=== block 1 ===
Figure 1. The metal 1 layer (block 1).
The bar under the picture is 50 um long. Cells faint in the background.
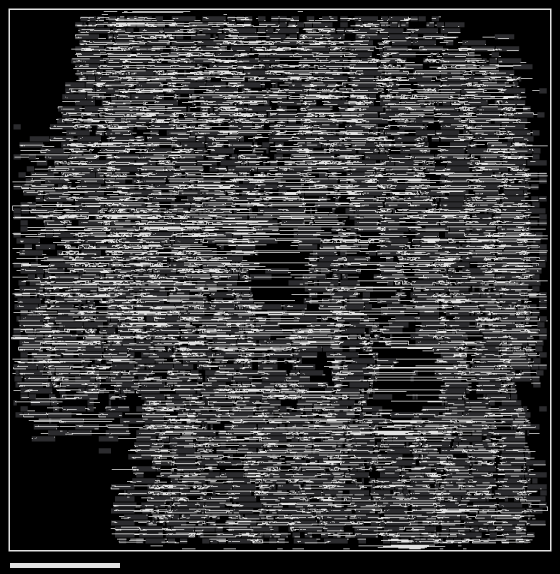

**src/rtl/branch_station_if.sv**
```systemverilog
`default_nettype none
// ============================================================================
// branch_station_if : dispatch, result-snoop and feed buses of the branch station
// Rev 1.0
// ============================================================================
interface branch_station_if #(
  parameter int XLEN   = 32,
  parameter int TAG_W  = 6,
  parameter int NAME_W = 8
) ();
  logic              disp_valid;
  logic              disp_ready;
  logic [NAME_W-1:0] disp_name;
  logic [XLEN-1:0]   disp_address;
  logic [XLEN-1:0]   disp_immediate;
  logic [TAG_W-1:0]  disp_dst_tag;
  logic [XLEN-1:0]   disp_data_1;
  logic [TAG_W-1:0]  disp_tag_1;
  logic              disp_rdy_1;
  logic [XLEN-1:0]   disp_data_2;
  logic [TAG_W-1:0]  disp_tag_2;
  logic              disp_rdy_2;

  logic              res_valid;
  logic [TAG_W-1:0]  res_tag;
  logic [XLEN-1:0]   res_data;

  logic              feed_valid;
  logic              feed_ready;
  logic [NAME_W-1:0] feed_instr_name;
  logic [XLEN-1:0]   feed_address;
  logic [XLEN-1:0]   feed_immediate;
  logic [XLEN-1:0]   feed_data_1;
  logic [XLEN-1:0]   feed_data_2;
  logic [TAG_W-1:0]  feed_dst_tag;

  modport slave (
    input  disp_valid, disp_name, disp_address, disp_immediate, disp_dst_tag,
           disp_data_1, disp_tag_1, disp_rdy_1, disp_data_2, disp_tag_2, disp_rdy_2,
           res_valid, res_tag, res_data, feed_ready,
    output disp_ready, feed_valid, feed_instr_name, feed_address, feed_immediate,
           feed_data_1, feed_data_2, feed_dst_tag
  );

  modport master (
    output disp_valid, disp_name, disp_address, disp_immediate, disp_dst_tag,
           disp_data_1, disp_tag_1, disp_rdy_1, disp_data_2, disp_tag_2, disp_rdy_2,
           res_valid, res_tag, res_data, feed_ready,
    input  disp_ready, feed_valid, feed_instr_name, feed_address, feed_immediate,
           feed_data_1, feed_data_2, feed_dst_tag
  );
endinterface
`default_nettype wire

```
**src/rtl/branch_station.sv**
```systemverilog
`default_nettype none
// ============================================================================
// branch_station : out-of-order reservation station feeding the branch unit
// Rev 1.0
// ============================================================================
module branch_station #(
  parameter int XLEN   = 32,
  parameter int DEPTH  = 4,
  parameter int TAG_W  = 6,
  parameter int NAME_W = 8
) (
  input  logic            clk,
  input  logic            reset_n,
  input  logic            flush,
  branch_station_if.slave bus
);
  localparam int                IDX_W     = $clog2(DEPTH);
  localparam logic [NAME_W-1:0] NAME_JAL  = NAME_W'(0);
  localparam logic [NAME_W-1:0] NAME_JALR = NAME_W'(1);

  logic [DEPTH-1:0]  valid;
  logic [DEPTH-1:0]  rdy1, rdy2;
  logic [DEPTH-1:0]  age [DEPTH];  // age[i][j] = 1: entry i is older than entry j
  logic [NAME_W-1:0] e_name [DEPTH];
  logic [XLEN-1:0]   e_addr [DEPTH];
  logic [XLEN-1:0]   e_imm  [DEPTH];
  logic [TAG_W-1:0]  e_dtag [DEPTH];
  logic [XLEN-1:0]   e_data1 [DEPTH];
  logic [XLEN-1:0]   e_data2 [DEPTH];
  logic [TAG_W-1:0]  e_tag1 [DEPTH];
  logic [TAG_W-1:0]  e_tag2 [DEPTH];

  logic              feed_valid;
  logic [NAME_W-1:0] feed_name;
  logic [XLEN-1:0]   feed_addr, feed_imm, feed_d1, feed_d2;
  logic [TAG_W-1:0]  feed_dtag;

  logic [DEPTH-1:0]  ready, has_older;
  logic              sel_found;
  logic [IDX_W-1:0]  sel_idx, free_idx;
  logic              disp_ready, dispatch, load, issue;
  logic              is_jal, is_jalr, hit1, hit2, in_rdy1, in_rdy2;
  logic [XLEN-1:0]   in_data1, in_data2;

  assign ready = valid & rdy1 & rdy2;

  always_comb begin
    has_older = '0;
    for (int i = 0; i < DEPTH; i++)
      for (int j = 0; j < DEPTH; j++)
        if (j != i && ready[j] && age[j][i]) has_older[i] = 1'b1;
  end

  always_comb begin
    sel_found = 1'b0;
    sel_idx   = '0;
    for (int i = 0; i < DEPTH; i++)
      if (ready[i] && !has_older[i] && !sel_found) begin
        sel_found = 1'b1;
        sel_idx   = IDX_W'(i);
      end
  end

  always_comb begin
    free_idx = '0;
    for (int i = DEPTH - 1; i >= 0; i--)
      if (!valid[i]) free_idx = IDX_W'(i);
  end

  assign disp_ready = ~&valid;
  assign dispatch   = bus.disp_valid && disp_ready;
  assign load       = !feed_valid || bus.feed_ready;
  assign issue      = load && sel_found;

  // JAL ignores both operands and JALR ignores operand 2, so they never wait on a tag.
  assign is_jal   = (bus.disp_name == NAME_JAL);
  assign is_jalr  = (bus.disp_name == NAME_JALR);
  assign hit1     = bus.res_valid && !bus.disp_rdy_1 && !is_jal &&
                    (bus.disp_tag_1 == bus.res_tag);
  assign hit2     = bus.res_valid && !bus.disp_rdy_2 && !is_jal && !is_jalr &&
                    (bus.disp_tag_2 == bus.res_tag);
  assign in_rdy1  = bus.disp_rdy_1 || hit1 || is_jal;
  assign in_rdy2  = bus.disp_rdy_2 || hit2 || is_jal || is_jalr;
  assign in_data1 = hit1 ? bus.res_data : bus.disp_data_1;
  assign in_data2 = hit2 ? bus.res_data : bus.disp_data_2;

  always_ff @(posedge clk) begin
    for (int i = 0; i < DEPTH; i++) begin
      if (bus.res_valid && valid[i] && !rdy1[i] && e_tag1[i] == bus.res_tag) begin
        e_data1[i] <= bus.res_data;
        rdy1[i]    <= 1'b1;
      end
      if (bus.res_valid && valid[i] && !rdy2[i] && e_tag2[i] == bus.res_tag) begin
        e_data2[i] <= bus.res_data;
        rdy2[i]    <= 1'b1;
      end
    end
    if (dispatch) begin
      e_name[free_idx]  <= bus.disp_name;
      e_addr[free_idx]  <= bus.disp_address;
      e_imm[free_idx]   <= bus.disp_immediate;
      e_dtag[free_idx]  <= bus.disp_dst_tag;
      e_data1[free_idx] <= in_data1;
      e_tag1[free_idx]  <= bus.disp_tag_1;
      rdy1[free_idx]    <= in_rdy1;
      e_data2[free_idx] <= in_data2;
      e_tag2[free_idx]  <= bus.disp_tag_2;
      rdy2[free_idx]    <= in_rdy2;
    end
  end

  always_ff @(posedge clk or negedge reset_n) begin
    if (!reset_n) begin
      valid      <= '0;
      for (int i = 0; i < DEPTH; i++) age[i] <= '0;
      feed_valid <= 1'b0;
      feed_name  <= '0;
      feed_addr  <= '0;
      feed_imm   <= '0;
      feed_d1    <= '0;
      feed_d2    <= '0;
      feed_dtag  <= '0;
    end else if (flush) begin
      valid      <= '0;
      feed_valid <= 1'b0;
    end else begin
      if (issue) valid[sel_idx] <= 1'b0;
      if (dispatch) begin
        valid[free_idx] <= 1'b1;
        // New entry is younger than everything already present.
        for (int j = 0; j < DEPTH; j++) begin
          age[free_idx][j] <= 1'b0;
          if (IDX_W'(j) != free_idx) age[j][free_idx] <= 1'b1;
        end
      end
      if (load) begin
        feed_valid <= sel_found;
        if (sel_found) begin
          feed_name <= e_name[sel_idx];
          feed_addr <= e_addr[sel_idx];
          feed_imm  <= e_imm[sel_idx];
          feed_d1   <= e_data1[sel_idx];
          feed_d2   <= e_data2[sel_idx];
          feed_dtag <= e_dtag[sel_idx];
        end
      end
    end
  end

  assign bus.disp_ready      = disp_ready;
  assign bus.feed_valid      = feed_valid;
  assign bus.feed_instr_name = feed_name;
  assign bus.feed_address    = feed_addr;
  assign bus.feed_immediate  = feed_imm;
  assign bus.feed_data_1     = feed_d1;
  assign bus.feed_data_2     = feed_d2;
  assign bus.feed_dst_tag    = feed_dtag;
endmodule
`default_nettype wire

```
**src/flat_wrapper.sv**
```systemverilog
// flat-port wrapper written by rule: the top's interface ports become plain ports
module branch_station_flat 
#(
  parameter int XLEN   = 32,
  parameter int DEPTH  = 4,
  parameter int TAG_W  = 6,
  parameter int NAME_W = 8
)
  (clk, reset_n, flush, bus_disp_valid, bus_disp_name, bus_disp_address, bus_disp_immediate, bus_disp_dst_tag, bus_disp_data_1, bus_disp_tag_1, bus_disp_rdy_1, bus_disp_data_2, bus_disp_tag_2, bus_disp_rdy_2, bus_res_valid, bus_res_tag, bus_res_data, bus_feed_ready, bus_disp_ready, bus_feed_valid, bus_feed_instr_name, bus_feed_address, bus_feed_immediate, bus_feed_data_1, bus_feed_data_2, bus_feed_dst_tag);
  branch_station_if #(.XLEN(XLEN), .TAG_W(TAG_W), .NAME_W(NAME_W)) bus_i ();
  input  logic clk;
  input  logic reset_n;
  input  logic flush;
  input wire logic [$bits(bus_i.disp_valid)-1:0] bus_disp_valid;
  input wire logic [$bits(bus_i.disp_name)-1:0] bus_disp_name;
  input wire logic [$bits(bus_i.disp_address)-1:0] bus_disp_address;
  input wire logic [$bits(bus_i.disp_immediate)-1:0] bus_disp_immediate;
  input wire logic [$bits(bus_i.disp_dst_tag)-1:0] bus_disp_dst_tag;
  input wire logic [$bits(bus_i.disp_data_1)-1:0] bus_disp_data_1;
  input wire logic [$bits(bus_i.disp_tag_1)-1:0] bus_disp_tag_1;
  input wire logic [$bits(bus_i.disp_rdy_1)-1:0] bus_disp_rdy_1;
  input wire logic [$bits(bus_i.disp_data_2)-1:0] bus_disp_data_2;
  input wire logic [$bits(bus_i.disp_tag_2)-1:0] bus_disp_tag_2;
  input wire logic [$bits(bus_i.disp_rdy_2)-1:0] bus_disp_rdy_2;
  input wire logic [$bits(bus_i.res_valid)-1:0] bus_res_valid;
  input wire logic [$bits(bus_i.res_tag)-1:0] bus_res_tag;
  input wire logic [$bits(bus_i.res_data)-1:0] bus_res_data;
  input wire logic [$bits(bus_i.feed_ready)-1:0] bus_feed_ready;
  output wire logic [$bits(bus_i.disp_ready)-1:0] bus_disp_ready;
  output wire logic [$bits(bus_i.feed_valid)-1:0] bus_feed_valid;
  output wire logic [$bits(bus_i.feed_instr_name)-1:0] bus_feed_instr_name;
  output wire logic [$bits(bus_i.feed_address)-1:0] bus_feed_address;
  output wire logic [$bits(bus_i.feed_immediate)-1:0] bus_feed_immediate;
  output wire logic [$bits(bus_i.feed_data_1)-1:0] bus_feed_data_1;
  output wire logic [$bits(bus_i.feed_data_2)-1:0] bus_feed_data_2;
  output wire logic [$bits(bus_i.feed_dst_tag)-1:0] bus_feed_dst_tag;
  assign bus_i.disp_valid = bus_disp_valid;
  assign bus_i.disp_name = bus_disp_name;
  assign bus_i.disp_address = bus_disp_address;
  assign bus_i.disp_immediate = bus_disp_immediate;
  assign bus_i.disp_dst_tag = bus_disp_dst_tag;
  assign bus_i.disp_data_1 = bus_disp_data_1;
  assign bus_i.disp_tag_1 = bus_disp_tag_1;
  assign bus_i.disp_rdy_1 = bus_disp_rdy_1;
  assign bus_i.disp_data_2 = bus_disp_data_2;
  assign bus_i.disp_tag_2 = bus_disp_tag_2;
  assign bus_i.disp_rdy_2 = bus_disp_rdy_2;
  assign bus_i.res_valid = bus_res_valid;
  assign bus_i.res_tag = bus_res_tag;
  assign bus_i.res_data = bus_res_data;
  assign bus_i.feed_ready = bus_feed_ready;
  assign bus_disp_ready = bus_i.disp_ready;
  assign bus_feed_valid = bus_i.feed_valid;
  assign bus_feed_instr_name = bus_i.feed_instr_name;
  assign bus_feed_address = bus_i.feed_address;
  assign bus_feed_immediate = bus_i.feed_immediate;
  assign bus_feed_data_1 = bus_i.feed_data_1;
  assign bus_feed_data_2 = bus_i.feed_data_2;
  assign bus_feed_dst_tag = bus_i.feed_dst_tag;
  branch_station #(.XLEN(XLEN), .DEPTH(DEPTH), .TAG_W(TAG_W), .NAME_W(NAME_W)) u_core (.clk(clk), .reset_n(reset_n), .flush(flush), .bus(bus_i));
endmodule
```
**config.mk**
```make
export PLATFORM = sky130hd
export DESIGN_NAME = branch_station_flat
export DESIGN_NICKNAME = d
export VERILOG_FILES = /design/src/rtl/branch_station_if.sv /design/src/rtl/branch_station.sv /design/src/flat_wrapper.sv
export SDC_FILE = /design/constraint.sdc
export NUM_CORES = 1
export LEC_CHECK = 0
export CORE_MARGIN = 1
export CORE_UTILIZATION = 55
export CTS_CLUSTER_DIAMETER = 30
export DETAILED_ROUTE_END_ITERATION = 10
export GPL_ROUTABILITY_DRIVEN = 0
export GPL_TIMING_DRIVEN = 0
export PLACE_DENSITY = 0.8
export SKIP_CTS_REPAIR_TIMING = 1
export SLEW_MARGIN = 20
export SYNTH_ARGS = -nofsm -noshare
export SYNTH_HDL_FRONTEND = slang
export SYNTH_SLANG_ARGS = --single-unit
```
**constraint.sdc**
```tcl
create_clock -name clk -period 7.57 [get_ports clk]
set_input_delay 0.757 -clock clk [delete_from_list [all_inputs] [get_ports clk]]
set_output_delay 0.757 -clock clk [all_outputs]
set_load 0.01 [all_outputs]
```
=== block 2 ===
==> src/rtl/pse_rank_sched.sv <==
// Angular-rank scheduler for the polygon-sort engine's shared cross unit.
// Issues every ordered (candidate, other) pair and turns sign counts into ranks.
module pse_rank_sched #(
   parameter int MAX_N     = 5,
   parameter int CROSS_LAT = 1
) (
   input  logic       clk,
   input  logic       reset,
   input  logic       start,
   input  logic [2:0] vec_num,
   output logic       busy,
   output logic       issue,
   output logic [2:0] sel_a,
   output logic [2:0] sel_b,
   input  logic       cross_pos,
   output logic       rank_we,
   output logic [2:0] rank_idx,
   output logic [2:0] rank_val,
   output logic       done
);

   typedef enum logic [1:0] {
      S_IDLE,
      S_ISSUE,
      S_DRAIN,
      S_FIN
   } state_t;

   localparam logic [2:0] MAXN3 = 3'(MAX_N);

   state_t     state_q, state_d;
   logic [2:0] n_q, n_d;
   logic [2:0] c_q, c_d;
   logic [2:0] o_q, o_d;
   logic [2:0] acc_q, acc_d;

   logic       is_issue;
   logic [2:0] nm1;
   logic [2:0] n_clamp;
   logic       last_o;
   logic       last_pair;
   logic       tv;
   logic       tl;
   logic [2:0] tc;
   logic       older_v;
   logic [2:0] inc;

   assign is_issue  = (state_q == S_ISSUE);
   assign nm1       = n_q - 3'd1;
   assign n_clamp   = (vec_num > MAXN3) ? MAXN3 : vec_num;
   // The last candidate never pairs with itself, so its final other is N-2.
   assign last_o    = (o_q == nm1) ||
                      ((o_q == nm1 - 3'd1) && (c_q == nm1));
   assign last_pair = last_o && (c_q == nm1);

   if (CROSS_LAT == 0) begin : g_direct
      assign tv      = is_issue;
      assign tl      = last_o;
      assign tc      = c_q;
      assign older_v = 1'b0;
   end else begin : g_pipe
      logic [CROSS_LAT-1:0] pv_q;
      logic [CROSS_LAT-1:0] pl_q;
      logic [2:0]           pc_q [CROSS_LAT];

      always_ff @(posedge clk or posedge reset) begin
         if (reset) begin
            pv_q <= '0;
            pl_q <= '0;
            for (int k = 0; k < CROSS_LAT; k++) begin
               pc_q[k] <= '0;
            end
         end else begin
            pv_q[0] <= is_issue;
            pl_q[0] <= last_o;
            pc_q[0] <= c_q;
            for (int k = 1; k < CROSS_LAT; k++) begin
               pv_q[k] <= pv_q[k-1];
               pl_q[k] <= pl_q[k-1];
               pc_q[k] <= pc_q[k-1];
            end
         end
      end

      assign tv = pv_q[CROSS_LAT-1];
      assign tl = pl_q[CROSS_LAT-1];
      assign tc = pc_q[CROSS_LAT-1];

      always_comb begin
         older_v = 1'b0;
         for (int k = 0; k < CROSS_LAT - 1; k++) begin
            older_v = older_v | pv_q[k];
         end
      end
   end

   assign inc = {2'b00, ~cross_pos};

   always_comb begin
      acc_d = acc_q;
      if (tv) begin
         acc_d = tl ? 3'd0 : acc_q + inc;
      end
   end

   always_comb begin
      state_d = state_q;
      n_d     = n_q;
      c_d     = c_q;
      o_d     = o_q;
      unique case (state_q)
         S_IDLE: begin
            if (start) begin
               n_d     = n_clamp;
               c_d     = 3'd0;
               o_d     = 3'd1;
               state_d = (n_clamp >= 3'd2) ? S_ISSUE : S_FIN;
            end
         end
         S_ISSUE: begin
            if (last_o) begin
               c_d = c_q + 3'd1;
               o_d = 3'd0;
            end else if (o_q + 3'd1 == c_q) begin
               o_d = o_q + 3'd2;
            end else begin
               o_d = o_q + 3'd1;
            end
            if (last_pair) begin
               state_d = (CROSS_LAT == 0) ? S_FIN : S_DRAIN;
            end
         end
         S_DRAIN: begin
            if (tv && !older_v) begin
               state_d = S_FIN;
            end
         end
         S_FIN: begin
            state_d = S_IDLE;
         end
         default: begin
            state_d = S_IDLE;
         end
      endcase
   end

   always_ff @(posedge clk or posedge reset) begin
      if (reset) begin
         state_q <= S_IDLE;
         n_q     <= '0;
         c_q     <= '0;
         o_q     <= '0;
         acc_q   <= '0;
      end else begin
         state_q <= state_d;
         n_q     <= n_d;
         c_q     <= c_d;
         o_q     <= o_d;
         acc_q   <= acc_d;
      end
   end

   assign busy     = (state_q != S_IDLE);
   assign done     = (state_q == S_FIN);
   assign issue    = is_issue;
   assign sel_a    = is_issue ? c_q : 3'd0;
   assign sel_b    = is_issue ? o_q : 3'd0;
   assign rank_we  = tv && tl;
   assign rank_idx = rank_we ? tc : 3'd0;
   assign rank_val = rank_we ? acc_q + inc : 3'd0;

endmodule

==> config.mk <==
export PLATFORM = sky130hd
export DESIGN_NAME = pse_rank_sched
export DESIGN_NICKNAME = d
export VERILOG_FILES = /design/src/rtl/pse_rank_sched.sv
export SDC_FILE = /design/constraint.sdc
export NUM_CORES = 1
export LEC_CHECK = 0
export CAP_MARGIN = 10
export CORE_UTILIZATION = 62
export DETAILED_ROUTE_END_ITERATION = 8
export DONT_BUFFER_PORTS = 1
export PLACE_DENSITY_LB_ADDON = 0.05
export SKIP_LAST_GASP = 1
export SYNTH_ARGS = -nofsm -noshare
export SYNTH_HDL_FRONTEND = slang
export SYNTH_SLANG_ARGS = --single-unit
export TNS_END_PERCENT = 1
==> constraint.sdc <==
create_clock -name clk -period 3.1 [get_ports clk]
set_input_delay 0.62 -clock clk [delete_from_list [all_inputs] [get_ports clk]]
set_output_delay 0.62 -clock clk [all_outputs]
set_load 0.01 [all_outputs]
=== block 3 ===
==> config.mk <==
export PLATFORM = sky130hd
export DESIGN_NAME = mini_alu_seq
export DESIGN_NICKNAME = d
export VERILOG_FILES = /design/src/rtl/mini_alu_seq.sv
export SDC_FILE = /design/constraint.sdc
export NUM_CORES = 1
export LEC_CHECK = 0
export ABC_AREA = 1
export ABC_CLOCK_PERIOD_IN_PS = 2800
export CORE_ASPECT_RATIO = 2
export CORE_MARGIN = 4
export CORE_UTILIZATION = 54
export DETAILED_ROUTE_END_ITERATION = 10
export PLACE_DENSITY = 0.88
export SLEW_MARGIN = 30
export SYNTH_ARGS = -nofsm -noshare
export SYNTH_HDL_FRONTEND = slang
export SYNTH_SLANG_ARGS = --single-unit
==> constraint.sdc <==
create_clock -name clk -period 2.8 [get_ports clk]
set_input_delay 0.84 -clock clk [delete_from_list [all_inputs] [get_ports clk]]
set_output_delay 0.84 -clock clk [all_outputs]
set_load 0.01 [all_outputs]
==> src/rtl/mini_alu_seq.sv <==
// Sequential mini ALU: single-cycle logic/arith ops, shift-add multiply, valid/ready
// handshake on both sides, accumulator operand source and an LED mirror of the last result.
module mini_alu_seq #(
  parameter int WIDTH = 8,
  parameter int LED_W = 4
) (
  input  logic             clk,
  input  logic             rst_n,
  input  logic             in_valid,
  output logic             in_ready,
  input  logic [WIDTH-1:0] A,
  input  logic [WIDTH-1:0] B,
  input  logic [2:0]       ctrl,
  input  logic             acc_mode,
  output logic             out_valid,
  input  logic             out_ready,
  output logic [WIDTH-1:0] result,
  output logic [3:0]       flags,
  output logic [LED_W-1:0] LED
);

  localparam int SW = $clog2(WIDTH);
  localparam logic [2:0] OP_MUL = 3'b111;

  typedef enum logic [1:0] {IDLE, MUL, DONE} state_t;

  state_t               state, state_nxt;
  logic [WIDTH-1:0]     acc;
  logic [WIDTH-1:0]     op_a, op_b;
  logic [2*WIDTH-1:0]   prod, prod_nxt, partial;
  logic [SW-1:0]        cnt;
  logic                 mul_last;
  logic [WIDTH-1:0]     opa_in;
  logic [WIDTH+3:0]     alu_out;

  // Returns {N,Z,C,V,result} for every opcode except MUL.
  function automatic logic [WIDTH+3:0] alu(input logic [2:0] c,
                                           input logic [WIDTH-1:0] a,
                                           input logic [WIDTH-1:0] b);
    logic [WIDTH:0]   wide;
    logic [WIDTH:0]   sh;
    logic [WIDTH-1:0] r;
    logic             cf, vf;
    logic [SW-1:0]    amt;
    amt  = b[SW-1:0];
    wide = '0;
    sh   = '0;
    r    = '0;
    cf   = 1'b0;
    vf   = 1'b0;
    case (c)
      3'b000: begin
        wide = {1'b0, a} + {1'b0, b};
        r    = wide[WIDTH-1:0];
        cf   = wide[WIDTH];
        vf   = (a[WIDTH-1] == b[WIDTH-1]) && (r[WIDTH-1] != a[WIDTH-1]);
      end
      3'b001: begin
        r  = a - b;
        cf = a < b;
        vf = (a[WIDTH-1] != b[WIDTH-1]) && (r[WIDTH-1] != a[WIDTH-1]);
      end
      3'b010: r = a & b;
      3'b011: r = a | b;
      3'b100: r = a ^ b;
      // The extra guard bit catches the last bit shifted out; it stays 0 for amount 0.
      3'b101: begin
        sh = {1'b0, a} << amt;
        r  = sh[WIDTH-1:0];
        cf = sh[WIDTH];
      end
      3'b110: begin
        sh = {a, 1'b0} >> amt;
        r  = sh[WIDTH:1];
        cf = sh[0];
      end
      default: r = '0;
    endcase
    return {r[WIDTH-1], (r == '0), cf, vf, r};
  endfunction

  assign opa_in    = acc_mode ? acc : A;
  assign alu_out   = alu(ctrl, opa_in, B);
  assign partial   = op_b[cnt] ? ({{WIDTH{1'b0}}, op_a} << cnt) : '0;
  assign prod_nxt  = prod + partial;
  assign mul_last  = (cnt == SW'(WIDTH - 1));
  assign in_ready  = (state == IDLE);
  assign out_valid = (state == DONE);

  always_comb begin
    state_nxt = state;
    case (state)
      IDLE:    if (in_valid) state_nxt = (ctrl == OP_MUL) ? MUL : DONE;
      MUL:     if (mul_last) state_nxt = DONE;
      DONE:    if (out_ready) state_nxt = IDLE;
      default: state_nxt = IDLE;
    endcase
  end

  always_ff @(posedge clk) begin
    if (!rst_n) begin
      state  <= IDLE;
      result <= '0;
      flags  <= '0;
      LED    <= '0;
      acc    <= '0;
      cnt    <= '0;
    end else begin
      state <= state_nxt;
      case (state)
        IDLE: if (in_valid) begin
          cnt <= '0;
          if (ctrl != OP_MUL) begin
            result <= alu_out[WIDTH-1:0];
            flags  <= alu_out[WIDTH+3:WIDTH];
            LED    <= alu_out[LED_W-1:0];
          end
        end
        MUL: begin
          cnt <= cnt + 1'b1;
          if (mul_last) begin
            result <= prod_nxt[WIDTH-1:0];
            flags  <= {prod_nxt[WIDTH-1], (prod_nxt[WIDTH-1:0] == '0),
                       (|prod_nxt[2*WIDTH-1:WIDTH]), 1'b0};
            LED    <= prod_nxt[LED_W-1:0];
          end
        end
        DONE: if (out_ready) acc <= result;
        default: ;
      endcase
    end
  end

  // Operand and partial-product registers are pure datapath and need no reset.
  always_ff @(posedge clk) begin
    if (state == IDLE && in_valid) begin
      op_a <= opa_in;
      op_b <= B;
      prod <= '0;
    end else if (state == MUL) begin
      prod <= prod_nxt;
    end
  end

endmodule

=== block 4 ===
[src/rtl/mem_access.sv]
// Memory-access pipeline stage: passes ALU results through, runs a req/ack memory
// transaction for loads and stores. Define MEM_TIMEOUT_EN to add an ack-timeout abort.
module mem_access #(
    parameter int TIMEOUT_CYCLES = 255
) (
    input  logic        clk,
    input  logic        reset,
    input  logic        in_valid,
    output logic        in_ready,
    input  logic        isld,
    input  logic        isst,
    input  logic        iswb,
    input  logic [3:0]  rd,
    input  logic [31:0] aluresult,
    input  logic [31:0] op2,
    output logic        mem_req,
    output logic        mem_we,
    output logic [31:0] mem_addr,
    output logic [31:0] mem_wdata,
    input  logic [31:0] mem_rdata,
    input  logic        mem_ack,
    output logic        out_valid,
    input  logic        out_ready,
    output logic        out_wb,
    output logic [3:0]  out_rd,
    output logic [31:0] out_result,
    output logic        out_err
);

    localparam logic [0:0] IDLE = 1'b0;
    localparam logic [0:0] WAIT = 1'b1;

    logic [0:0]  state_reg;
    logic        out_valid_reg;
    logic        out_wb_reg;
    logic        out_err_reg;
    logic [3:0]  out_rd_reg;
    logic [31:0] out_result_reg;
    logic        mem_req_reg;
    logic        mem_we_reg;
    logic [31:0] mem_addr_reg;
    logic [31:0] mem_wdata_reg;
    logic        pend_ld_reg;
    logic        pend_wb_reg;
    logic [3:0]  pend_rd_reg;

    logic accept;
    logic is_mem;
    logic ack;
    logic timeout;

    assign in_ready = (state_reg == IDLE) && (!out_valid_reg || out_ready);
    assign accept   = in_valid && in_ready;
    assign is_mem   = isld || isst;
    assign ack      = (state_reg == WAIT) && mem_req_reg && mem_ack;

`ifdef MEM_TIMEOUT_EN
    localparam logic [15:0] TIMEOUT_LAST = 16'(TIMEOUT_CYCLES - 1);
    logic [15:0] cnt_reg;

    // Abort on the edge where the unacknowledged wait count would reach TIMEOUT_CYCLES.
    assign timeout = (state_reg == WAIT) && !mem_ack && (cnt_reg == TIMEOUT_LAST);

    always_ff @(posedge clk) begin
        if (reset) begin
            cnt_reg <= '0;
        end else if (accept && is_mem) begin
            cnt_reg <= '0;
        end else if (state_reg == WAIT && !mem_ack) begin
            cnt_reg <= cnt_reg + 16'd1;
        end
    end
`else
    logic [15:0] unused_timeout;
    assign unused_timeout = 16'(TIMEOUT_CYCLES);
    assign timeout        = 1'b0;
`endif

    always_ff @(posedge clk) begin
        if (reset) begin
            state_reg      <= IDLE;
            out_valid_reg  <= 1'b0;
            out_wb_reg     <= 1'b0;
            out_err_reg    <= 1'b0;
            out_rd_reg     <= '0;
            out_result_reg <= '0;
            mem_req_reg    <= 1'b0;
            mem_we_reg     <= 1'b0;
            mem_addr_reg   <= '0;
            mem_wdata_reg  <= '0;
            pend_ld_reg    <= 1'b0;
            pend_wb_reg    <= 1'b0;
            pend_rd_reg    <= '0;
        end else begin
            if (out_valid_reg && out_ready) begin
                out_valid_reg <= 1'b0;
            end
            case (state_reg)
                IDLE: begin
                    if (accept) begin
                        if (is_mem) begin
                            // Load wins when both flags are set, so no write is issued.
                            mem_req_reg   <= 1'b1;
                            mem_we_reg    <= isst && !isld;
                            mem_addr_reg  <= aluresult;
                            mem_wdata_reg <= op2;
                            pend_ld_reg   <= isld;
                            pend_wb_reg   <= iswb;
                            pend_rd_reg   <= rd;
                            state_reg     <= WAIT;
                        end else begin
                            out_valid_reg  <= 1'b1;
                            out_result_reg <= aluresult;
                            out_rd_reg     <= rd;
                            out_wb_reg     <= iswb;
                            out_err_reg    <= 1'b0;
                        end
                    end
                end
                default: begin
                    if (ack || timeout) begin
                        mem_req_reg    <= 1'b0;
                        state_reg      <= IDLE;
                        out_valid_reg  <= 1'b1;
                        out_rd_reg     <= pend_rd_reg;
                        out_wb_reg     <= ack ? pend_wb_reg : 1'b0;
                        out_err_reg    <= !ack;
                        // mem_addr_reg still holds the original aluresult.
                        out_result_reg <= (ack && pend_ld_reg) ? mem_rdata : mem_addr_reg;
                    end
                end
            endcase
        end
    end

    assign mem_req    = mem_req_reg;
    assign mem_we     = mem_we_reg;
    assign mem_addr   = mem_addr_reg;
    assign mem_wdata  = mem_wdata_reg;
    assign out_valid  = out_valid_reg;
    assign out_wb     = out_wb_reg;
    assign out_rd     = out_rd_reg;
    assign out_result = out_result_reg;
    assign out_err    = out_err_reg;

endmodule

[config.mk]
export PLATFORM = sky130hd
export DESIGN_NAME = mem_access
export DESIGN_NICKNAME = d
export VERILOG_FILES = /design/src/rtl/mem_access.sv
export SDC_FILE = /design/constraint.sdc
export NUM_CORES = 1
export LEC_CHECK = 0
export ABC_AREA = 1
export CAP_MARGIN = 20
export CORE_UTILIZATION = 45
export CTS_BUF_LIST = sky130_fd_sc_hd__clkbuf_16
export CTS_CLUSTER_SIZE = 28
export DETAILED_ROUTE_END_ITERATION = 12
export PLACE_DENSITY = 0.78
export SYNTH_ARGS = -nofsm -noshare
export SYNTH_HDL_FRONTEND = slang
export SYNTH_SLANG_ARGS = --single-unit
[constraint.sdc]
create_clock -name clk -period 1.45 [get_ports clk]
set_input_delay 0.29 -clock clk [delete_from_list [all_inputs] [get_ports clk]]
set_output_delay 0.29 -clock clk [all_outputs]
set_load 0.01 [all_outputs]
Figure 2. Clock distribution (block 1).
The bar under the picture is 50 um long.
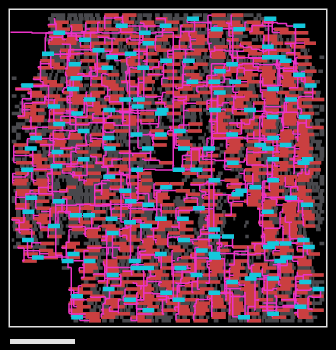
[red] flip-flops | count: 783
[cyan] cells driving clock nets | count: 147
[magenta] clock wires | length: 9930 um
flops lie: spread over the die
routed clock nets: 148
clock group share of total power: 44.8%
clk latency of the worst-skew pair: 700 ps
Clk power: 6.23 mW

## Picture notes: Figure 1
main direction: horizontal
wire length on this layer: 36.4 mm
share of all routed wire: 38%
nets with wire on the layer: 2774
longest straight run: 98.4 um
wire length after detailed routing: 96.2 mm
met1 Track Usage GR: 41.2%
total vias in the final route: 22900

==> metrics.log, block 1 <==
[report] extracting results
[metrics] outcome: completed
[metrics] min Tclk post-route: 3840 ps
[metrics] cell type with the highest aggregate area in the netlist: edfxtp_1
[metrics] Final Max-Slew Violation Tally: 0
[metrics] category of the worst setup path launch point: flip-flop
[metrics] post-synthesis net count: 2453
[metrics] number of buffer and inverter instances along the worst setup path: 2
[metrics] met3 WL post-DR: 9.46 mm
[metrics] most repeated cell in the gate-level netlist after synthesis: edfxtp_1
[metrics] final number of hold-violating endpoints: 0
[metrics] post-synthesis share of cell area spent on and, or, nand and nor gates: 7.06%
[metrics] Final Instance Area: between 0.04 and 0.05 mm^2
[metrics] slack of the worst reg-to-reg path: 3730 ps
[metrics] compound-cell area share of the yosys netlist: 10.2%
[metrics] portion of synthesized cell area occupied by the leading cell type: 57.1%
[metrics] setup violation total in the final timing report: 0
[metrics] dominant synthesized flop cell: edfxtp_1
[metrics] per-cell routed wire length: 26.4 um
[metrics] cells on worst reg2reg path: 7
[metrics] met3 GRT Util: 8.04%
[metrics] critical setup path kind: reg2reg
[metrics] Max power group: clock
[metrics] port buffer count: 337
## block 1: cell type report
type / count / area [um^2] / share of cell area [%]
plain buffers: 162 / 721 / 1.72
diodes: 14 / 35.0 / 0.0834
clock buffers: 199 / 4080 / 9.71
inverters: 8 / 50.0 / 0.119
flip-flops and latches: 783 / 22600 / 53.9
repair buffers: 352 / 3750 / 8.93
clock inverters: 66 / 692 / 1.65
multi-input cells: 1300 / 9090 / 21.6
well taps: 765 / 957 / 2.28
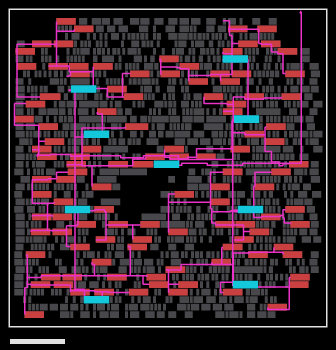
Figure 3: block 4, clock distribution.
The bar under the picture is 20 um long.
[magenta] clock wires | length: 1380 um
[red] flip-flops | count: 112
[cyan] cells driving clock nets | count: 9
flops lie: spread over the die
routed clock nets: 10
clk latency of the worst-skew pair: 360 ps
clock group share of total power: 30.0%
Post-Route Skew: 5.46 ps

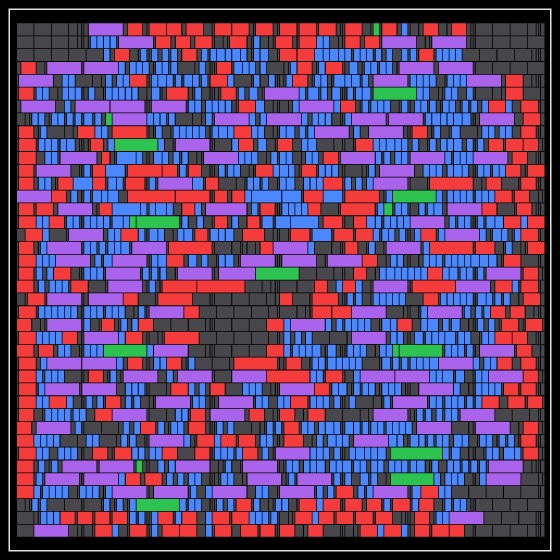
Figure 4: block 4, placement by cell class.
Fill, decap, tap and diode cells in grey.
[red] other buffers and delay cells | cells: 261 | share of their area: 32%
[blue] all other logic | cells: 799 | share of their area: 38%
[purple] flip-flops | cells: 112 | share of their area: 27%
[green] clock drivers and dummy loads | cells: 16 | share of their area: 3.3%
utilization of the core after routing: 70.8%
Core Footprint: 0.0122 mm^2
num rows: 40
Final Instance Area: 0.00860 mm^2
fraction of area in registers: 26.1%

==> metrics.log, block 4 <==
[report] extracting results
[metrics] 1st-iter DRT viols: slightly below 500
[metrics] port buffer count: 213
[metrics] CP endpoint kind: flip-flop
[metrics] die extent in x: 114 um
[metrics] Max power group: registers
[metrics] synthesized area per cell: 5.88 um^2
[metrics] CP Capture Point: mem_addr[31]$_SDFFE_PP0P_
[metrics] fraction of area in multi-input gates: 31.1%
[metrics] logic depth of the worst setup path including buffers: 8
[metrics] Gate power share: a little over a quarter
[metrics] Final Max-Slew Violation Tally: 0
[metrics] layout cells sized above 1: 7.15%
[metrics] maximum vdd drop: 0.000605 V
[metrics] clock-pin slew reported for the worst setup and hold paths after clock tree synthesis: 70 ps
[metrics] number of warnings printed during yosys synthesis: 0
[metrics] gpl congestion: slightly above 0.8
[metrics] outcome: completed
[metrics] num tapcells: 168
block 4: repair_timing:
action	4_1_cts	5_1_grt
pin swaps	0	17
setup buffers	0	3
cloned	1	8
gates resized	111	36
endpoints found under the setup margin	116	85
block 4: kinds of logic after synthesis:
| kind of cell | after synthesis | synth area share [%] |
|---|---|---|
| and+or+nand+nor | 645 | 44.6 |
| buffers and inverters | 196 | 14.7 |
| DFF | 112 | 39.5 |
| AOI/OAI and AO/OA | 12 | 1.19 |
block 4: tightest hold or removal path: stages:
cell and delay, ps:
dlymetal6s2s_1 160, nand3_1 100, a21oi_1 60
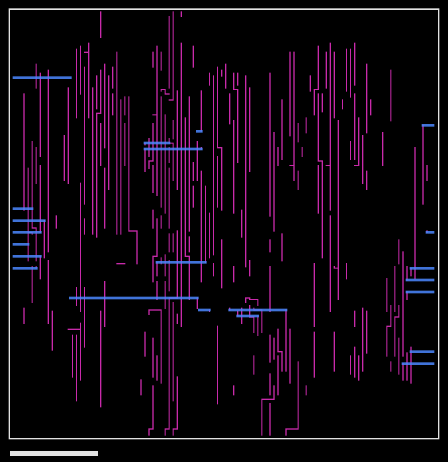
Figure 5: block 2, routed metal, one colour a layer.
The bar under the picture is 10 um long. Only two layers are drawn.
[blue] met3 | wire length: 77.7 um
[magenta] met2 | wire length: 1240 um
per-cell routed wire length: 15.3 um
wire length after detailed routing: 2.56 mm
total vias in the final route: 1011
GR Util All Layers: 24.1%

==> metrics.log, block 2 <==
[report] extracting results
[metrics] Max-Slew Margin vs Limit: 52.4%
[metrics] top cells, area: dfrtp_1, ha_1, inv_1, xnor2_1, and3_1
[metrics] portion of synthesized cell area occupied by the leading cell type: 34.9%
[metrics] setup ws final: ~410 ps
[metrics] logic depth of the worst setup path including buffers: 7
[metrics] synthesized area per cell: roughly 9.5 um^2
[metrics] number of buffer and inverter instances along the worst setup path: 1
[metrics] register share of total power: between 30 and 40%
[metrics] worst slack after detailed placement: 466 ps
[metrics] cells on worst reg2reg path: 7
[metrics] hold slack final: 298 ps
[metrics] CP endpoint kind: flip-flop
[metrics] power dissipated in combinational cells: ~0.83 mW
[metrics] vias per std cell: 6.02
[metrics] number of buffers between clock root and the deepest sink: 2
[metrics] category of the worst setup path launch point: flip-flop
[metrics] cell type with the highest aggregate area in the netlist: dfrtp_1
[metrics] Final Max-Slew Violation Tally: 0
[metrics] share of total power consumed by net switching: 47.0%
[metrics] largest fanout of any net on the critical path: 9
[metrics] Worst R2R End: state_q[0]$_DFFE_PP0P_
[metrics] outcome: completed
[metrics] non-clock buffer count: 1
[metrics] share of synthesized cell area in full adder, half adder and majority cells: 10.1%
[metrics] post-synthesis net count: 162
[block 2: routing by layer]
layer  up-vias  track usage, %
li1        495               -
met1       486            32.4
met2        26            40.0
met3         4            2.80
met4         0            8.82
met5         -               0
[block 2: cells in the final DEF (no fill, tap or decap), types with 2 or more instances in the layout]
cell	count
a211oi_1	2
a21o_1	3
a21oi_1	5
a22o_1	2
and2_1	4
and3_1	6
clkbuf_4	3
dfrtp_1	19
ha_1	11
inv_1	14
mux2i_1	3
nand2_1	9
nand2b_1	3
nand3_1	2
nor2_1	8
nor3_1	3
nor3b_1	2
o21ai_0	2
o31a_1	3
xnor2_1	5
xor2_1	4
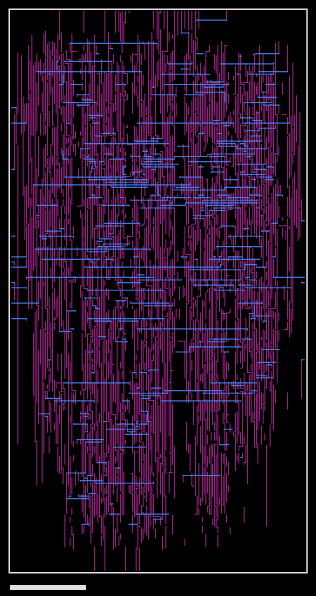
Figure 6: block 3, routed metal, one colour a layer.
The bar under the picture is 20 um long. Only two layers are drawn.
[magenta] met2 | wire length: 11000 um
[blue] met3 | wire length: 1570 um
per-cell routed wire length: 19.1 um
total vias in the final route: 6821

==> metrics.log, block 3 <==
[report] extracting results
[metrics] outcome: finished with violations
[metrics] failing checks: negative setup slack
[metrics] critical setup path kind: reg2reg
[metrics] max incr delay on CP: 380 ps
[metrics] CP endpoint kind: flip-flop
[metrics] setup violation total in the final timing report: 6
[metrics] number of storage elements in the synthesis netlist: about 56
[metrics] number of clock sinks: around 56
[metrics] MUX area fraction: less than 1%
[metrics] non-clock buffer count: between 150 and 200
[metrics] Max power group: combinational cells
[metrics] setup ws final: -221 ps
[metrics] most common cell after layout, fill and taps aside: nand2_1
[metrics] initial antenna violation count: 0
[metrics] final number of hold-violating endpoints: 0
[metrics] design internal power: about 1.8 mW
[metrics] cell count after synthesis: 854
[metrics] GR Util All Layers: 35.2%
[metrics] 1st-iter DRT viols: 567
[metrics] DR pass1 iterations: 5
==> block 3: per-layer routing <==
metal | vias up | global-route usage, % | wire length, um
met5 | - | 0 | 0
met4 | 0 | 30.6 | 2890
met3 | 183 | 4.06 | 1570
met2 | 428 | 66.9 | 11000
met1 | 3079 | 31.5 | 6720
li1 | 3131 | - | -
==> block 3: repair_timing <==
action,4_1_cts,5_1_grt
gates cloned,0,0
setup buffers,5,5
pin swaps,11,31
endpoints found under the setup margin,12,18
gates resized,67,79

=== block 5 ===
Figure 7. Clock distribution (block 5).
The bar under the picture is 50 um long.
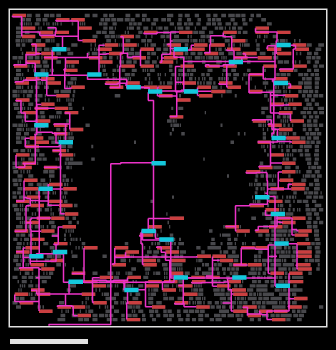

**src/rtl/mc_pkg.sv**
```systemverilog
// Shared encodings for the multicycle MIPS datapath register stage:
// controller states, PC source select and instruction field positions.
package mc_pkg;

    typedef enum logic [3:0] {
        S_FETCH  = 4'd0,
        S_DECODE = 4'd1,
        S_MEMADR = 4'd2,
        S_MEMRD  = 4'd3,
        S_MEMWB  = 4'd4,
        S_MEMWR  = 4'd5,
        S_EXEC   = 4'd6,
        S_RCOMP  = 4'd7,
        S_BRANCH = 4'd8,
        S_JUMP   = 4'd9
    } state_t;

    typedef enum logic [1:0] {
        PCSRC_ALU    = 2'b00,
        PCSRC_ALUOUT = 2'b01,
        PCSRC_JUMP   = 2'b10,
        PCSRC_RSVD   = 2'b11
    } pcsrc_t;

    localparam int unsigned OPCODE_MSB = 31;
    localparam int unsigned OPCODE_LSB = 26;
    localparam int unsigned RS_MSB     = 25;
    localparam int unsigned RS_LSB     = 21;
    localparam int unsigned RT_MSB     = 20;
    localparam int unsigned RT_LSB     = 16;
    localparam int unsigned RD_MSB     = 15;
    localparam int unsigned RD_LSB     = 11;
    localparam int unsigned FUNCT_MSB  = 5;
    localparam int unsigned FUNCT_LSB  = 0;
    localparam int unsigned IMM_MSB    = 15;
    localparam int unsigned IMM_LSB    = 0;
    localparam int unsigned TARGET_MSB = 25;
    localparam int unsigned PC_SEG_LSB = 28;

endpackage

```
**src/rtl/mc_en_reg.sv**
```systemverilog
// Enabled register with asynchronous active-low reset to a parameterised value.
module mc_en_reg #(
    parameter int unsigned   W       = 32,
    parameter logic [W-1:0]  RST_VAL = '0
) (
    input  logic         clk,
    input  logic         rst_n,
    input  logic         en,
    input  logic [W-1:0] d,
    output logic [W-1:0] q
);

    always_ff @(posedge clk or negedge rst_n) begin
        if (!rst_n)
            q <= RST_VAL;
        else if (en)
            q <= d;
    end

endmodule

```
**src/rtl/mc_datapath_regs.sv**
```systemverilog
// Architectural and inter-cycle registers of the multicycle MIPS core:
// FSM state, PC, IR, MDR, A, B, ALUOut, memory wait-state stall and retire count.
module mc_datapath_regs
    import mc_pkg::*;
#(
    parameter int unsigned       WIDTH    = 32,
    parameter logic [WIDTH-1:0]  RESET_PC = '0
) (
    input  logic             clk,
    input  logic             rst_n,
    input  logic [3:0]       NS,
    input  logic             PCWrite,
    input  logic             PCWriteCond,
    input  logic             IorD,
    input  logic             IRWrite,
    input  logic             MemRead,
    input  logic             MemWrite,
    input  logic [1:0]       PCSource,
    input  logic             zero,
    input  logic [WIDTH-1:0] alu_result,
    input  logic [WIDTH-1:0] mem_rdata,
    input  logic             mem_ready,
    input  logic [WIDTH-1:0] rf_rdata1,
    input  logic [WIDTH-1:0] rf_rdata2,
    output logic [3:0]       state,
    output logic [WIDTH-1:0] pc,
    output logic [WIDTH-1:0] ir,
    output logic [WIDTH-1:0] mdr,
    output logic [WIDTH-1:0] a,
    output logic [WIDTH-1:0] b,
    output logic [WIDTH-1:0] alu_out,
    output logic [WIDTH-1:0] mem_addr,
    output logic [5:0]       opcode,
    output logic [5:0]       funct,
    output logic [4:0]       rs,
    output logic [4:0]       rt,
    output logic [4:0]       rd,
    output logic [15:0]      imm,
    output logic             stall,
    output logic [31:0]      instr_count
);

    logic             advance;
    logic             pcEn;
    logic             pcLoad;
    logic [WIDTH-1:0] pcNext;
    pcsrc_t           pcSel;

    assign stall    = (MemRead | MemWrite) & ~mem_ready;
    assign advance  = ~stall;
    assign mem_addr = IorD ? alu_out : pc;

    assign pcEn  = (PCWrite | (PCWriteCond & zero)) & advance;
    assign pcSel = pcsrc_t'(PCSource);

    // Reserved select suppresses the load rather than picking a value.
    always_comb begin
        pcNext = pc;
        pcLoad = pcEn;
        unique case (pcSel)
            PCSRC_ALU:    pcNext = alu_result;
            PCSRC_ALUOUT: pcNext = alu_out;
            PCSRC_JUMP:   pcNext = {pc[WIDTH-1:PC_SEG_LSB], ir[TARGET_MSB:0], 2'b00};
            default:      pcLoad = 1'b0;
        endcase
    end

    mc_en_reg #(.W(4), .RST_VAL(S_FETCH)) stateReg (
        .clk(clk), .rst_n(rst_n), .en(advance), .d(NS), .q(state)
    );

    mc_en_reg #(.W(WIDTH), .RST_VAL(RESET_PC)) pcReg (
        .clk(clk), .rst_n(rst_n), .en(pcLoad), .d(pcNext), .q(pc)
    );

    mc_en_reg #(.W(WIDTH), .RST_VAL('0)) irReg (
        .clk(clk), .rst_n(rst_n), .en(IRWrite & advance), .d(mem_rdata), .q(ir)
    );

    mc_en_reg #(.W(WIDTH), .RST_VAL('0)) mdrReg (
        .clk(clk), .rst_n(rst_n), .en(advance), .d(mem_rdata), .q(mdr)
    );

    mc_en_reg #(.W(WIDTH), .RST_VAL('0)) aReg (
        .clk(clk), .rst_n(rst_n), .en(advance), .d(rf_rdata1), .q(a)
    );

    mc_en_reg #(.W(WIDTH), .RST_VAL('0)) bReg (
        .clk(clk), .rst_n(rst_n), .en(advance), .d(rf_rdata2), .q(b)
    );

    mc_en_reg #(.W(WIDTH), .RST_VAL('0)) aluOutReg (
        .clk(clk), .rst_n(rst_n), .en(advance), .d(alu_result), .q(alu_out)
    );

    // An instruction retires on the edge that returns the FSM to FETCH.
    always_ff @(posedge clk or negedge rst_n) begin
        if (!rst_n)
            instr_count <= '0;
        else if (advance && (state_t'(state) != S_FETCH) && (state_t'(NS) == S_FETCH))
            instr_count <= instr_count + 32'd1;
    end

    assign opcode = ir[OPCODE_MSB:OPCODE_LSB];
    assign rs     = ir[RS_MSB:RS_LSB];
    assign rt     = ir[RT_MSB:RT_LSB];
    assign rd     = ir[RD_MSB:RD_LSB];
    assign funct  = ir[FUNCT_MSB:FUNCT_LSB];
    assign imm    = ir[IMM_MSB:IMM_LSB];

endmodule

```
**config.mk**
```make
export PLATFORM = sky130hd
export DESIGN_NAME = mc_datapath_regs
export DESIGN_NICKNAME = d
export VERILOG_FILES = /design/src/rtl/mc_pkg.sv /design/src/rtl/mc_en_reg.sv /design/src/rtl/mc_datapath_regs.sv
export SDC_FILE = /design/constraint.sdc
export NUM_CORES = 1
export LEC_CHECK = 0
export ABC_CLOCK_PERIOD_IN_PS = 1780
export CAP_MARGIN = 20
export CORE_UTILIZATION = 25
export DETAILED_ROUTE_END_ITERATION = 16
export GPL_TIMING_DRIVEN = 0
export SLEW_MARGIN = 25
export SYNTH_ARGS = -nofsm -noshare
export SYNTH_HDL_FRONTEND = slang
export SYNTH_SLANG_ARGS = --single-unit
```
**constraint.sdc**
```tcl
create_clock -name clk -period 1.78 [get_ports clk]
set_clock_uncertainty 0.1 [all_clocks]
set_input_delay 0.178 -clock clk [delete_from_list [all_inputs] [get_ports clk]]
set_output_delay 0.178 -clock clk [all_outputs]
set_load 0.005 [all_outputs]
```
=== block 6 ===
--- config.mk ---
export PLATFORM = sky130hd
export DESIGN_NAME = axi_mem_arbiter
export DESIGN_NICKNAME = d
export VERILOG_FILES = /design/src/rtl/venus_soc_pkg.sv /design/src/rtl/rr_arbiter.sv /design/src/rtl/axi_mem_arbiter.sv
export SDC_FILE = /design/constraint.sdc
export NUM_CORES = 1
export LEC_CHECK = 0
export CORE_AREA = 2 2 223 225
export DETAILED_ROUTE_END_ITERATION = 8
export DIE_AREA = 0 0 225 227
export GPL_ROUTABILITY_DRIVEN = 0
export GPL_TIMING_DRIVEN = 0
export HOLD_SLACK_MARGIN = 0.06
export PLACE_DENSITY = 0.32
export SLEW_MARGIN = 5
export SYNTH_ARGS = -nofsm -noshare
export SYNTH_HDL_FRONTEND = slang
export SYNTH_SLANG_ARGS = --single-unit
--- constraint.sdc ---
create_clock -name aclk -period 2.8 [get_ports aclk]
set_input_delay 0.84 -clock aclk [delete_from_list [all_inputs] [get_ports aclk]]
set_output_delay 0.84 -clock aclk [all_outputs]
set_load 0.05 [all_outputs]
--- src/rtl/venus_soc_pkg.sv ---
// venus_soc_pkg: shared AXI4 bundle types and the memory arbiter
// FSM encodings used across the SoC fabric.
package venus_soc_pkg;

    localparam int AXI_ID_W   = 4;
    localparam int AXI_ADDR_W = 32;
    localparam int AXI_DATA_W = 32;
    localparam int AXI_STRB_W = AXI_DATA_W / 8;

    localparam logic [1:0] RESP_OKAY = 2'b00;

    typedef struct packed {
        logic [AXI_ID_W-1:0]   id;
        logic [AXI_ADDR_W-1:0] addr;
        logic [7:0]            len;
        logic [2:0]            size;
        logic [1:0]            burst;
    } axi_ax_t;

    typedef struct packed {
        logic [AXI_DATA_W-1:0] data;
        logic [AXI_STRB_W-1:0] strb;
        logic                  last;
    } axi_w_t;

    typedef struct packed {
        logic [AXI_ID_W-1:0] id;
        logic [1:0]          resp;
    } axi_b_t;

    typedef struct packed {
        logic [AXI_ID_W-1:0]   id;
        logic [AXI_DATA_W-1:0] data;
        logic [1:0]            resp;
        logic                  last;
    } axi_r_t;

    typedef struct packed {
        axi_ax_t aw;
        logic    awvalid;
        axi_w_t  w;
        logic    wvalid;
        logic    bready;
        axi_ax_t ar;
        logic    arvalid;
        logic    rready;
    } axi_req_t;

    typedef struct packed {
        logic   awready;
        logic   arready;
        logic   wready;
        axi_b_t b;
        logic   bvalid;
        axi_r_t r;
        logic   rvalid;
    } axi_resp_t;

    typedef enum logic [1:0] {
        WR_IDLE,
        WR_ADDR,
        WR_DATA,
        WR_RESP
    } wr_state_e;

    typedef enum logic [1:0] {
        RD_IDLE,
        RD_ADDR,
        RD_DATA
    } rd_state_e;

endpackage

--- src/rtl/rr_arbiter.sv ---
// rr_arbiter: combinational round-robin pick of the first
// requester at or after ptr, wrapping modulo N.
module rr_arbiter #(
    parameter int N  = 2,
    parameter int IW = $clog2(N)
) (
    input  logic [N-1:0]  req,
    input  logic [IW-1:0] ptr,
    output logic [IW-1:0] gnt_idx,
    output logic          gnt_valid
);

    logic [IW:0] cand;

    // Scan downward so the candidate closest to ptr is written last.
    always_comb begin
        gnt_idx   = '0;
        gnt_valid = 1'b0;
        cand      = '0;
        for (int k = N - 1; k >= 0; k--) begin
            cand = {1'b0, ptr} + (IW+1)'(k);
            if (cand >= (IW+1)'(N)) begin
                cand = cand - (IW+1)'(N);
            end
            if (req[cand[IW-1:0]]) begin
                gnt_idx   = cand[IW-1:0];
                gnt_valid = 1'b1;
            end
        end
    end

endmodule

--- src/rtl/axi_mem_arbiter.sv ---
// axi_mem_arbiter: shares one AXI4 memory port between NUM_MST
// masters, with independent round-robin read and write sequencers.
module axi_mem_arbiter
    import venus_soc_pkg::*;
#(
    parameter int NUM_MST = 2,
    parameter int IDX_W   = $clog2(NUM_MST)
) (
    input  logic      aclk,
    input  logic      areset,
    input  axi_req_t  slv_req_i  [NUM_MST],
    output axi_resp_t slv_resp_o [NUM_MST],
    output axi_req_t  mst_req_o,
    input  axi_resp_t mst_resp_i
);

    wr_state_e        wr_state;
    rd_state_e        rd_state;
    logic [IDX_W-1:0] wr_gnt;
    logic [IDX_W-1:0] wr_ptr;
    logic [IDX_W-1:0] rd_gnt;
    logic [IDX_W-1:0] rd_ptr;
    logic [IDX_W-1:0] aw_idx;
    logic [IDX_W-1:0] ar_idx;
    logic             aw_any;
    logic             ar_any;
    logic [NUM_MST-1:0] aw_req;
    logic [NUM_MST-1:0] ar_req;
    logic aw_hs;
    logic w_done;
    logic b_hs;
    logic ar_hs;
    logic r_done;

    function automatic logic [IDX_W-1:0] inc_ptr(
        input logic [IDX_W-1:0] p
    );
        return (p == IDX_W'(NUM_MST - 1)) ? '0 : p + 1'b1;
    endfunction

    always_comb begin
        for (int i = 0; i < NUM_MST; i++) begin
            aw_req[i] = slv_req_i[i].awvalid;
            ar_req[i] = slv_req_i[i].arvalid;
        end
    end

    rr_arbiter #(.N(NUM_MST), .IW(IDX_W)) u_wr_arb (
        .req       (aw_req),
        .ptr       (wr_ptr),
        .gnt_idx   (aw_idx),
        .gnt_valid (aw_any)
    );

    rr_arbiter #(.N(NUM_MST), .IW(IDX_W)) u_rd_arb (
        .req       (ar_req),
        .ptr       (rd_ptr),
        .gnt_idx   (ar_idx),
        .gnt_valid (ar_any)
    );

    assign aw_hs  = mst_req_o.awvalid & mst_resp_i.awready;
    assign w_done = mst_req_o.wvalid & mst_resp_i.wready
                  & mst_req_o.w.last;
    assign b_hs   = mst_resp_i.bvalid & mst_req_o.bready;
    assign ar_hs  = mst_req_o.arvalid & mst_resp_i.arready;
    assign r_done = mst_resp_i.rvalid & mst_req_o.rready
                  & mst_resp_i.r.last;

    always_ff @(posedge aclk or posedge areset) begin
        if (areset) begin
            wr_state <= WR_IDLE;
            wr_gnt   <= '0;
            wr_ptr   <= '0;
        end else begin
            unique case (wr_state)
                WR_IDLE: if (aw_any) begin
                    wr_gnt   <= aw_idx;
                    wr_state <= WR_ADDR;
                end
                WR_ADDR: if (aw_hs)  wr_state <= WR_DATA;
                WR_DATA: if (w_done) wr_state <= WR_RESP;
                WR_RESP: if (b_hs) begin
                    wr_state <= WR_IDLE;
                    wr_ptr   <= inc_ptr(wr_gnt);
                end
                default: wr_state <= WR_IDLE;
            endcase
        end
    end

    always_ff @(posedge aclk or posedge areset) begin
        if (areset) begin
            rd_state <= RD_IDLE;
            rd_gnt   <= '0;
            rd_ptr   <= '0;
        end else begin
            unique case (rd_state)
                RD_IDLE: if (ar_any) begin
                    rd_gnt   <= ar_idx;
                    rd_state <= RD_ADDR;
                end
                RD_ADDR: if (ar_hs) rd_state <= RD_DATA;
                RD_DATA: if (r_done) begin
                    rd_state <= RD_IDLE;
                    rd_ptr   <= inc_ptr(rd_gnt);
                end
                default: rd_state <= RD_IDLE;
            endcase
        end
    end

    // Only the latched grant is routed; IDLE exposes no ready at all.
    always_comb begin
        mst_req_o  = '0;
        slv_resp_o = '{default: '0};
        unique case (wr_state)
            WR_ADDR: begin
                mst_req_o.aw      = slv_req_i[wr_gnt].aw;
                mst_req_o.awvalid = slv_req_i[wr_gnt].awvalid;
                slv_resp_o[wr_gnt].awready = mst_resp_i.awready;
            end
            WR_DATA: begin
                mst_req_o.w      = slv_req_i[wr_gnt].w;
                mst_req_o.wvalid = slv_req_i[wr_gnt].wvalid;
                slv_resp_o[wr_gnt].wready = mst_resp_i.wready;
            end
            WR_RESP: begin
                mst_req_o.bready = slv_req_i[wr_gnt].bready;
                slv_resp_o[wr_gnt].b      = mst_resp_i.b;
                slv_resp_o[wr_gnt].bvalid = mst_resp_i.bvalid;
            end
            default: ;
        endcase
        unique case (rd_state)
            RD_ADDR: begin
                mst_req_o.ar      = slv_req_i[rd_gnt].ar;
                mst_req_o.arvalid = slv_req_i[rd_gnt].arvalid;
                slv_resp_o[rd_gnt].arready = mst_resp_i.arready;
            end
            RD_DATA: begin
                mst_req_o.rready = slv_req_i[rd_gnt].rready;
                slv_resp_o[rd_gnt].r      = mst_resp_i.r;
                slv_resp_o[rd_gnt].rvalid = mst_resp_i.rvalid;
            end
            default: ;
        endcase
    end

endmodule

=== block 7 ===
File: config.mk
export PLATFORM = sky130hd
export DESIGN_NAME = display_scan_driver
export DESIGN_NICKNAME = d
export VERILOG_FILES = /design/src/rtl/display_scan_driver.sv
export SDC_FILE = /design/constraint.sdc
export NUM_CORES = 1
export LEC_CHECK = 0
export CORE_UTILIZATION = 58
export CTS_CLUSTER_DIAMETER = 50
export CTS_CLUSTER_SIZE = 12
export DETAILED_ROUTE_END_ITERATION = 6
export PLACE_DENSITY = 0.81
export SYNTH_ARGS = -nofsm -noshare
export SYNTH_HDL_FRONTEND = slang
export SYNTH_SLANG_ARGS = --single-unit
File: constraint.sdc
create_clock -name clk -period 3.3 [get_ports clk]
set_input_delay 0.825 -clock clk [delete_from_list [all_inputs] [get_ports clk]]
set_output_delay 0.825 -clock clk [all_outputs]
set_load 0.005 [all_outputs]
File: src/rtl/display_scan_driver.sv
// display_scan_driver
// Eight-entry character register file driving a multiplexed 8-digit
// common-anode seven-segment display. Each digit slot lasts REFRESH_DIV
// clocks, opens with BLANK_CYCLES of all-anodes-off, and FRAME pulses
// alongside the first output cycle of digit 0.
module display_scan_driver #(
   parameter int REFRESH_DIV  = 100000,
   parameter int BLANK_CYCLES = 16
) (
   input  logic       clk,
   input  logic       rst_n,
   input  logic       W,
   input  logic [2:0] WADD,
   input  logic [5:0] DIN,
   output logic [7:0] AN,
   output logic [6:0] SEG,
   output logic       DP,
   output logic       FRAME
);

   localparam int PCNT_W = $clog2(REFRESH_DIV);
   localparam logic [PCNT_W-1:0] PCNT_LAST = PCNT_W'(REFRESH_DIV - 1);
   localparam logic [PCNT_W-1:0] BLANK_END = PCNT_W'(BLANK_CYCLES);

   // Active-low {g,f,e,d,c,b,a} pattern for a hex nibble
   function automatic logic [6:0] hex7(input logic [3:0] n);
      logic [6:0] s;
      case (n)
         4'h0: s = 7'h40;
         4'h1: s = 7'h79;
         4'h2: s = 7'h24;
         4'h3: s = 7'h30;
         4'h4: s = 7'h19;
         4'h5: s = 7'h12;
         4'h6: s = 7'h02;
         4'h7: s = 7'h78;
         4'h8: s = 7'h00;
         4'h9: s = 7'h10;
         4'hA: s = 7'h08;
         4'hB: s = 7'h03;
         4'hC: s = 7'h46;
         4'hD: s = 7'h21;
         4'hE: s = 7'h06;
         default: s = 7'h0E;
      endcase
      return s;
   endfunction

   logic [5:0]        mem [8];
   logic [PCNT_W-1:0] pcnt;
   logic [2:0]        d;
   logic              frame_p0;

   logic [5:0] e;
   logic       slot_last;
   logic       blank;
   logic [7:0] an_next;

   assign e         = mem[d];
   assign slot_last = (pcnt == PCNT_LAST);
   // BLANK_CYCLES of zero means no guard interval at all
   assign blank     = (BLANK_CYCLES != 0) && (pcnt < BLANK_END);
   assign an_next   = (blank || !e[5]) ? 8'hFF : ~(8'b1 << d);

   // Register file: last write wins; reset disables every digit
   always_ff @(posedge clk or negedge rst_n) begin
      if (!rst_n) begin
         for (int i = 0; i < 8; i++) mem[i] <= '0;
      end else if (W) begin
         mem[WADD] <= DIN;
      end
   end

   // Scan position: prescaler within the slot, digit index across slots
   always_ff @(posedge clk or negedge rst_n) begin
      if (!rst_n) begin
         pcnt     <= '0;
         d        <= '0;
         frame_p0 <= 1'b0;
      end else begin
         frame_p0 <= slot_last && (d == 3'd7);
         if (slot_last) begin
            pcnt <= '0;
            d    <= d + 3'd1;
         end else begin
            pcnt <= pcnt + 1'b1;
         end
      end
   end

   // Output register: presents the state that preceded this edge, so FRAME
   // is delayed one cycle to land on digit 0's first presented cycle
   always_ff @(posedge clk or negedge rst_n) begin
      if (!rst_n) begin
         AN    <= 8'hFF;
         SEG   <= 7'h7F;
         DP    <= 1'b1;
         FRAME <= 1'b0;
      end else begin
         AN    <= an_next;
         SEG   <= hex7(e[4:1]);
         DP    <= e[0];
         FRAME <= frame_p0;
      end
   end

endmodule

Figure 8. Routed metal, one colour a layer (block 6).
The bar under the picture is 50 um long. Only two layers are drawn.
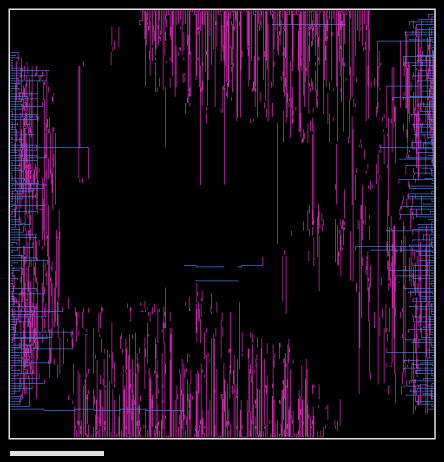
[magenta] met2 | wire length: 17100 um
[blue] met3 | wire length: 2600 um
per-cell routed wire length: 17.8 um
total vias in the final route: 5842
GR Util All Layers: 11.2%
wire length after detailed routing: 30.9 mm

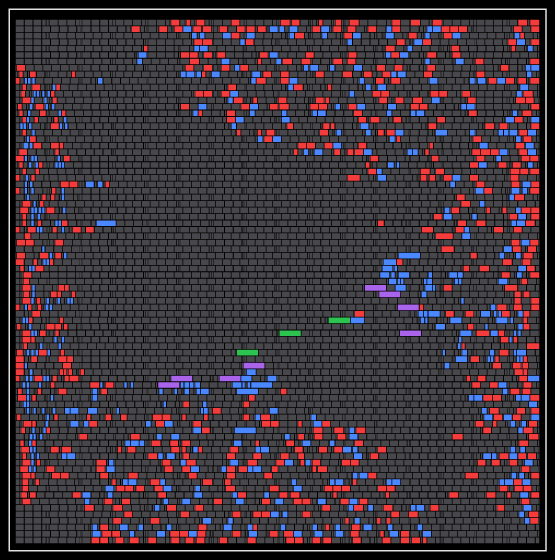
Figure 9: block 6, placement by cell class.
Fill, decap, tap and diode cells in grey.
[blue] all other logic | cells: 483 | share of their area: 36%
[purple] flip-flops | cells: 8 | share of their area: 2.2%
[red] other buffers and delay cells | cells: 622 | share of their area: 61%
[green] cells driving clock nets | cells: 3 | share of their area: 0.81%
fraction of area in registers: 1.99%
utilization of the core after routing: 20.7%
Core Footprint: 0.0485 mm^2
num rows: 81
Final Instance Area: 0.0100 mm^2

==> metrics.log, block 6 <==
[report] extracting results
[metrics] Tot Pwr: 9.67 mW
[metrics] final sequential cell count: 8
[metrics] number of warnings printed during yosys synthesis: 0
[metrics] Worst R2R End: wr_state[1]$_DFFE_PP0P_
[metrics] Top Family by Delay on Critical Path: buffers and inverters
[metrics] clk latency of the worst-skew pair: 230 ps
[metrics] Reg area: 200 um^2
[metrics] register share of total power: 2.4%
[metrics] number of buffers between clock root and the deepest sink: 2
[metrics] CTS hold repair buffers: 0
[metrics] first-pass GRT wire length: between 40 and 50 mm
[metrics] CP endpoint kind: output pin
[metrics] maximum vdd drop: 0.000478 V
[metrics] placed inst area: 0.0101 mm^2
[metrics] layout cells sized above 1: around 28%
[metrics] worst-case hold path end point: rd_ptr$_DFFE_PP0P_
[metrics] full die area: 0.0511 mm^2
[metrics] DR pass1 iterations: 4
[metrics] hold path start: rd_ptr$_DFFE_PP0P_
[metrics] grt total ovfl: 0
[metrics] most common cell after layout, fill and taps aside: clkdlybuf4s50_1
[metrics] outcome: completed
[metrics] min Tclk post-route: 2780 ps
[metrics] type of the worst min-delay path: reg2reg
[metrics] Gate power share: roughly 95%
[metrics] endpoint required time on the critical path: a little under 2000 ps
block 6: registers in the layout, summed over array words and instances, names as in the netlist:
register and flops:
wr_ptr 1, rd_gnt 1, rd_ptr 1, rd_state 2, wr_state 2, wr_gnt 1
block 6: routing by layer:
metal / vias up / routed length (um) / track usage [%]
met1: 2600 / 10900 / 11.4
met4: 0 / 382 / 1.86
met3: 14 / 2600 / 3.25
met5: - / 0 / 0
li1: 2914 / - / -
met2: 314 / 17100 / 22.7
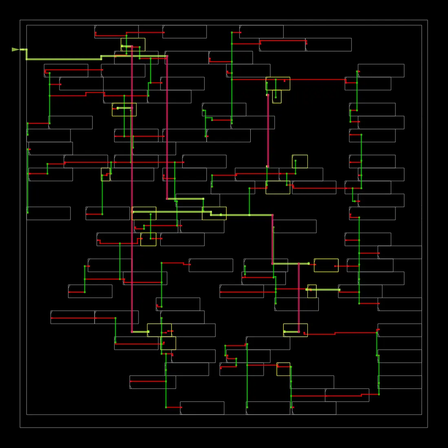
Figure 10: block 7, the clock network.
number of clock sinks: 86
Post-Route Skew: 11.5 ps
CLK BUF: 9

==> metrics.log, block 7 <==
[report] extracting results
[metrics] outcome: completed
[metrics] register share of total power: 54.2%
[metrics] routed metal-1 wire length: 3.26 mm
[metrics] setup ws final: 697 ps
[metrics] category of the worst setup path launch point: flip-flop
[metrics] root buffer cell: clkbuf_8
[metrics] die extent in x: 85.4 um
[metrics] maximum vdd drop: 0.000315 V
[metrics] synthesized area per cell: 13.9 um^2
[metrics] Worst R2R End: SEG[0]$_DFF_PN1_
[metrics] total vias in the final route: 2411
[metrics] critical setup path kind: reg2reg
[metrics] Top Family by Delay on Critical Path: multiplexers
[metrics] Final Instance Area: about 0.0046 mm^2
[metrics] Gate power share: about a fifth
[metrics] final antenna-violating net count: 0
[metrics] number of buffer and inverter instances along the worst setup path: 1
[metrics] placed inst area: approximately 0.0044 mm^2
[metrics] design internal power: 1.79 mW
[metrics] area occupied by multi-input gates: 0.00179 mm^2
[metrics] layout cells sized above 1: 29.7%
[metrics] hold slack final: 361 ps
[metrics] cell type with the highest aggregate area in the netlist: dfrtp_1
[metrics] num tapcells: 80
[block 7: worst min-delay path by stage]
stage	to	cells after the start	from	slack, ps
finish	FRAME$_DFF_PN0_	0	frame_p0$_DFF_PN0_	360
detailed placement	FRAME$_DFF_PN0_	0	frame_p0$_DFF_PN0_	350
global placement	FRAME$_DFF_PN0_	0	frame_p0$_DFF_PN0_	340
floorplan	FRAME$_DFF_PN0_	0	frame_p0$_DFF_PN0_	330
global route	FRAME$_DFF_PN0_	0	frame_p0$_DFF_PN0_	390
CTS	FRAME$_DFF_PN0_	0	frame_p0$_DFF_PN0_	370
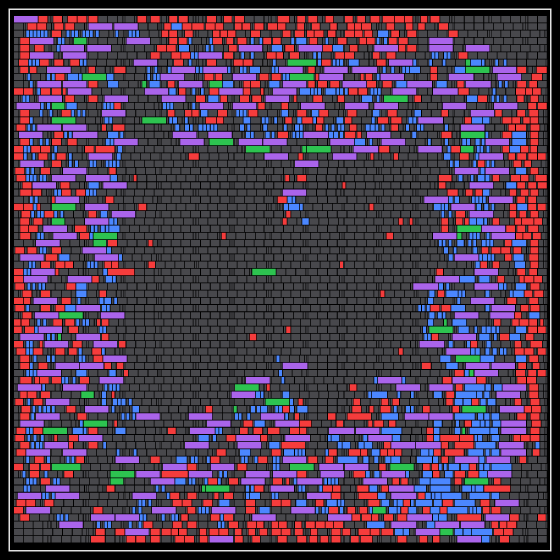
Figure 11: block 5, placement by cell class.
Fill, decap, tap and diode cells in grey.
[red] other buffers and delay cells | cells: 686 | share of their area: 37%
[purple] flip-flops | cells: 228 | share of their area: 34%
[blue] all other logic | cells: 731 | share of their area: 24%
[green] clock drivers and dummy loads | cells: 49 | share of their area: 5.4%
fraction of area in registers: 32.3%
utilization of the core after routing: 44.6%
Final Instance Area: 0.0178 mm^2
Core Footprint: 0.0399 mm^2

## Picture notes: Figure 7
[red] flip-flops | count: 228
[cyan] cells driving clock nets | count: 27
[magenta] clock wires | length: 3380 um
routed clock nets: 28
flops lie: spread over the die
Clk power: 5.69 mW
clock group share of total power: 35.0%
clk latency of the worst-skew pair: 530 ps

==> metrics.log, block 5 <==
[report] extracting results
[metrics] top library cells by usage in the layout, fill and taps aside: nand2_1, clkdlybuf4s50_1, dfrtp_1
[metrics] type of the worst min-delay path: in2reg
[metrics] outcome: finished with violations
[metrics] full die area: 0.0414 mm^2
[metrics] power dissipated in combinational cells: 4.28 mW
[metrics] non-clock buffer count: 686
[metrics] Max power group: registers
[metrics] failing checks: negative setup slack
[metrics] ClkCell Share: 5.16%
[metrics] dominant synthesized flop cell: dfrtp_1
[metrics] setup violation total in the final timing report: 2
[metrics] layout cells sized above 1: 23.1%
[metrics] DR pass1 iterations: 5
[metrics] setup ws final: -24.7 ps
[metrics] global routing met2 resource utilization: 34.6%
[metrics] CLK BUF: 42
[metrics] total CTS buffers: 27
[metrics] Setup TNS: -45.2 ps
[metrics] IO Count: 448
[metrics] Cells after DPL: 2035
[block 5: cell usage after synthesis (all sizes together), types with 2 or more instances]
| cell | instances |
|---|---|
| ha | 5 |
| buf | 59 |
| nor3 | 7 |
| and4 | 2 |
| clkbuf | 44 |
| nor2b | 2 |
| a22oi | 26 |
| inv | 10 |
| a31oi | 2 |
| xnor2 | 19 |
| nand3 | 18 |
| nand4 | 13 |
| nor2 | 3 |
| nand2 | 450 |
| or4 | 2 |
| xor2 | 12 |
| nor4 | 16 |
| and3 | 5 |
| dfrtp | 228 |
| mux2 | 68 |
| o21ai | 62 |
| or3 | 3 |

=== block 8 ===
`config.mk`:
```
export PLATFORM = sky130hd
export DESIGN_NAME = seq_shift_add_mult
export DESIGN_NICKNAME = d
export VERILOG_FILES = /design/src/rtl/seq_shift_add_mult.sv
export SDC_FILE = /design/constraint.sdc
export NUM_CORES = 1
export LEC_CHECK = 0
export CORE_ASPECT_RATIO = 0.8
export CORE_MARGIN = 2
export CORE_UTILIZATION = 37
export CTS_CLUSTER_DIAMETER = 200
export DETAILED_ROUTE_END_ITERATION = 10
export GPL_TIMING_DRIVEN = 0
export PLACE_DENSITY = 0.75
export RECOVER_POWER = 50
export SYNTH_ARGS = -nofsm -noshare
export SYNTH_HDL_FRONTEND = slang
export SYNTH_SLANG_ARGS = --single-unit
```
`constraint.sdc`:
```
create_clock -name clk -period 1.3 [get_ports clk]
set_clock_uncertainty 0.15 [all_clocks]
set_input_delay 0.26 -clock clk [delete_from_list [all_inputs] [get_ports clk]]
set_output_delay 0.26 -clock clk [all_outputs]
set_load 0.02 [all_outputs]
```
`src/rtl/seq_shift_add_mult.sv`:
```
// Sequential shift-and-add unsigned mantissa multiplier.
// Drives an external W-bit adder each RUN cycle; product = {acc_hi, q}.
module seq_shift_add_mult #(
   parameter int W = 4
) (
   input  logic           clk,
   input  logic           rst,
   input  logic           start,
   input  logic [W-1:0]   mant_a,
   input  logic [W-1:0]   mant_b,
   output logic [W-1:0]   add_a,
   output logic [W-1:0]   add_b,
   output logic           add_ci,
   input  logic [W:0]     add_sum,
   output logic           busy,
   output logic           done,
   output logic [2*W-1:0] product
);

   localparam int CW = $clog2(W) + 1;
   localparam logic [CW-1:0] LAST = CW'(W - 1);

   typedef enum logic [1:0] {
      IDLE = 2'd0,
      RUN  = 2'd1,
      DONE = 2'd2
   } state_t;

   state_t        state;
   logic [W-1:0]  m;
   logic [W-1:0]  acc_hi;
   logic [W-1:0]  q;
   logic [CW-1:0] cnt;

   // adder operands: only live while iterating, zero otherwise
   always_comb begin
      add_a  = '0;
      add_b  = '0;
      add_ci = 1'b0;
      if (state == RUN) begin
         add_a = acc_hi;
         add_b = q[0] ? m : '0;
      end
   end

   assign product = {acc_hi, q};

   // control FSM and datapath; carry-out shifts into acc_hi msb
   always_ff @(posedge clk) begin
      if (rst) begin
         state  <= IDLE;
         m      <= '0;
         acc_hi <= '0;
         q      <= '0;
         cnt    <= '0;
         busy   <= 1'b0;
         done   <= 1'b0;
      end else begin
         unique case (state)
            IDLE: begin
               if (start) begin
                  m      <= mant_a;
                  q      <= mant_b;
                  acc_hi <= '0;
                  cnt    <= '0;
                  busy   <= 1'b1;
                  state  <= RUN;
               end
            end
            RUN: begin
               acc_hi <= add_sum[W:1];
               q      <= {add_sum[0], q[W-1:1]};
               cnt    <= cnt + 1'b1;
               if (cnt == LAST) begin
                  done  <= 1'b1;
                  state <= DONE;
               end
            end
            DONE: begin
               done  <= 1'b0;
               busy  <= 1'b0;
               state <= IDLE;
            end
            default: begin
               done  <= 1'b0;
               busy  <= 1'b0;
               state <= IDLE;
            end
         endcase
      end
   end

endmodule

```
=== block 9 ===
`config.mk`:
```
export PLATFORM = sky130hd
export DESIGN_NAME = control_unit_flat
export DESIGN_NICKNAME = d
export VERILOG_FILES = /design/src/rtl/cu_pkg.sv /design/src/rtl/control_unit_if.sv /design/src/rtl/cu_decoder.sv /design/src/rtl/control_unit.sv /design/src/flat_wrapper.sv
export SDC_FILE = /design/constraint.sdc
export NUM_CORES = 1
export LEC_CHECK = 0
export ABC_AREA = 1
export CAP_MARGIN = 5
export CORE_MARGIN = 2
export CORE_UTILIZATION = 35
export DETAILED_ROUTE_END_ITERATION = 10
export GPL_TIMING_DRIVEN = 1
export PLACE_DENSITY = 0.58
export SYNTH_ARGS = -nofsm -noshare
export SYNTH_HDL_FRONTEND = slang
export SYNTH_HIERARCHICAL = 1
export SYNTH_SLANG_ARGS = --single-unit
```
`constraint.sdc`:
```
create_clock -name clk -period 3.5 [get_ports clk]
set_input_delay 0.35 -clock clk [delete_from_list [all_inputs] [get_ports clk]]
set_output_delay 0.35 -clock clk [all_outputs]
set_load 0.005 [all_outputs]
```
`src/rtl/cu_pkg.sv`:
```
// Shared definitions for the multi-cycle controller: FSM state encoding,
// instruction opcodes, the 7-bit ALU opcodes shared with the ALU, and the
// bit positions of the flags status word.
package cu_pkg;

  typedef enum logic [2:0] {
    FETCH,
    DECODE,
    EXECUTE,
    MEMORY,
    WRITEBACK,
    HALT
  } stateT;

  // Instruction opcodes, instr[31:26]
  localparam logic [5:0] OP_OR    = 6'h00;
  localparam logic [5:0] OP_AND   = 6'h01;
  localparam logic [5:0] OP_XOR   = 6'h02;
  localparam logic [5:0] OP_ADD   = 6'h03;
  localparam logic [5:0] OP_SUB   = 6'h04;
  localparam logic [5:0] OP_SHIFT = 6'h05;
  localparam logic [5:0] OP_ADDI  = 6'h08;
  localparam logic [5:0] OP_LW    = 6'h10;
  localparam logic [5:0] OP_SW    = 6'h11;
  localparam logic [5:0] OP_BEQ   = 6'h18;
  localparam logic [5:0] OP_BNE   = 6'h19;
  localparam logic [5:0] OP_J     = 6'h1C;
  localparam logic [5:0] OP_HALT  = 6'h3F;

  // ALU opcodes
  localparam logic [6:0] ALU_OR    = 7'd0;
  localparam logic [6:0] ALU_AND   = 7'd1;
  localparam logic [6:0] ALU_XOR   = 7'd2;
  localparam logic [6:0] ALU_ADD   = 7'd3;
  localparam logic [6:0] ALU_SUB   = 7'd4;
  localparam logic [6:0] ALU_SHIFT = 7'd5;

  // Bit indices within the flags word {par,ovf,cout,neg,zero}
  localparam int unsigned FLAG_ZERO = 0;
  localparam int unsigned FLAG_NEG  = 1;
  localparam int unsigned FLAG_COUT = 2;
  localparam int unsigned FLAG_OVF  = 3;
  localparam int unsigned FLAG_PAR  = 4;

  function automatic logic [31:0] signExtend16(input logic [15:0] value);
    return {{16{value[15]}}, value};
  endfunction

endpackage

```
`src/rtl/control_unit_if.sv`:
```
// Bundle of all controller-facing signals except clock and reset.
//   master : control unit side (drives PC, strobes, ALU controls, status)
//   slave  : environment side (instruction/data memory acks, ALU flags)
interface control_unit_if;
  logic [31:0] instr;
  logic        imem_ack;
  logic        dmem_ack;
  logic        alu_zero;
  logic        alu_neg;
  logic        alu_cout;
  logic        alu_ovf;
  logic        alu_par;
  logic [31:0] pc;
  logic        imem_req;
  logic [6:0]  alu_op;
  logic        use_imm;
  logic [31:0] imm;
  logic [4:0]  rs_addr;
  logic [4:0]  rt_addr;
  logic [4:0]  rd_addr;
  logic        reg_we;
  logic        wb_sel_mem;
  logic        dmem_re;
  logic        dmem_we;
  logic [4:0]  flags;
  logic        halted;
  logic        illegal;

  modport master (
    input  instr, imem_ack, dmem_ack, alu_zero, alu_neg, alu_cout, alu_ovf, alu_par,
    output pc, imem_req, alu_op, use_imm, imm, rs_addr, rt_addr, rd_addr,
           reg_we, wb_sel_mem, dmem_re, dmem_we, flags, halted, illegal
  );

  modport slave (
    output instr, imem_ack, dmem_ack, alu_zero, alu_neg, alu_cout, alu_ovf, alu_par,
    input  pc, imem_req, alu_op, use_imm, imm, rs_addr, rt_addr, rd_addr,
           reg_we, wb_sel_mem, dmem_re, dmem_we, flags, halted, illegal
  );
endinterface

```
`src/rtl/cu_decoder.sv`:
```
// Combinational instruction decoder: opcode field of the latched IR ->
// ALU opcode, operand select and instruction class bits.
//   opcode    in  6  IR[31:26]
//   aluOp     out 7  ALU opcode used during EXECUTE
//   useImm    out 1  B operand is the sign-extended immediate
//   isLoad/isStore/isBranch/branchNe/isJump/writesRd  class bits
//   illegal   out 1  opcode is not defined
module cu_decoder
  import cu_pkg::*;
(
  input  logic [5:0] opcode,
  output logic [6:0] aluOp,
  output logic       useImm,
  output logic       isLoad,
  output logic       isStore,
  output logic       isBranch,
  output logic       branchNe,
  output logic       isJump,
  output logic       writesRd,
  output logic       illegal
);

  always_comb begin
    aluOp    = ALU_OR;
    useImm   = 1'b0;
    isLoad   = 1'b0;
    isStore  = 1'b0;
    isBranch = 1'b0;
    branchNe = 1'b0;
    isJump   = 1'b0;
    writesRd = 1'b0;
    illegal  = 1'b0;
    case (opcode)
      OP_OR, OP_AND, OP_XOR, OP_ADD, OP_SUB, OP_SHIFT: begin
        aluOp    = 7'(opcode);
        writesRd = 1'b1;
      end
      OP_ADDI: begin
        aluOp    = ALU_ADD;
        useImm   = 1'b1;
        writesRd = 1'b1;
      end
      OP_LW: begin
        aluOp    = ALU_ADD;
        useImm   = 1'b1;
        isLoad   = 1'b1;
        writesRd = 1'b1;
      end
      OP_SW: begin
        aluOp   = ALU_ADD;
        useImm  = 1'b1;
        isStore = 1'b1;
      end
      OP_BEQ: begin
        aluOp    = ALU_SUB;
        isBranch = 1'b1;
      end
      OP_BNE: begin
        aluOp    = ALU_SUB;
        isBranch = 1'b1;
        branchNe = 1'b1;
      end
      OP_J:    isJump = 1'b1;
      OP_HALT: ;
      default: illegal = 1'b1;
    endcase
  end

endmodule

```
`src/rtl/control_unit.sv`:
```
// Multi-cycle controller upstream of the ALU. Owns the PC and instruction
// register, sequences FETCH/DECODE/EXECUTE/MEMORY/WRITEBACK, and latches ALU
// flags at the end of EXECUTE into a status word.
//   clk, rst : clock and synchronous active-high reset
//   bus      : control_unit_if.master (memory handshakes, ALU controls,
//              register-file addresses/strobes, PC and status)
// Every output is a register or a decode of state + IR; acks only steer
// the next state.
module control_unit
  import cu_pkg::*;
#(
  parameter logic [31:0] RESET_PC = 32'h0000_0000,
  parameter int unsigned PC_STEP  = 4
) (
  input  logic clk,
  input  logic rst,
  control_unit_if.master bus
);

  stateT       state, nextState;
  logic [31:0] pc, pcNext, ir;
  logic [4:0]  flags;
  logic        illegalQ;

  logic [6:0]  decAluOp;
  logic        decUseImm, decIsLoad, decIsStore, decIsBranch, decBranchNe;
  logic        decIsJump, decWritesRd, decIllegal;

  logic [31:0] imm, pcInc, pcTarget;
  logic        branchTaken;

  cu_decoder uDecoder (
    .opcode   (ir[31:26]),
    .aluOp    (decAluOp),
    .useImm   (decUseImm),
    .isLoad   (decIsLoad),
    .isStore  (decIsStore),
    .isBranch (decIsBranch),
    .branchNe (decBranchNe),
    .isJump   (decIsJump),
    .writesRd (decWritesRd),
    .illegal  (decIllegal)
  );

  assign imm      = signExtend16(ir[15:0]);
  assign pcInc    = pc + 32'(PC_STEP);
  // imm<<2 keeps only the low 32 bits; all PC sums wrap mod 2^32
  assign pcTarget = pcInc + {imm[29:0], 2'b00};
  assign branchTaken = decBranchNe ? ~bus.alu_zero : bus.alu_zero;

  always_comb begin
    nextState = state;
    pcNext    = pc;
    case (state)
      FETCH: if (bus.imem_ack) nextState = DECODE;
      DECODE: begin
        if (ir[31:26] == OP_HALT || decIllegal) begin
          nextState = HALT;
        end else if (decIsJump) begin
          nextState = FETCH;
          pcNext    = pcTarget;
        end else begin
          nextState = EXECUTE;
        end
      end
      EXECUTE: begin
        if (decIsBranch) begin
          nextState = FETCH;
          pcNext    = branchTaken ? pcTarget : pcInc;
        end else if (decIsLoad || decIsStore) begin
          nextState = MEMORY;
        end else begin
          nextState = WRITEBACK;
        end
      end
      MEMORY: begin
        if (bus.dmem_ack) begin
          if (decIsStore) begin
            nextState = FETCH;
            pcNext    = pcInc;
          end else begin
            nextState = WRITEBACK;
          end
        end
      end
      WRITEBACK: begin
        nextState = FETCH;
        pcNext    = pcInc;
      end
      HALT:    nextState = HALT;
      default: nextState = FETCH;
    endcase
  end

  always_ff @(posedge clk) begin
    if (rst) begin
      state    <= FETCH;
      pc       <= RESET_PC;
      ir       <= '0;
      flags    <= '0;
      illegalQ <= 1'b0;
    end else begin
      state <= nextState;
      pc    <= pcNext;
      if (state == FETCH && bus.imem_ack) ir <= bus.instr;
      if (state == EXECUTE) begin
        flags[FLAG_ZERO] <= bus.alu_zero;
        flags[FLAG_NEG]  <= bus.alu_neg;
        flags[FLAG_COUT] <= bus.alu_cout;
        flags[FLAG_OVF]  <= bus.alu_ovf;
        flags[FLAG_PAR]  <= bus.alu_par;
      end
      if (state == DECODE && decIllegal) illegalQ <= 1'b1;
    end
  end

  assign bus.pc         = pc;
  assign bus.imem_req   = (state == FETCH);
  assign bus.alu_op     = (state == EXECUTE) ? decAluOp : ALU_OR;
  assign bus.use_imm    = (state == EXECUTE) && decUseImm;
  assign bus.imm        = imm;
  assign bus.rs_addr    = ir[20:16];
  assign bus.rt_addr    = ir[15:11];
  assign bus.rd_addr    = ir[25:21];
  assign bus.reg_we     = (state == WRITEBACK) && decWritesRd;
  assign bus.wb_sel_mem = (state == WRITEBACK) && decIsLoad;
  assign bus.dmem_re    = (state == MEMORY) && decIsLoad;
  assign bus.dmem_we    = (state == MEMORY) && decIsStore;
  assign bus.flags      = flags;
  assign bus.halted     = (state == HALT);
  assign bus.illegal    = illegalQ;

endmodule
```
`src/flat_wrapper.sv`:
```
// flat-port wrapper written by rule: the top's interface ports become plain ports
module control_unit_flat import cu_pkg::*;
#(
  parameter logic [31:0] RESET_PC = 32'h0000_0000,
  parameter int unsigned PC_STEP  = 4
)
  (clk, rst, bus_instr, bus_imem_ack, bus_dmem_ack, bus_alu_zero, bus_alu_neg, bus_alu_cout, bus_alu_ovf, bus_alu_par, bus_pc, bus_imem_req, bus_alu_op, bus_use_imm, bus_imm, bus_rs_addr, bus_rt_addr, bus_rd_addr, bus_reg_we, bus_wb_sel_mem, bus_dmem_re, bus_dmem_we, bus_flags, bus_halted, bus_illegal);
  control_unit_if bus_i ();
  input  logic clk;
  input  logic rst;
  input wire logic [$bits(bus_i.instr)-1:0] bus_instr;
  input wire logic [$bits(bus_i.imem_ack)-1:0] bus_imem_ack;
  input wire logic [$bits(bus_i.dmem_ack)-1:0] bus_dmem_ack;
  input wire logic [$bits(bus_i.alu_zero)-1:0] bus_alu_zero;
  input wire logic [$bits(bus_i.alu_neg)-1:0] bus_alu_neg;
  input wire logic [$bits(bus_i.alu_cout)-1:0] bus_alu_cout;
  input wire logic [$bits(bus_i.alu_ovf)-1:0] bus_alu_ovf;
  input wire logic [$bits(bus_i.alu_par)-1:0] bus_alu_par;
  output wire logic [$bits(bus_i.pc)-1:0] bus_pc;
  output wire logic [$bits(bus_i.imem_req)-1:0] bus_imem_req;
  output wire logic [$bits(bus_i.alu_op)-1:0] bus_alu_op;
  output wire logic [$bits(bus_i.use_imm)-1:0] bus_use_imm;
  output wire logic [$bits(bus_i.imm)-1:0] bus_imm;
  output wire logic [$bits(bus_i.rs_addr)-1:0] bus_rs_addr;
  output wire logic [$bits(bus_i.rt_addr)-1:0] bus_rt_addr;
  output wire logic [$bits(bus_i.rd_addr)-1:0] bus_rd_addr;
  output wire logic [$bits(bus_i.reg_we)-1:0] bus_reg_we;
  output wire logic [$bits(bus_i.wb_sel_mem)-1:0] bus_wb_sel_mem;
  output wire logic [$bits(bus_i.dmem_re)-1:0] bus_dmem_re;
  output wire logic [$bits(bus_i.dmem_we)-1:0] bus_dmem_we;
  output wire logic [$bits(bus_i.flags)-1:0] bus_flags;
  output wire logic [$bits(bus_i.halted)-1:0] bus_halted;
  output wire logic [$bits(bus_i.illegal)-1:0] bus_illegal;
  assign bus_i.instr = bus_instr;
  assign bus_i.imem_ack = bus_imem_ack;
  assign bus_i.dmem_ack = bus_dmem_ack;
  assign bus_i.alu_zero = bus_alu_zero;
  assign bus_i.alu_neg = bus_alu_neg;
  assign bus_i.alu_cout = bus_alu_cout;
  assign bus_i.alu_ovf = bus_alu_ovf;
  assign bus_i.alu_par = bus_alu_par;
  assign bus_pc = bus_i.pc;
  assign bus_imem_req = bus_i.imem_req;
  assign bus_alu_op = bus_i.alu_op;
  assign bus_use_imm = bus_i.use_imm;
  assign bus_imm = bus_i.imm;
  assign bus_rs_addr = bus_i.rs_addr;
  assign bus_rt_addr = bus_i.rt_addr;
  assign bus_rd_addr = bus_i.rd_addr;
  assign bus_reg_we = bus_i.reg_we;
  assign bus_wb_sel_mem = bus_i.wb_sel_mem;
  assign bus_dmem_re = bus_i.dmem_re;
  assign bus_dmem_we = bus_i.dmem_we;
  assign bus_flags = bus_i.flags;
  assign bus_halted = bus_i.halted;
  assign bus_illegal = bus_i.illegal;
  control_unit #(.RESET_PC(RESET_PC), .PC_STEP(PC_STEP)) u_core (.clk(clk), .rst(rst), .bus(bus_i));
endmodule
```
=== block 10 ===
==> config.mk <==
export PLATFORM = sky130hd
export DESIGN_NAME = spi_arbiter_flat
export DESIGN_NICKNAME = d
export VERILOG_FILES = /design/src/rtl/spi_arbiter_if.sv /design/src/rtl/spi_arbiter.sv /design/src/flat_wrapper.sv
export SDC_FILE = /design/constraint.sdc
export NUM_CORES = 1
export LEC_CHECK = 0
export ABC_AREA = 1
export ABC_CLOCK_PERIOD_IN_PS = 1650
export CAP_MARGIN = 20
export CORE_MARGIN = 5
export CORE_UTILIZATION = 43
export DETAILED_ROUTE_END_ITERATION = 10
export PLACE_DENSITY = 0.79
export SLEW_MARGIN = 20
export SYNTH_ARGS = -nofsm -noshare
export SYNTH_HDL_FRONTEND = slang
export SYNTH_SLANG_ARGS = --single-unit
==> constraint.sdc <==
create_clock -name clk -period 1.65 [get_ports clk]
set_input_delay 0.33 -clock clk [delete_from_list [all_inputs] [get_ports clk]]
set_output_delay 0.33 -clock clk [all_outputs]
set_load 0.02 [all_outputs]
==> src/rtl/spi_arbiter_if.sv <==
// Z80-style register bus between the arbiter and one z80_spimaster.
// The arbiter drives the strobes, address and write data; the master returns read data.
interface spi_arbiter_if;
    logic       m_iorq_L;
    logic       m_rd_L;
    logic       m_wr_L;
    logic       m_a;
    logic [7:0] m_d;
    logic [7:0] m_d_in;

    modport master (
        output m_iorq_L,
        output m_rd_L,
        output m_wr_L,
        output m_a,
        output m_d,
        input  m_d_in
    );

    modport slave (
        input  m_iorq_L,
        input  m_rd_L,
        input  m_wr_L,
        input  m_a,
        input  m_d,
        output m_d_in
    );
endinterface

==> src/rtl/spi_arbiter.sv <==
// Round-robin sequencer sharing one z80_spimaster between two requesters; runs
// 1-256 byte full-duplex bursts by driving the master's register bus directly.
// TX handshake: the owner holds tx_valid/tx_data until it sees the one-cycle
// tx_ack, which follows the TXWAIT cycle in which tx_valid was sampled high.
module spi_arbiter #(
    parameter int TIMEOUT = 4095
) (
    input  logic       clk,
    input  logic       reset,
    input  logic       req0,
    input  logic [1:0] req0_cs,
    input  logic [4:0] req0_mode,
    input  logic [7:0] req0_len,
    input  logic       req0_tx_valid,
    input  logic [7:0] req0_tx_data,
    output logic       req0_tx_ack,
    output logic       req0_rx_valid,
    output logic       req0_grant,
    output logic       req0_done,
    output logic       req0_err,
    input  logic       req1,
    input  logic [1:0] req1_cs,
    input  logic [4:0] req1_mode,
    input  logic [7:0] req1_len,
    input  logic       req1_tx_valid,
    input  logic [7:0] req1_tx_data,
    output logic       req1_tx_ack,
    output logic       req1_rx_valid,
    output logic       req1_grant,
    output logic       req1_done,
    output logic       req1_err,
    output logic [7:0] rx_data,
    spi_arbiter_if.master bus,
    output logic [3:0] state_o
);
    typedef enum logic [3:0] {
        S_IDLE    = 4'd0,
        S_CFG     = 4'd1,
        S_TXWAIT  = 4'd2,
        S_WR      = 4'd3,
        S_SETTLE  = 4'd4,
        S_POLL    = 4'd5,
        S_RD      = 4'd6,
        S_RELEASE = 4'd7,
        S_DONE    = 4'd8
    } state_t;

    localparam logic [11:0] TMO = 12'(TIMEOUT);

    state_t      state_q;
    logic        rr_q;
    logic        own_q;
    logic [1:0]  cs_q;
    logic [4:0]  mode_q;
    logic [8:0]  cnt_q;
    logic [11:0] tmo_q;
    logic        err_flag_q;
    logic [1:0]  grant_q;
    logic [1:0]  tx_ack_q;
    logic [1:0]  rx_valid_q;
    logic [1:0]  done_q;
    logic [1:0]  err_q;
    logic [7:0]  rx_data_q;
    logic        iorq_l_q;
    logic        rd_l_q;
    logic        wr_l_q;
    logic        a_q;
    logic [7:0]  d_q;

    logic        any_req;
    logic        pick;
    logic [1:0]  sel_cs;
    logic [4:0]  sel_mode;
    logic [7:0]  sel_len;
    logic [1:0]  own_mask;
    logic        own_tx_valid;
    logic [7:0]  own_tx_data;
    logic [11:0] tmo_inc;

    always_comb begin
        any_req      = req0 | req1;
        // rr holds priority; fall back to the other side when it is not requesting
        pick         = rr_q ? req1 : ~req0;
        sel_cs       = pick ? req1_cs   : req0_cs;
        sel_mode     = pick ? req1_mode : req0_mode;
        sel_len      = pick ? req1_len  : req0_len;
        own_mask     = own_q ? 2'b10 : 2'b01;
        own_tx_valid = own_q ? req1_tx_valid : req0_tx_valid;
        own_tx_data  = own_q ? req1_tx_data  : req0_tx_data;
        tmo_inc      = tmo_q + 12'd1;
    end

    always_ff @(posedge clk) begin
        if (reset) begin
            state_q    <= S_IDLE;
            rr_q       <= 1'b0;
            own_q      <= 1'b0;
            cs_q       <= 2'd0;
            mode_q     <= 5'd0;
            cnt_q      <= 9'd0;
            tmo_q      <= 12'd0;
            err_flag_q <= 1'b0;
            grant_q    <= 2'b00;
            tx_ack_q   <= 2'b00;
            rx_valid_q <= 2'b00;
            done_q     <= 2'b00;
            err_q      <= 2'b00;
            rx_data_q  <= 8'd0;
            iorq_l_q   <= 1'b1;
            rd_l_q     <= 1'b1;
            wr_l_q     <= 1'b1;
            a_q        <= 1'b0;
            d_q        <= 8'd0;
        end else begin
            // Bus outputs describe the access of the state being entered
            tx_ack_q   <= 2'b00;
            rx_valid_q <= 2'b00;
            done_q     <= 2'b00;
            err_q      <= 2'b00;
            iorq_l_q   <= 1'b1;
            rd_l_q     <= 1'b1;
            wr_l_q     <= 1'b1;
            a_q        <= 1'b0;
            d_q        <= 8'd0;
            case (state_q)
                S_IDLE: begin
                    if (any_req) begin
                        own_q      <= pick;
                        grant_q    <= pick ? 2'b10 : 2'b01;
                        cs_q       <= sel_cs;
                        mode_q     <= sel_mode;
                        cnt_q      <= (sel_len == 8'd0) ? 9'd256 : {1'b0, sel_len};
                        err_flag_q <= 1'b0;
                        iorq_l_q   <= 1'b0;
                        wr_l_q     <= 1'b0;
                        a_q        <= 1'b1;
                        d_q        <= {1'b1, sel_cs, sel_mode};
                        state_q    <= S_CFG;
                    end
                end
                S_CFG: state_q <= S_TXWAIT;
                S_TXWAIT: begin
                    if (own_tx_valid) begin
                        tx_ack_q <= own_mask;
                        iorq_l_q <= 1'b0;
                        wr_l_q   <= 1'b0;
                        d_q      <= own_tx_data;
                        state_q  <= S_WR;
                    end
                end
                S_WR: state_q <= S_SETTLE;
                S_SETTLE: begin
                    tmo_q    <= 12'd0;
                    iorq_l_q <= 1'b0;
                    rd_l_q   <= 1'b0;
                    a_q      <= 1'b1;
                    state_q  <= S_POLL;
                end
                S_POLL: begin
                    if (bus.m_d_in[7]) begin
                        tmo_q <= tmo_inc;
                        if (tmo_inc == TMO) begin
                            err_flag_q <= 1'b1;
                            iorq_l_q   <= 1'b0;
                            wr_l_q     <= 1'b0;
                            a_q        <= 1'b1;
                            d_q        <= {1'b0, cs_q, mode_q};
                            state_q    <= S_RELEASE;
                        end else begin
                            iorq_l_q <= 1'b0;
                            rd_l_q   <= 1'b0;
                            a_q      <= 1'b1;
                        end
                    end else begin
                        iorq_l_q <= 1'b0;
                        rd_l_q   <= 1'b0;
                        state_q  <= S_RD;
                    end
                end
                S_RD: begin
                    rx_data_q  <= bus.m_d_in;
                    rx_valid_q <= own_mask;
                    cnt_q      <= cnt_q - 9'd1;
                    if (cnt_q == 9'd1) begin
                        iorq_l_q <= 1'b0;
                        wr_l_q   <= 1'b0;
                        a_q      <= 1'b1;
                        d_q      <= {1'b0, cs_q, mode_q};
                        state_q  <= S_RELEASE;
                    end else begin
                        state_q <= S_TXWAIT;
                    end
                end
                S_RELEASE: begin
                    if (err_flag_q) begin
                        err_q <= own_mask;
                    end else begin
                        done_q <= own_mask;
                    end
                    state_q <= S_DONE;
                end
                S_DONE: begin
                    grant_q <= 2'b00;
                    rr_q    <= ~own_q;
                    state_q <= S_IDLE;
                end
                default: state_q <= S_IDLE;
            endcase
        end
    end

    assign req0_grant    = grant_q[0];
    assign req1_grant    = grant_q[1];
    assign req0_tx_ack   = tx_ack_q[0];
    assign req1_tx_ack   = tx_ack_q[1];
    assign req0_rx_valid = rx_valid_q[0];
    assign req1_rx_valid = rx_valid_q[1];
    assign req0_done     = done_q[0];
    assign req1_done     = done_q[1];
    assign req0_err      = err_q[0];
    assign req1_err      = err_q[1];
    assign rx_data       = rx_data_q;
    assign bus.m_iorq_L  = iorq_l_q;
    assign bus.m_rd_L    = rd_l_q;
    assign bus.m_wr_L    = wr_l_q;
    assign bus.m_a       = a_q;
    assign bus.m_d       = d_q;
    assign state_o       = state_q;
endmodule

==> src/flat_wrapper.sv <==
// flat-port wrapper written by rule: the top's interface ports become plain ports
module spi_arbiter_flat 
#(
    parameter int TIMEOUT = 4095
)
  (clk, reset, req0, req0_cs, req0_mode, req0_len, req0_tx_valid, req0_tx_data, req0_tx_ack, req0_rx_valid, req0_grant, req0_done, req0_err, req1, req1_cs, req1_mode, req1_len, req1_tx_valid, req1_tx_data, req1_tx_ack, req1_rx_valid, req1_grant, req1_done, req1_err, rx_data, state_o, bus_m_iorq_L, bus_m_rd_L, bus_m_wr_L, bus_m_a, bus_m_d, bus_m_d_in);
  spi_arbiter_if bus_i ();
  input  logic clk;
  input  logic reset;
  input  logic req0;
  input  logic [1:0] req0_cs;
  input  logic [4:0] req0_mode;
  input  logic [7:0] req0_len;
  input  logic req0_tx_valid;
  input  logic [7:0] req0_tx_data;
  output logic req0_tx_ack;
  output logic req0_rx_valid;
  output logic req0_grant;
  output logic req0_done;
  output logic req0_err;
  input  logic req1;
  input  logic [1:0] req1_cs;
  input  logic [4:0] req1_mode;
  input  logic [7:0] req1_len;
  input  logic req1_tx_valid;
  input  logic [7:0] req1_tx_data;
  output logic req1_tx_ack;
  output logic req1_rx_valid;
  output logic req1_grant;
  output logic req1_done;
  output logic req1_err;
  output logic [7:0] rx_data;
  output logic [3:0] state_o;
  output wire logic [$bits(bus_i.m_iorq_L)-1:0] bus_m_iorq_L;
  output wire logic [$bits(bus_i.m_rd_L)-1:0] bus_m_rd_L;
  output wire logic [$bits(bus_i.m_wr_L)-1:0] bus_m_wr_L;
  output wire logic [$bits(bus_i.m_a)-1:0] bus_m_a;
  output wire logic [$bits(bus_i.m_d)-1:0] bus_m_d;
  input wire logic [$bits(bus_i.m_d_in)-1:0] bus_m_d_in;
  assign bus_m_iorq_L = bus_i.m_iorq_L;
  assign bus_m_rd_L = bus_i.m_rd_L;
  assign bus_m_wr_L = bus_i.m_wr_L;
  assign bus_m_a = bus_i.m_a;
  assign bus_m_d = bus_i.m_d;
  assign bus_i.m_d_in = bus_m_d_in;
  spi_arbiter #(.TIMEOUT(TIMEOUT)) u_core (.clk(clk), .reset(reset), .req0(req0), .req0_cs(req0_cs), .req0_mode(req0_mode), .req0_len(req0_len), .req0_tx_valid(req0_tx_valid), .req0_tx_data(req0_tx_data), .req0_tx_ack(req0_tx_ack), .req0_rx_valid(req0_rx_valid), .req0_grant(req0_grant), .req0_done(req0_done), .req0_err(req0_err), .req1(req1), .req1_cs(req1_cs), .req1_mode(req1_mode), .req1_len(req1_len), .req1_tx_valid(req1_tx_valid), .req1_tx_data(req1_tx_data), .req1_tx_ack(req1_tx_ack), .req1_rx_valid(req1_rx_valid), .req1_grant(req1_grant), .req1_done(req1_done), .req1_err(req1_err), .rx_data(rx_data), .bus(bus_i), .state_o(state_o));
endmodule
Figure 12. Sequential cells grouped by signal name (block 10).
The bar under the picture is 20 um long.
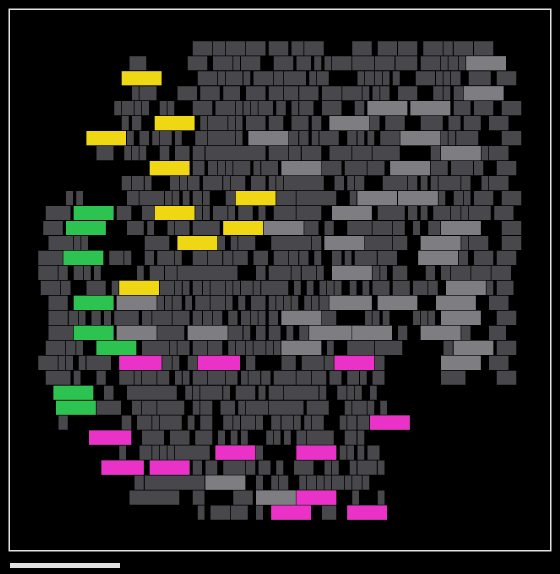
[green] u_core.rx_data | placed flops: 8 | where: left middle
[yellow] u_core.cnt_q | placed flops: 9
[magenta] u_core.tmo_q | placed flops: 12
not coloured: 36
power of the sequential group: 2.04 mW
utilization of the core after routing: 66.6%
fraction of area in registers: 25.7%
Reg area: 0.00131 mm^2

==> metrics.log, block 10 <==
[report] extracting results
[metrics] Post-synth seq share: 39.0%
[metrics] cell type with the highest aggregate area in the netlist: dfxtp_1
[metrics] CP endpoint kind: flip-flop
[metrics] Most flops, register: u_core.tmo_q
[metrics] Core Footprint: around 0.0076 mm^2
[metrics] port buffer count: 93
[metrics] Setup TNS: -288 ps
[metrics] total CTS buffers: 9
[metrics] global routing met2 resource utilization: 36.8%
[metrics] maximum vdd drop: roughly 0.00066 V
[metrics] layout cells sized above 1: 23.0%
[metrics] first-pass GRT wire length: about 16 mm
[metrics] area figure in the yosys stat output: about 0.0033 mm^2
[metrics] power dissipated in combinational cells: around 2.4 mW
[metrics] portion of synthesized cell area occupied by the leading cell type: between 30% and 40%
[metrics] number of clock sinks: around 65
[metrics] CTS H-tree depth: 3
[metrics] setup ws final: -55.3 ps
[metrics] setup violation total in the final timing report: 8
[metrics] failing checks: negative setup slack
[metrics] outcome: finished with violations
[metrics] critical setup path kind: reg2reg
[metrics] DR pass1 iterations: 5
[metrics] met1 Track Usage GR: 24.9%
[metrics] post-synthesis share of cell area spent on and, or, nand and nor gates: 31.4%
[block 10: cell type report]
class / count / share of cell area, %
Tap cell: 102 / 2.51
Clock buffer: 12 / 3.24
Timing Repair Buffer: 135 / 25.6
Inverter: 51 / 3.86
Multi-Input combinational cell: 334 / 37.2
Clock inverter: 4 / 1.92
Sequential cell: 65 / 25.7
[block 10: critical path: cells and delay by family (launching register included)]
family          cells  cell delay (ps)
simple gates       10              930
buf+inv             1               40
compound gates      1              130
fa+ha+maj           1              170
flops               1              360
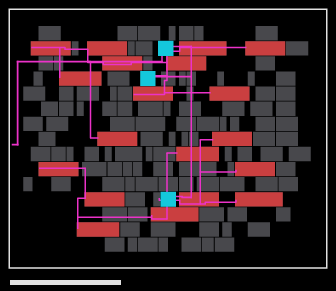
Figure 13: block 8, clock distribution.
The bar under the picture is 20 um long.
[red] flip-flops | count: 19
[cyan] cells driving clock nets | count: 3
[magenta] clock wires | length: 265 um
routed clock nets: 4
Clk power: 0.306 mW
clock group share of total power: 23.7%
clk latency of the worst-skew pair: 300 ps

==> metrics.log, block 8 <==
[report] extracting results
[metrics] most repeated cell in the gate-level netlist after synthesis: dfxtp_1
[metrics] HPWL after detailed placement: 1.31 mm
[metrics] largest family of logic cells by area: simple AND/OR/NAND/NOR gates
[metrics] 1st-iter DRT viols: 11
[metrics] IO Count: 35
[metrics] CP endpoint kind: output pin
[metrics] largest registers ranked by flip-flop count: acc_hi x4, m x4, q x4
[metrics] Worst R2R End: m[2]$_SDFFE_PP0P_
[metrics] portion of synthesized cell area occupied by the leading cell type: a little under half
[metrics] MUX area fraction: 9.65%
[metrics] CLK BUF: 4
[metrics] met2 WL: ~1 mm
[metrics] static leakage: around 0.6 nW
[metrics] max incr delay on CP: 390 ps
[metrics] setup violation total in the final timing report: 20
[metrics] largest fanout of any net on the critical path: 7
[metrics] post-synthesis share of cell area spent on and, or, nand and nor gates: approximately a fifth
[metrics] worst-path cell chain: nor2b_4 > buf_6 > and3_4 > buf_6
[metrics] outcome: finished with violations
[metrics] failing checks: negative setup slack
[metrics] critical path data arrival time: 1270 ps
[metrics] vias per std cell: 4.92
[metrics] setup ws final: -385 ps
[metrics] power of the sequential group: about 0.65 mW
[metrics] share of the synthesized netlist area taken by xor and xnor gates: 0%
[metrics] final sequential cell count: 19
[metrics] Setup TNS: -3770 ps
[metrics] fraction of area in multi-input gates: 35.2%
[metrics] share of total power consumed by net switching: 28.7%
[metrics] top library cells by usage in the layout, fill and taps aside: buf_6, clkdlybuf4s50_1, nor2_1, dfxtp_1
==> block 8: layer usage <==
metal / global-route usage [%] / vias to the layer above
met5: 0 / -
met4: 8.37 / 0
met3: 4.78 / 5
met2: 30.3 / 22
met1: 19.3 / 356
li1: - / 384
==> block 8: metrics by stage <==
stage | setup slack, ps | utilization [%]
2_1_floorplan | -85.1 | -
3_3_place_gp | -716 | 56.7
3_5_place_dp | -722 | 56.7
4_1_cts | -429 | 61.9
5_1_grt | -437 | 64.2
6_report | -385 | 64.2
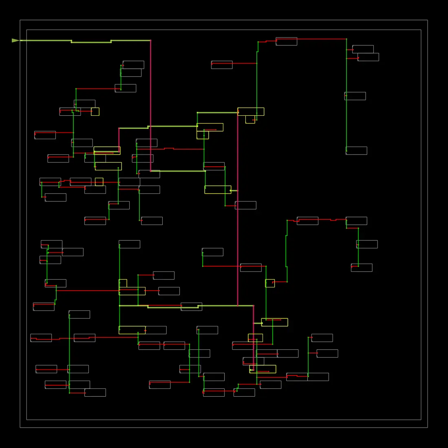
Figure 14: block 9, the clock network.
CLK BUF: 10
clk latency of the worst-skew pair: 350 ps
total CTS buffers: 9
Post-Route Skew: 9.16 ps
number of clock sinks: 71

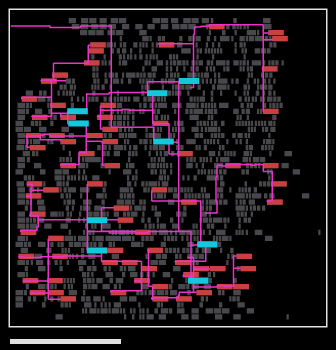
Figure 15: block 9, clock distribution.
The bar under the picture is 50 um long.
[cyan] cells driving clock nets | count: 9
[magenta] clock wires | length: 1280 um
[red] flip-flops | count: 71
flops lie: spread over the die
routed clock nets: 10
clock group share of total power: 17.9%
Clk power: 0.929 mW

==> metrics.log, block 9 <==
[report] extracting results
[metrics] outcome: completed
[metrics] source of the critical timing path: u_core/bus.pc[2]$_SDFFE_PP0P_
[metrics] setup violation total in the final timing report: 0
[metrics] gpl congestion: 1.02
[metrics] met2 WL: 10.4 mm
[metrics] Cell Count, Final, Fillers Out: approximately 1400
[metrics] root buffer cell: clkbuf_16
[metrics] Area growth, synth to finish: 23.2%
[metrics] synthesized area per cell: 6.03 um^2
[metrics] worst hold stages: 2
[metrics] initial antenna violation count: 0
[metrics] max incr delay on CP: 440 ps
[metrics] final antenna-violating net count: 0
[metrics] number of warnings printed during yosys synthesis: 6
[metrics] worst-case hold path end point: u_core/bus.flags[0]$_SDFFE_PP0P_
[metrics] placed inst area: 0.00793 mm^2
[metrics] static leakage: between 3 and 4 nW
[metrics] area occupied by multi-input gates: just over 0.004 mm^2
[metrics] cells in synth_stat.txt: 1107
[metrics] Cells after DPL: 1416
[metrics] CP Capture Point: u_core/bus.pc[27]$_SDFFE_PP0P_
[metrics] share of total power consumed by net switching: 47.4%
[metrics] HPWL after detailed placement: 17.9 mm
[metrics] design internal power: 2.73 mW
[metrics] power density cells: approximately 630 mW/mm^2
[metrics] Gate power share: 57.7%
[metrics] ClkCell Share: 3.53%
[metrics] number of buffer and inverter instances along the worst setup path: 3
[metrics] combined area of all synthesized cells: 0.00668 mm^2
[metrics] critical setup path kind: reg2reg
[metrics] Least-Margin Pin Slew: approximately 980 ps
[metrics] count of filler cells inserted in the layout: 1964
[metrics] endpoint required time on the critical path: 3780 ps
[metrics] dominant synthesized flop cell: dfxtp_1
[metrics] Final Instance Area: 0.00822 mm^2
[metrics] per-cell routed wire length: 15.8 um
[metrics] Reg area: about 0.0014 mm^2
[metrics] number of max-cap violations: 0
[metrics] fraction of area in multi-input gates: between 50 and 60%
[metrics] ys async rst share: 0%
==> block 9: flip-flops by register name, indices dropped and copies added, names as in the netlist <==
| name | cells |
|---|---|
| u_core/state | 3 |
| u_core/ir | 32 |
| u_core/bus.flags | 5 |
| u_core/bus.pc | 30 |
| u_core/bus.illegal | 1 |
==> block 9: cell families after synthesis <==
| group | synth area share [%] |
|---|---|
| xor gates and xnor gates | 3.39 |
| AOI/OAI and AO/OA | 15.3 |
| buffers and inverters | 17.4 |
| DFF | 21.3 |
| and+or+nand+nor | 35.6 |
| other | 0.112 |
| adders and majority gates | 6.86 |

=== block 11 ===
Figure 16. Placement by cell class (block 11).
Fill, decap, tap and diode cells in grey.
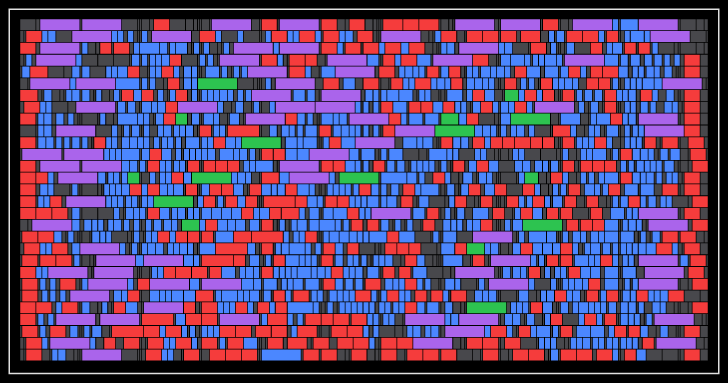

## src/rtl/z_group1_mul_post_pkg.sv

```systemverilog
// Shared invsqrt constants: group-1 datapath widths, Q-format integer bits and rounding modes.
package z_group1_mul_post_pkg;

    localparam int unsigned G1_A_W     = 33;
    localparam int unsigned G1_B_W     = 47;
    localparam int unsigned G1_P_W     = G1_A_W + G1_B_W;
    localparam int unsigned G1_OUT_W   = 47;
    localparam int unsigned G1_EXP_W   = 10;
    localparam int unsigned G1_MUL_LAT = 2;

    // Product is Q2.(P_W-2); normalised mantissa is Q1.(OUT_W-1).
    localparam int unsigned P_INT_BITS    = 2;
    localparam int unsigned MANT_INT_BITS = 1;

    typedef enum logic [0:0] {
        RndRne,
        RndRtz
    } round_mode_e;

endpackage

```

## src/rtl/z_group1_rne_round.sv

```systemverilog
// Combinational normalise + round of a Q2 product to a Q1 mantissa with exponent adjust.
// Shared by the group-1 and group-2 post stages.
module z_group1_rne_round
    import z_group1_mul_post_pkg::*;
#(
    parameter int unsigned P_W   = G1_P_W,
    parameter int unsigned OUT_W = G1_OUT_W,
    parameter int unsigned EXP_W = G1_EXP_W,
    parameter round_mode_e MODE  = RndRne
) (
    input  logic [P_W-1:0]   p_i,
    input  logic [EXP_W-1:0] exp_i,
    output logic [OUT_W-1:0] mant_o,
    output logic [EXP_W-1:0] exp_o,
    output logic             zero_o,
    output logic             ovf_o
);

    // Leading bit position when the product is below 2.0.
    localparam int unsigned LO_TOP = P_W - P_INT_BITS;
    localparam logic [OUT_W-1:0] MANT_ONE = OUT_W'(1) << (OUT_W - MANT_INT_BITS);

    logic             hi;
    logic [OUT_W-1:0] m;
    logic             g;
    logic             s;
    logic             rnd_up;
    logic [EXP_W:0]   e;

    assign hi = p_i[P_W-1];

    always_comb begin
        if (hi) begin
            m = p_i[P_W-1 -: OUT_W];
            g = p_i[P_W-1-OUT_W];
            s = |p_i[P_W-2-OUT_W:0];
        end else begin
            m = p_i[LO_TOP -: OUT_W];
            g = p_i[LO_TOP-OUT_W];
            s = |p_i[LO_TOP-1-OUT_W:0];
        end
    end

    assign rnd_up = (MODE == RndRne) ? (g & (s | m[0])) : 1'b0;

    always_comb begin
        mant_o = m;
        e      = {1'b0, exp_i} + {{EXP_W{1'b0}}, hi};
        if (rnd_up) begin
            // All-ones mantissa rolls over to 1.0 of the next binade.
            if (&m) begin
                mant_o = MANT_ONE;
                e      = e + (EXP_W+1)'(1);
            end else begin
                mant_o = m + OUT_W'(1);
            end
        end
        zero_o = 1'b0;
        ovf_o  = 1'b0;
        exp_o  = e[EXP_W-1:0];
        if (p_i == '0) begin
            zero_o = 1'b1;
            mant_o = '0;
            exp_o  = exp_i;
        end else if (e[EXP_W]) begin
            ovf_o  = 1'b1;
            mant_o = '1;
            exp_o  = '1;
        end
    end

endmodule

```

## src/rtl/z_group1_mul_post.sv

```systemverilog
// Group-1 invsqrt multiplier post stage: multiplier enable, exponent/valid tag line
// and registered normalise/round result on a valid/ready interface.
module z_group1_mul_post
    import z_group1_mul_post_pkg::*;
#(
    parameter int unsigned A_W     = G1_A_W,
    parameter int unsigned B_W     = G1_B_W,
    parameter int unsigned OUT_W   = G1_OUT_W,
    parameter int unsigned EXP_W   = G1_EXP_W,
    parameter int unsigned MUL_LAT = G1_MUL_LAT
) (
    input  logic                 clk,
    input  logic                 rst,
    input  logic                 ce,
    input  logic                 in_valid,
    input  logic [EXP_W-1:0]     in_exp,
    output logic                 in_ready,
    output logic                 mul_ce,
    input  logic [A_W+B_W-1:0]   p,
    output logic                 out_valid,
    input  logic                 out_ready,
    output logic [OUT_W-1:0]     out_mant,
    output logic [EXP_W-1:0]     out_exp,
    output logic                 out_zero,
    output logic                 out_ovf
);

    localparam int unsigned P_W = A_W + B_W;

    logic               stall;
    logic [MUL_LAT-1:0] tag_v_q;
    logic [EXP_W-1:0]   tag_e_q [MUL_LAT];

    logic [OUT_W-1:0]   rnd_mant;
    logic [EXP_W-1:0]   rnd_exp;
    logic               rnd_zero;
    logic               rnd_ovf;

    logic               out_valid_q;
    logic [OUT_W-1:0]   out_mant_q;
    logic [EXP_W-1:0]   out_exp_q;
    logic               out_zero_q;
    logic               out_ovf_q;

    // A held result freezes the multiplier and tag line together so they stay aligned.
    assign stall    = out_valid_q & ~out_ready;
    assign mul_ce   = ce & ~stall;
    assign in_ready = mul_ce;

    always_ff @(posedge clk or negedge rst) begin
        if (!rst) begin
            tag_v_q <= '0;
            for (int i = 0; i < MUL_LAT; i++) begin
                tag_e_q[i] <= '0;
            end
        end else if (mul_ce) begin
            tag_v_q[0] <= in_valid;
            tag_e_q[0] <= in_exp;
            for (int i = 1; i < MUL_LAT; i++) begin
                tag_v_q[i] <= tag_v_q[i-1];
                tag_e_q[i] <= tag_e_q[i-1];
            end
        end
    end

    z_group1_rne_round #(
        .P_W   (P_W),
        .OUT_W (OUT_W),
        .EXP_W (EXP_W),
        .MODE  (RndRne)
    ) u_round (
        .p_i    (p),
        .exp_i  (tag_e_q[MUL_LAT-1]),
        .mant_o (rnd_mant),
        .exp_o  (rnd_exp),
        .zero_o (rnd_zero),
        .ovf_o  (rnd_ovf)
    );

    always_ff @(posedge clk or negedge rst) begin
        if (!rst) begin
            out_valid_q <= 1'b0;
            out_mant_q  <= '0;
            out_exp_q   <= '0;
            out_zero_q  <= 1'b0;
            out_ovf_q   <= 1'b0;
        end else if (mul_ce) begin
            out_valid_q <= tag_v_q[MUL_LAT-1];
            if (tag_v_q[MUL_LAT-1]) begin
                out_mant_q <= rnd_mant;
                out_exp_q  <= rnd_exp;
                out_zero_q <= rnd_zero;
                out_ovf_q  <= rnd_ovf;
            end
        end
    end

    assign out_valid = out_valid_q;
    assign out_mant  = out_mant_q;
    assign out_exp   = out_exp_q;
    assign out_zero  = out_zero_q;
    assign out_ovf   = out_ovf_q;

endmodule
```

## config.mk

```make
export PLATFORM = sky130hd
export DESIGN_NAME = z_group1_mul_post
export DESIGN_NICKNAME = d
export VERILOG_FILES = /design/src/rtl/z_group1_mul_post_pkg.sv /design/src/rtl/z_group1_rne_round.sv /design/src/rtl/z_group1_mul_post.sv
export SDC_FILE = /design/constraint.sdc
export NUM_CORES = 1
export LEC_CHECK = 0
export ABC_AREA = 1
export CAP_MARGIN = 5
export CORE_ASPECT_RATIO = 0.5
export CORE_MARGIN = 2
export CORE_UTILIZATION = 50
export DETAILED_ROUTE_END_ITERATION = 10
export PLACE_DENSITY = 0.84
export REMOVE_ABC_BUFFERS = 1
export SLEW_MARGIN = 10
export SYNTH_ARGS = -nofsm -noshare
export SYNTH_HDL_FRONTEND = slang
export SYNTH_SLANG_ARGS = --single-unit
```

## constraint.sdc

```tcl
create_clock -name clk -period 3.02 [get_ports clk]
set_clock_uncertainty 0.15 [all_clocks]
set_input_delay 0.906 -clock clk [delete_from_list [all_inputs] [get_ports clk]]
set_output_delay 0.906 -clock clk [all_outputs]
set_load 0.03 [all_outputs]
```

=== block 12 ===
--- src/rtl/lc3_decode_pkg.sv ---
// LC-3 decode package: opcode encoding, E_control field layout, control encodings.
// Latency: n/a (types and constants only).
// Backpressure: n/a.
package lc3_decode_pkg;

    typedef enum logic [3:0] {
        OP_BR   = 4'b0000,
        OP_ADD  = 4'b0001,
        OP_LD   = 4'b0010,
        OP_ST   = 4'b0011,
        OP_JSR  = 4'b0100,
        OP_AND  = 4'b0101,
        OP_LDR  = 4'b0110,
        OP_STR  = 4'b0111,
        OP_RTI  = 4'b1000,
        OP_NOT  = 4'b1001,
        OP_LDI  = 4'b1010,
        OP_STI  = 4'b1011,
        OP_JMP  = 4'b1100,
        OP_RES  = 4'b1101,
        OP_LEA  = 4'b1110,
        OP_TRAP = 4'b1111
    } opcode_t;

    // E_control = {alu_control[1:0], pcselect1[1:0], pcselect2, op2select}
    localparam int E_ALU_HI    = 5;
    localparam int E_ALU_LO    = 4;
    localparam int E_PCSEL1_HI = 3;
    localparam int E_PCSEL1_LO = 2;
    localparam int E_PCSEL2    = 1;
    localparam int E_OP2SEL    = 0;

    localparam logic [1:0] ALU_PASS = 2'b00;
    localparam logic [1:0] ALU_AND  = 2'b01;
    localparam logic [1:0] ALU_NOT  = 2'b10;

    localparam logic [1:0] PCSEL1_OFF11 = 2'b00;
    localparam logic [1:0] PCSEL1_OFF9  = 2'b01;
    localparam logic [1:0] PCSEL1_OFF6  = 2'b10;
    localparam logic [1:0] PCSEL1_ZERO  = 2'b11;

    localparam logic [1:0] W_ALU = 2'b00;
    localparam logic [1:0] W_MEM = 2'b01;
    localparam logic [1:0] W_PC  = 2'b10;

    typedef struct packed {
        logic [5:0] e;
        logic [1:0] w;
        logic       mem;
    } ctrl_word_t;

    function automatic logic [5:0] make_e(input logic [1:0] alu,
                                          input logic [1:0] pcsel1,
                                          input logic       pcsel2,
                                          input logic       op2sel);
        logic [5:0] e;
        e = '0;
        e[E_ALU_HI:E_ALU_LO]       = alu;
        e[E_PCSEL1_HI:E_PCSEL1_LO] = pcsel1;
        e[E_PCSEL2]                = pcsel2;
        e[E_OP2SEL]                = op2sel;
        return e;
    endfunction

endpackage

--- src/rtl/lc3_decode_ctrl.sv ---
// LC-3 control-word decoder: opcode + IR[5] -> {E_control, W_control, Mem_control}.
// Latency: 0 cycles (purely combinational).
// Backpressure: none; output follows input.
// Ports: opcode (IR[15:12]), imm_bit (IR[5], 1 = immediate form), ctrl (decoded word).
module lc3_decode_ctrl
    import lc3_decode_pkg::*;
(
    input  logic [3:0]  opcode,
    input  logic        imm_bit,
    output ctrl_word_t  ctrl
);

    always_comb begin
        ctrl = '0;
        case (opcode)
            OP_ADD: ctrl.e = make_e(ALU_PASS, PCSEL1_OFF11, 1'b0, ~imm_bit);
            OP_AND: ctrl.e = make_e(ALU_AND,  PCSEL1_OFF11, 1'b0, ~imm_bit);
            OP_NOT: ctrl.e = make_e(ALU_NOT,  PCSEL1_OFF11, 1'b0, 1'b0);
            OP_BR:  ctrl.e = make_e(ALU_PASS, PCSEL1_OFF9,  1'b1, 1'b0);
            OP_JMP: ctrl.e = make_e(ALU_PASS, PCSEL1_ZERO,  1'b0, 1'b0);
            OP_LD, OP_LDI: begin
                ctrl.e   = make_e(ALU_PASS, PCSEL1_OFF9, 1'b1, 1'b0);
                ctrl.w   = W_MEM;
                ctrl.mem = (opcode == OP_LDI);
            end
            OP_ST, OP_STI: begin
                ctrl.e   = make_e(ALU_PASS, PCSEL1_OFF9, 1'b1, 1'b0);
                ctrl.mem = (opcode == OP_STI);
            end
            OP_LEA: begin
                ctrl.e = make_e(ALU_PASS, PCSEL1_OFF9, 1'b1, 1'b0);
                ctrl.w = W_PC;
            end
            OP_LDR: begin
                ctrl.e = make_e(ALU_PASS, PCSEL1_OFF6, 1'b0, 1'b0);
                ctrl.w = W_MEM;
            end
            OP_STR: ctrl.e = make_e(ALU_PASS, PCSEL1_OFF6, 1'b0, 1'b0);
            // JSR, RTI, reserved and TRAP produce no controls
            default: ctrl = '0;
        endcase
    end

endmodule

--- src/rtl/lc3_decode_unit.sv ---
// LC-3 decode stage: registers IR/next-PC and the decoded execute/writeback/memory controls.
// Latency: 1 cycle from an enabled decode to valid outputs.
// Backpressure: enable_decode=0 stalls; every output holds its value.
// Ports: clock, reset (async active-high), enable_decode, instr_dout, npc_in ->
//        IR, npc_out, E_control, W_control, Mem_control, decode_valid
//        (+ illegal_op when LC3_DECODE_ILLEGAL_EN is defined).
module lc3_decode_unit
    import lc3_decode_pkg::*;
#(
    parameter int INSTR_W = 16,
    parameter int PC_W    = 16
) (
    input  logic               clock,
    input  logic               reset,
    input  logic               enable_decode,
    input  logic [INSTR_W-1:0] instr_dout,
    input  logic [PC_W-1:0]    npc_in,
    output logic [INSTR_W-1:0] IR,
    output logic [PC_W-1:0]    npc_out,
    output logic [5:0]         E_control,
    output logic [1:0]         W_control,
    output logic               Mem_control,
`ifdef LC3_DECODE_ILLEGAL_EN
    output logic               illegal_op,
`endif
    output logic               decode_valid
);

    ctrl_word_t ctrl_nxt;

    // Decode from the incoming word, not IR, so back-to-back enables each get fresh controls.
    lc3_decode_ctrl u_ctrl (
        .opcode  (instr_dout[15:12]),
        .imm_bit (instr_dout[5]),
        .ctrl    (ctrl_nxt)
    );

    always_ff @(posedge clock or posedge reset) begin
        if (reset) begin
            IR           <= '0;
            npc_out      <= '0;
            E_control    <= '0;
            W_control    <= '0;
            Mem_control  <= 1'b0;
            decode_valid <= 1'b0;
        end else if (enable_decode) begin
            IR           <= instr_dout;
            npc_out      <= npc_in;
            E_control    <= ctrl_nxt.e;
            W_control    <= ctrl_nxt.w;
            Mem_control  <= ctrl_nxt.mem;
            decode_valid <= 1'b1;
        end
    end

`ifdef LC3_DECODE_ILLEGAL_EN
    always_ff @(posedge clock or posedge reset) begin
        if (reset) begin
            illegal_op <= 1'b0;
        end else if (enable_decode) begin
            illegal_op <= (instr_dout[15:12] == OP_RES) || (instr_dout[15:12] == OP_RTI);
        end
    end
`endif

endmodule

--- config.mk ---
export PLATFORM = sky130hd
export DESIGN_NAME = lc3_decode_unit
export DESIGN_NICKNAME = d
export VERILOG_FILES = /design/src/rtl/lc3_decode_pkg.sv /design/src/rtl/lc3_decode_ctrl.sv /design/src/rtl/lc3_decode_unit.sv
export SDC_FILE = /design/constraint.sdc
export NUM_CORES = 1
export LEC_CHECK = 0
export ABC_AREA = 1
export ABC_CLOCK_PERIOD_IN_PS = 1700
export CAP_MARGIN = 20
export CORE_MARGIN = 3
export CORE_UTILIZATION = 40
export DETAILED_ROUTE_END_ITERATION = 10
export PLACE_DENSITY = 0.72
export SETUP_SLACK_MARGIN = 0.05
export SYNTH_ARGS = -nofsm -noshare
export SYNTH_HDL_FRONTEND = slang
export SYNTH_HIERARCHICAL = 1
export SYNTH_SLANG_ARGS = --single-unit
--- constraint.sdc ---
create_clock -name clock -period 1.7 [get_ports clock]
set_input_delay 0.34 -clock clock [delete_from_list [all_inputs] [get_ports clock]]
set_output_delay 0.34 -clock clock [all_outputs]
set_load 0.01 [all_outputs]
=== block 13 ===
===== src/rtl/regfile_wb_arbiter_if.sv =====
// Writeback request bus between the execute/memory units and the
// register-file writeback arbiter.
// master: a writeback source (drives valid/addr/data, sees the grant).
// slave:  the arbiter.
interface regfile_wb_arbiter_if #(
  parameter int N      = 3,
  parameter int ADDR_W = 6,
  parameter int DATA_W = 32
);
  logic [N-1:0]        req_valid;
  logic [N*ADDR_W-1:0] req_addr;
  logic [N*DATA_W-1:0] req_data;
  logic [N-1:0]        req_ready;

  modport master (output req_valid, output req_addr, output req_data, input req_ready);
  modport slave  (input req_valid, input req_addr, input req_data, output req_ready);
endinterface


===== src/rtl/regfile_wb_arbiter.sv =====
// Register-file writeback arbiter with a busy scoreboard.
// Round-robin arbitration of N writeback sources onto the single write port,
// one pipeline register in front of the register file, and a per-register
// busy bit that decode uses for RAW/WAW stalls.
// Optional macro REGFILE_WB_BYPASS_EN adds rs1_fwd/rs2_fwd/fwd_data so a
// consumer can take the in-flight write data instead of stalling one cycle.
module regfile_wb_arbiter #(
  parameter int N      = 3,
  parameter int ADDR_W = 6,
  parameter int DATA_W = 32,
  localparam int GW    = (N > 1) ? $clog2(N) : 1,
  localparam int NREG  = 1 << ADDR_W
) (
  input  logic              clk,
  input  logic              rst,
  regfile_wb_arbiter_if.slave wb,
  input  logic              rsv_valid,
  input  logic [ADDR_W-1:0] rsv_addr,
  output logic              rsv_ready,
  input  logic [ADDR_W-1:0] rs1_addr,
  input  logic [ADDR_W-1:0] rs2_addr,
  output logic              rs1_busy,
  output logic              rs2_busy,
`ifdef REGFILE_WB_BYPASS_EN
  output logic              rs1_fwd,
  output logic              rs2_fwd,
  output logic [DATA_W-1:0] fwd_data,
`endif
  output logic              rf_wr_en,
  output logic [ADDR_W-1:0] rf_wr_addr,
  output logic [DATA_W-1:0] rf_wr_data,
  output logic [GW-1:0]     last_grant
);

  // Unpacked views of the packed request buses.
  logic [ADDR_W-1:0] addr_a [N];
  logic [DATA_W-1:0] data_a [N];

  for (genvar gi = 0; gi < N; gi++) begin : g_slice
    assign addr_a[gi] = wb.req_addr[gi*ADDR_W +: ADDR_W];
    assign data_a[gi] = wb.req_data[gi*DATA_W +: DATA_W];
  end

  logic              rf_wr_en_q,   rf_wr_en_d;
  logic [ADDR_W-1:0] rf_wr_addr_q, rf_wr_addr_d;
  logic [DATA_W-1:0] rf_wr_data_q, rf_wr_data_d;
  logic [GW-1:0]     last_grant_q, last_grant_d;
  logic [NREG-1:0]   busy_q,       busy_d;

  logic [N-1:0]      grant;
  logic [GW-1:0]     grant_idx;
  logic              found;
  logic [GW-1:0]     cand;
  logic              xfer;
  logic              rsv_hit;

  // Round-robin search starting just after the last granted requester.
  always_comb begin
    grant     = '0;
    grant_idx = '0;
    found     = 1'b0;
    cand      = last_grant_q;
    for (int k = 0; k < N; k++) begin
      cand = (cand == GW'(N-1)) ? '0 : cand + GW'(1);
      if (!found && wb.req_valid[cand]) begin
        found     = 1'b1;
        grant_idx = cand;
      end
    end
    if (found && !rst) begin
      grant[grant_idx] = 1'b1;
    end
  end

  assign wb.req_ready = grant;
  assign xfer         = |grant;

  // A reservation is accepted when the register is idle, or when its
  // outstanding write is retiring this very cycle (keeps WAW ordering).
  assign rsv_hit   = rf_wr_en_q && (rf_wr_addr_q == rsv_addr);
  assign rsv_ready = ~busy_q[rsv_addr] | rsv_hit;

  // Next-state for the write pipeline register, grant pointer and scoreboard.
  always_comb begin
    rf_wr_en_d   = xfer;
    rf_wr_addr_d = xfer ? addr_a[grant_idx] : rf_wr_addr_q;
    rf_wr_data_d = xfer ? data_a[grant_idx] : rf_wr_data_q;
    last_grant_d = xfer ? grant_idx : last_grant_q;
    busy_d       = busy_q;
    // Clear first so a same-edge reservation of the same register wins.
    if (rf_wr_en_q) begin
      busy_d[rf_wr_addr_q] = 1'b0;
    end
    if (rsv_valid && rsv_ready) begin
      busy_d[rsv_addr] = 1'b1;
    end
  end

  // State registers; reset drops any in-flight write.
  always_ff @(posedge clk) begin
    if (rst) begin
      rf_wr_en_q   <= 1'b0;
      rf_wr_addr_q <= '0;
      rf_wr_data_q <= '0;
      last_grant_q <= GW'(N-1);
      busy_q       <= '0;
    end else begin
      rf_wr_en_q   <= rf_wr_en_d;
      rf_wr_addr_q <= rf_wr_addr_d;
      rf_wr_data_q <= rf_wr_data_d;
      last_grant_q <= last_grant_d;
      busy_q       <= busy_d;
    end
  end

  assign rf_wr_en   = rf_wr_en_q;
  assign rf_wr_addr = rf_wr_addr_q;
  assign rf_wr_data = rf_wr_data_q;
  assign last_grant = last_grant_q;

`ifdef REGFILE_WB_BYPASS_EN
  // The retiring write is forwarded, so the source is not reported busy.
  logic rs1_hit, rs2_hit;
  assign rs1_hit  = rf_wr_en_q && (rf_wr_addr_q == rs1_addr);
  assign rs2_hit  = rf_wr_en_q && (rf_wr_addr_q == rs2_addr);
  assign rs1_fwd  = rs1_hit;
  assign rs2_fwd  = rs2_hit;
  assign fwd_data = rf_wr_data_q;
  assign rs1_busy = busy_q[rs1_addr] & ~rs1_hit;
  assign rs2_busy = busy_q[rs2_addr] & ~rs2_hit;
`else
  // Busy stays set through the writing cycle; the register file read
  // reflects the write only on the following cycle.
  assign rs1_busy = busy_q[rs1_addr];
  assign rs2_busy = busy_q[rs2_addr];
`endif

endmodule


===== src/flat_wrapper.sv =====
// flat-port wrapper written by rule: the top's interface ports become plain ports
module regfile_wb_arbiter_flat 
#(
  parameter int N      = 3,
  parameter int ADDR_W = 6,
  parameter int DATA_W = 32,
  localparam int GW    = (N > 1) ? $clog2(N) : 1,
  localparam int NREG  = 1 << ADDR_W
)
  (clk, rst, rsv_valid, rsv_addr, rsv_ready, rs1_addr, rs2_addr, rs1_busy, rs2_busy, rf_wr_en, rf_wr_addr, rf_wr_data, last_grant, wb_req_valid, wb_req_addr, wb_req_data, wb_req_ready);
  regfile_wb_arbiter_if #(.N(N), .ADDR_W(ADDR_W), .DATA_W(DATA_W)) wb_i ();
  input  logic clk;
  input  logic rst;
  input  logic rsv_valid;
  input  logic [ADDR_W-1:0] rsv_addr;
  output logic rsv_ready;
  input  logic [ADDR_W-1:0] rs1_addr;
  input  logic [ADDR_W-1:0] rs2_addr;
  output logic rs1_busy;
  output logic rs2_busy;
  output logic rf_wr_en;
  output logic [ADDR_W-1:0] rf_wr_addr;
  output logic [DATA_W-1:0] rf_wr_data;
  output logic [GW-1:0] last_grant;
  input wire logic [$bits(wb_i.req_valid)-1:0] wb_req_valid;
  input wire logic [$bits(wb_i.req_addr)-1:0] wb_req_addr;
  input wire logic [$bits(wb_i.req_data)-1:0] wb_req_data;
  output wire logic [$bits(wb_i.req_ready)-1:0] wb_req_ready;
  assign wb_i.req_valid = wb_req_valid;
  assign wb_i.req_addr = wb_req_addr;
  assign wb_i.req_data = wb_req_data;
  assign wb_req_ready = wb_i.req_ready;
  regfile_wb_arbiter #(.N(N), .ADDR_W(ADDR_W), .DATA_W(DATA_W)) u_core (.clk(clk), .rst(rst), .wb(wb_i), .rsv_valid(rsv_valid), .rsv_addr(rsv_addr), .rsv_ready(rsv_ready), .rs1_addr(rs1_addr), .rs2_addr(rs2_addr), .rs1_busy(rs1_busy), .rs2_busy(rs2_busy), .rf_wr_en(rf_wr_en), .rf_wr_addr(rf_wr_addr), .rf_wr_data(rf_wr_data), .last_grant(last_grant));
endmodule

===== config.mk =====
export PLATFORM = sky130hd
export DESIGN_NAME = regfile_wb_arbiter_flat
export DESIGN_NICKNAME = d
export VERILOG_FILES = /design/src/rtl/regfile_wb_arbiter_if.sv /design/src/rtl/regfile_wb_arbiter.sv /design/src/flat_wrapper.sv
export SDC_FILE = /design/constraint.sdc
export NUM_CORES = 1
export LEC_CHECK = 0
export ABC_AREA = 1
export CAP_MARGIN = 15
export CORE_ASPECT_RATIO = 0.5
export CORE_MARGIN = 1.5
export CORE_UTILIZATION = 40
export CTS_BUF_LIST = sky130_fd_sc_hd__clkbuf_8
export DETAILED_ROUTE_END_ITERATION = 7
export GPL_TIMING_DRIVEN = 0
export HOLD_SLACK_MARGIN = 0.12
export PLACE_DENSITY = 0.66
export SETUP_SLACK_MARGIN = 0.2
export SYNTH_ARGS = -nofsm -noshare
export SYNTH_HDL_FRONTEND = slang
export SYNTH_SLANG_ARGS = --single-unit

===== constraint.sdc =====
create_clock -name clk -period 2.1 [get_ports clk]
set_input_delay 0.21 -clock clk [delete_from_list [all_inputs] [get_ports clk]]
set_output_delay 0.21 -clock clk [all_outputs]
set_load 0.005 [all_outputs]

=== block 14 ===
==> config.mk <==
export PLATFORM = sky130hd
export DESIGN_NAME = ats21_host_port_flat
export DESIGN_NICKNAME = d
export VERILOG_FILES = /design/src/rtl/ats21_pkg.sv /design/src/rtl/ats21_host_port_if.sv /design/src/rtl/ats21_alarm_capture.sv /design/src/rtl/ats21_host_port.sv /design/src/flat_wrapper.sv
export SDC_FILE = /design/constraint.sdc
export NUM_CORES = 1
export LEC_CHECK = 0
export CAP_MARGIN = 30
export CORE_UTILIZATION = 45
export DETAILED_ROUTE_END_ITERATION = 6
export PLACE_DENSITY = 0.76
export SYNTH_ARGS = -nofsm -noshare
export SYNTH_HDL_FRONTEND = slang
export SYNTH_SLANG_ARGS = --single-unit
==> constraint.sdc <==
create_clock -name i_clk -period 2.25 [get_ports i_clk]
set_input_delay 0.45 -clock i_clk [delete_from_list [all_inputs] [get_ports i_clk]]
set_output_delay 0.45 -clock i_clk [all_outputs]
set_load 0.03 [all_outputs]
==> src/rtl/ats21_pkg.sv <==
// Shared types for the ATS21 host port.
// This covers the opcode set, the instruction layout and the host FSM states.
package ats21_pkg;

  typedef enum logic [2:0] {
    OP_NOP     = 3'b000,
    OP_SET_CLK = 3'b001,
    OP_EN_CLK  = 3'b010,
    OP_MODE    = 3'b011,
    OP_SET_ALM = 3'b101,
    OP_SET_TMR = 3'b110,
    OP_EN_ALM  = 3'b111
  } opcode_e;

  // The opcode is kept as raw bits so that unlisted opcodes pass through untouched.
  typedef struct packed {
    logic [2:0]  opcode;
    logic [4:0]  id;
    logic [7:0]  flags;
    logic [15:0] value;
  } instr_t;

  typedef enum logic [2:0] {
    S_IDLE = 3'd0,
    S_HI   = 3'd1,
    S_LO   = 3'd2,
    S_WAIT = 3'd3,
    S_GAP  = 3'd4
  } host_state_e;

  function automatic logic is_nop(instr_t instr);
    return instr.opcode == OP_NOP;
  endfunction

endpackage

==> src/rtl/ats21_host_port_if.sv <==
// Local instruction queue and completion channel of one ATS21 host port.
// cmd: the word transfers at a clock edge where cmd_valid and cmd_ready are both high;
// the master holds cmd_data stable while cmd_valid is high; rsp_* is a one-cycle pulse with no backpressure.
interface ats21_host_port_if;
  logic        cmd_valid;
  logic [31:0] cmd_data;
  logic        cmd_ready;
  logic        rsp_valid;
  logic        rsp_ack;
  logic [2:0]  rsp_retries;

  modport master (
    output cmd_valid, cmd_data,
    input  cmd_ready, rsp_valid, rsp_ack, rsp_retries
  );

  modport slave (
    input  cmd_valid, cmd_data,
    output cmd_ready, rsp_valid, rsp_ack, rsp_retries
  );
endinterface

==> src/rtl/ats21_alarm_capture.sv <==
// Turns the short ATS21 alarm "finished" pulses into sticky, write-one-to-clear pending bits.
// It also produces a registered interrupt.
module ats21_alarm_capture #(
  parameter int NUM_ALARMS = 24
) (
  input  logic                  i_clk,
  input  logic                  i_reset,
  input  logic [NUM_ALARMS-1:0] i_data_in,
  input  logic [NUM_ALARMS-1:0] i_alarm_clr,
  output logic [NUM_ALARMS-1:0] o_alarm_pend,
  output logic                  o_alarm_irq
);

  logic [NUM_ALARMS-1:0] r_data_q;
  logic [NUM_ALARMS-1:0] r_pend;
  logic                  r_irq;
  logic [NUM_ALARMS-1:0] w_rise;
  logic [NUM_ALARMS-1:0] w_pend_next;

  // A rise beats a coincident clear, and only the rising edge of a held level counts.
  assign w_rise      = i_data_in & ~r_data_q;
  assign w_pend_next = (r_pend & ~i_alarm_clr) | w_rise;

  always_ff @(posedge i_clk) begin
    if (i_reset) begin
      r_data_q <= '0;
      r_pend   <= '0;
      r_irq    <= 1'b0;
    end else begin
      r_data_q <= i_data_in;
      r_pend   <= w_pend_next;
      r_irq    <= |w_pend_next;
    end
  end

  assign o_alarm_pend = r_pend;
  assign o_alarm_irq  = r_irq;

endmodule

==> src/rtl/ats21_host_port.sv <==
// ATS21 client-side initiator.
// Each 32-bit instruction goes out as a high beat then a low beat, with Ack/Nack retry, plus alarm capture.
module ats21_host_port
  import ats21_pkg::*;
#(
  parameter int RSP_LAT    = 1,
  parameter int MAX_RETRY  = 2,
  parameter int NUM_ALARMS = 24
) (
  input  logic                  i_clk,
  input  logic                  i_reset,
  ats21_host_port_if.slave      host,
  output logic                  o_req,
  output logic [15:0]           o_ctrl,
  input  logic                  i_stat_in,
  input  logic [NUM_ALARMS-1:0] i_data_in,
  input  logic [NUM_ALARMS-1:0] i_alarm_clr,
  output logic [NUM_ALARMS-1:0] o_alarm_pend,
  output logic                  o_alarm_irq,
  output host_state_e           o_state
);

  localparam logic [2:0] LAT_CNT = 3'(RSP_LAT);
  localparam logic [2:0] MAX_CNT = 3'(MAX_RETRY);

  host_state_e r_state;
  instr_t      r_instr;
  logic [2:0]  r_cnt;
  logic [2:0]  r_retry;
  logic        r_reissue;
  logic        r_req;
  logic [15:0] r_ctrl;
  logic        r_cmd_ready;
  logic        r_rsp_valid;
  logic        r_rsp_ack;
  logic [2:0]  r_rsp_retries;
  instr_t      w_cmd;

  assign w_cmd = instr_t'(host.cmd_data);

  always_ff @(posedge i_clk) begin
    if (i_reset) begin
      r_state       <= S_IDLE;
      r_instr       <= '0;
      r_cnt         <= '0;
      r_retry       <= '0;
      r_reissue     <= 1'b0;
      r_req         <= 1'b0;
      r_ctrl        <= '0;
      r_cmd_ready   <= 1'b0;
      r_rsp_valid   <= 1'b0;
      r_rsp_ack     <= 1'b0;
      r_rsp_retries <= '0;
    end else begin
      r_rsp_valid <= 1'b0;
      case (r_state)
        S_IDLE: begin
          r_cmd_ready <= 1'b1;
          if (host.cmd_valid && r_cmd_ready) begin
            r_retry <= '0;
            if (is_nop(w_cmd)) begin
              r_rsp_valid   <= 1'b1;
              r_rsp_ack     <= 1'b1;
              r_rsp_retries <= '0;
            end else begin
              r_instr     <= w_cmd;
              r_cmd_ready <= 1'b0;
              r_req       <= 1'b1;
              r_ctrl      <= {w_cmd.opcode, w_cmd.id, w_cmd.flags};
              r_state     <= S_HI;
            end
          end
        end
        S_HI: begin
          r_ctrl  <= r_instr.value;
          r_state <= S_LO;
        end
        S_LO: begin
          r_req   <= 1'b0;
          r_ctrl  <= '0;
          r_cnt   <= LAT_CNT;
          r_state <= S_WAIT;
        end
        S_WAIT: begin
          r_cnt <= r_cnt - 3'd1;
          // The count reaches zero on this edge, so this is the stat sampling point.
          if (r_cnt == 3'd1) begin
            r_state   <= S_GAP;
            r_reissue <= 1'b0;
            if (i_stat_in) begin
              r_rsp_valid   <= 1'b1;
              r_rsp_ack     <= 1'b1;
              r_rsp_retries <= r_retry;
            end else if (r_retry < MAX_CNT) begin
              r_retry   <= r_retry + 3'd1;
              r_reissue <= 1'b1;
            end else begin
              r_rsp_valid   <= 1'b1;
              r_rsp_ack     <= 1'b0;
              r_rsp_retries <= r_retry;
            end
          end
        end
        S_GAP: begin
          if (r_reissue) begin
            r_req   <= 1'b1;
            r_ctrl  <= {r_instr.opcode, r_instr.id, r_instr.flags};
            r_state <= S_HI;
          end else begin
            r_cmd_ready <= 1'b1;
            r_state     <= S_IDLE;
          end
        end
        default: begin
          r_req       <= 1'b0;
          r_ctrl      <= '0;
          r_cmd_ready <= 1'b0;
          r_state     <= S_IDLE;
        end
      endcase
    end
  end

  ats21_alarm_capture #(
    .NUM_ALARMS(NUM_ALARMS)
  ) u_alarm (
    .i_clk       (i_clk),
    .i_reset     (i_reset),
    .i_data_in   (i_data_in),
    .i_alarm_clr (i_alarm_clr),
    .o_alarm_pend(o_alarm_pend),
    .o_alarm_irq (o_alarm_irq)
  );

  assign host.cmd_ready   = r_cmd_ready;
  assign host.rsp_valid   = r_rsp_valid;
  assign host.rsp_ack     = r_rsp_ack;
  assign host.rsp_retries = r_rsp_retries;
  assign o_req            = r_req;
  assign o_ctrl           = r_ctrl;
  assign o_state          = r_state;

endmodule
==> src/flat_wrapper.sv <==
// flat-port wrapper written by rule: the top's interface ports become plain ports
module ats21_host_port_flat import ats21_pkg::*;
#(
  parameter int RSP_LAT    = 1,
  parameter int MAX_RETRY  = 2,
  parameter int NUM_ALARMS = 24
)
  (i_clk, i_reset, o_req, o_ctrl, i_stat_in, i_data_in, i_alarm_clr, o_alarm_pend, o_alarm_irq, o_state, host_cmd_valid, host_cmd_data, host_cmd_ready, host_rsp_valid, host_rsp_ack, host_rsp_retries);
  ats21_host_port_if host_i ();
  input  logic i_clk;
  input  logic i_reset;
  output logic o_req;
  output logic [15:0] o_ctrl;
  input  logic i_stat_in;
  input  logic [NUM_ALARMS-1:0] i_data_in;
  input  logic [NUM_ALARMS-1:0] i_alarm_clr;
  output logic [NUM_ALARMS-1:0] o_alarm_pend;
  output logic o_alarm_irq;
  output host_state_e o_state;
  input wire logic [$bits(host_i.cmd_valid)-1:0] host_cmd_valid;
  input wire logic [$bits(host_i.cmd_data)-1:0] host_cmd_data;
  output wire logic [$bits(host_i.cmd_ready)-1:0] host_cmd_ready;
  output wire logic [$bits(host_i.rsp_valid)-1:0] host_rsp_valid;
  output wire logic [$bits(host_i.rsp_ack)-1:0] host_rsp_ack;
  output wire logic [$bits(host_i.rsp_retries)-1:0] host_rsp_retries;
  assign host_i.cmd_valid = host_cmd_valid;
  assign host_i.cmd_data = host_cmd_data;
  assign host_cmd_ready = host_i.cmd_ready;
  assign host_rsp_valid = host_i.rsp_valid;
  assign host_rsp_ack = host_i.rsp_ack;
  assign host_rsp_retries = host_i.rsp_retries;
  ats21_host_port #(.RSP_LAT(RSP_LAT), .MAX_RETRY(MAX_RETRY), .NUM_ALARMS(NUM_ALARMS)) u_core (.i_clk(i_clk), .i_reset(i_reset), .host(host_i), .o_req(o_req), .o_ctrl(o_ctrl), .i_stat_in(i_stat_in), .i_data_in(i_data_in), .i_alarm_clr(i_alarm_clr), .o_alarm_pend(o_alarm_pend), .o_alarm_irq(o_alarm_irq), .o_state(o_state));
endmodule
Figure 17. Clock distribution (block 14).
The bar under the picture is 20 um long.
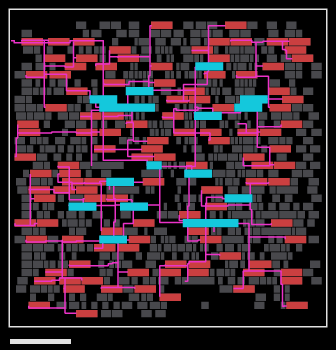
[red] flip-flops | count: 114
[magenta] clock wires | length: 1340 um
[cyan] cells driving clock nets | count: 17
flops lie: spread over the die
Post-Route Skew: 7.86 ps
Clk power: 2.63 mW
clk latency of the worst-skew pair: 490 ps
clock group share of total power: 45.0%

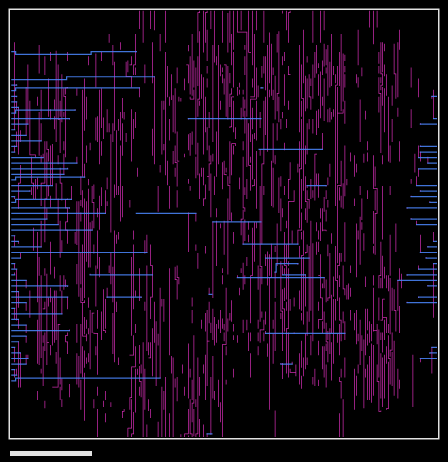
Figure 18: block 14, routed metal, one colour a layer.
The bar under the picture is 20 um long. Only two layers are drawn.
[blue] met3 | wire length: 773 um
[magenta] met2 | wire length: 5560 um
GR Util All Layers: 22.4%
total vias in the final route: 4105
per-cell routed wire length: 14.5 um
wire length after detailed routing: 11.7 mm

==> metrics.log, block 14 <==
[report] extracting results
[metrics] power density cells: 857 mW/mm^2
[metrics] number of warnings in the stage logs: 27
[metrics] routed metal-1 wire length: 5.22 mm
[metrics] number of global-route vias before repair: ~4200
[metrics] CP Capture Point: o_state[1]
[metrics] Top Metal Used: met4
[metrics] clock-pin slew reported for the worst setup and hold paths after clock tree synthesis: 60 ps
[metrics] final sequential cell count: around 110
[metrics] non-clock buffer share of cell area: 22.2%
[metrics] Least-Margin Pin Slew: 881 ps
[metrics] final number of hold-violating endpoints: 0
[metrics] maximum number of pins on one net before global-route repair: 58
[metrics] first-pass GRT wire length: 19.8 mm
[metrics] number of clock sinks: 114
[metrics] Post-synth seq share: 48.4%
[metrics] ClkCell Share: 8.62%
[metrics] max incr delay on CP: 730 ps
[metrics] Tot Pwr: 5.86 mW
[metrics] Gate power share: 16.8%
[metrics] post-layout period usage: 95.7%
[metrics] fraction of area in registers: between 30% and 40%
[metrics] endpoint required time on the critical path: 1800 ps
[metrics] CTS hold repair buffers: 0
[metrics] num tapcells: 133
[metrics] met3 WL post-DR: 772 um
[metrics] max FFs per register: 32
[metrics] global routing met2 resource utilization: a little under two fifths
[metrics] number of storage elements in the synthesis netlist: around 110
[metrics] category of the worst setup path launch point: flip-flop
[metrics] Setup TNS: 0 ps
[metrics] switching power of the nets: 1.46 mW
[metrics] setup ws final: 95.7 ps
[metrics] cells on worst reg2reg path: 5
[metrics] outcome: completed
[metrics] Inverters: 3
[metrics] number of warnings printed during yosys synthesis: 0
[metrics] ys async rst share: 0%
[metrics] grt total ovfl: 0
[metrics] CLK BUF: 20
[metrics] type of the worst min-delay path: in2reg
[metrics] Area growth, synth to finish: 45.1%
[metrics] power of the sequential group: 2.24 mW
[metrics] placed inst area: 0.00624 mm^2
block 14: synth_stat cells (7+ instances only):
library cell / n / area [um^2]
o2bb2ai_1: 10 / 87.6
nor2b_1: 28 / 175
dfxtp_1: 114 / 2280
clkbuf_1: 20 / 75.1
a21oi_1: 66 / 330
mux2i_1: 32 / 320
nand4_1: 15 / 93.8
nand2b_1: 66 / 413
nand2_1: 90 / 338
buf_2: 7 / 35.0
nor2_1: 9 / 33.8
block 14: cells by family after synthesis:
logic type	count (synthesis)	synth area share, %
compound gates	109	14.8
mux	32	6.80
flops	114	48.4
fa+ha+maj	3	0.797
simple gates	230	25.5
buf+inv	36	3.61
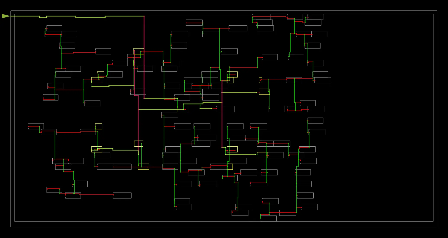
Figure 19: block 13, the clock network.
clk latency of the worst-skew pair: 400 ps
Clk power: 1.27 mW

==> metrics.log, block 13 <==
[report] extracting results
[metrics] source of the critical timing path: u_core.last_grant[1]$_SDFFE_PP1P_
[metrics] failing checks: negative setup slack
[metrics] synthesized area per cell: 5.85 um^2
[metrics] setup ws final: -84.6 ps
[metrics] design internal power: 3.58 mW
[metrics] met2 WL: 15.8 mm
[metrics] clock group share of total power: 22.4%
[metrics] fraction of area in registers: a little under a fifth
[metrics] Reg area: 0.00219 mm^2
[metrics] final antenna-violating net count: 0
[metrics] outcome: finished with violations
[metrics] worst hold stages: 3
[metrics] setup violation total in the final timing report: 3
[metrics] top library cells by usage in the layout, fill and taps aside: nand2_1, nor2_1, clkdlybuf4s50_1
[metrics] placed inst area: 0.0100 mm^2
[metrics] Chip Height: 102 um
[metrics] gpl congestion: 0.980
[metrics] critical path data arrival time: 1970 ps
[metrics] initial antenna violation count: 1
[metrics] routed metal-1 wire length: 14.4 mm
[metrics] Reg-to-Reg Start: u_core.last_grant[1]$_SDFFE_PP1P_
==> block 13: cells by family (layout without fill, tap and decap cells) <==
family	Yosys count	in the layout
and+or+nand+nor	766	766
xor gates and xnor gates	2	2
DFF	105	105
buffers and inverters	207	445
AOI/OAI and AO/OA	266	266
other	0	1
==> block 13: critical path, cell delays in order (launching register included) <==
cell	delay (ps)
dfxtp_4	420
inv_8	60
or2_4	250
o211ai_4	100
nand3_2	100
nand2_2	90
nand2_2	70
buf_6	130
buf_6	110
nor3_2	140
buf_2	130
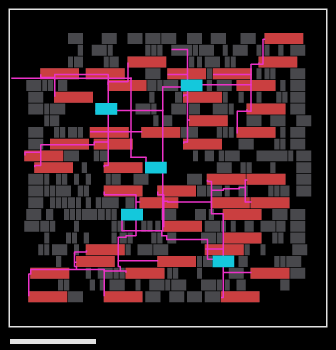
Figure 20: block 12, clock distribution.
The bar under the picture is 20 um long.
[magenta] clock wires | length: 480 um
[cyan] cells driving clock nets | count: 5
[red] flip-flops | count: 42
flops lie: spread over the die
Post-Route Skew: 0 ps
clock group share of total power: 28.8%
clk latency of the worst-skew pair: 290 ps
Clk power: 0.643 mW

==> metrics.log, block 12 <==
[report] extracting results
[metrics] number of library cell types mapped by synthesis: 16
[metrics] CTS H-tree depth: 2
[metrics] cells in synth_stat.txt: 201
[metrics] total CTS buffers: 5
[metrics] gpl congestion: 0.741
[metrics] number of warnings in the stage logs: 26
[metrics] outcome: completed
[metrics] final number of hold-violating endpoints: 0
[metrics] largest family of logic cells by area: simple AND/OR/NAND/NOR gates
[metrics] logic depth of the worst setup path including buffers: 1
[metrics] Final Instance Area: 0.00265 mm^2
[metrics] compound-cell area share of the yosys netlist: 0%
[metrics] num rows: 23
[metrics] PostCTS Resize Cnt: 0
[metrics] number of multi-input logic gates: between 100 and 150
[metrics] number of clock sinks: around 42
[metrics] maximum number of pins on one net before global-route repair: 43
[block 12: flip-flops by register name, indices dropped and copies added, names as in the netlist]
register      cells
W_control         2
IR               16
E_control         6
decode_valid      1
Mem_control       1
npc_out          16
[block 12: per-layer routing]
layer	global-route usage (%)	up-vias	wire [um]
li1	-	752	-
met1	21.6	665	1850
met2	24.5	53	1750
met3	4.92	6	316
met4	5.53	0	51
met5	0	-	0
[block 12: power by group]
part           leakage (nW)  internal, mW  switching [mW]
Clock                0.0482         0.327           0.315
Sequential            0.519          1.08          0.0503
Combinational         0.761         0.258           0.200
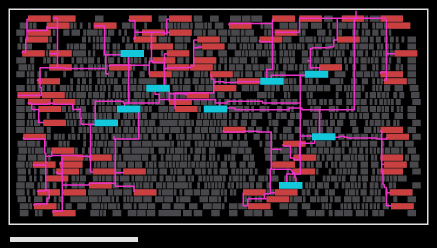
Figure 21: block 11, clock distribution.
The bar under the picture is 50 um long.
[red] flip-flops | count: 82
[cyan] cells driving clock nets | count: 9
[magenta] clock wires | length: 1250 um
routed clock nets: 10
flops lie: spread over the die
clock group share of total power: 18.0%
clk latency of the worst-skew pair: 350 ps
Clk power: 1.12 mW

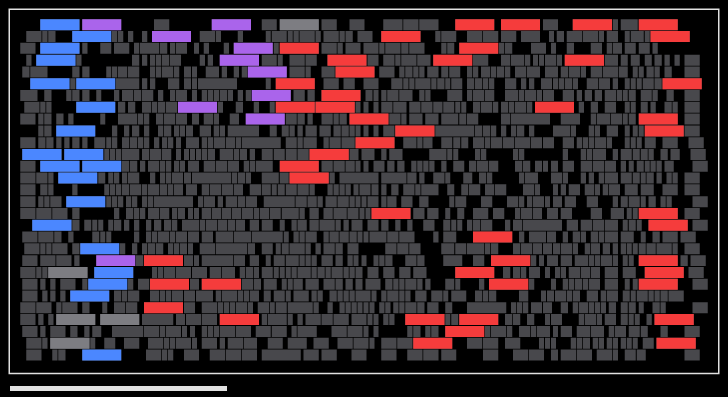
Figure 22: block 11, sequential cells grouped by signal name.
The bar under the picture is 50 um long.
[purple] out_exp | placed flops: 10
[blue] tag_e_q | placed flops: 20
[red] out_mant | placed flops: 47
Reg area: 0.00205 mm^2
fraction of area in registers: 20.5%
power of the sequential group: 1.86 mW
utilization of the core after routing: 79.8%

About Figure 16:
[blue] all other logic | cells: 885 | share of their area: 43%
[red] other buffers and delay cells | cells: 358 | share of their area: 33%
[green] clock drivers and dummy loads | cells: 16 | share of their area: 3.0%
[purple] flip-flops | cells: 82 | share of their area: 21%
Core Footprint: 0.0125 mm^2
num rows: 29
Final Instance Area: 0.00999 mm^2

==> metrics.log, block 11 <==
[report] extracting results
[metrics] number of warnings printed during yosys synthesis: 0
[metrics] worst-path cell chain: clkdlybuf4s50_1 > inv_1 > o21ai_2 > nand2_1 > nor2_1 > nand2_2 > nor2_4 > buf_4 > nand3_1 > nor2_1 > nand2_1 > nand3_1 > inv_1 > nand3_1 > nand2_1 > nand2_1
[metrics] worst slack after detailed placement: -465 ps
[metrics] number of storage elements in the synthesis netlist: 82
[metrics] setup ws final: -30.4 ps
[metrics] diodes inserted: 0
[metrics] non-clock buffer share of cell area: 32.0%
[metrics] root buffer cell: clkbuf_16
[metrics] failing checks: negative setup slack
[metrics] most common cell after layout, fill and taps aside: nand2_1
[metrics] CP Capture Point: out_exp[8]$_DFFE_PN0P_
[metrics] setup violation total in the final timing report: 1
[metrics] min Tclk post-route: around 3100 ps
[metrics] cell count after synthesis: 1003
[metrics] outcome: finished with violations
[metrics] hold path start: out_ovf$_DFFE_PN0P_
[metrics] Top Family by Delay on Critical Path: simple AND/OR/NAND/NOR gates
[metrics] placed inst area: 0.00942 mm^2
[metrics] Setup TNS: -30.4 ps
[metrics] Worst R2R End: out_exp[8]$_DFFE_PN0P_
[metrics] 1st-iter DRT viols: 696
[metrics] most repeated cell in the gate-level netlist after synthesis: nand2_1
[metrics] maximum number of pins on one net before global-route repair: 34
[metrics] Inverters: 107
[metrics] Least-Margin Pin Slew: around 450 ps
[metrics] drt drc: 0
[metrics] Final Max-Slew Violation Tally: 0
[metrics] slack of the worst reg-to-reg path: 390 ps
[metrics] share of synthesized cell area in full adder, half adder and majority cells: 0.789%
[metrics] final-stage net count: 1435
[metrics] timing-limited maximum frequency: 328 MHz
[metrics] largest fanout of any net on the critical path: 6
[metrics] Chip Height: 83.6 um
[metrics] fraction of area in multi-input gates: 38.3%
[metrics] compound-cell area share of the yosys netlist: 11.1%
[metrics] TritonCTS clock tree: built
[block 11: per-layer routing]
layer / vias up / global-route usage, % / routed length, um
li1: 3881 / - / -
met1: 3703 / 43.9 / 9860
met2: 390 / 58.8 / 11300
met3: 65 / 6.76 / 1870
met4: 0 / 10.8 / 699
met5: - / 0 / 0
[block 11: report_power, final]
part	switching (mW)	internal (mW)
registers	0.307	1.55
logic	1.84	1.41
clock network	0.542	0.582
[block 11: sequential cells by signal, indices dropped and copies added, names as in the netlist]
signal / cells
out_exp: 10
out_mant: 47
out_ovf: 1
out_valid: 1
out_zero: 1
tag_e_q: 20
tag_v_q: 2

=== block 15 ===
Figure 23. Placement by cell class (block 15).
Fill, decap, tap and diode cells in grey.
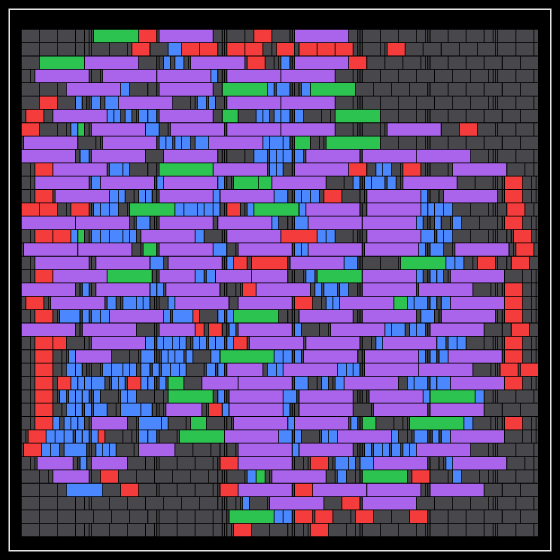

==> config.mk <==
export PLATFORM = sky130hd
export DESIGN_NAME = delay_pipe_egress_buffer_flat
export DESIGN_NICKNAME = d
export VERILOG_FILES = /design/src/rtl/delay_pipe_pkg.sv /design/src/rtl/delay_pipe_egress_buffer_if.sv /design/src/rtl/delay_pipe_egress_fifo.sv /design/src/rtl/delay_pipe_egress_buffer.sv /design/src/flat_wrapper.sv
export SDC_FILE = /design/constraint.sdc
export NUM_CORES = 1
export LEC_CHECK = 0
export ABC_AREA = 1
export CORE_MARGIN = 2
export CORE_UTILIZATION = 49
export CTS_CLUSTER_SIZE = 16
export DETAILED_ROUTE_END_ITERATION = 10
export PLACE_DENSITY = 0.86
export RECOVER_POWER = 100
export SLEW_MARGIN = 20
export SYNTH_ARGS = -nofsm -noshare
export SYNTH_HDL_FRONTEND = slang
export SYNTH_SLANG_ARGS = --single-unit
export TNS_END_PERCENT = 20
==> constraint.sdc <==
create_clock -name clk -period 2.4 [get_ports clk]
set_clock_uncertainty 0.05 [all_clocks]
set_input_delay 0.24 -clock clk [delete_from_list [all_inputs] [get_ports clk]]
set_output_delay 0.24 -clock clk [all_outputs]
set_load 0.05 [all_outputs]
==> src/rtl/delay_pipe_pkg.sv <==
// Definitions shared between the static delay pipe and its egress buffer:
// wrap-increment pointer helper and the protocol-error cause encoding.
package delay_pipe_pkg;

  typedef enum logic [1:0] {
    ERR_NONE     = 2'd0,
    ERR_ISSUE    = 2'd1,
    ERR_OVERFLOW = 2'd2
  } err_cause_e;

  // Pointer increment that wraps after 'limit', so depths need not be powers of 2.
  function automatic logic [31:0] ptr_wrap_inc(input logic [31:0] ptr, input logic [31:0] limit);
    return (ptr >= limit) ? 32'd0 : ptr + 32'd1;
  endfunction

endpackage

==> src/rtl/delay_pipe_egress_buffer_if.sv <==
// Producer/consumer-facing signals of the egress buffer.
interface delay_pipe_egress_buffer_if #(
  parameter int D = 4,
  parameter int W = 32
);
  localparam int CW = $clog2(D + 1);

  logic          issue_vld;
  logic          issue_ok;
  logic [W-1:0]  in;
  logic          in_vld;
  logic [W-1:0]  out_r;
  logic          out_vld_r;
  logic          out_accept;
  logic [CW-1:0] credits_r;
  logic          err_r;

  modport master (
    output issue_vld, in, in_vld, out_accept,
    input  issue_ok, out_r, out_vld_r, credits_r, err_r
  );

  modport slave (
    input  issue_vld, in, in_vld, out_accept,
    output issue_ok, out_r, out_vld_r, credits_r, err_r
  );
endinterface

==> src/rtl/delay_pipe_egress_fifo.sv <==
// Circular storage behind the head register; occupancy counter separates full from empty.
module delay_pipe_egress_fifo
  import delay_pipe_pkg::*;
#(
  parameter int DEPTH = 3,
  parameter int W     = 32
) (
  input  logic         clk,
  input  logic         rst,
  input  logic         i_push,
  input  logic         i_pop,
  input  logic [W-1:0] i_din,
  output logic [W-1:0] o_dout,
  output logic         o_empty,
  output logic         o_full
);
  localparam int PW = (DEPTH > 1) ? $clog2(DEPTH) : 1;
  localparam int CW = $clog2(DEPTH + 1);

  logic [W-1:0]  r_mem [DEPTH];
  logic [PW-1:0] r_rd_ptr;
  logic [PW-1:0] r_wr_ptr;
  logic [CW-1:0] r_count;

  assign o_dout  = r_mem[r_rd_ptr];
  assign o_empty = (r_count == '0);
  assign o_full  = (r_count == CW'(DEPTH));

  always_ff @(posedge clk) begin
    if (!rst) begin
      r_rd_ptr <= '0;
      r_wr_ptr <= '0;
      r_count  <= '0;
    end else begin
      if (i_push) r_wr_ptr <= PW'(ptr_wrap_inc(32'(r_wr_ptr), 32'(DEPTH - 1)));
      if (i_pop)  r_rd_ptr <= PW'(ptr_wrap_inc(32'(r_rd_ptr), 32'(DEPTH - 1)));
      if (i_push && !i_pop)      r_count <= r_count + CW'(1);
      else if (!i_push && i_pop) r_count <= r_count - CW'(1);
    end
  end

  // Full-with-pop writes the slot being read this cycle; the read is combinational so it is safe.
  always_ff @(posedge clk) begin
    if (i_push) r_mem[r_wr_ptr] <= i_din;
  end

endmodule

==> src/rtl/delay_pipe_egress_buffer.sv <==
// Egress buffer for the static delay pipe: head register with bypass, optional
// storage FIFO, credit counter gating issues, and a sticky protocol-error flag.
module delay_pipe_egress_buffer
  import delay_pipe_pkg::*;
#(
  parameter int D = 4,
  parameter int W = 32
) (
  input  logic clk,
  input  logic rst,
  delay_pipe_egress_buffer_if.slave bus
);
  localparam int CW = $clog2(D + 1);

  logic [W-1:0]  r_head;
  logic          r_head_vld;
  logic [CW-1:0] r_credits;
  logic          r_err;

  logic          w_issue;
  logic          w_pop;
  logic          w_head_load;
  logic          w_bypass;
  logic          w_fifo_push;
  logic          w_fifo_pop;
  logic          w_fifo_empty;
  logic          w_fifo_full;
  logic [W-1:0]  w_fifo_dout;
  err_cause_e    w_cause;

  assign bus.issue_ok  = rst && (r_credits != '0);
  assign bus.out_r     = r_head;
  assign bus.out_vld_r = r_head_vld;
  assign bus.credits_r = r_credits;
  assign bus.err_r     = r_err;

  assign w_issue     = bus.issue_vld && bus.issue_ok;
  assign w_pop       = r_head_vld && bus.out_accept;
  assign w_head_load = !r_head_vld || w_pop;
  assign w_bypass    = w_head_load && w_fifo_empty;
  assign w_fifo_pop  = w_head_load && !w_fifo_empty;
  assign w_fifo_push = bus.in_vld && !w_bypass && (!w_fifo_full || w_fifo_pop);

  always_comb begin
    w_cause = ERR_NONE;
    if (bus.issue_vld && !bus.issue_ok)
      w_cause = ERR_ISSUE;
    else if (bus.in_vld && !w_head_load && w_fifo_full)
      w_cause = ERR_OVERFLOW;
  end

  always_ff @(posedge clk) begin
    if (!rst) begin
      r_head_vld <= 1'b0;
      r_credits  <= CW'(D);
      r_err      <= 1'b0;
    end else begin
      if (w_head_load) r_head_vld <= !w_fifo_empty || bus.in_vld;
      if (w_issue && !w_pop)      r_credits <= r_credits - CW'(1);
      else if (!w_issue && w_pop) r_credits <= r_credits + CW'(1);
      if (w_cause != ERR_NONE) r_err <= 1'b1;
    end
  end

  // Head data is not reset and keeps its last value when the head empties.
  always_ff @(posedge clk) begin
    if (w_head_load) begin
      if (!w_fifo_empty)   r_head <= w_fifo_dout;
      else if (bus.in_vld) r_head <= bus.in;
    end
  end

  if (D > 1) begin : g_fifo
    delay_pipe_egress_fifo #(
      .DEPTH (D - 1),
      .W     (W)
    ) u_fifo (
      .clk     (clk),
      .rst     (rst),
      .i_push  (w_fifo_push),
      .i_pop   (w_fifo_pop),
      .i_din   (bus.in),
      .o_dout  (w_fifo_dout),
      .o_empty (w_fifo_empty),
      .o_full  (w_fifo_full)
    );
  end else begin : g_no_fifo
    assign w_fifo_dout  = '0;
    assign w_fifo_empty = 1'b1;
    assign w_fifo_full  = 1'b1;
  end

endmodule
==> src/flat_wrapper.sv <==
// flat-port wrapper written by rule: the top's interface ports become plain ports
module delay_pipe_egress_buffer_flat import delay_pipe_pkg::*;
#(
  parameter int D = 4,
  parameter int W = 32
)
  (clk, rst, bus_issue_vld, bus_in, bus_in_vld, bus_out_accept, bus_issue_ok, bus_out_r, bus_out_vld_r, bus_credits_r, bus_err_r);
  delay_pipe_egress_buffer_if #(.D(D), .W(W)) bus_i ();
  input  logic clk;
  input  logic rst;
  input wire logic [$bits(bus_i.issue_vld)-1:0] bus_issue_vld;
  input wire logic [$bits(bus_i.in)-1:0] bus_in;
  input wire logic [$bits(bus_i.in_vld)-1:0] bus_in_vld;
  input wire logic [$bits(bus_i.out_accept)-1:0] bus_out_accept;
  output wire logic [$bits(bus_i.issue_ok)-1:0] bus_issue_ok;
  output wire logic [$bits(bus_i.out_r)-1:0] bus_out_r;
  output wire logic [$bits(bus_i.out_vld_r)-1:0] bus_out_vld_r;
  output wire logic [$bits(bus_i.credits_r)-1:0] bus_credits_r;
  output wire logic [$bits(bus_i.err_r)-1:0] bus_err_r;
  assign bus_i.issue_vld = bus_issue_vld;
  assign bus_i.in = bus_in;
  assign bus_i.in_vld = bus_in_vld;
  assign bus_i.out_accept = bus_out_accept;
  assign bus_issue_ok = bus_i.issue_ok;
  assign bus_out_r = bus_i.out_r;
  assign bus_out_vld_r = bus_i.out_vld_r;
  assign bus_credits_r = bus_i.credits_r;
  assign bus_err_r = bus_i.err_r;
  delay_pipe_egress_buffer #(.D(D), .W(W)) u_core (.clk(clk), .rst(rst), .bus(bus_i));
endmodule
=== block 16 ===
--- src/rtl/binary_mul_pkg.sv ---
// Shared types and helpers for the pipelined binary multiplier family.
package binary_mul_pkg;

  localparam int unsigned WIDTH_MAX = 16;
  localparam int unsigned PROD_MAX  = 2 * WIDTH_MAX;

  typedef enum logic {
    MUL_UNSIGNED = 1'b0,
    MUL_SIGNED   = 1'b1
  } mul_mode_e;

  // One pipeline slot; sized for the widest legal operand, narrower builds use the low bits.
  typedef struct packed {
    logic [PROD_MAX-1:0]  sum;
    logic [PROD_MAX-1:0]  carry;
    logic [WIDTH_MAX-1:0] a;
    logic [WIDTH_MAX-1:0] b;
    mul_mode_e            mode;
    logic                 valid;
  } mul_stage_t;

  // Latency in enabled cycles: one register per partial-product row plus the final adder.
  function automatic int unsigned calc_lat(input int unsigned width);
    return width + 1;
  endfunction

endpackage

--- src/rtl/binary_mul_row_stage.sv ---
// One partial-product row: carry-save adds row ROW into the running sum/carry and registers it.
module binary_mul_row_stage
  import binary_mul_pkg::*;
#(
  parameter int unsigned WIDTH = 4,
  parameter int unsigned ROW   = 0
) (
  input  logic       clk,
  input  logic       rst_n,
  input  logic       en_i,
  input  logic       clr_valid_i,
  input  mul_stage_t stage_i,
  output mul_stage_t stage_o
);

  localparam int unsigned PW = 2 * WIDTH;

  logic [WIDTH-1:0] a_w;
  logic             b_bit;
  logic             neg;
  logic [PW-1:0]    ext_a;
  logic [PW-1:0]    pp;
  logic [PW-1:0]    s_in;
  logic [PW-1:0]    c_in;
  logic [PW-1:0]    sum_d;
  logic [PW-1:0]    maj;
  logic [PW-1:0]    carry_d;
  mul_stage_t       stage_d;
  mul_stage_t       stage_q;

  // Row k partial product; the top row of a signed multiply subtracts, using ~x plus a carry-in.
  always_comb begin
    a_w     = stage_i.a[WIDTH-1:0];
    b_bit   = stage_i.b[0];
    s_in    = stage_i.sum[PW-1:0];
    c_in    = stage_i.carry[PW-1:0];
    ext_a   = {{WIDTH{(stage_i.mode == MUL_SIGNED) & a_w[WIDTH-1]}}, a_w};
    neg     = (ROW == WIDTH - 1) && (stage_i.mode == MUL_SIGNED) && b_bit;
    pp      = '0;
    if (b_bit) pp = ext_a << ROW;
    if (neg)   pp = ~(ext_a << ROW);
    sum_d   = s_in ^ c_in ^ pp;
    maj     = (s_in & c_in) | (s_in & pp) | (c_in & pp);
    carry_d = (maj << 1) | PW'(neg);
    stage_d       = stage_i;
    stage_d.sum   = PROD_MAX'(sum_d);
    stage_d.carry = PROD_MAX'(carry_d);
    stage_d.b     = stage_i.b >> 1;
  end

  // Stage register; a flush clears only the valid bit and leaves data in place.
  always_ff @(posedge clk or negedge rst_n) begin
    if (!rst_n) begin
      stage_q <= '0;
    end else if (clr_valid_i) begin
      stage_q.valid <= 1'b0;
    end else if (en_i) begin
      stage_q <= stage_d;
    end
  end

  assign stage_o = stage_q;

endmodule

--- src/rtl/binary_mul_pipe_param.sv ---
// Fully pipelined WIDTH x WIDTH array multiplier, signed/unsigned per transaction.
// Optional flush port enabled by defining BINARY_MUL_FLUSH_EN.
module binary_mul_pipe_param
  import binary_mul_pkg::*;
#(
  parameter int unsigned WIDTH = 4
) (
  input  logic               clk,
  input  logic               rst_n,
`ifdef BINARY_MUL_FLUSH_EN
  input  logic               flush,
`endif
  input  logic               en,
  input  logic               in_valid,
  input  logic               signed_mode,
  input  logic [WIDTH-1:0]   a,
  input  logic [WIDTH-1:0]   b,
  output logic [2*WIDTH-1:0] p,
  output logic               out_valid
);

  localparam int unsigned LAT  = calc_lat(WIDTH);
  localparam int unsigned ROWS = LAT - 1;
  localparam int unsigned PW   = 2 * WIDTH;

  mul_stage_t        chain [0:ROWS];
  mul_stage_t        stage_in;
  mul_stage_t        last;
  logic              clr_valid;
  logic [PW-1:0]     p_d;
  logic [PW-1:0]     p_q;
  logic              out_valid_q;
  logic              unused_last;

`ifdef BINARY_MUL_FLUSH_EN
  assign clr_valid = flush;
`else
  assign clr_valid = 1'b0;
`endif

  // Pack the incoming transaction into an empty slot.
  always_comb begin
    stage_in       = '0;
    stage_in.a     = WIDTH_MAX'(a);
    stage_in.b     = WIDTH_MAX'(b);
    stage_in.mode  = mul_mode_e'(signed_mode);
    stage_in.valid = in_valid;
  end

  assign chain[0] = stage_in;

  for (genvar k = 0; k < ROWS; k++) begin : g_row
    binary_mul_row_stage #(
      .WIDTH (WIDTH),
      .ROW   (k)
    ) u_row (
      .clk         (clk),
      .rst_n       (rst_n),
      .en_i        (en),
      .clr_valid_i (clr_valid),
      .stage_i     (chain[k]),
      .stage_o     (chain[k+1])
    );
  end

  assign last        = chain[ROWS];
  assign p_d         = last.sum[PW-1:0] + last.carry[PW-1:0];
  assign unused_last = ^last;

  // Final carry-propagate stage and output valid.
  always_ff @(posedge clk or negedge rst_n) begin
    if (!rst_n) begin
      p_q         <= '0;
      out_valid_q <= 1'b0;
    end else if (clr_valid) begin
      out_valid_q <= 1'b0;
    end else if (en) begin
      p_q         <= p_d;
      out_valid_q <= last.valid;
    end
  end

  assign p         = p_q;
  assign out_valid = out_valid_q;

endmodule
--- config.mk ---
export PLATFORM = sky130hd
export DESIGN_NAME = binary_mul_pipe_param
export DESIGN_NICKNAME = d
export VERILOG_FILES = /design/src/rtl/binary_mul_pkg.sv /design/src/rtl/binary_mul_row_stage.sv /design/src/rtl/binary_mul_pipe_param.sv
export SDC_FILE = /design/constraint.sdc
export NUM_CORES = 1
export LEC_CHECK = 0
export CAP_MARGIN = 0
export CORE_ASPECT_RATIO = 0.7
export CORE_MARGIN = 2
export CORE_UTILIZATION = 58
export CTS_BUF_LIST = sky130_fd_sc_hd__clkbuf_8 sky130_fd_sc_hd__clkbuf_16
export CTS_CLUSTER_DIAMETER = 150
export DETAILED_ROUTE_END_ITERATION = 6
export GPL_ROUTABILITY_DRIVEN = 0
export PLACE_DENSITY = 0.76
export SETUP_SLACK_MARGIN = 0.02
export SYNTH_ARGS = -nofsm -noshare
export SYNTH_HDL_FRONTEND = slang
export SYNTH_SLANG_ARGS = --single-unit
--- constraint.sdc ---
create_clock -name clk -period 2.1 [get_ports clk]
set_input_delay 0.315 -clock clk [delete_from_list [all_inputs] [get_ports clk]]
set_output_delay 0.315 -clock clk [all_outputs]
set_load 0.005 [all_outputs]
=== block 17 ===
`src/rtl/dac_raw_sample_play.sv`:
```
// Raw DAC burst player: buffers packed 2x16-bit words and plays a fixed-length burst on trigger/sync.
// Optional DAC_RAW_PLAY_ZERO_FILL_EN: underflow slots output zero instead of repeating the last sample.
module dac_raw_sample_play #(
  parameter int g_FIFO_DEPTH  = 16,
  parameter int g_SAMPLE_DIV  = 1,
  parameter int g_NUM_SAMPLES = 40
) (
  input  logic        aclk,
  input  logic        aresetn,
  input  logic [31:0] s_axis_tdata,
  input  logic        s_axis_tvalid,
  output logic        s_axis_tready,
  output logic [15:0] m_axis_tdata,
  output logic        m_axis_tvalid,
  input  logic        i_trigger,
  input  logic        i_start_sync,
  output logic        o_busy,
  output logic        o_underflow
);

  localparam int AW = $clog2(g_FIFO_DEPTH);
  localparam int CW = $clog2(g_NUM_SAMPLES + 1);
  localparam logic [CW-1:0] NUM_LAST = CW'(g_NUM_SAMPLES);
  localparam logic [15:0]   DIV_LAST = 16'(g_SAMPLE_DIV - 1);

  typedef enum logic [1:0] {IDLE, ARMED, PLAY, DONE} state_t;

  state_t        state_q, state_d;
  logic [31:0]   mem_q [g_FIFO_DEPTH];
  logic [AW:0]   wr_ptr_q, rd_ptr_q;
  logic [CW-1:0] cnt_q, cnt_d;
  logic [15:0]   div_q, div_d;
  logic [15:0]   pend_q, pend_d;
  logic          pend_vld_q, pend_vld_d;
  logic [15:0]   tdata_q, tdata_d;
  logic          tvalid_q, tvalid_d;
  logic          uf_q, uf_d;
  logic          fifo_empty, fifo_full;
  logic          wr_en, rd_en, slot;
  logic [31:0]   rd_word;

  function automatic logic [15:0] next_div(input logic [15:0] d);
    return (d == DIV_LAST) ? 16'd0 : d + 16'd1;
  endfunction

  function automatic logic [15:0] fill_value(input logic [15:0] last);
`ifdef DAC_RAW_PLAY_ZERO_FILL_EN
    return last & 16'h0000;
`else
    return last;
`endif
  endfunction

  assign fifo_empty    = (wr_ptr_q == rd_ptr_q);
  assign fifo_full     = (wr_ptr_q[AW] != rd_ptr_q[AW]) &&
                         (wr_ptr_q[AW-1:0] == rd_ptr_q[AW-1:0]);
  // Ready is forced low while reset is held, not just after the first clock.
  assign s_axis_tready = aresetn & ~fifo_full;
  assign wr_en         = s_axis_tvalid & s_axis_tready;
  assign rd_word       = mem_q[rd_ptr_q[AW-1:0]];

  assign m_axis_tdata  = tdata_q;
  assign m_axis_tvalid = tvalid_q;
  assign o_busy        = (state_q == PLAY);
  assign o_underflow   = uf_q;

  always_ff @(posedge aclk) begin
    if (wr_en) mem_q[wr_ptr_q[AW-1:0]] <= s_axis_tdata;
    pend_q <= pend_d;
  end

  always_comb begin
    state_d    = state_q;
    cnt_d      = cnt_q;
    div_d      = div_q;
    pend_d     = pend_q;
    pend_vld_d = pend_vld_q;
    tdata_d    = tdata_q;
    tvalid_d   = 1'b0;
    uf_d       = uf_q;
    slot       = 1'b0;
    rd_en      = 1'b0;
    case (state_q)
      IDLE: if (i_trigger) state_d = ARMED;
      ARMED: begin
        if (!i_trigger) begin
          state_d = IDLE;
        end else if (i_start_sync) begin
          // The first slot is emitted on the very edge that enters PLAY.
          state_d = PLAY;
          cnt_d   = '0;
          div_d   = '0;
          uf_d    = 1'b0;
          slot    = 1'b1;
        end
      end
      PLAY: begin
        if (!i_trigger) begin
          state_d    = IDLE;
          pend_vld_d = 1'b0;
        end else if (div_q == 16'd0) begin
          if (cnt_q == NUM_LAST) begin
            state_d    = DONE;
            pend_vld_d = 1'b0;
          end else begin
            slot = 1'b1;
          end
        end else begin
          div_d = next_div(div_q);
        end
      end
      DONE: if (!i_trigger) state_d = IDLE;
      default: state_d = IDLE;
    endcase

    if (slot) begin
      tvalid_d = 1'b1;
      cnt_d    = cnt_d + CW'(1);
      div_d    = next_div(16'd0);
      if (pend_vld_q) begin
        tdata_d    = pend_q;
        pend_vld_d = 1'b0;
      end else if (!fifo_empty) begin
        rd_en      = 1'b1;
        tdata_d    = rd_word[15:0];
        pend_d     = rd_word[31:16];
        pend_vld_d = 1'b1;
      end else begin
        uf_d    = 1'b1;
        tdata_d = fill_value(tdata_q);
      end
    end
  end

  always_ff @(posedge aclk or negedge aresetn) begin
    if (!aresetn) begin
      state_q    <= IDLE;
      wr_ptr_q   <= '0;
      rd_ptr_q   <= '0;
      cnt_q      <= '0;
      div_q      <= '0;
      pend_vld_q <= 1'b0;
      tdata_q    <= '0;
      tvalid_q   <= 1'b0;
      uf_q       <= 1'b0;
    end else begin
      state_q    <= state_d;
      wr_ptr_q   <= wr_ptr_q + (AW+1)'(wr_en);
      rd_ptr_q   <= rd_ptr_q + (AW+1)'(rd_en);
      cnt_q      <= cnt_d;
      div_q      <= div_d;
      pend_vld_q <= pend_vld_d;
      tdata_q    <= tdata_d;
      tvalid_q   <= tvalid_d;
      uf_q       <= uf_d;
    end
  end

endmodule

```
`config.mk`:
```
export PLATFORM = sky130hd
export DESIGN_NAME = dac_raw_sample_play
export DESIGN_NICKNAME = d
export VERILOG_FILES = /design/src/rtl/dac_raw_sample_play.sv
export SDC_FILE = /design/constraint.sdc
export NUM_CORES = 1
export LEC_CHECK = 0
export CORE_MARGIN = 1.5
export CORE_UTILIZATION = 55
export DETAILED_ROUTE_END_ITERATION = 8
export MAX_ROUTING_LAYER = met4
export PLACE_DENSITY = 0.75
export SYNTH_ARGS = -nofsm -noshare
export SYNTH_HDL_FRONTEND = slang
export SYNTH_SLANG_ARGS = --single-unit
```
`constraint.sdc`:
```
create_clock -name aclk -period 3.8 [get_ports aclk]
set_input_delay 0.57 -clock aclk [delete_from_list [all_inputs] [get_ports aclk]]
set_output_delay 0.57 -clock aclk [all_outputs]
set_load 0.03 [all_outputs]
```
=== block 18 ===
$ cat config.mk
export PLATFORM = sky130hd
export DESIGN_NAME = adder_rr_scheduler
export DESIGN_NICKNAME = d
export VERILOG_FILES = /design/src/rtl/adder_rr_scheduler.sv
export SDC_FILE = /design/constraint.sdc
export NUM_CORES = 1
export LEC_CHECK = 0
export ABC_AREA = 1
export CAP_MARGIN = 20
export CORE_AREA = 2 2 163 165
export CTS_BUF_LIST = sky130_fd_sc_hd__clkbuf_16
export DETAILED_ROUTE_END_ITERATION = 16
export DIE_AREA = 0 0 165 167
export PLACE_DENSITY = 0.66
export SLEW_MARGIN = 15
export SYNTH_ARGS = -nofsm -noshare
export SYNTH_HDL_FRONTEND = slang
export SYNTH_SLANG_ARGS = --single-unit
$ cat constraint.sdc
create_clock -name clk -period 5.3 [get_ports clk]
set_clock_uncertainty 0.05 [all_clocks]
set_input_delay 0.795 -clock clk [delete_from_list [all_inputs] [get_ports clk]]
set_output_delay 0.795 -clock clk [all_outputs]
set_load 0.01 [all_outputs]
$ cat src/rtl/adder_rr_scheduler.sv
// adder_rr_scheduler: shares one external combinational 32-bit adder between NREQ
// requesters using round-robin arbitration, with registered operands and a registered result.
module adder_rr_scheduler #(
  parameter int NREQ = 4,
  parameter int IDW  = $clog2(NREQ),
  parameter int CNTW = 16
) (
  input  logic              clk,
  input  logic              rst_n,
  input  logic [NREQ-1:0]   req_valid,
  output logic [NREQ-1:0]   req_ready,
  input  logic [NREQ*32-1:0] req_a,
  input  logic [NREQ*32-1:0] req_b,
  input  logic [NREQ-1:0]   req_cin,
  output logic [31:0]       add_a,
  output logic [31:0]       add_b,
  output logic              add_cin,
  input  logic [31:0]       add_s,
  input  logic              add_cout,
  output logic              rsp_valid,
  input  logic              rsp_ready,
  output logic [31:0]       rsp_sum,
  output logic              rsp_cout,
  output logic [IDW-1:0]    rsp_id,
  output logic              busy,
  output logic [CNTW-1:0]   op_count,
  output logic [1:0]        dbg_state
);

  // Handshakes: a transfer happens on a rising edge where valid and ready are both high.
  // A producer holds valid and its payload until that edge; ready never depends on a
  // payload, and rsp_* stay stable while rsp_valid is high and rsp_ready is low.

  typedef enum logic [1:0] {
    ST_IDLE = 2'd0,
    ST_EXEC = 2'd1,
    ST_RESP = 2'd2
  } state_t;

  state_t          state;
  logic [IDW-1:0]  ptr;
  logic [IDW-1:0]  tag;

  logic            any_valid;
  logic [IDW-1:0]  grant_idx;
  logic            can_grant;
  logic            do_grant;
  logic [31:0]     sel_a;
  logic [31:0]     sel_b;
  logic            sel_cin;
  logic [IDW-1:0]  next_ptr;

  // Circular search: walk offsets from high to low so the offset closest to ptr wins.
  always_comb begin
    any_valid = 1'b0;
    grant_idx = '0;
    for (int k = NREQ - 1; k >= 0; k--) begin
      int cand;
      cand = int'(ptr) + k;
      if (cand >= NREQ) cand = cand - NREQ;
      if (req_valid[IDW'(cand)]) begin
        any_valid = 1'b1;
        grant_idx = IDW'(cand);
      end
    end
  end

  always_comb begin
    sel_a   = '0;
    sel_b   = '0;
    sel_cin = 1'b0;
    for (int i = 0; i < NREQ; i++) begin
      if (grant_idx == IDW'(i)) begin
        sel_a   = req_a[32*i +: 32];
        sel_b   = req_b[32*i +: 32];
        sel_cin = req_cin[i];
      end
    end
  end

  assign can_grant = rst_n && ((state == ST_IDLE) || ((state == ST_RESP) && rsp_ready));
  assign do_grant  = can_grant && any_valid;
  assign req_ready = do_grant ? (NREQ'(1) << grant_idx) : '0;
  assign next_ptr  = (grant_idx == IDW'(NREQ - 1)) ? '0 : grant_idx + IDW'(1);
  assign busy      = (state != ST_IDLE);
  assign dbg_state = state;

  always_ff @(posedge clk or negedge rst_n) begin
    if (!rst_n) begin
      state     <= ST_IDLE;
      ptr       <= '0;
      tag       <= '0;
      add_a     <= '0;
      add_b     <= '0;
      add_cin   <= 1'b0;
      rsp_valid <= 1'b0;
      rsp_sum   <= '0;
      rsp_cout  <= 1'b0;
      rsp_id    <= '0;
      op_count  <= '0;
    end else begin
      case (state)
        ST_IDLE: begin
          if (do_grant) begin
            add_a   <= sel_a;
            add_b   <= sel_b;
            add_cin <= sel_cin;
            tag     <= grant_idx;
            ptr     <= next_ptr;
            state   <= ST_EXEC;
          end
        end
        ST_EXEC: begin
          rsp_sum   <= add_s;
          rsp_cout  <= add_cout;
          rsp_id    <= tag;
          rsp_valid <= 1'b1;
          state     <= ST_RESP;
        end
        ST_RESP: begin
          if (rsp_ready) begin
            op_count  <= op_count + CNTW'(1);
            rsp_valid <= 1'b0;
            // Accepting the next request here keeps the adder busy every other cycle.
            if (do_grant) begin
              add_a   <= sel_a;
              add_b   <= sel_b;
              add_cin <= sel_cin;
              tag     <= grant_idx;
              ptr     <= next_ptr;
              state   <= ST_EXEC;
            end else begin
              state <= ST_IDLE;
            end
          end
        end
        default: state <= ST_IDLE;
      endcase
    end
  end

endmodule


==> gallery <==
Routed metal, one colour a layer.
panel A
The bar under the picture is 20 um long. Only two layers are drawn.
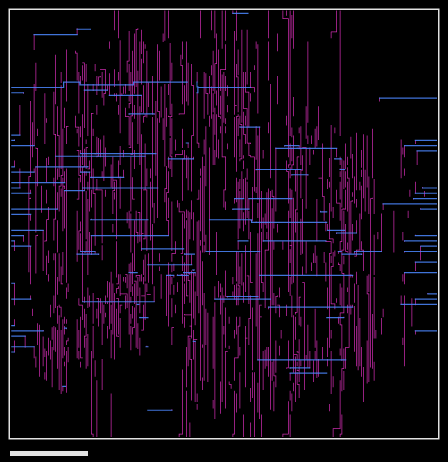
panel B
The bar under the picture is 50 um long. Only two layers are drawn.
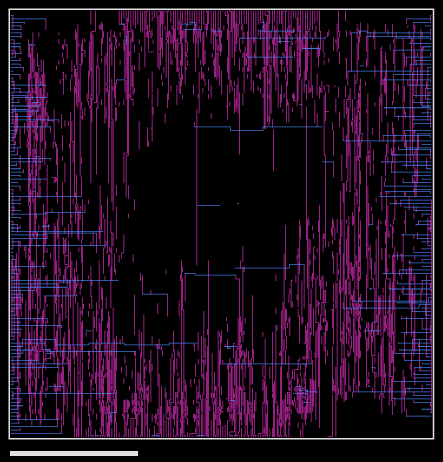
panel C
The bar under the picture is 20 um long. Only two layers are drawn.
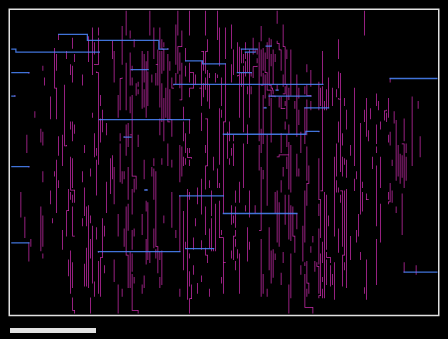
panel D
The bar under the picture is 50 um long. Only two layers are drawn.
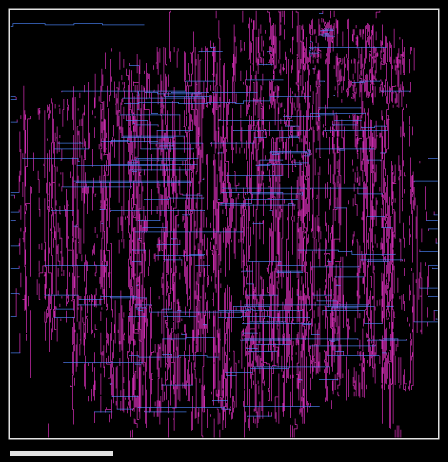
| picture | from |
|---|---|
| panel B | block 18 |
| panel C | block 16 |
| panel A | block 15 |
| panel D | block 17 |
Of these, largest die: panel D

Figure 24. The clock network (block 18).
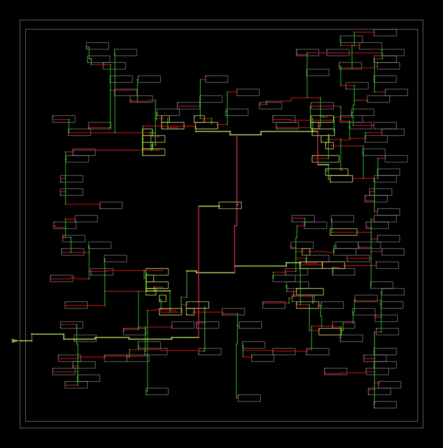
CLK BUF: 17
total CTS buffers: 17
Clk power: 1.27 mW

==> metrics.log, block 18 <==
[report] extracting results
[metrics] outcome: completed
[metrics] number of storage elements in the synthesis netlist: 123
[metrics] non-clock buffer count: 435
[metrics] met3 WL post-DR: 2.37 mm
[metrics] dominant kind of cell: buffers
[metrics] top cells by count, synth: nand2_1, o21ai_0, dfrtp_1
[metrics] min Tclk post-route: approximately 4200 ps
[metrics] fraction of area in multi-input gates: 29.3%
[metrics] global routing met2 resource utilization: 36.6%
[metrics] clock group share of total power: 15.6%
[metrics] endpoint required time on the critical path: 4450 ps
[metrics] number of buffer and inverter instances along the worst setup path: 5
[metrics] timing-limited maximum frequency: 236 MHz
[metrics] ClkCell Share: 5.19%
[metrics] placed inst area: ~0.011 mm^2
[metrics] area figure in the yosys stat output: about 0.007 mm^2
-- block 18: layout by cell type (no fill, tap or decap), drive strengths merged --
cell / count
nand2: 448
clkdlybuf4s50: 422
o21ai: 134
dfrtp: 123
a21oi: 66
mux2: 36
inv: 33
nor2: 20
clkbuf: 17
buf: 13
nand3: 12
xnor2: 8
xor2: 6
ha: 5
nand4: 3
clkinv: 3
bufinv: 3
diode: 1
nand3b: 1
a21o: 1
nor3: 1
a31oi: 1
o21bai: 1
clkinvlp: 1
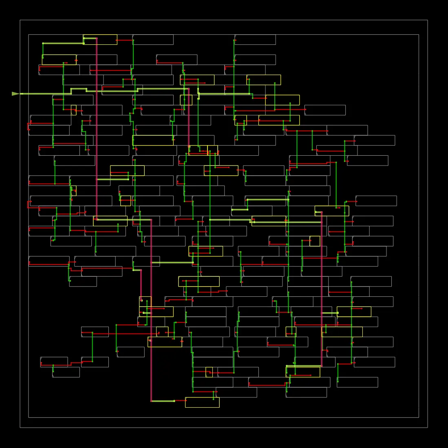
Figure 25: block 15, the clock network.
clk latency of the worst-skew pair: 530 ps
total CTS buffers: 17

Notes on Figure 23 above:
[red] other buffers and delay cells | cells: 87 | share of their area: 12%
[purple] flip-flops | cells: 141 | share of their area: 60%
[green] clock drivers and dummy loads | cells: 32 | share of their area: 8.9%
[blue] all other logic | cells: 273 | share of their area: 19%
num rows: 38
fraction of area in registers: 58.1%
utilization of the core after routing: 64.9%
Core Footprint: 0.0109 mm^2
Final Instance Area: 0.00707 mm^2

==> metrics.log, block 15 <==
[report] extracting results
[metrics] source of the critical timing path: u_core.bus.out_vld_r$_SDFFE_PN0N_
[metrics] core utilization before placement: 50.6%
[metrics] vias per std cell: 5.40
[metrics] cells on worst reg2reg path: 7
[metrics] drt drc: 0
[metrics] global route hottest layer: met2
[metrics] setup violation total in the final timing report: 0
[metrics] Gate power share: 37.1%
[metrics] cell type with the highest aggregate area in the netlist: edfxtp_1
[metrics] portion of synthesized cell area occupied by the leading cell type: between 60% and 70%
[metrics] Reg-to-Reg Start: u_core.g_fifo.u_fifo.r_count[0]$_SDFFE_PN0P_
[metrics] Worst R2R End: u_core.g_fifo.u_fifo.r_mem[0][18]$_DFFE_PP_
[metrics] Chip Height: about 110 um
[metrics] design internal power: ~6.2 mW
[metrics] critical path data arrival time: 1850 ps
[metrics] num tapcells: 140
[metrics] outcome: completed
[metrics] Post-synth seq share: 74.5%
[metrics] static leakage: 2.59 nW
[metrics] number of clock sinks: 141
[metrics] post-synthesis net count: 475
[metrics] per-cell routed wire length: 17.0 um
[metrics] Tot Pwr: 10.1 mW
[metrics] power dissipated in combinational cells: between 3 and 4 mW
[metrics] met2 WL: 5.96 mm
[metrics] fraction of area in multi-input gates: 15.8%
[metrics] Top Metal Used: met4
[metrics] Max-Slew Margin vs Limit: 26.2%
[metrics] layout cells sized above 1: 8.63%
[metrics] final number of hold-violating endpoints: 0
[metrics] timing-limited maximum frequency: 468 MHz
[metrics] ys async rst share: 0%
[metrics] PostCTS Resize Cnt: 0
[metrics] most repeated cell in the gate-level netlist after synthesis: edfxtp_1
[metrics] endpoint required time on the critical path: 2110 ps
[metrics] diodes inserted: 1
[block 15: flip-flops by register name, summed over array words and instances, names as in the netlist, named ones only]
signal                         cells
u_core.bus.out_r                  32
u_core.g_fifo.u_fifo.r_mem        96
u_core.g_fifo.u_fifo.r_rd_ptr      2
u_core.bus.out_vld_r               1
u_core.g_fifo.u_fifo.r_count       2
u_core.bus.credits_r               3
u_core.g_fifo.u_fifo.r_wr_ptr      2
u_core.bus.err_r                   1
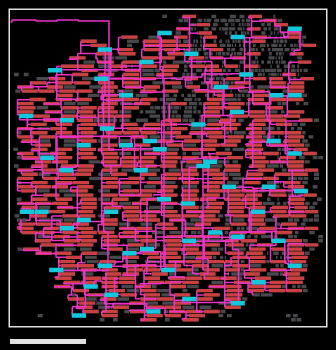
Figure 26: block 17, clock distribution.
The bar under the picture is 50 um long.
[magenta] clock wires | length: 6160 um
[cyan] cells driving clock nets | count: 57
[red] flip-flops | count: 581
routed clock nets: 58
flops lie: spread over the die
Post-Route Skew: 11.4 ps
clk latency of the worst-skew pair: 610 ps
clock group share of total power: 28.9%
Clk power: 5.29 mW

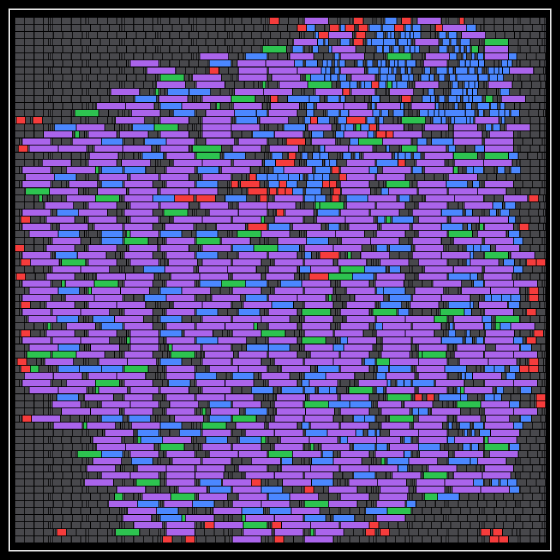
Figure 27: block 17, placement by cell class.
Fill, decap, tap and diode cells in grey.
[blue] all other logic | cells: 458 | share of their area: 22%
[red] other buffers and delay cells | cells: 91 | share of their area: 3.7%
[green] clock drivers and dummy loads | cells: 105 | share of their area: 6.9%
[purple] flip-flops | cells: 581 | share of their area: 68%
num rows: 74
Final Instance Area: 0.0260 mm^2
utilization of the core after routing: 63.6%

==> metrics.log, block 17 <==
[report] extracting results
[metrics] Reg area: 0.0172 mm^2
[metrics] outcome: completed
[metrics] number of max-cap violations: 0
[metrics] core utilization before placement: 55.8%
[metrics] post-layout period usage: 87.6%
[metrics] per-cell routed wire length: roughly 26 um
[metrics] DR pass1 iterations: 5
[metrics] critical setup path kind: reg2out
[metrics] source of the critical timing path: wr_ptr_q[3]$_DFF_PN0_
[metrics] final-stage net count: 1238
[metrics] Post-synth seq share: 75.2%
[metrics] Reg-to-Reg Start: wr_ptr_q[3]$_DFF_PN0_
[metrics] port buffer count: 56
[metrics] power density cells: 702 mW/mm^2
[metrics] static leakage: 8.62 nW
[metrics] Tot Pwr: 18.3 mW
[metrics] power dissipated in combinational cells: roughly 5.1 mW
[metrics] type of the worst min-delay path: in2async
[metrics] 1st-iter DRT viols: 943
[metrics] IO Count: 57
[metrics] non-clock buffer share of cell area: 3.62%
[metrics] share of synthesized cell area in full adder, half adder and majority cells: less than 1%
[metrics] number of synthesized flops with an enable pin: 528
[metrics] cell count after synthesis: 1099
[metrics] cell type with the highest aggregate area in the netlist: edfxtp_1
[metrics] root buffer cell: clkbuf_16
[metrics] number of storage elements in the synthesis netlist: 581
-- block 17: layer usage --
layer | part of all wire (%) | GRT usage [%] | vias up
met5 | 0 | - | -
met4 | 2.2 | 5.86 | 0
met3 | 7.5 | 4.25 | 83
met2 | 50 | 36.7 | 435
met1 | 41 | 31.3 | 5639
li1 | - | - | 4754
-- block 17: sequential cells by signal, indices dropped and copies added (netlist names), 2 cells and up --
signal,count
state_q,2
rd_ptr_q,5
mem_q,512
wr_ptr_q,5
cnt_q,6
m_axis_tdata,16
div_q,16
pend_q,16
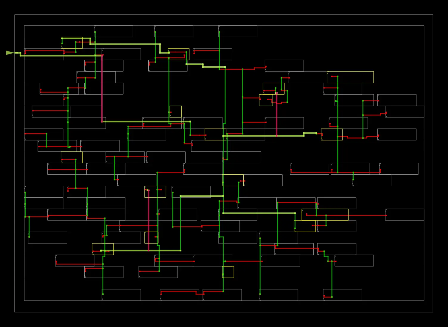
Figure 28: block 16, the clock network.
number of clock sinks: 78
CLK BUF: 10
Clk power: 1.28 mW
Post-Route Skew: 7.03 ps

==> metrics.log, block 16 <==
[report] extracting results
[metrics] IO Count: 22
[metrics] Reg area: 0.00195 mm^2
[metrics] outcome: completed
[metrics] first-pass GRT wire length: 10.9 mm
[metrics] number of library cell types mapped by synthesis: 38
[metrics] cells in synth_stat.txt: 314
[metrics] TritonCTS clock tree: built
[metrics] number of max-cap violations: 0
[metrics] type of the worst min-delay path: in2reg
[metrics] setup fix buffers added after clock tree synthesis: 0
[metrics] number of buffer and inverter instances along the worst setup path: 1
[metrics] total CTS buffers: 9
[metrics] worst hold stages: 3
[metrics] diodes inserted: 0
[metrics] CP Capture Point: p[6]$_DFFE_PN0P_
[metrics] area figure in the yosys stat output: around 0.0037 mm^2
[metrics] clock-pin slew reported for the worst setup and hold paths after clock tree synthesis: 80 ps
[metrics] Cell Count, Final, Fillers Out: roughly 420
[metrics] port buffer count: 21
[metrics] root buffer cell: clkbuf_8
[metrics] static leakage: 1.88 nW
[metrics] max FFs per register: 69
[metrics] top library cells by usage in the layout, fill and taps aside: dfrtp_1, mux2_2, nand2_1
[metrics] Chip Height: about 71 um
[metrics] fraction of area in multi-input gates: 36.6%
[metrics] unrepaired setup endpoints after global routing: no
[metrics] Gate power share: 26.8%
[metrics] max incr delay on CP: 420 ps
[metrics] critical setup path kind: reg2reg
[metrics] worst-case hold path end point: g_row[1].u_row.stage_o[72]$_DFFE_PN0P_
[metrics] initial antenna violation count: 0
[metrics] HPWL after detailed placement: 4.17 mm
[metrics] slack of the worst reg-to-reg path: 170 ps
[metrics] share of total power consumed by net switching: 30.1%
[metrics] number of warnings printed during yosys synthesis: 0
[metrics] ClkCell Share: 5.48%
[metrics] per-cell routed wire length: 14.3 um
[metrics] post-synthesis net count: 352
[metrics] top cells by count, synth: dfrtp_1, mux2_2, nand2_1
[metrics] timing-limited maximum frequency: roughly 520 MHz
[metrics] PostCTS Resize Cnt: 0
[metrics] CTS H-tree depth: 3
[metrics] worst slack after detailed placement: 212 ps
[metrics] area occupied by multi-input gates: about 0.0015 mm^2
==> block 16: cells by family (layout without fill, tap and decap cells) <==
family	after synthesis	after routing	share of synthesized area, %
xor gates and xnor gates	8	8	1.91
DFF	78	78	53.1
muxes	42	42	12.7
adders and majority gates	25	25	10.6
buffers and inverters	45	73	5.00
and+or+nand+nor	64	64	8.07
AOI/OAI and AO/OA	52	52	8.65
==> block 16: metal layers <==
metal,track usage (%),vias up,part of all wire [%]
met5,0,-,0
met4,6.09,0,1.2
met3,7.11,10,4.2
met2,29.1,41,45
met1,28.3,1111,50
li1,-,1113,-


==> layout pictures side by side <==
The clock network.
Plate I
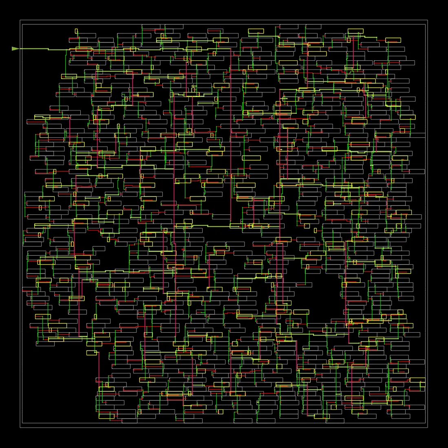
Plate II
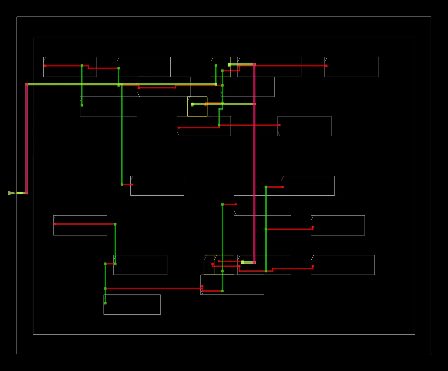
Plate III
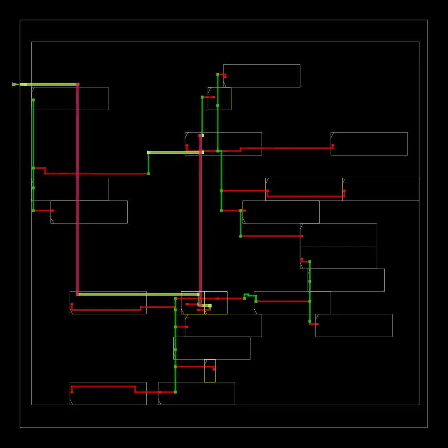
Plate IV
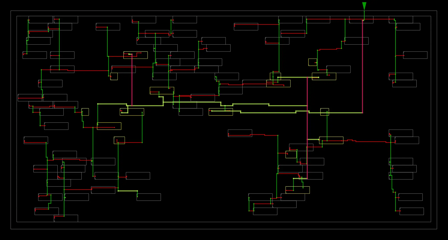
Plate V
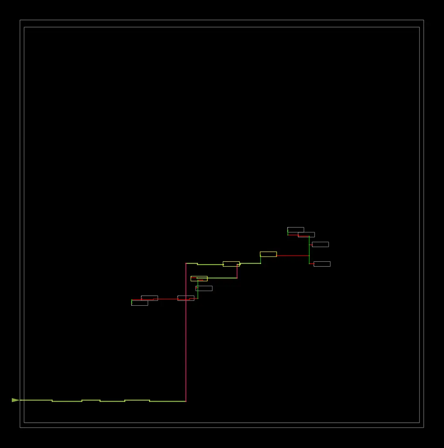
Plate VI
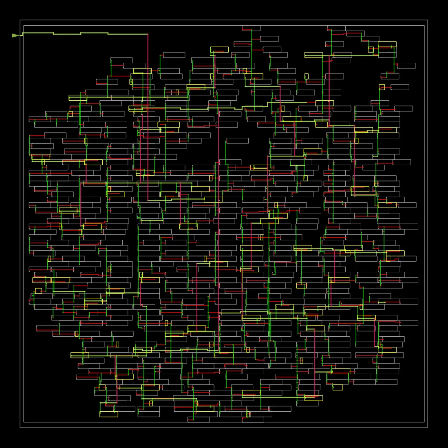
block 2 -> Plate III
block 17 -> Plate VI
block 11 -> Plate IV
block 6 -> Plate V
block 1 -> Plate I
block 8 -> Plate II
The one with the most clock buffers is Plate I.


==> screenshots <==
Routed metal, one colour a layer.
image #1
The bar under the picture is 50 um long. Only two layers are drawn.
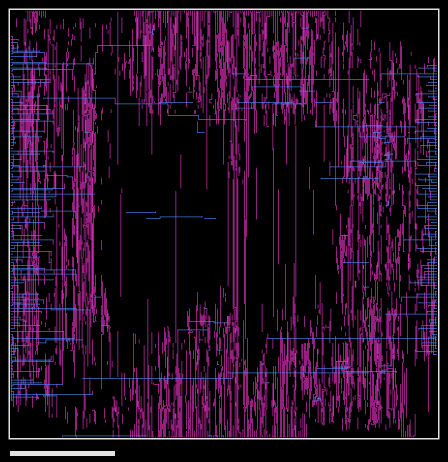
image #2
The bar under the picture is 20 um long. Only two layers are drawn.
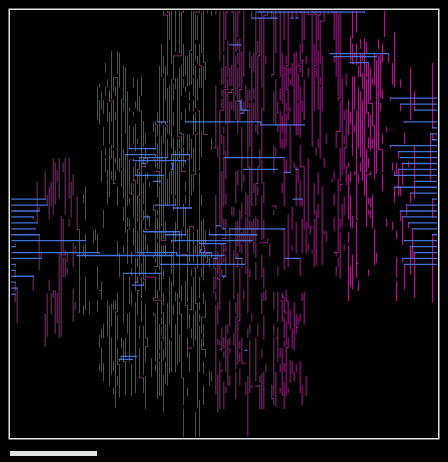
image #3
The bar under the picture is 50 um long. Only two layers are drawn.
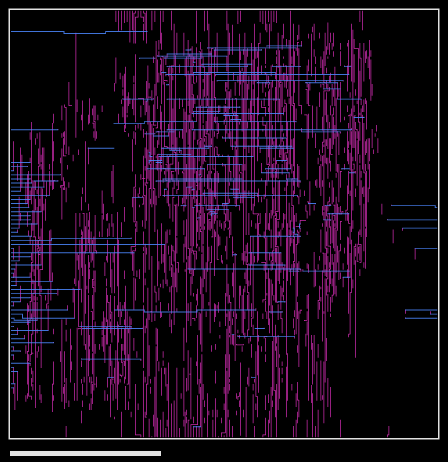
image #4
The bar under the picture is 50 um long. Only two layers are drawn.
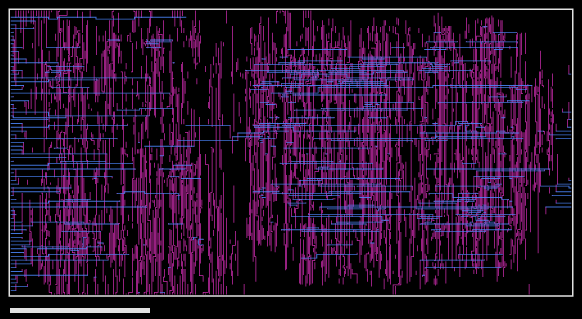
image #5
The bar under the picture is 20 um long. Only two layers are drawn.
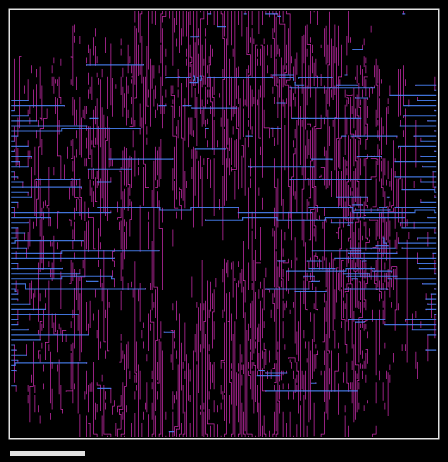
image #6
The bar under the picture is 20 um long. Only two layers are drawn.
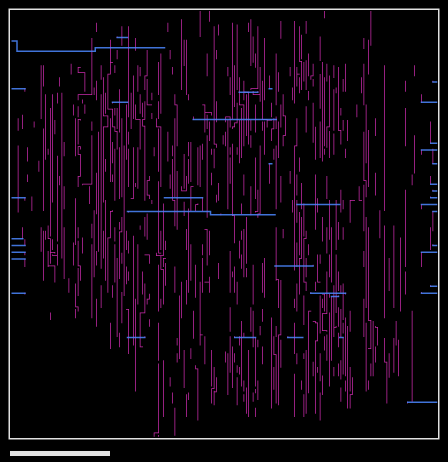
Image #4 comes from block 13.
Image #3 comes from block 9.
Image #5 comes from block 4.
Image #1 comes from block 5.
Image #6 comes from block 7.
Image #2 comes from block 10.
The one with the most wire is image #1.
The one with the smallest die is image #6.

Key to image #2:
[blue] met3 | wire length: 600 um
[magenta] met2 | wire length: 5130 um

Power is estimated from default activity; no workload was simulated.
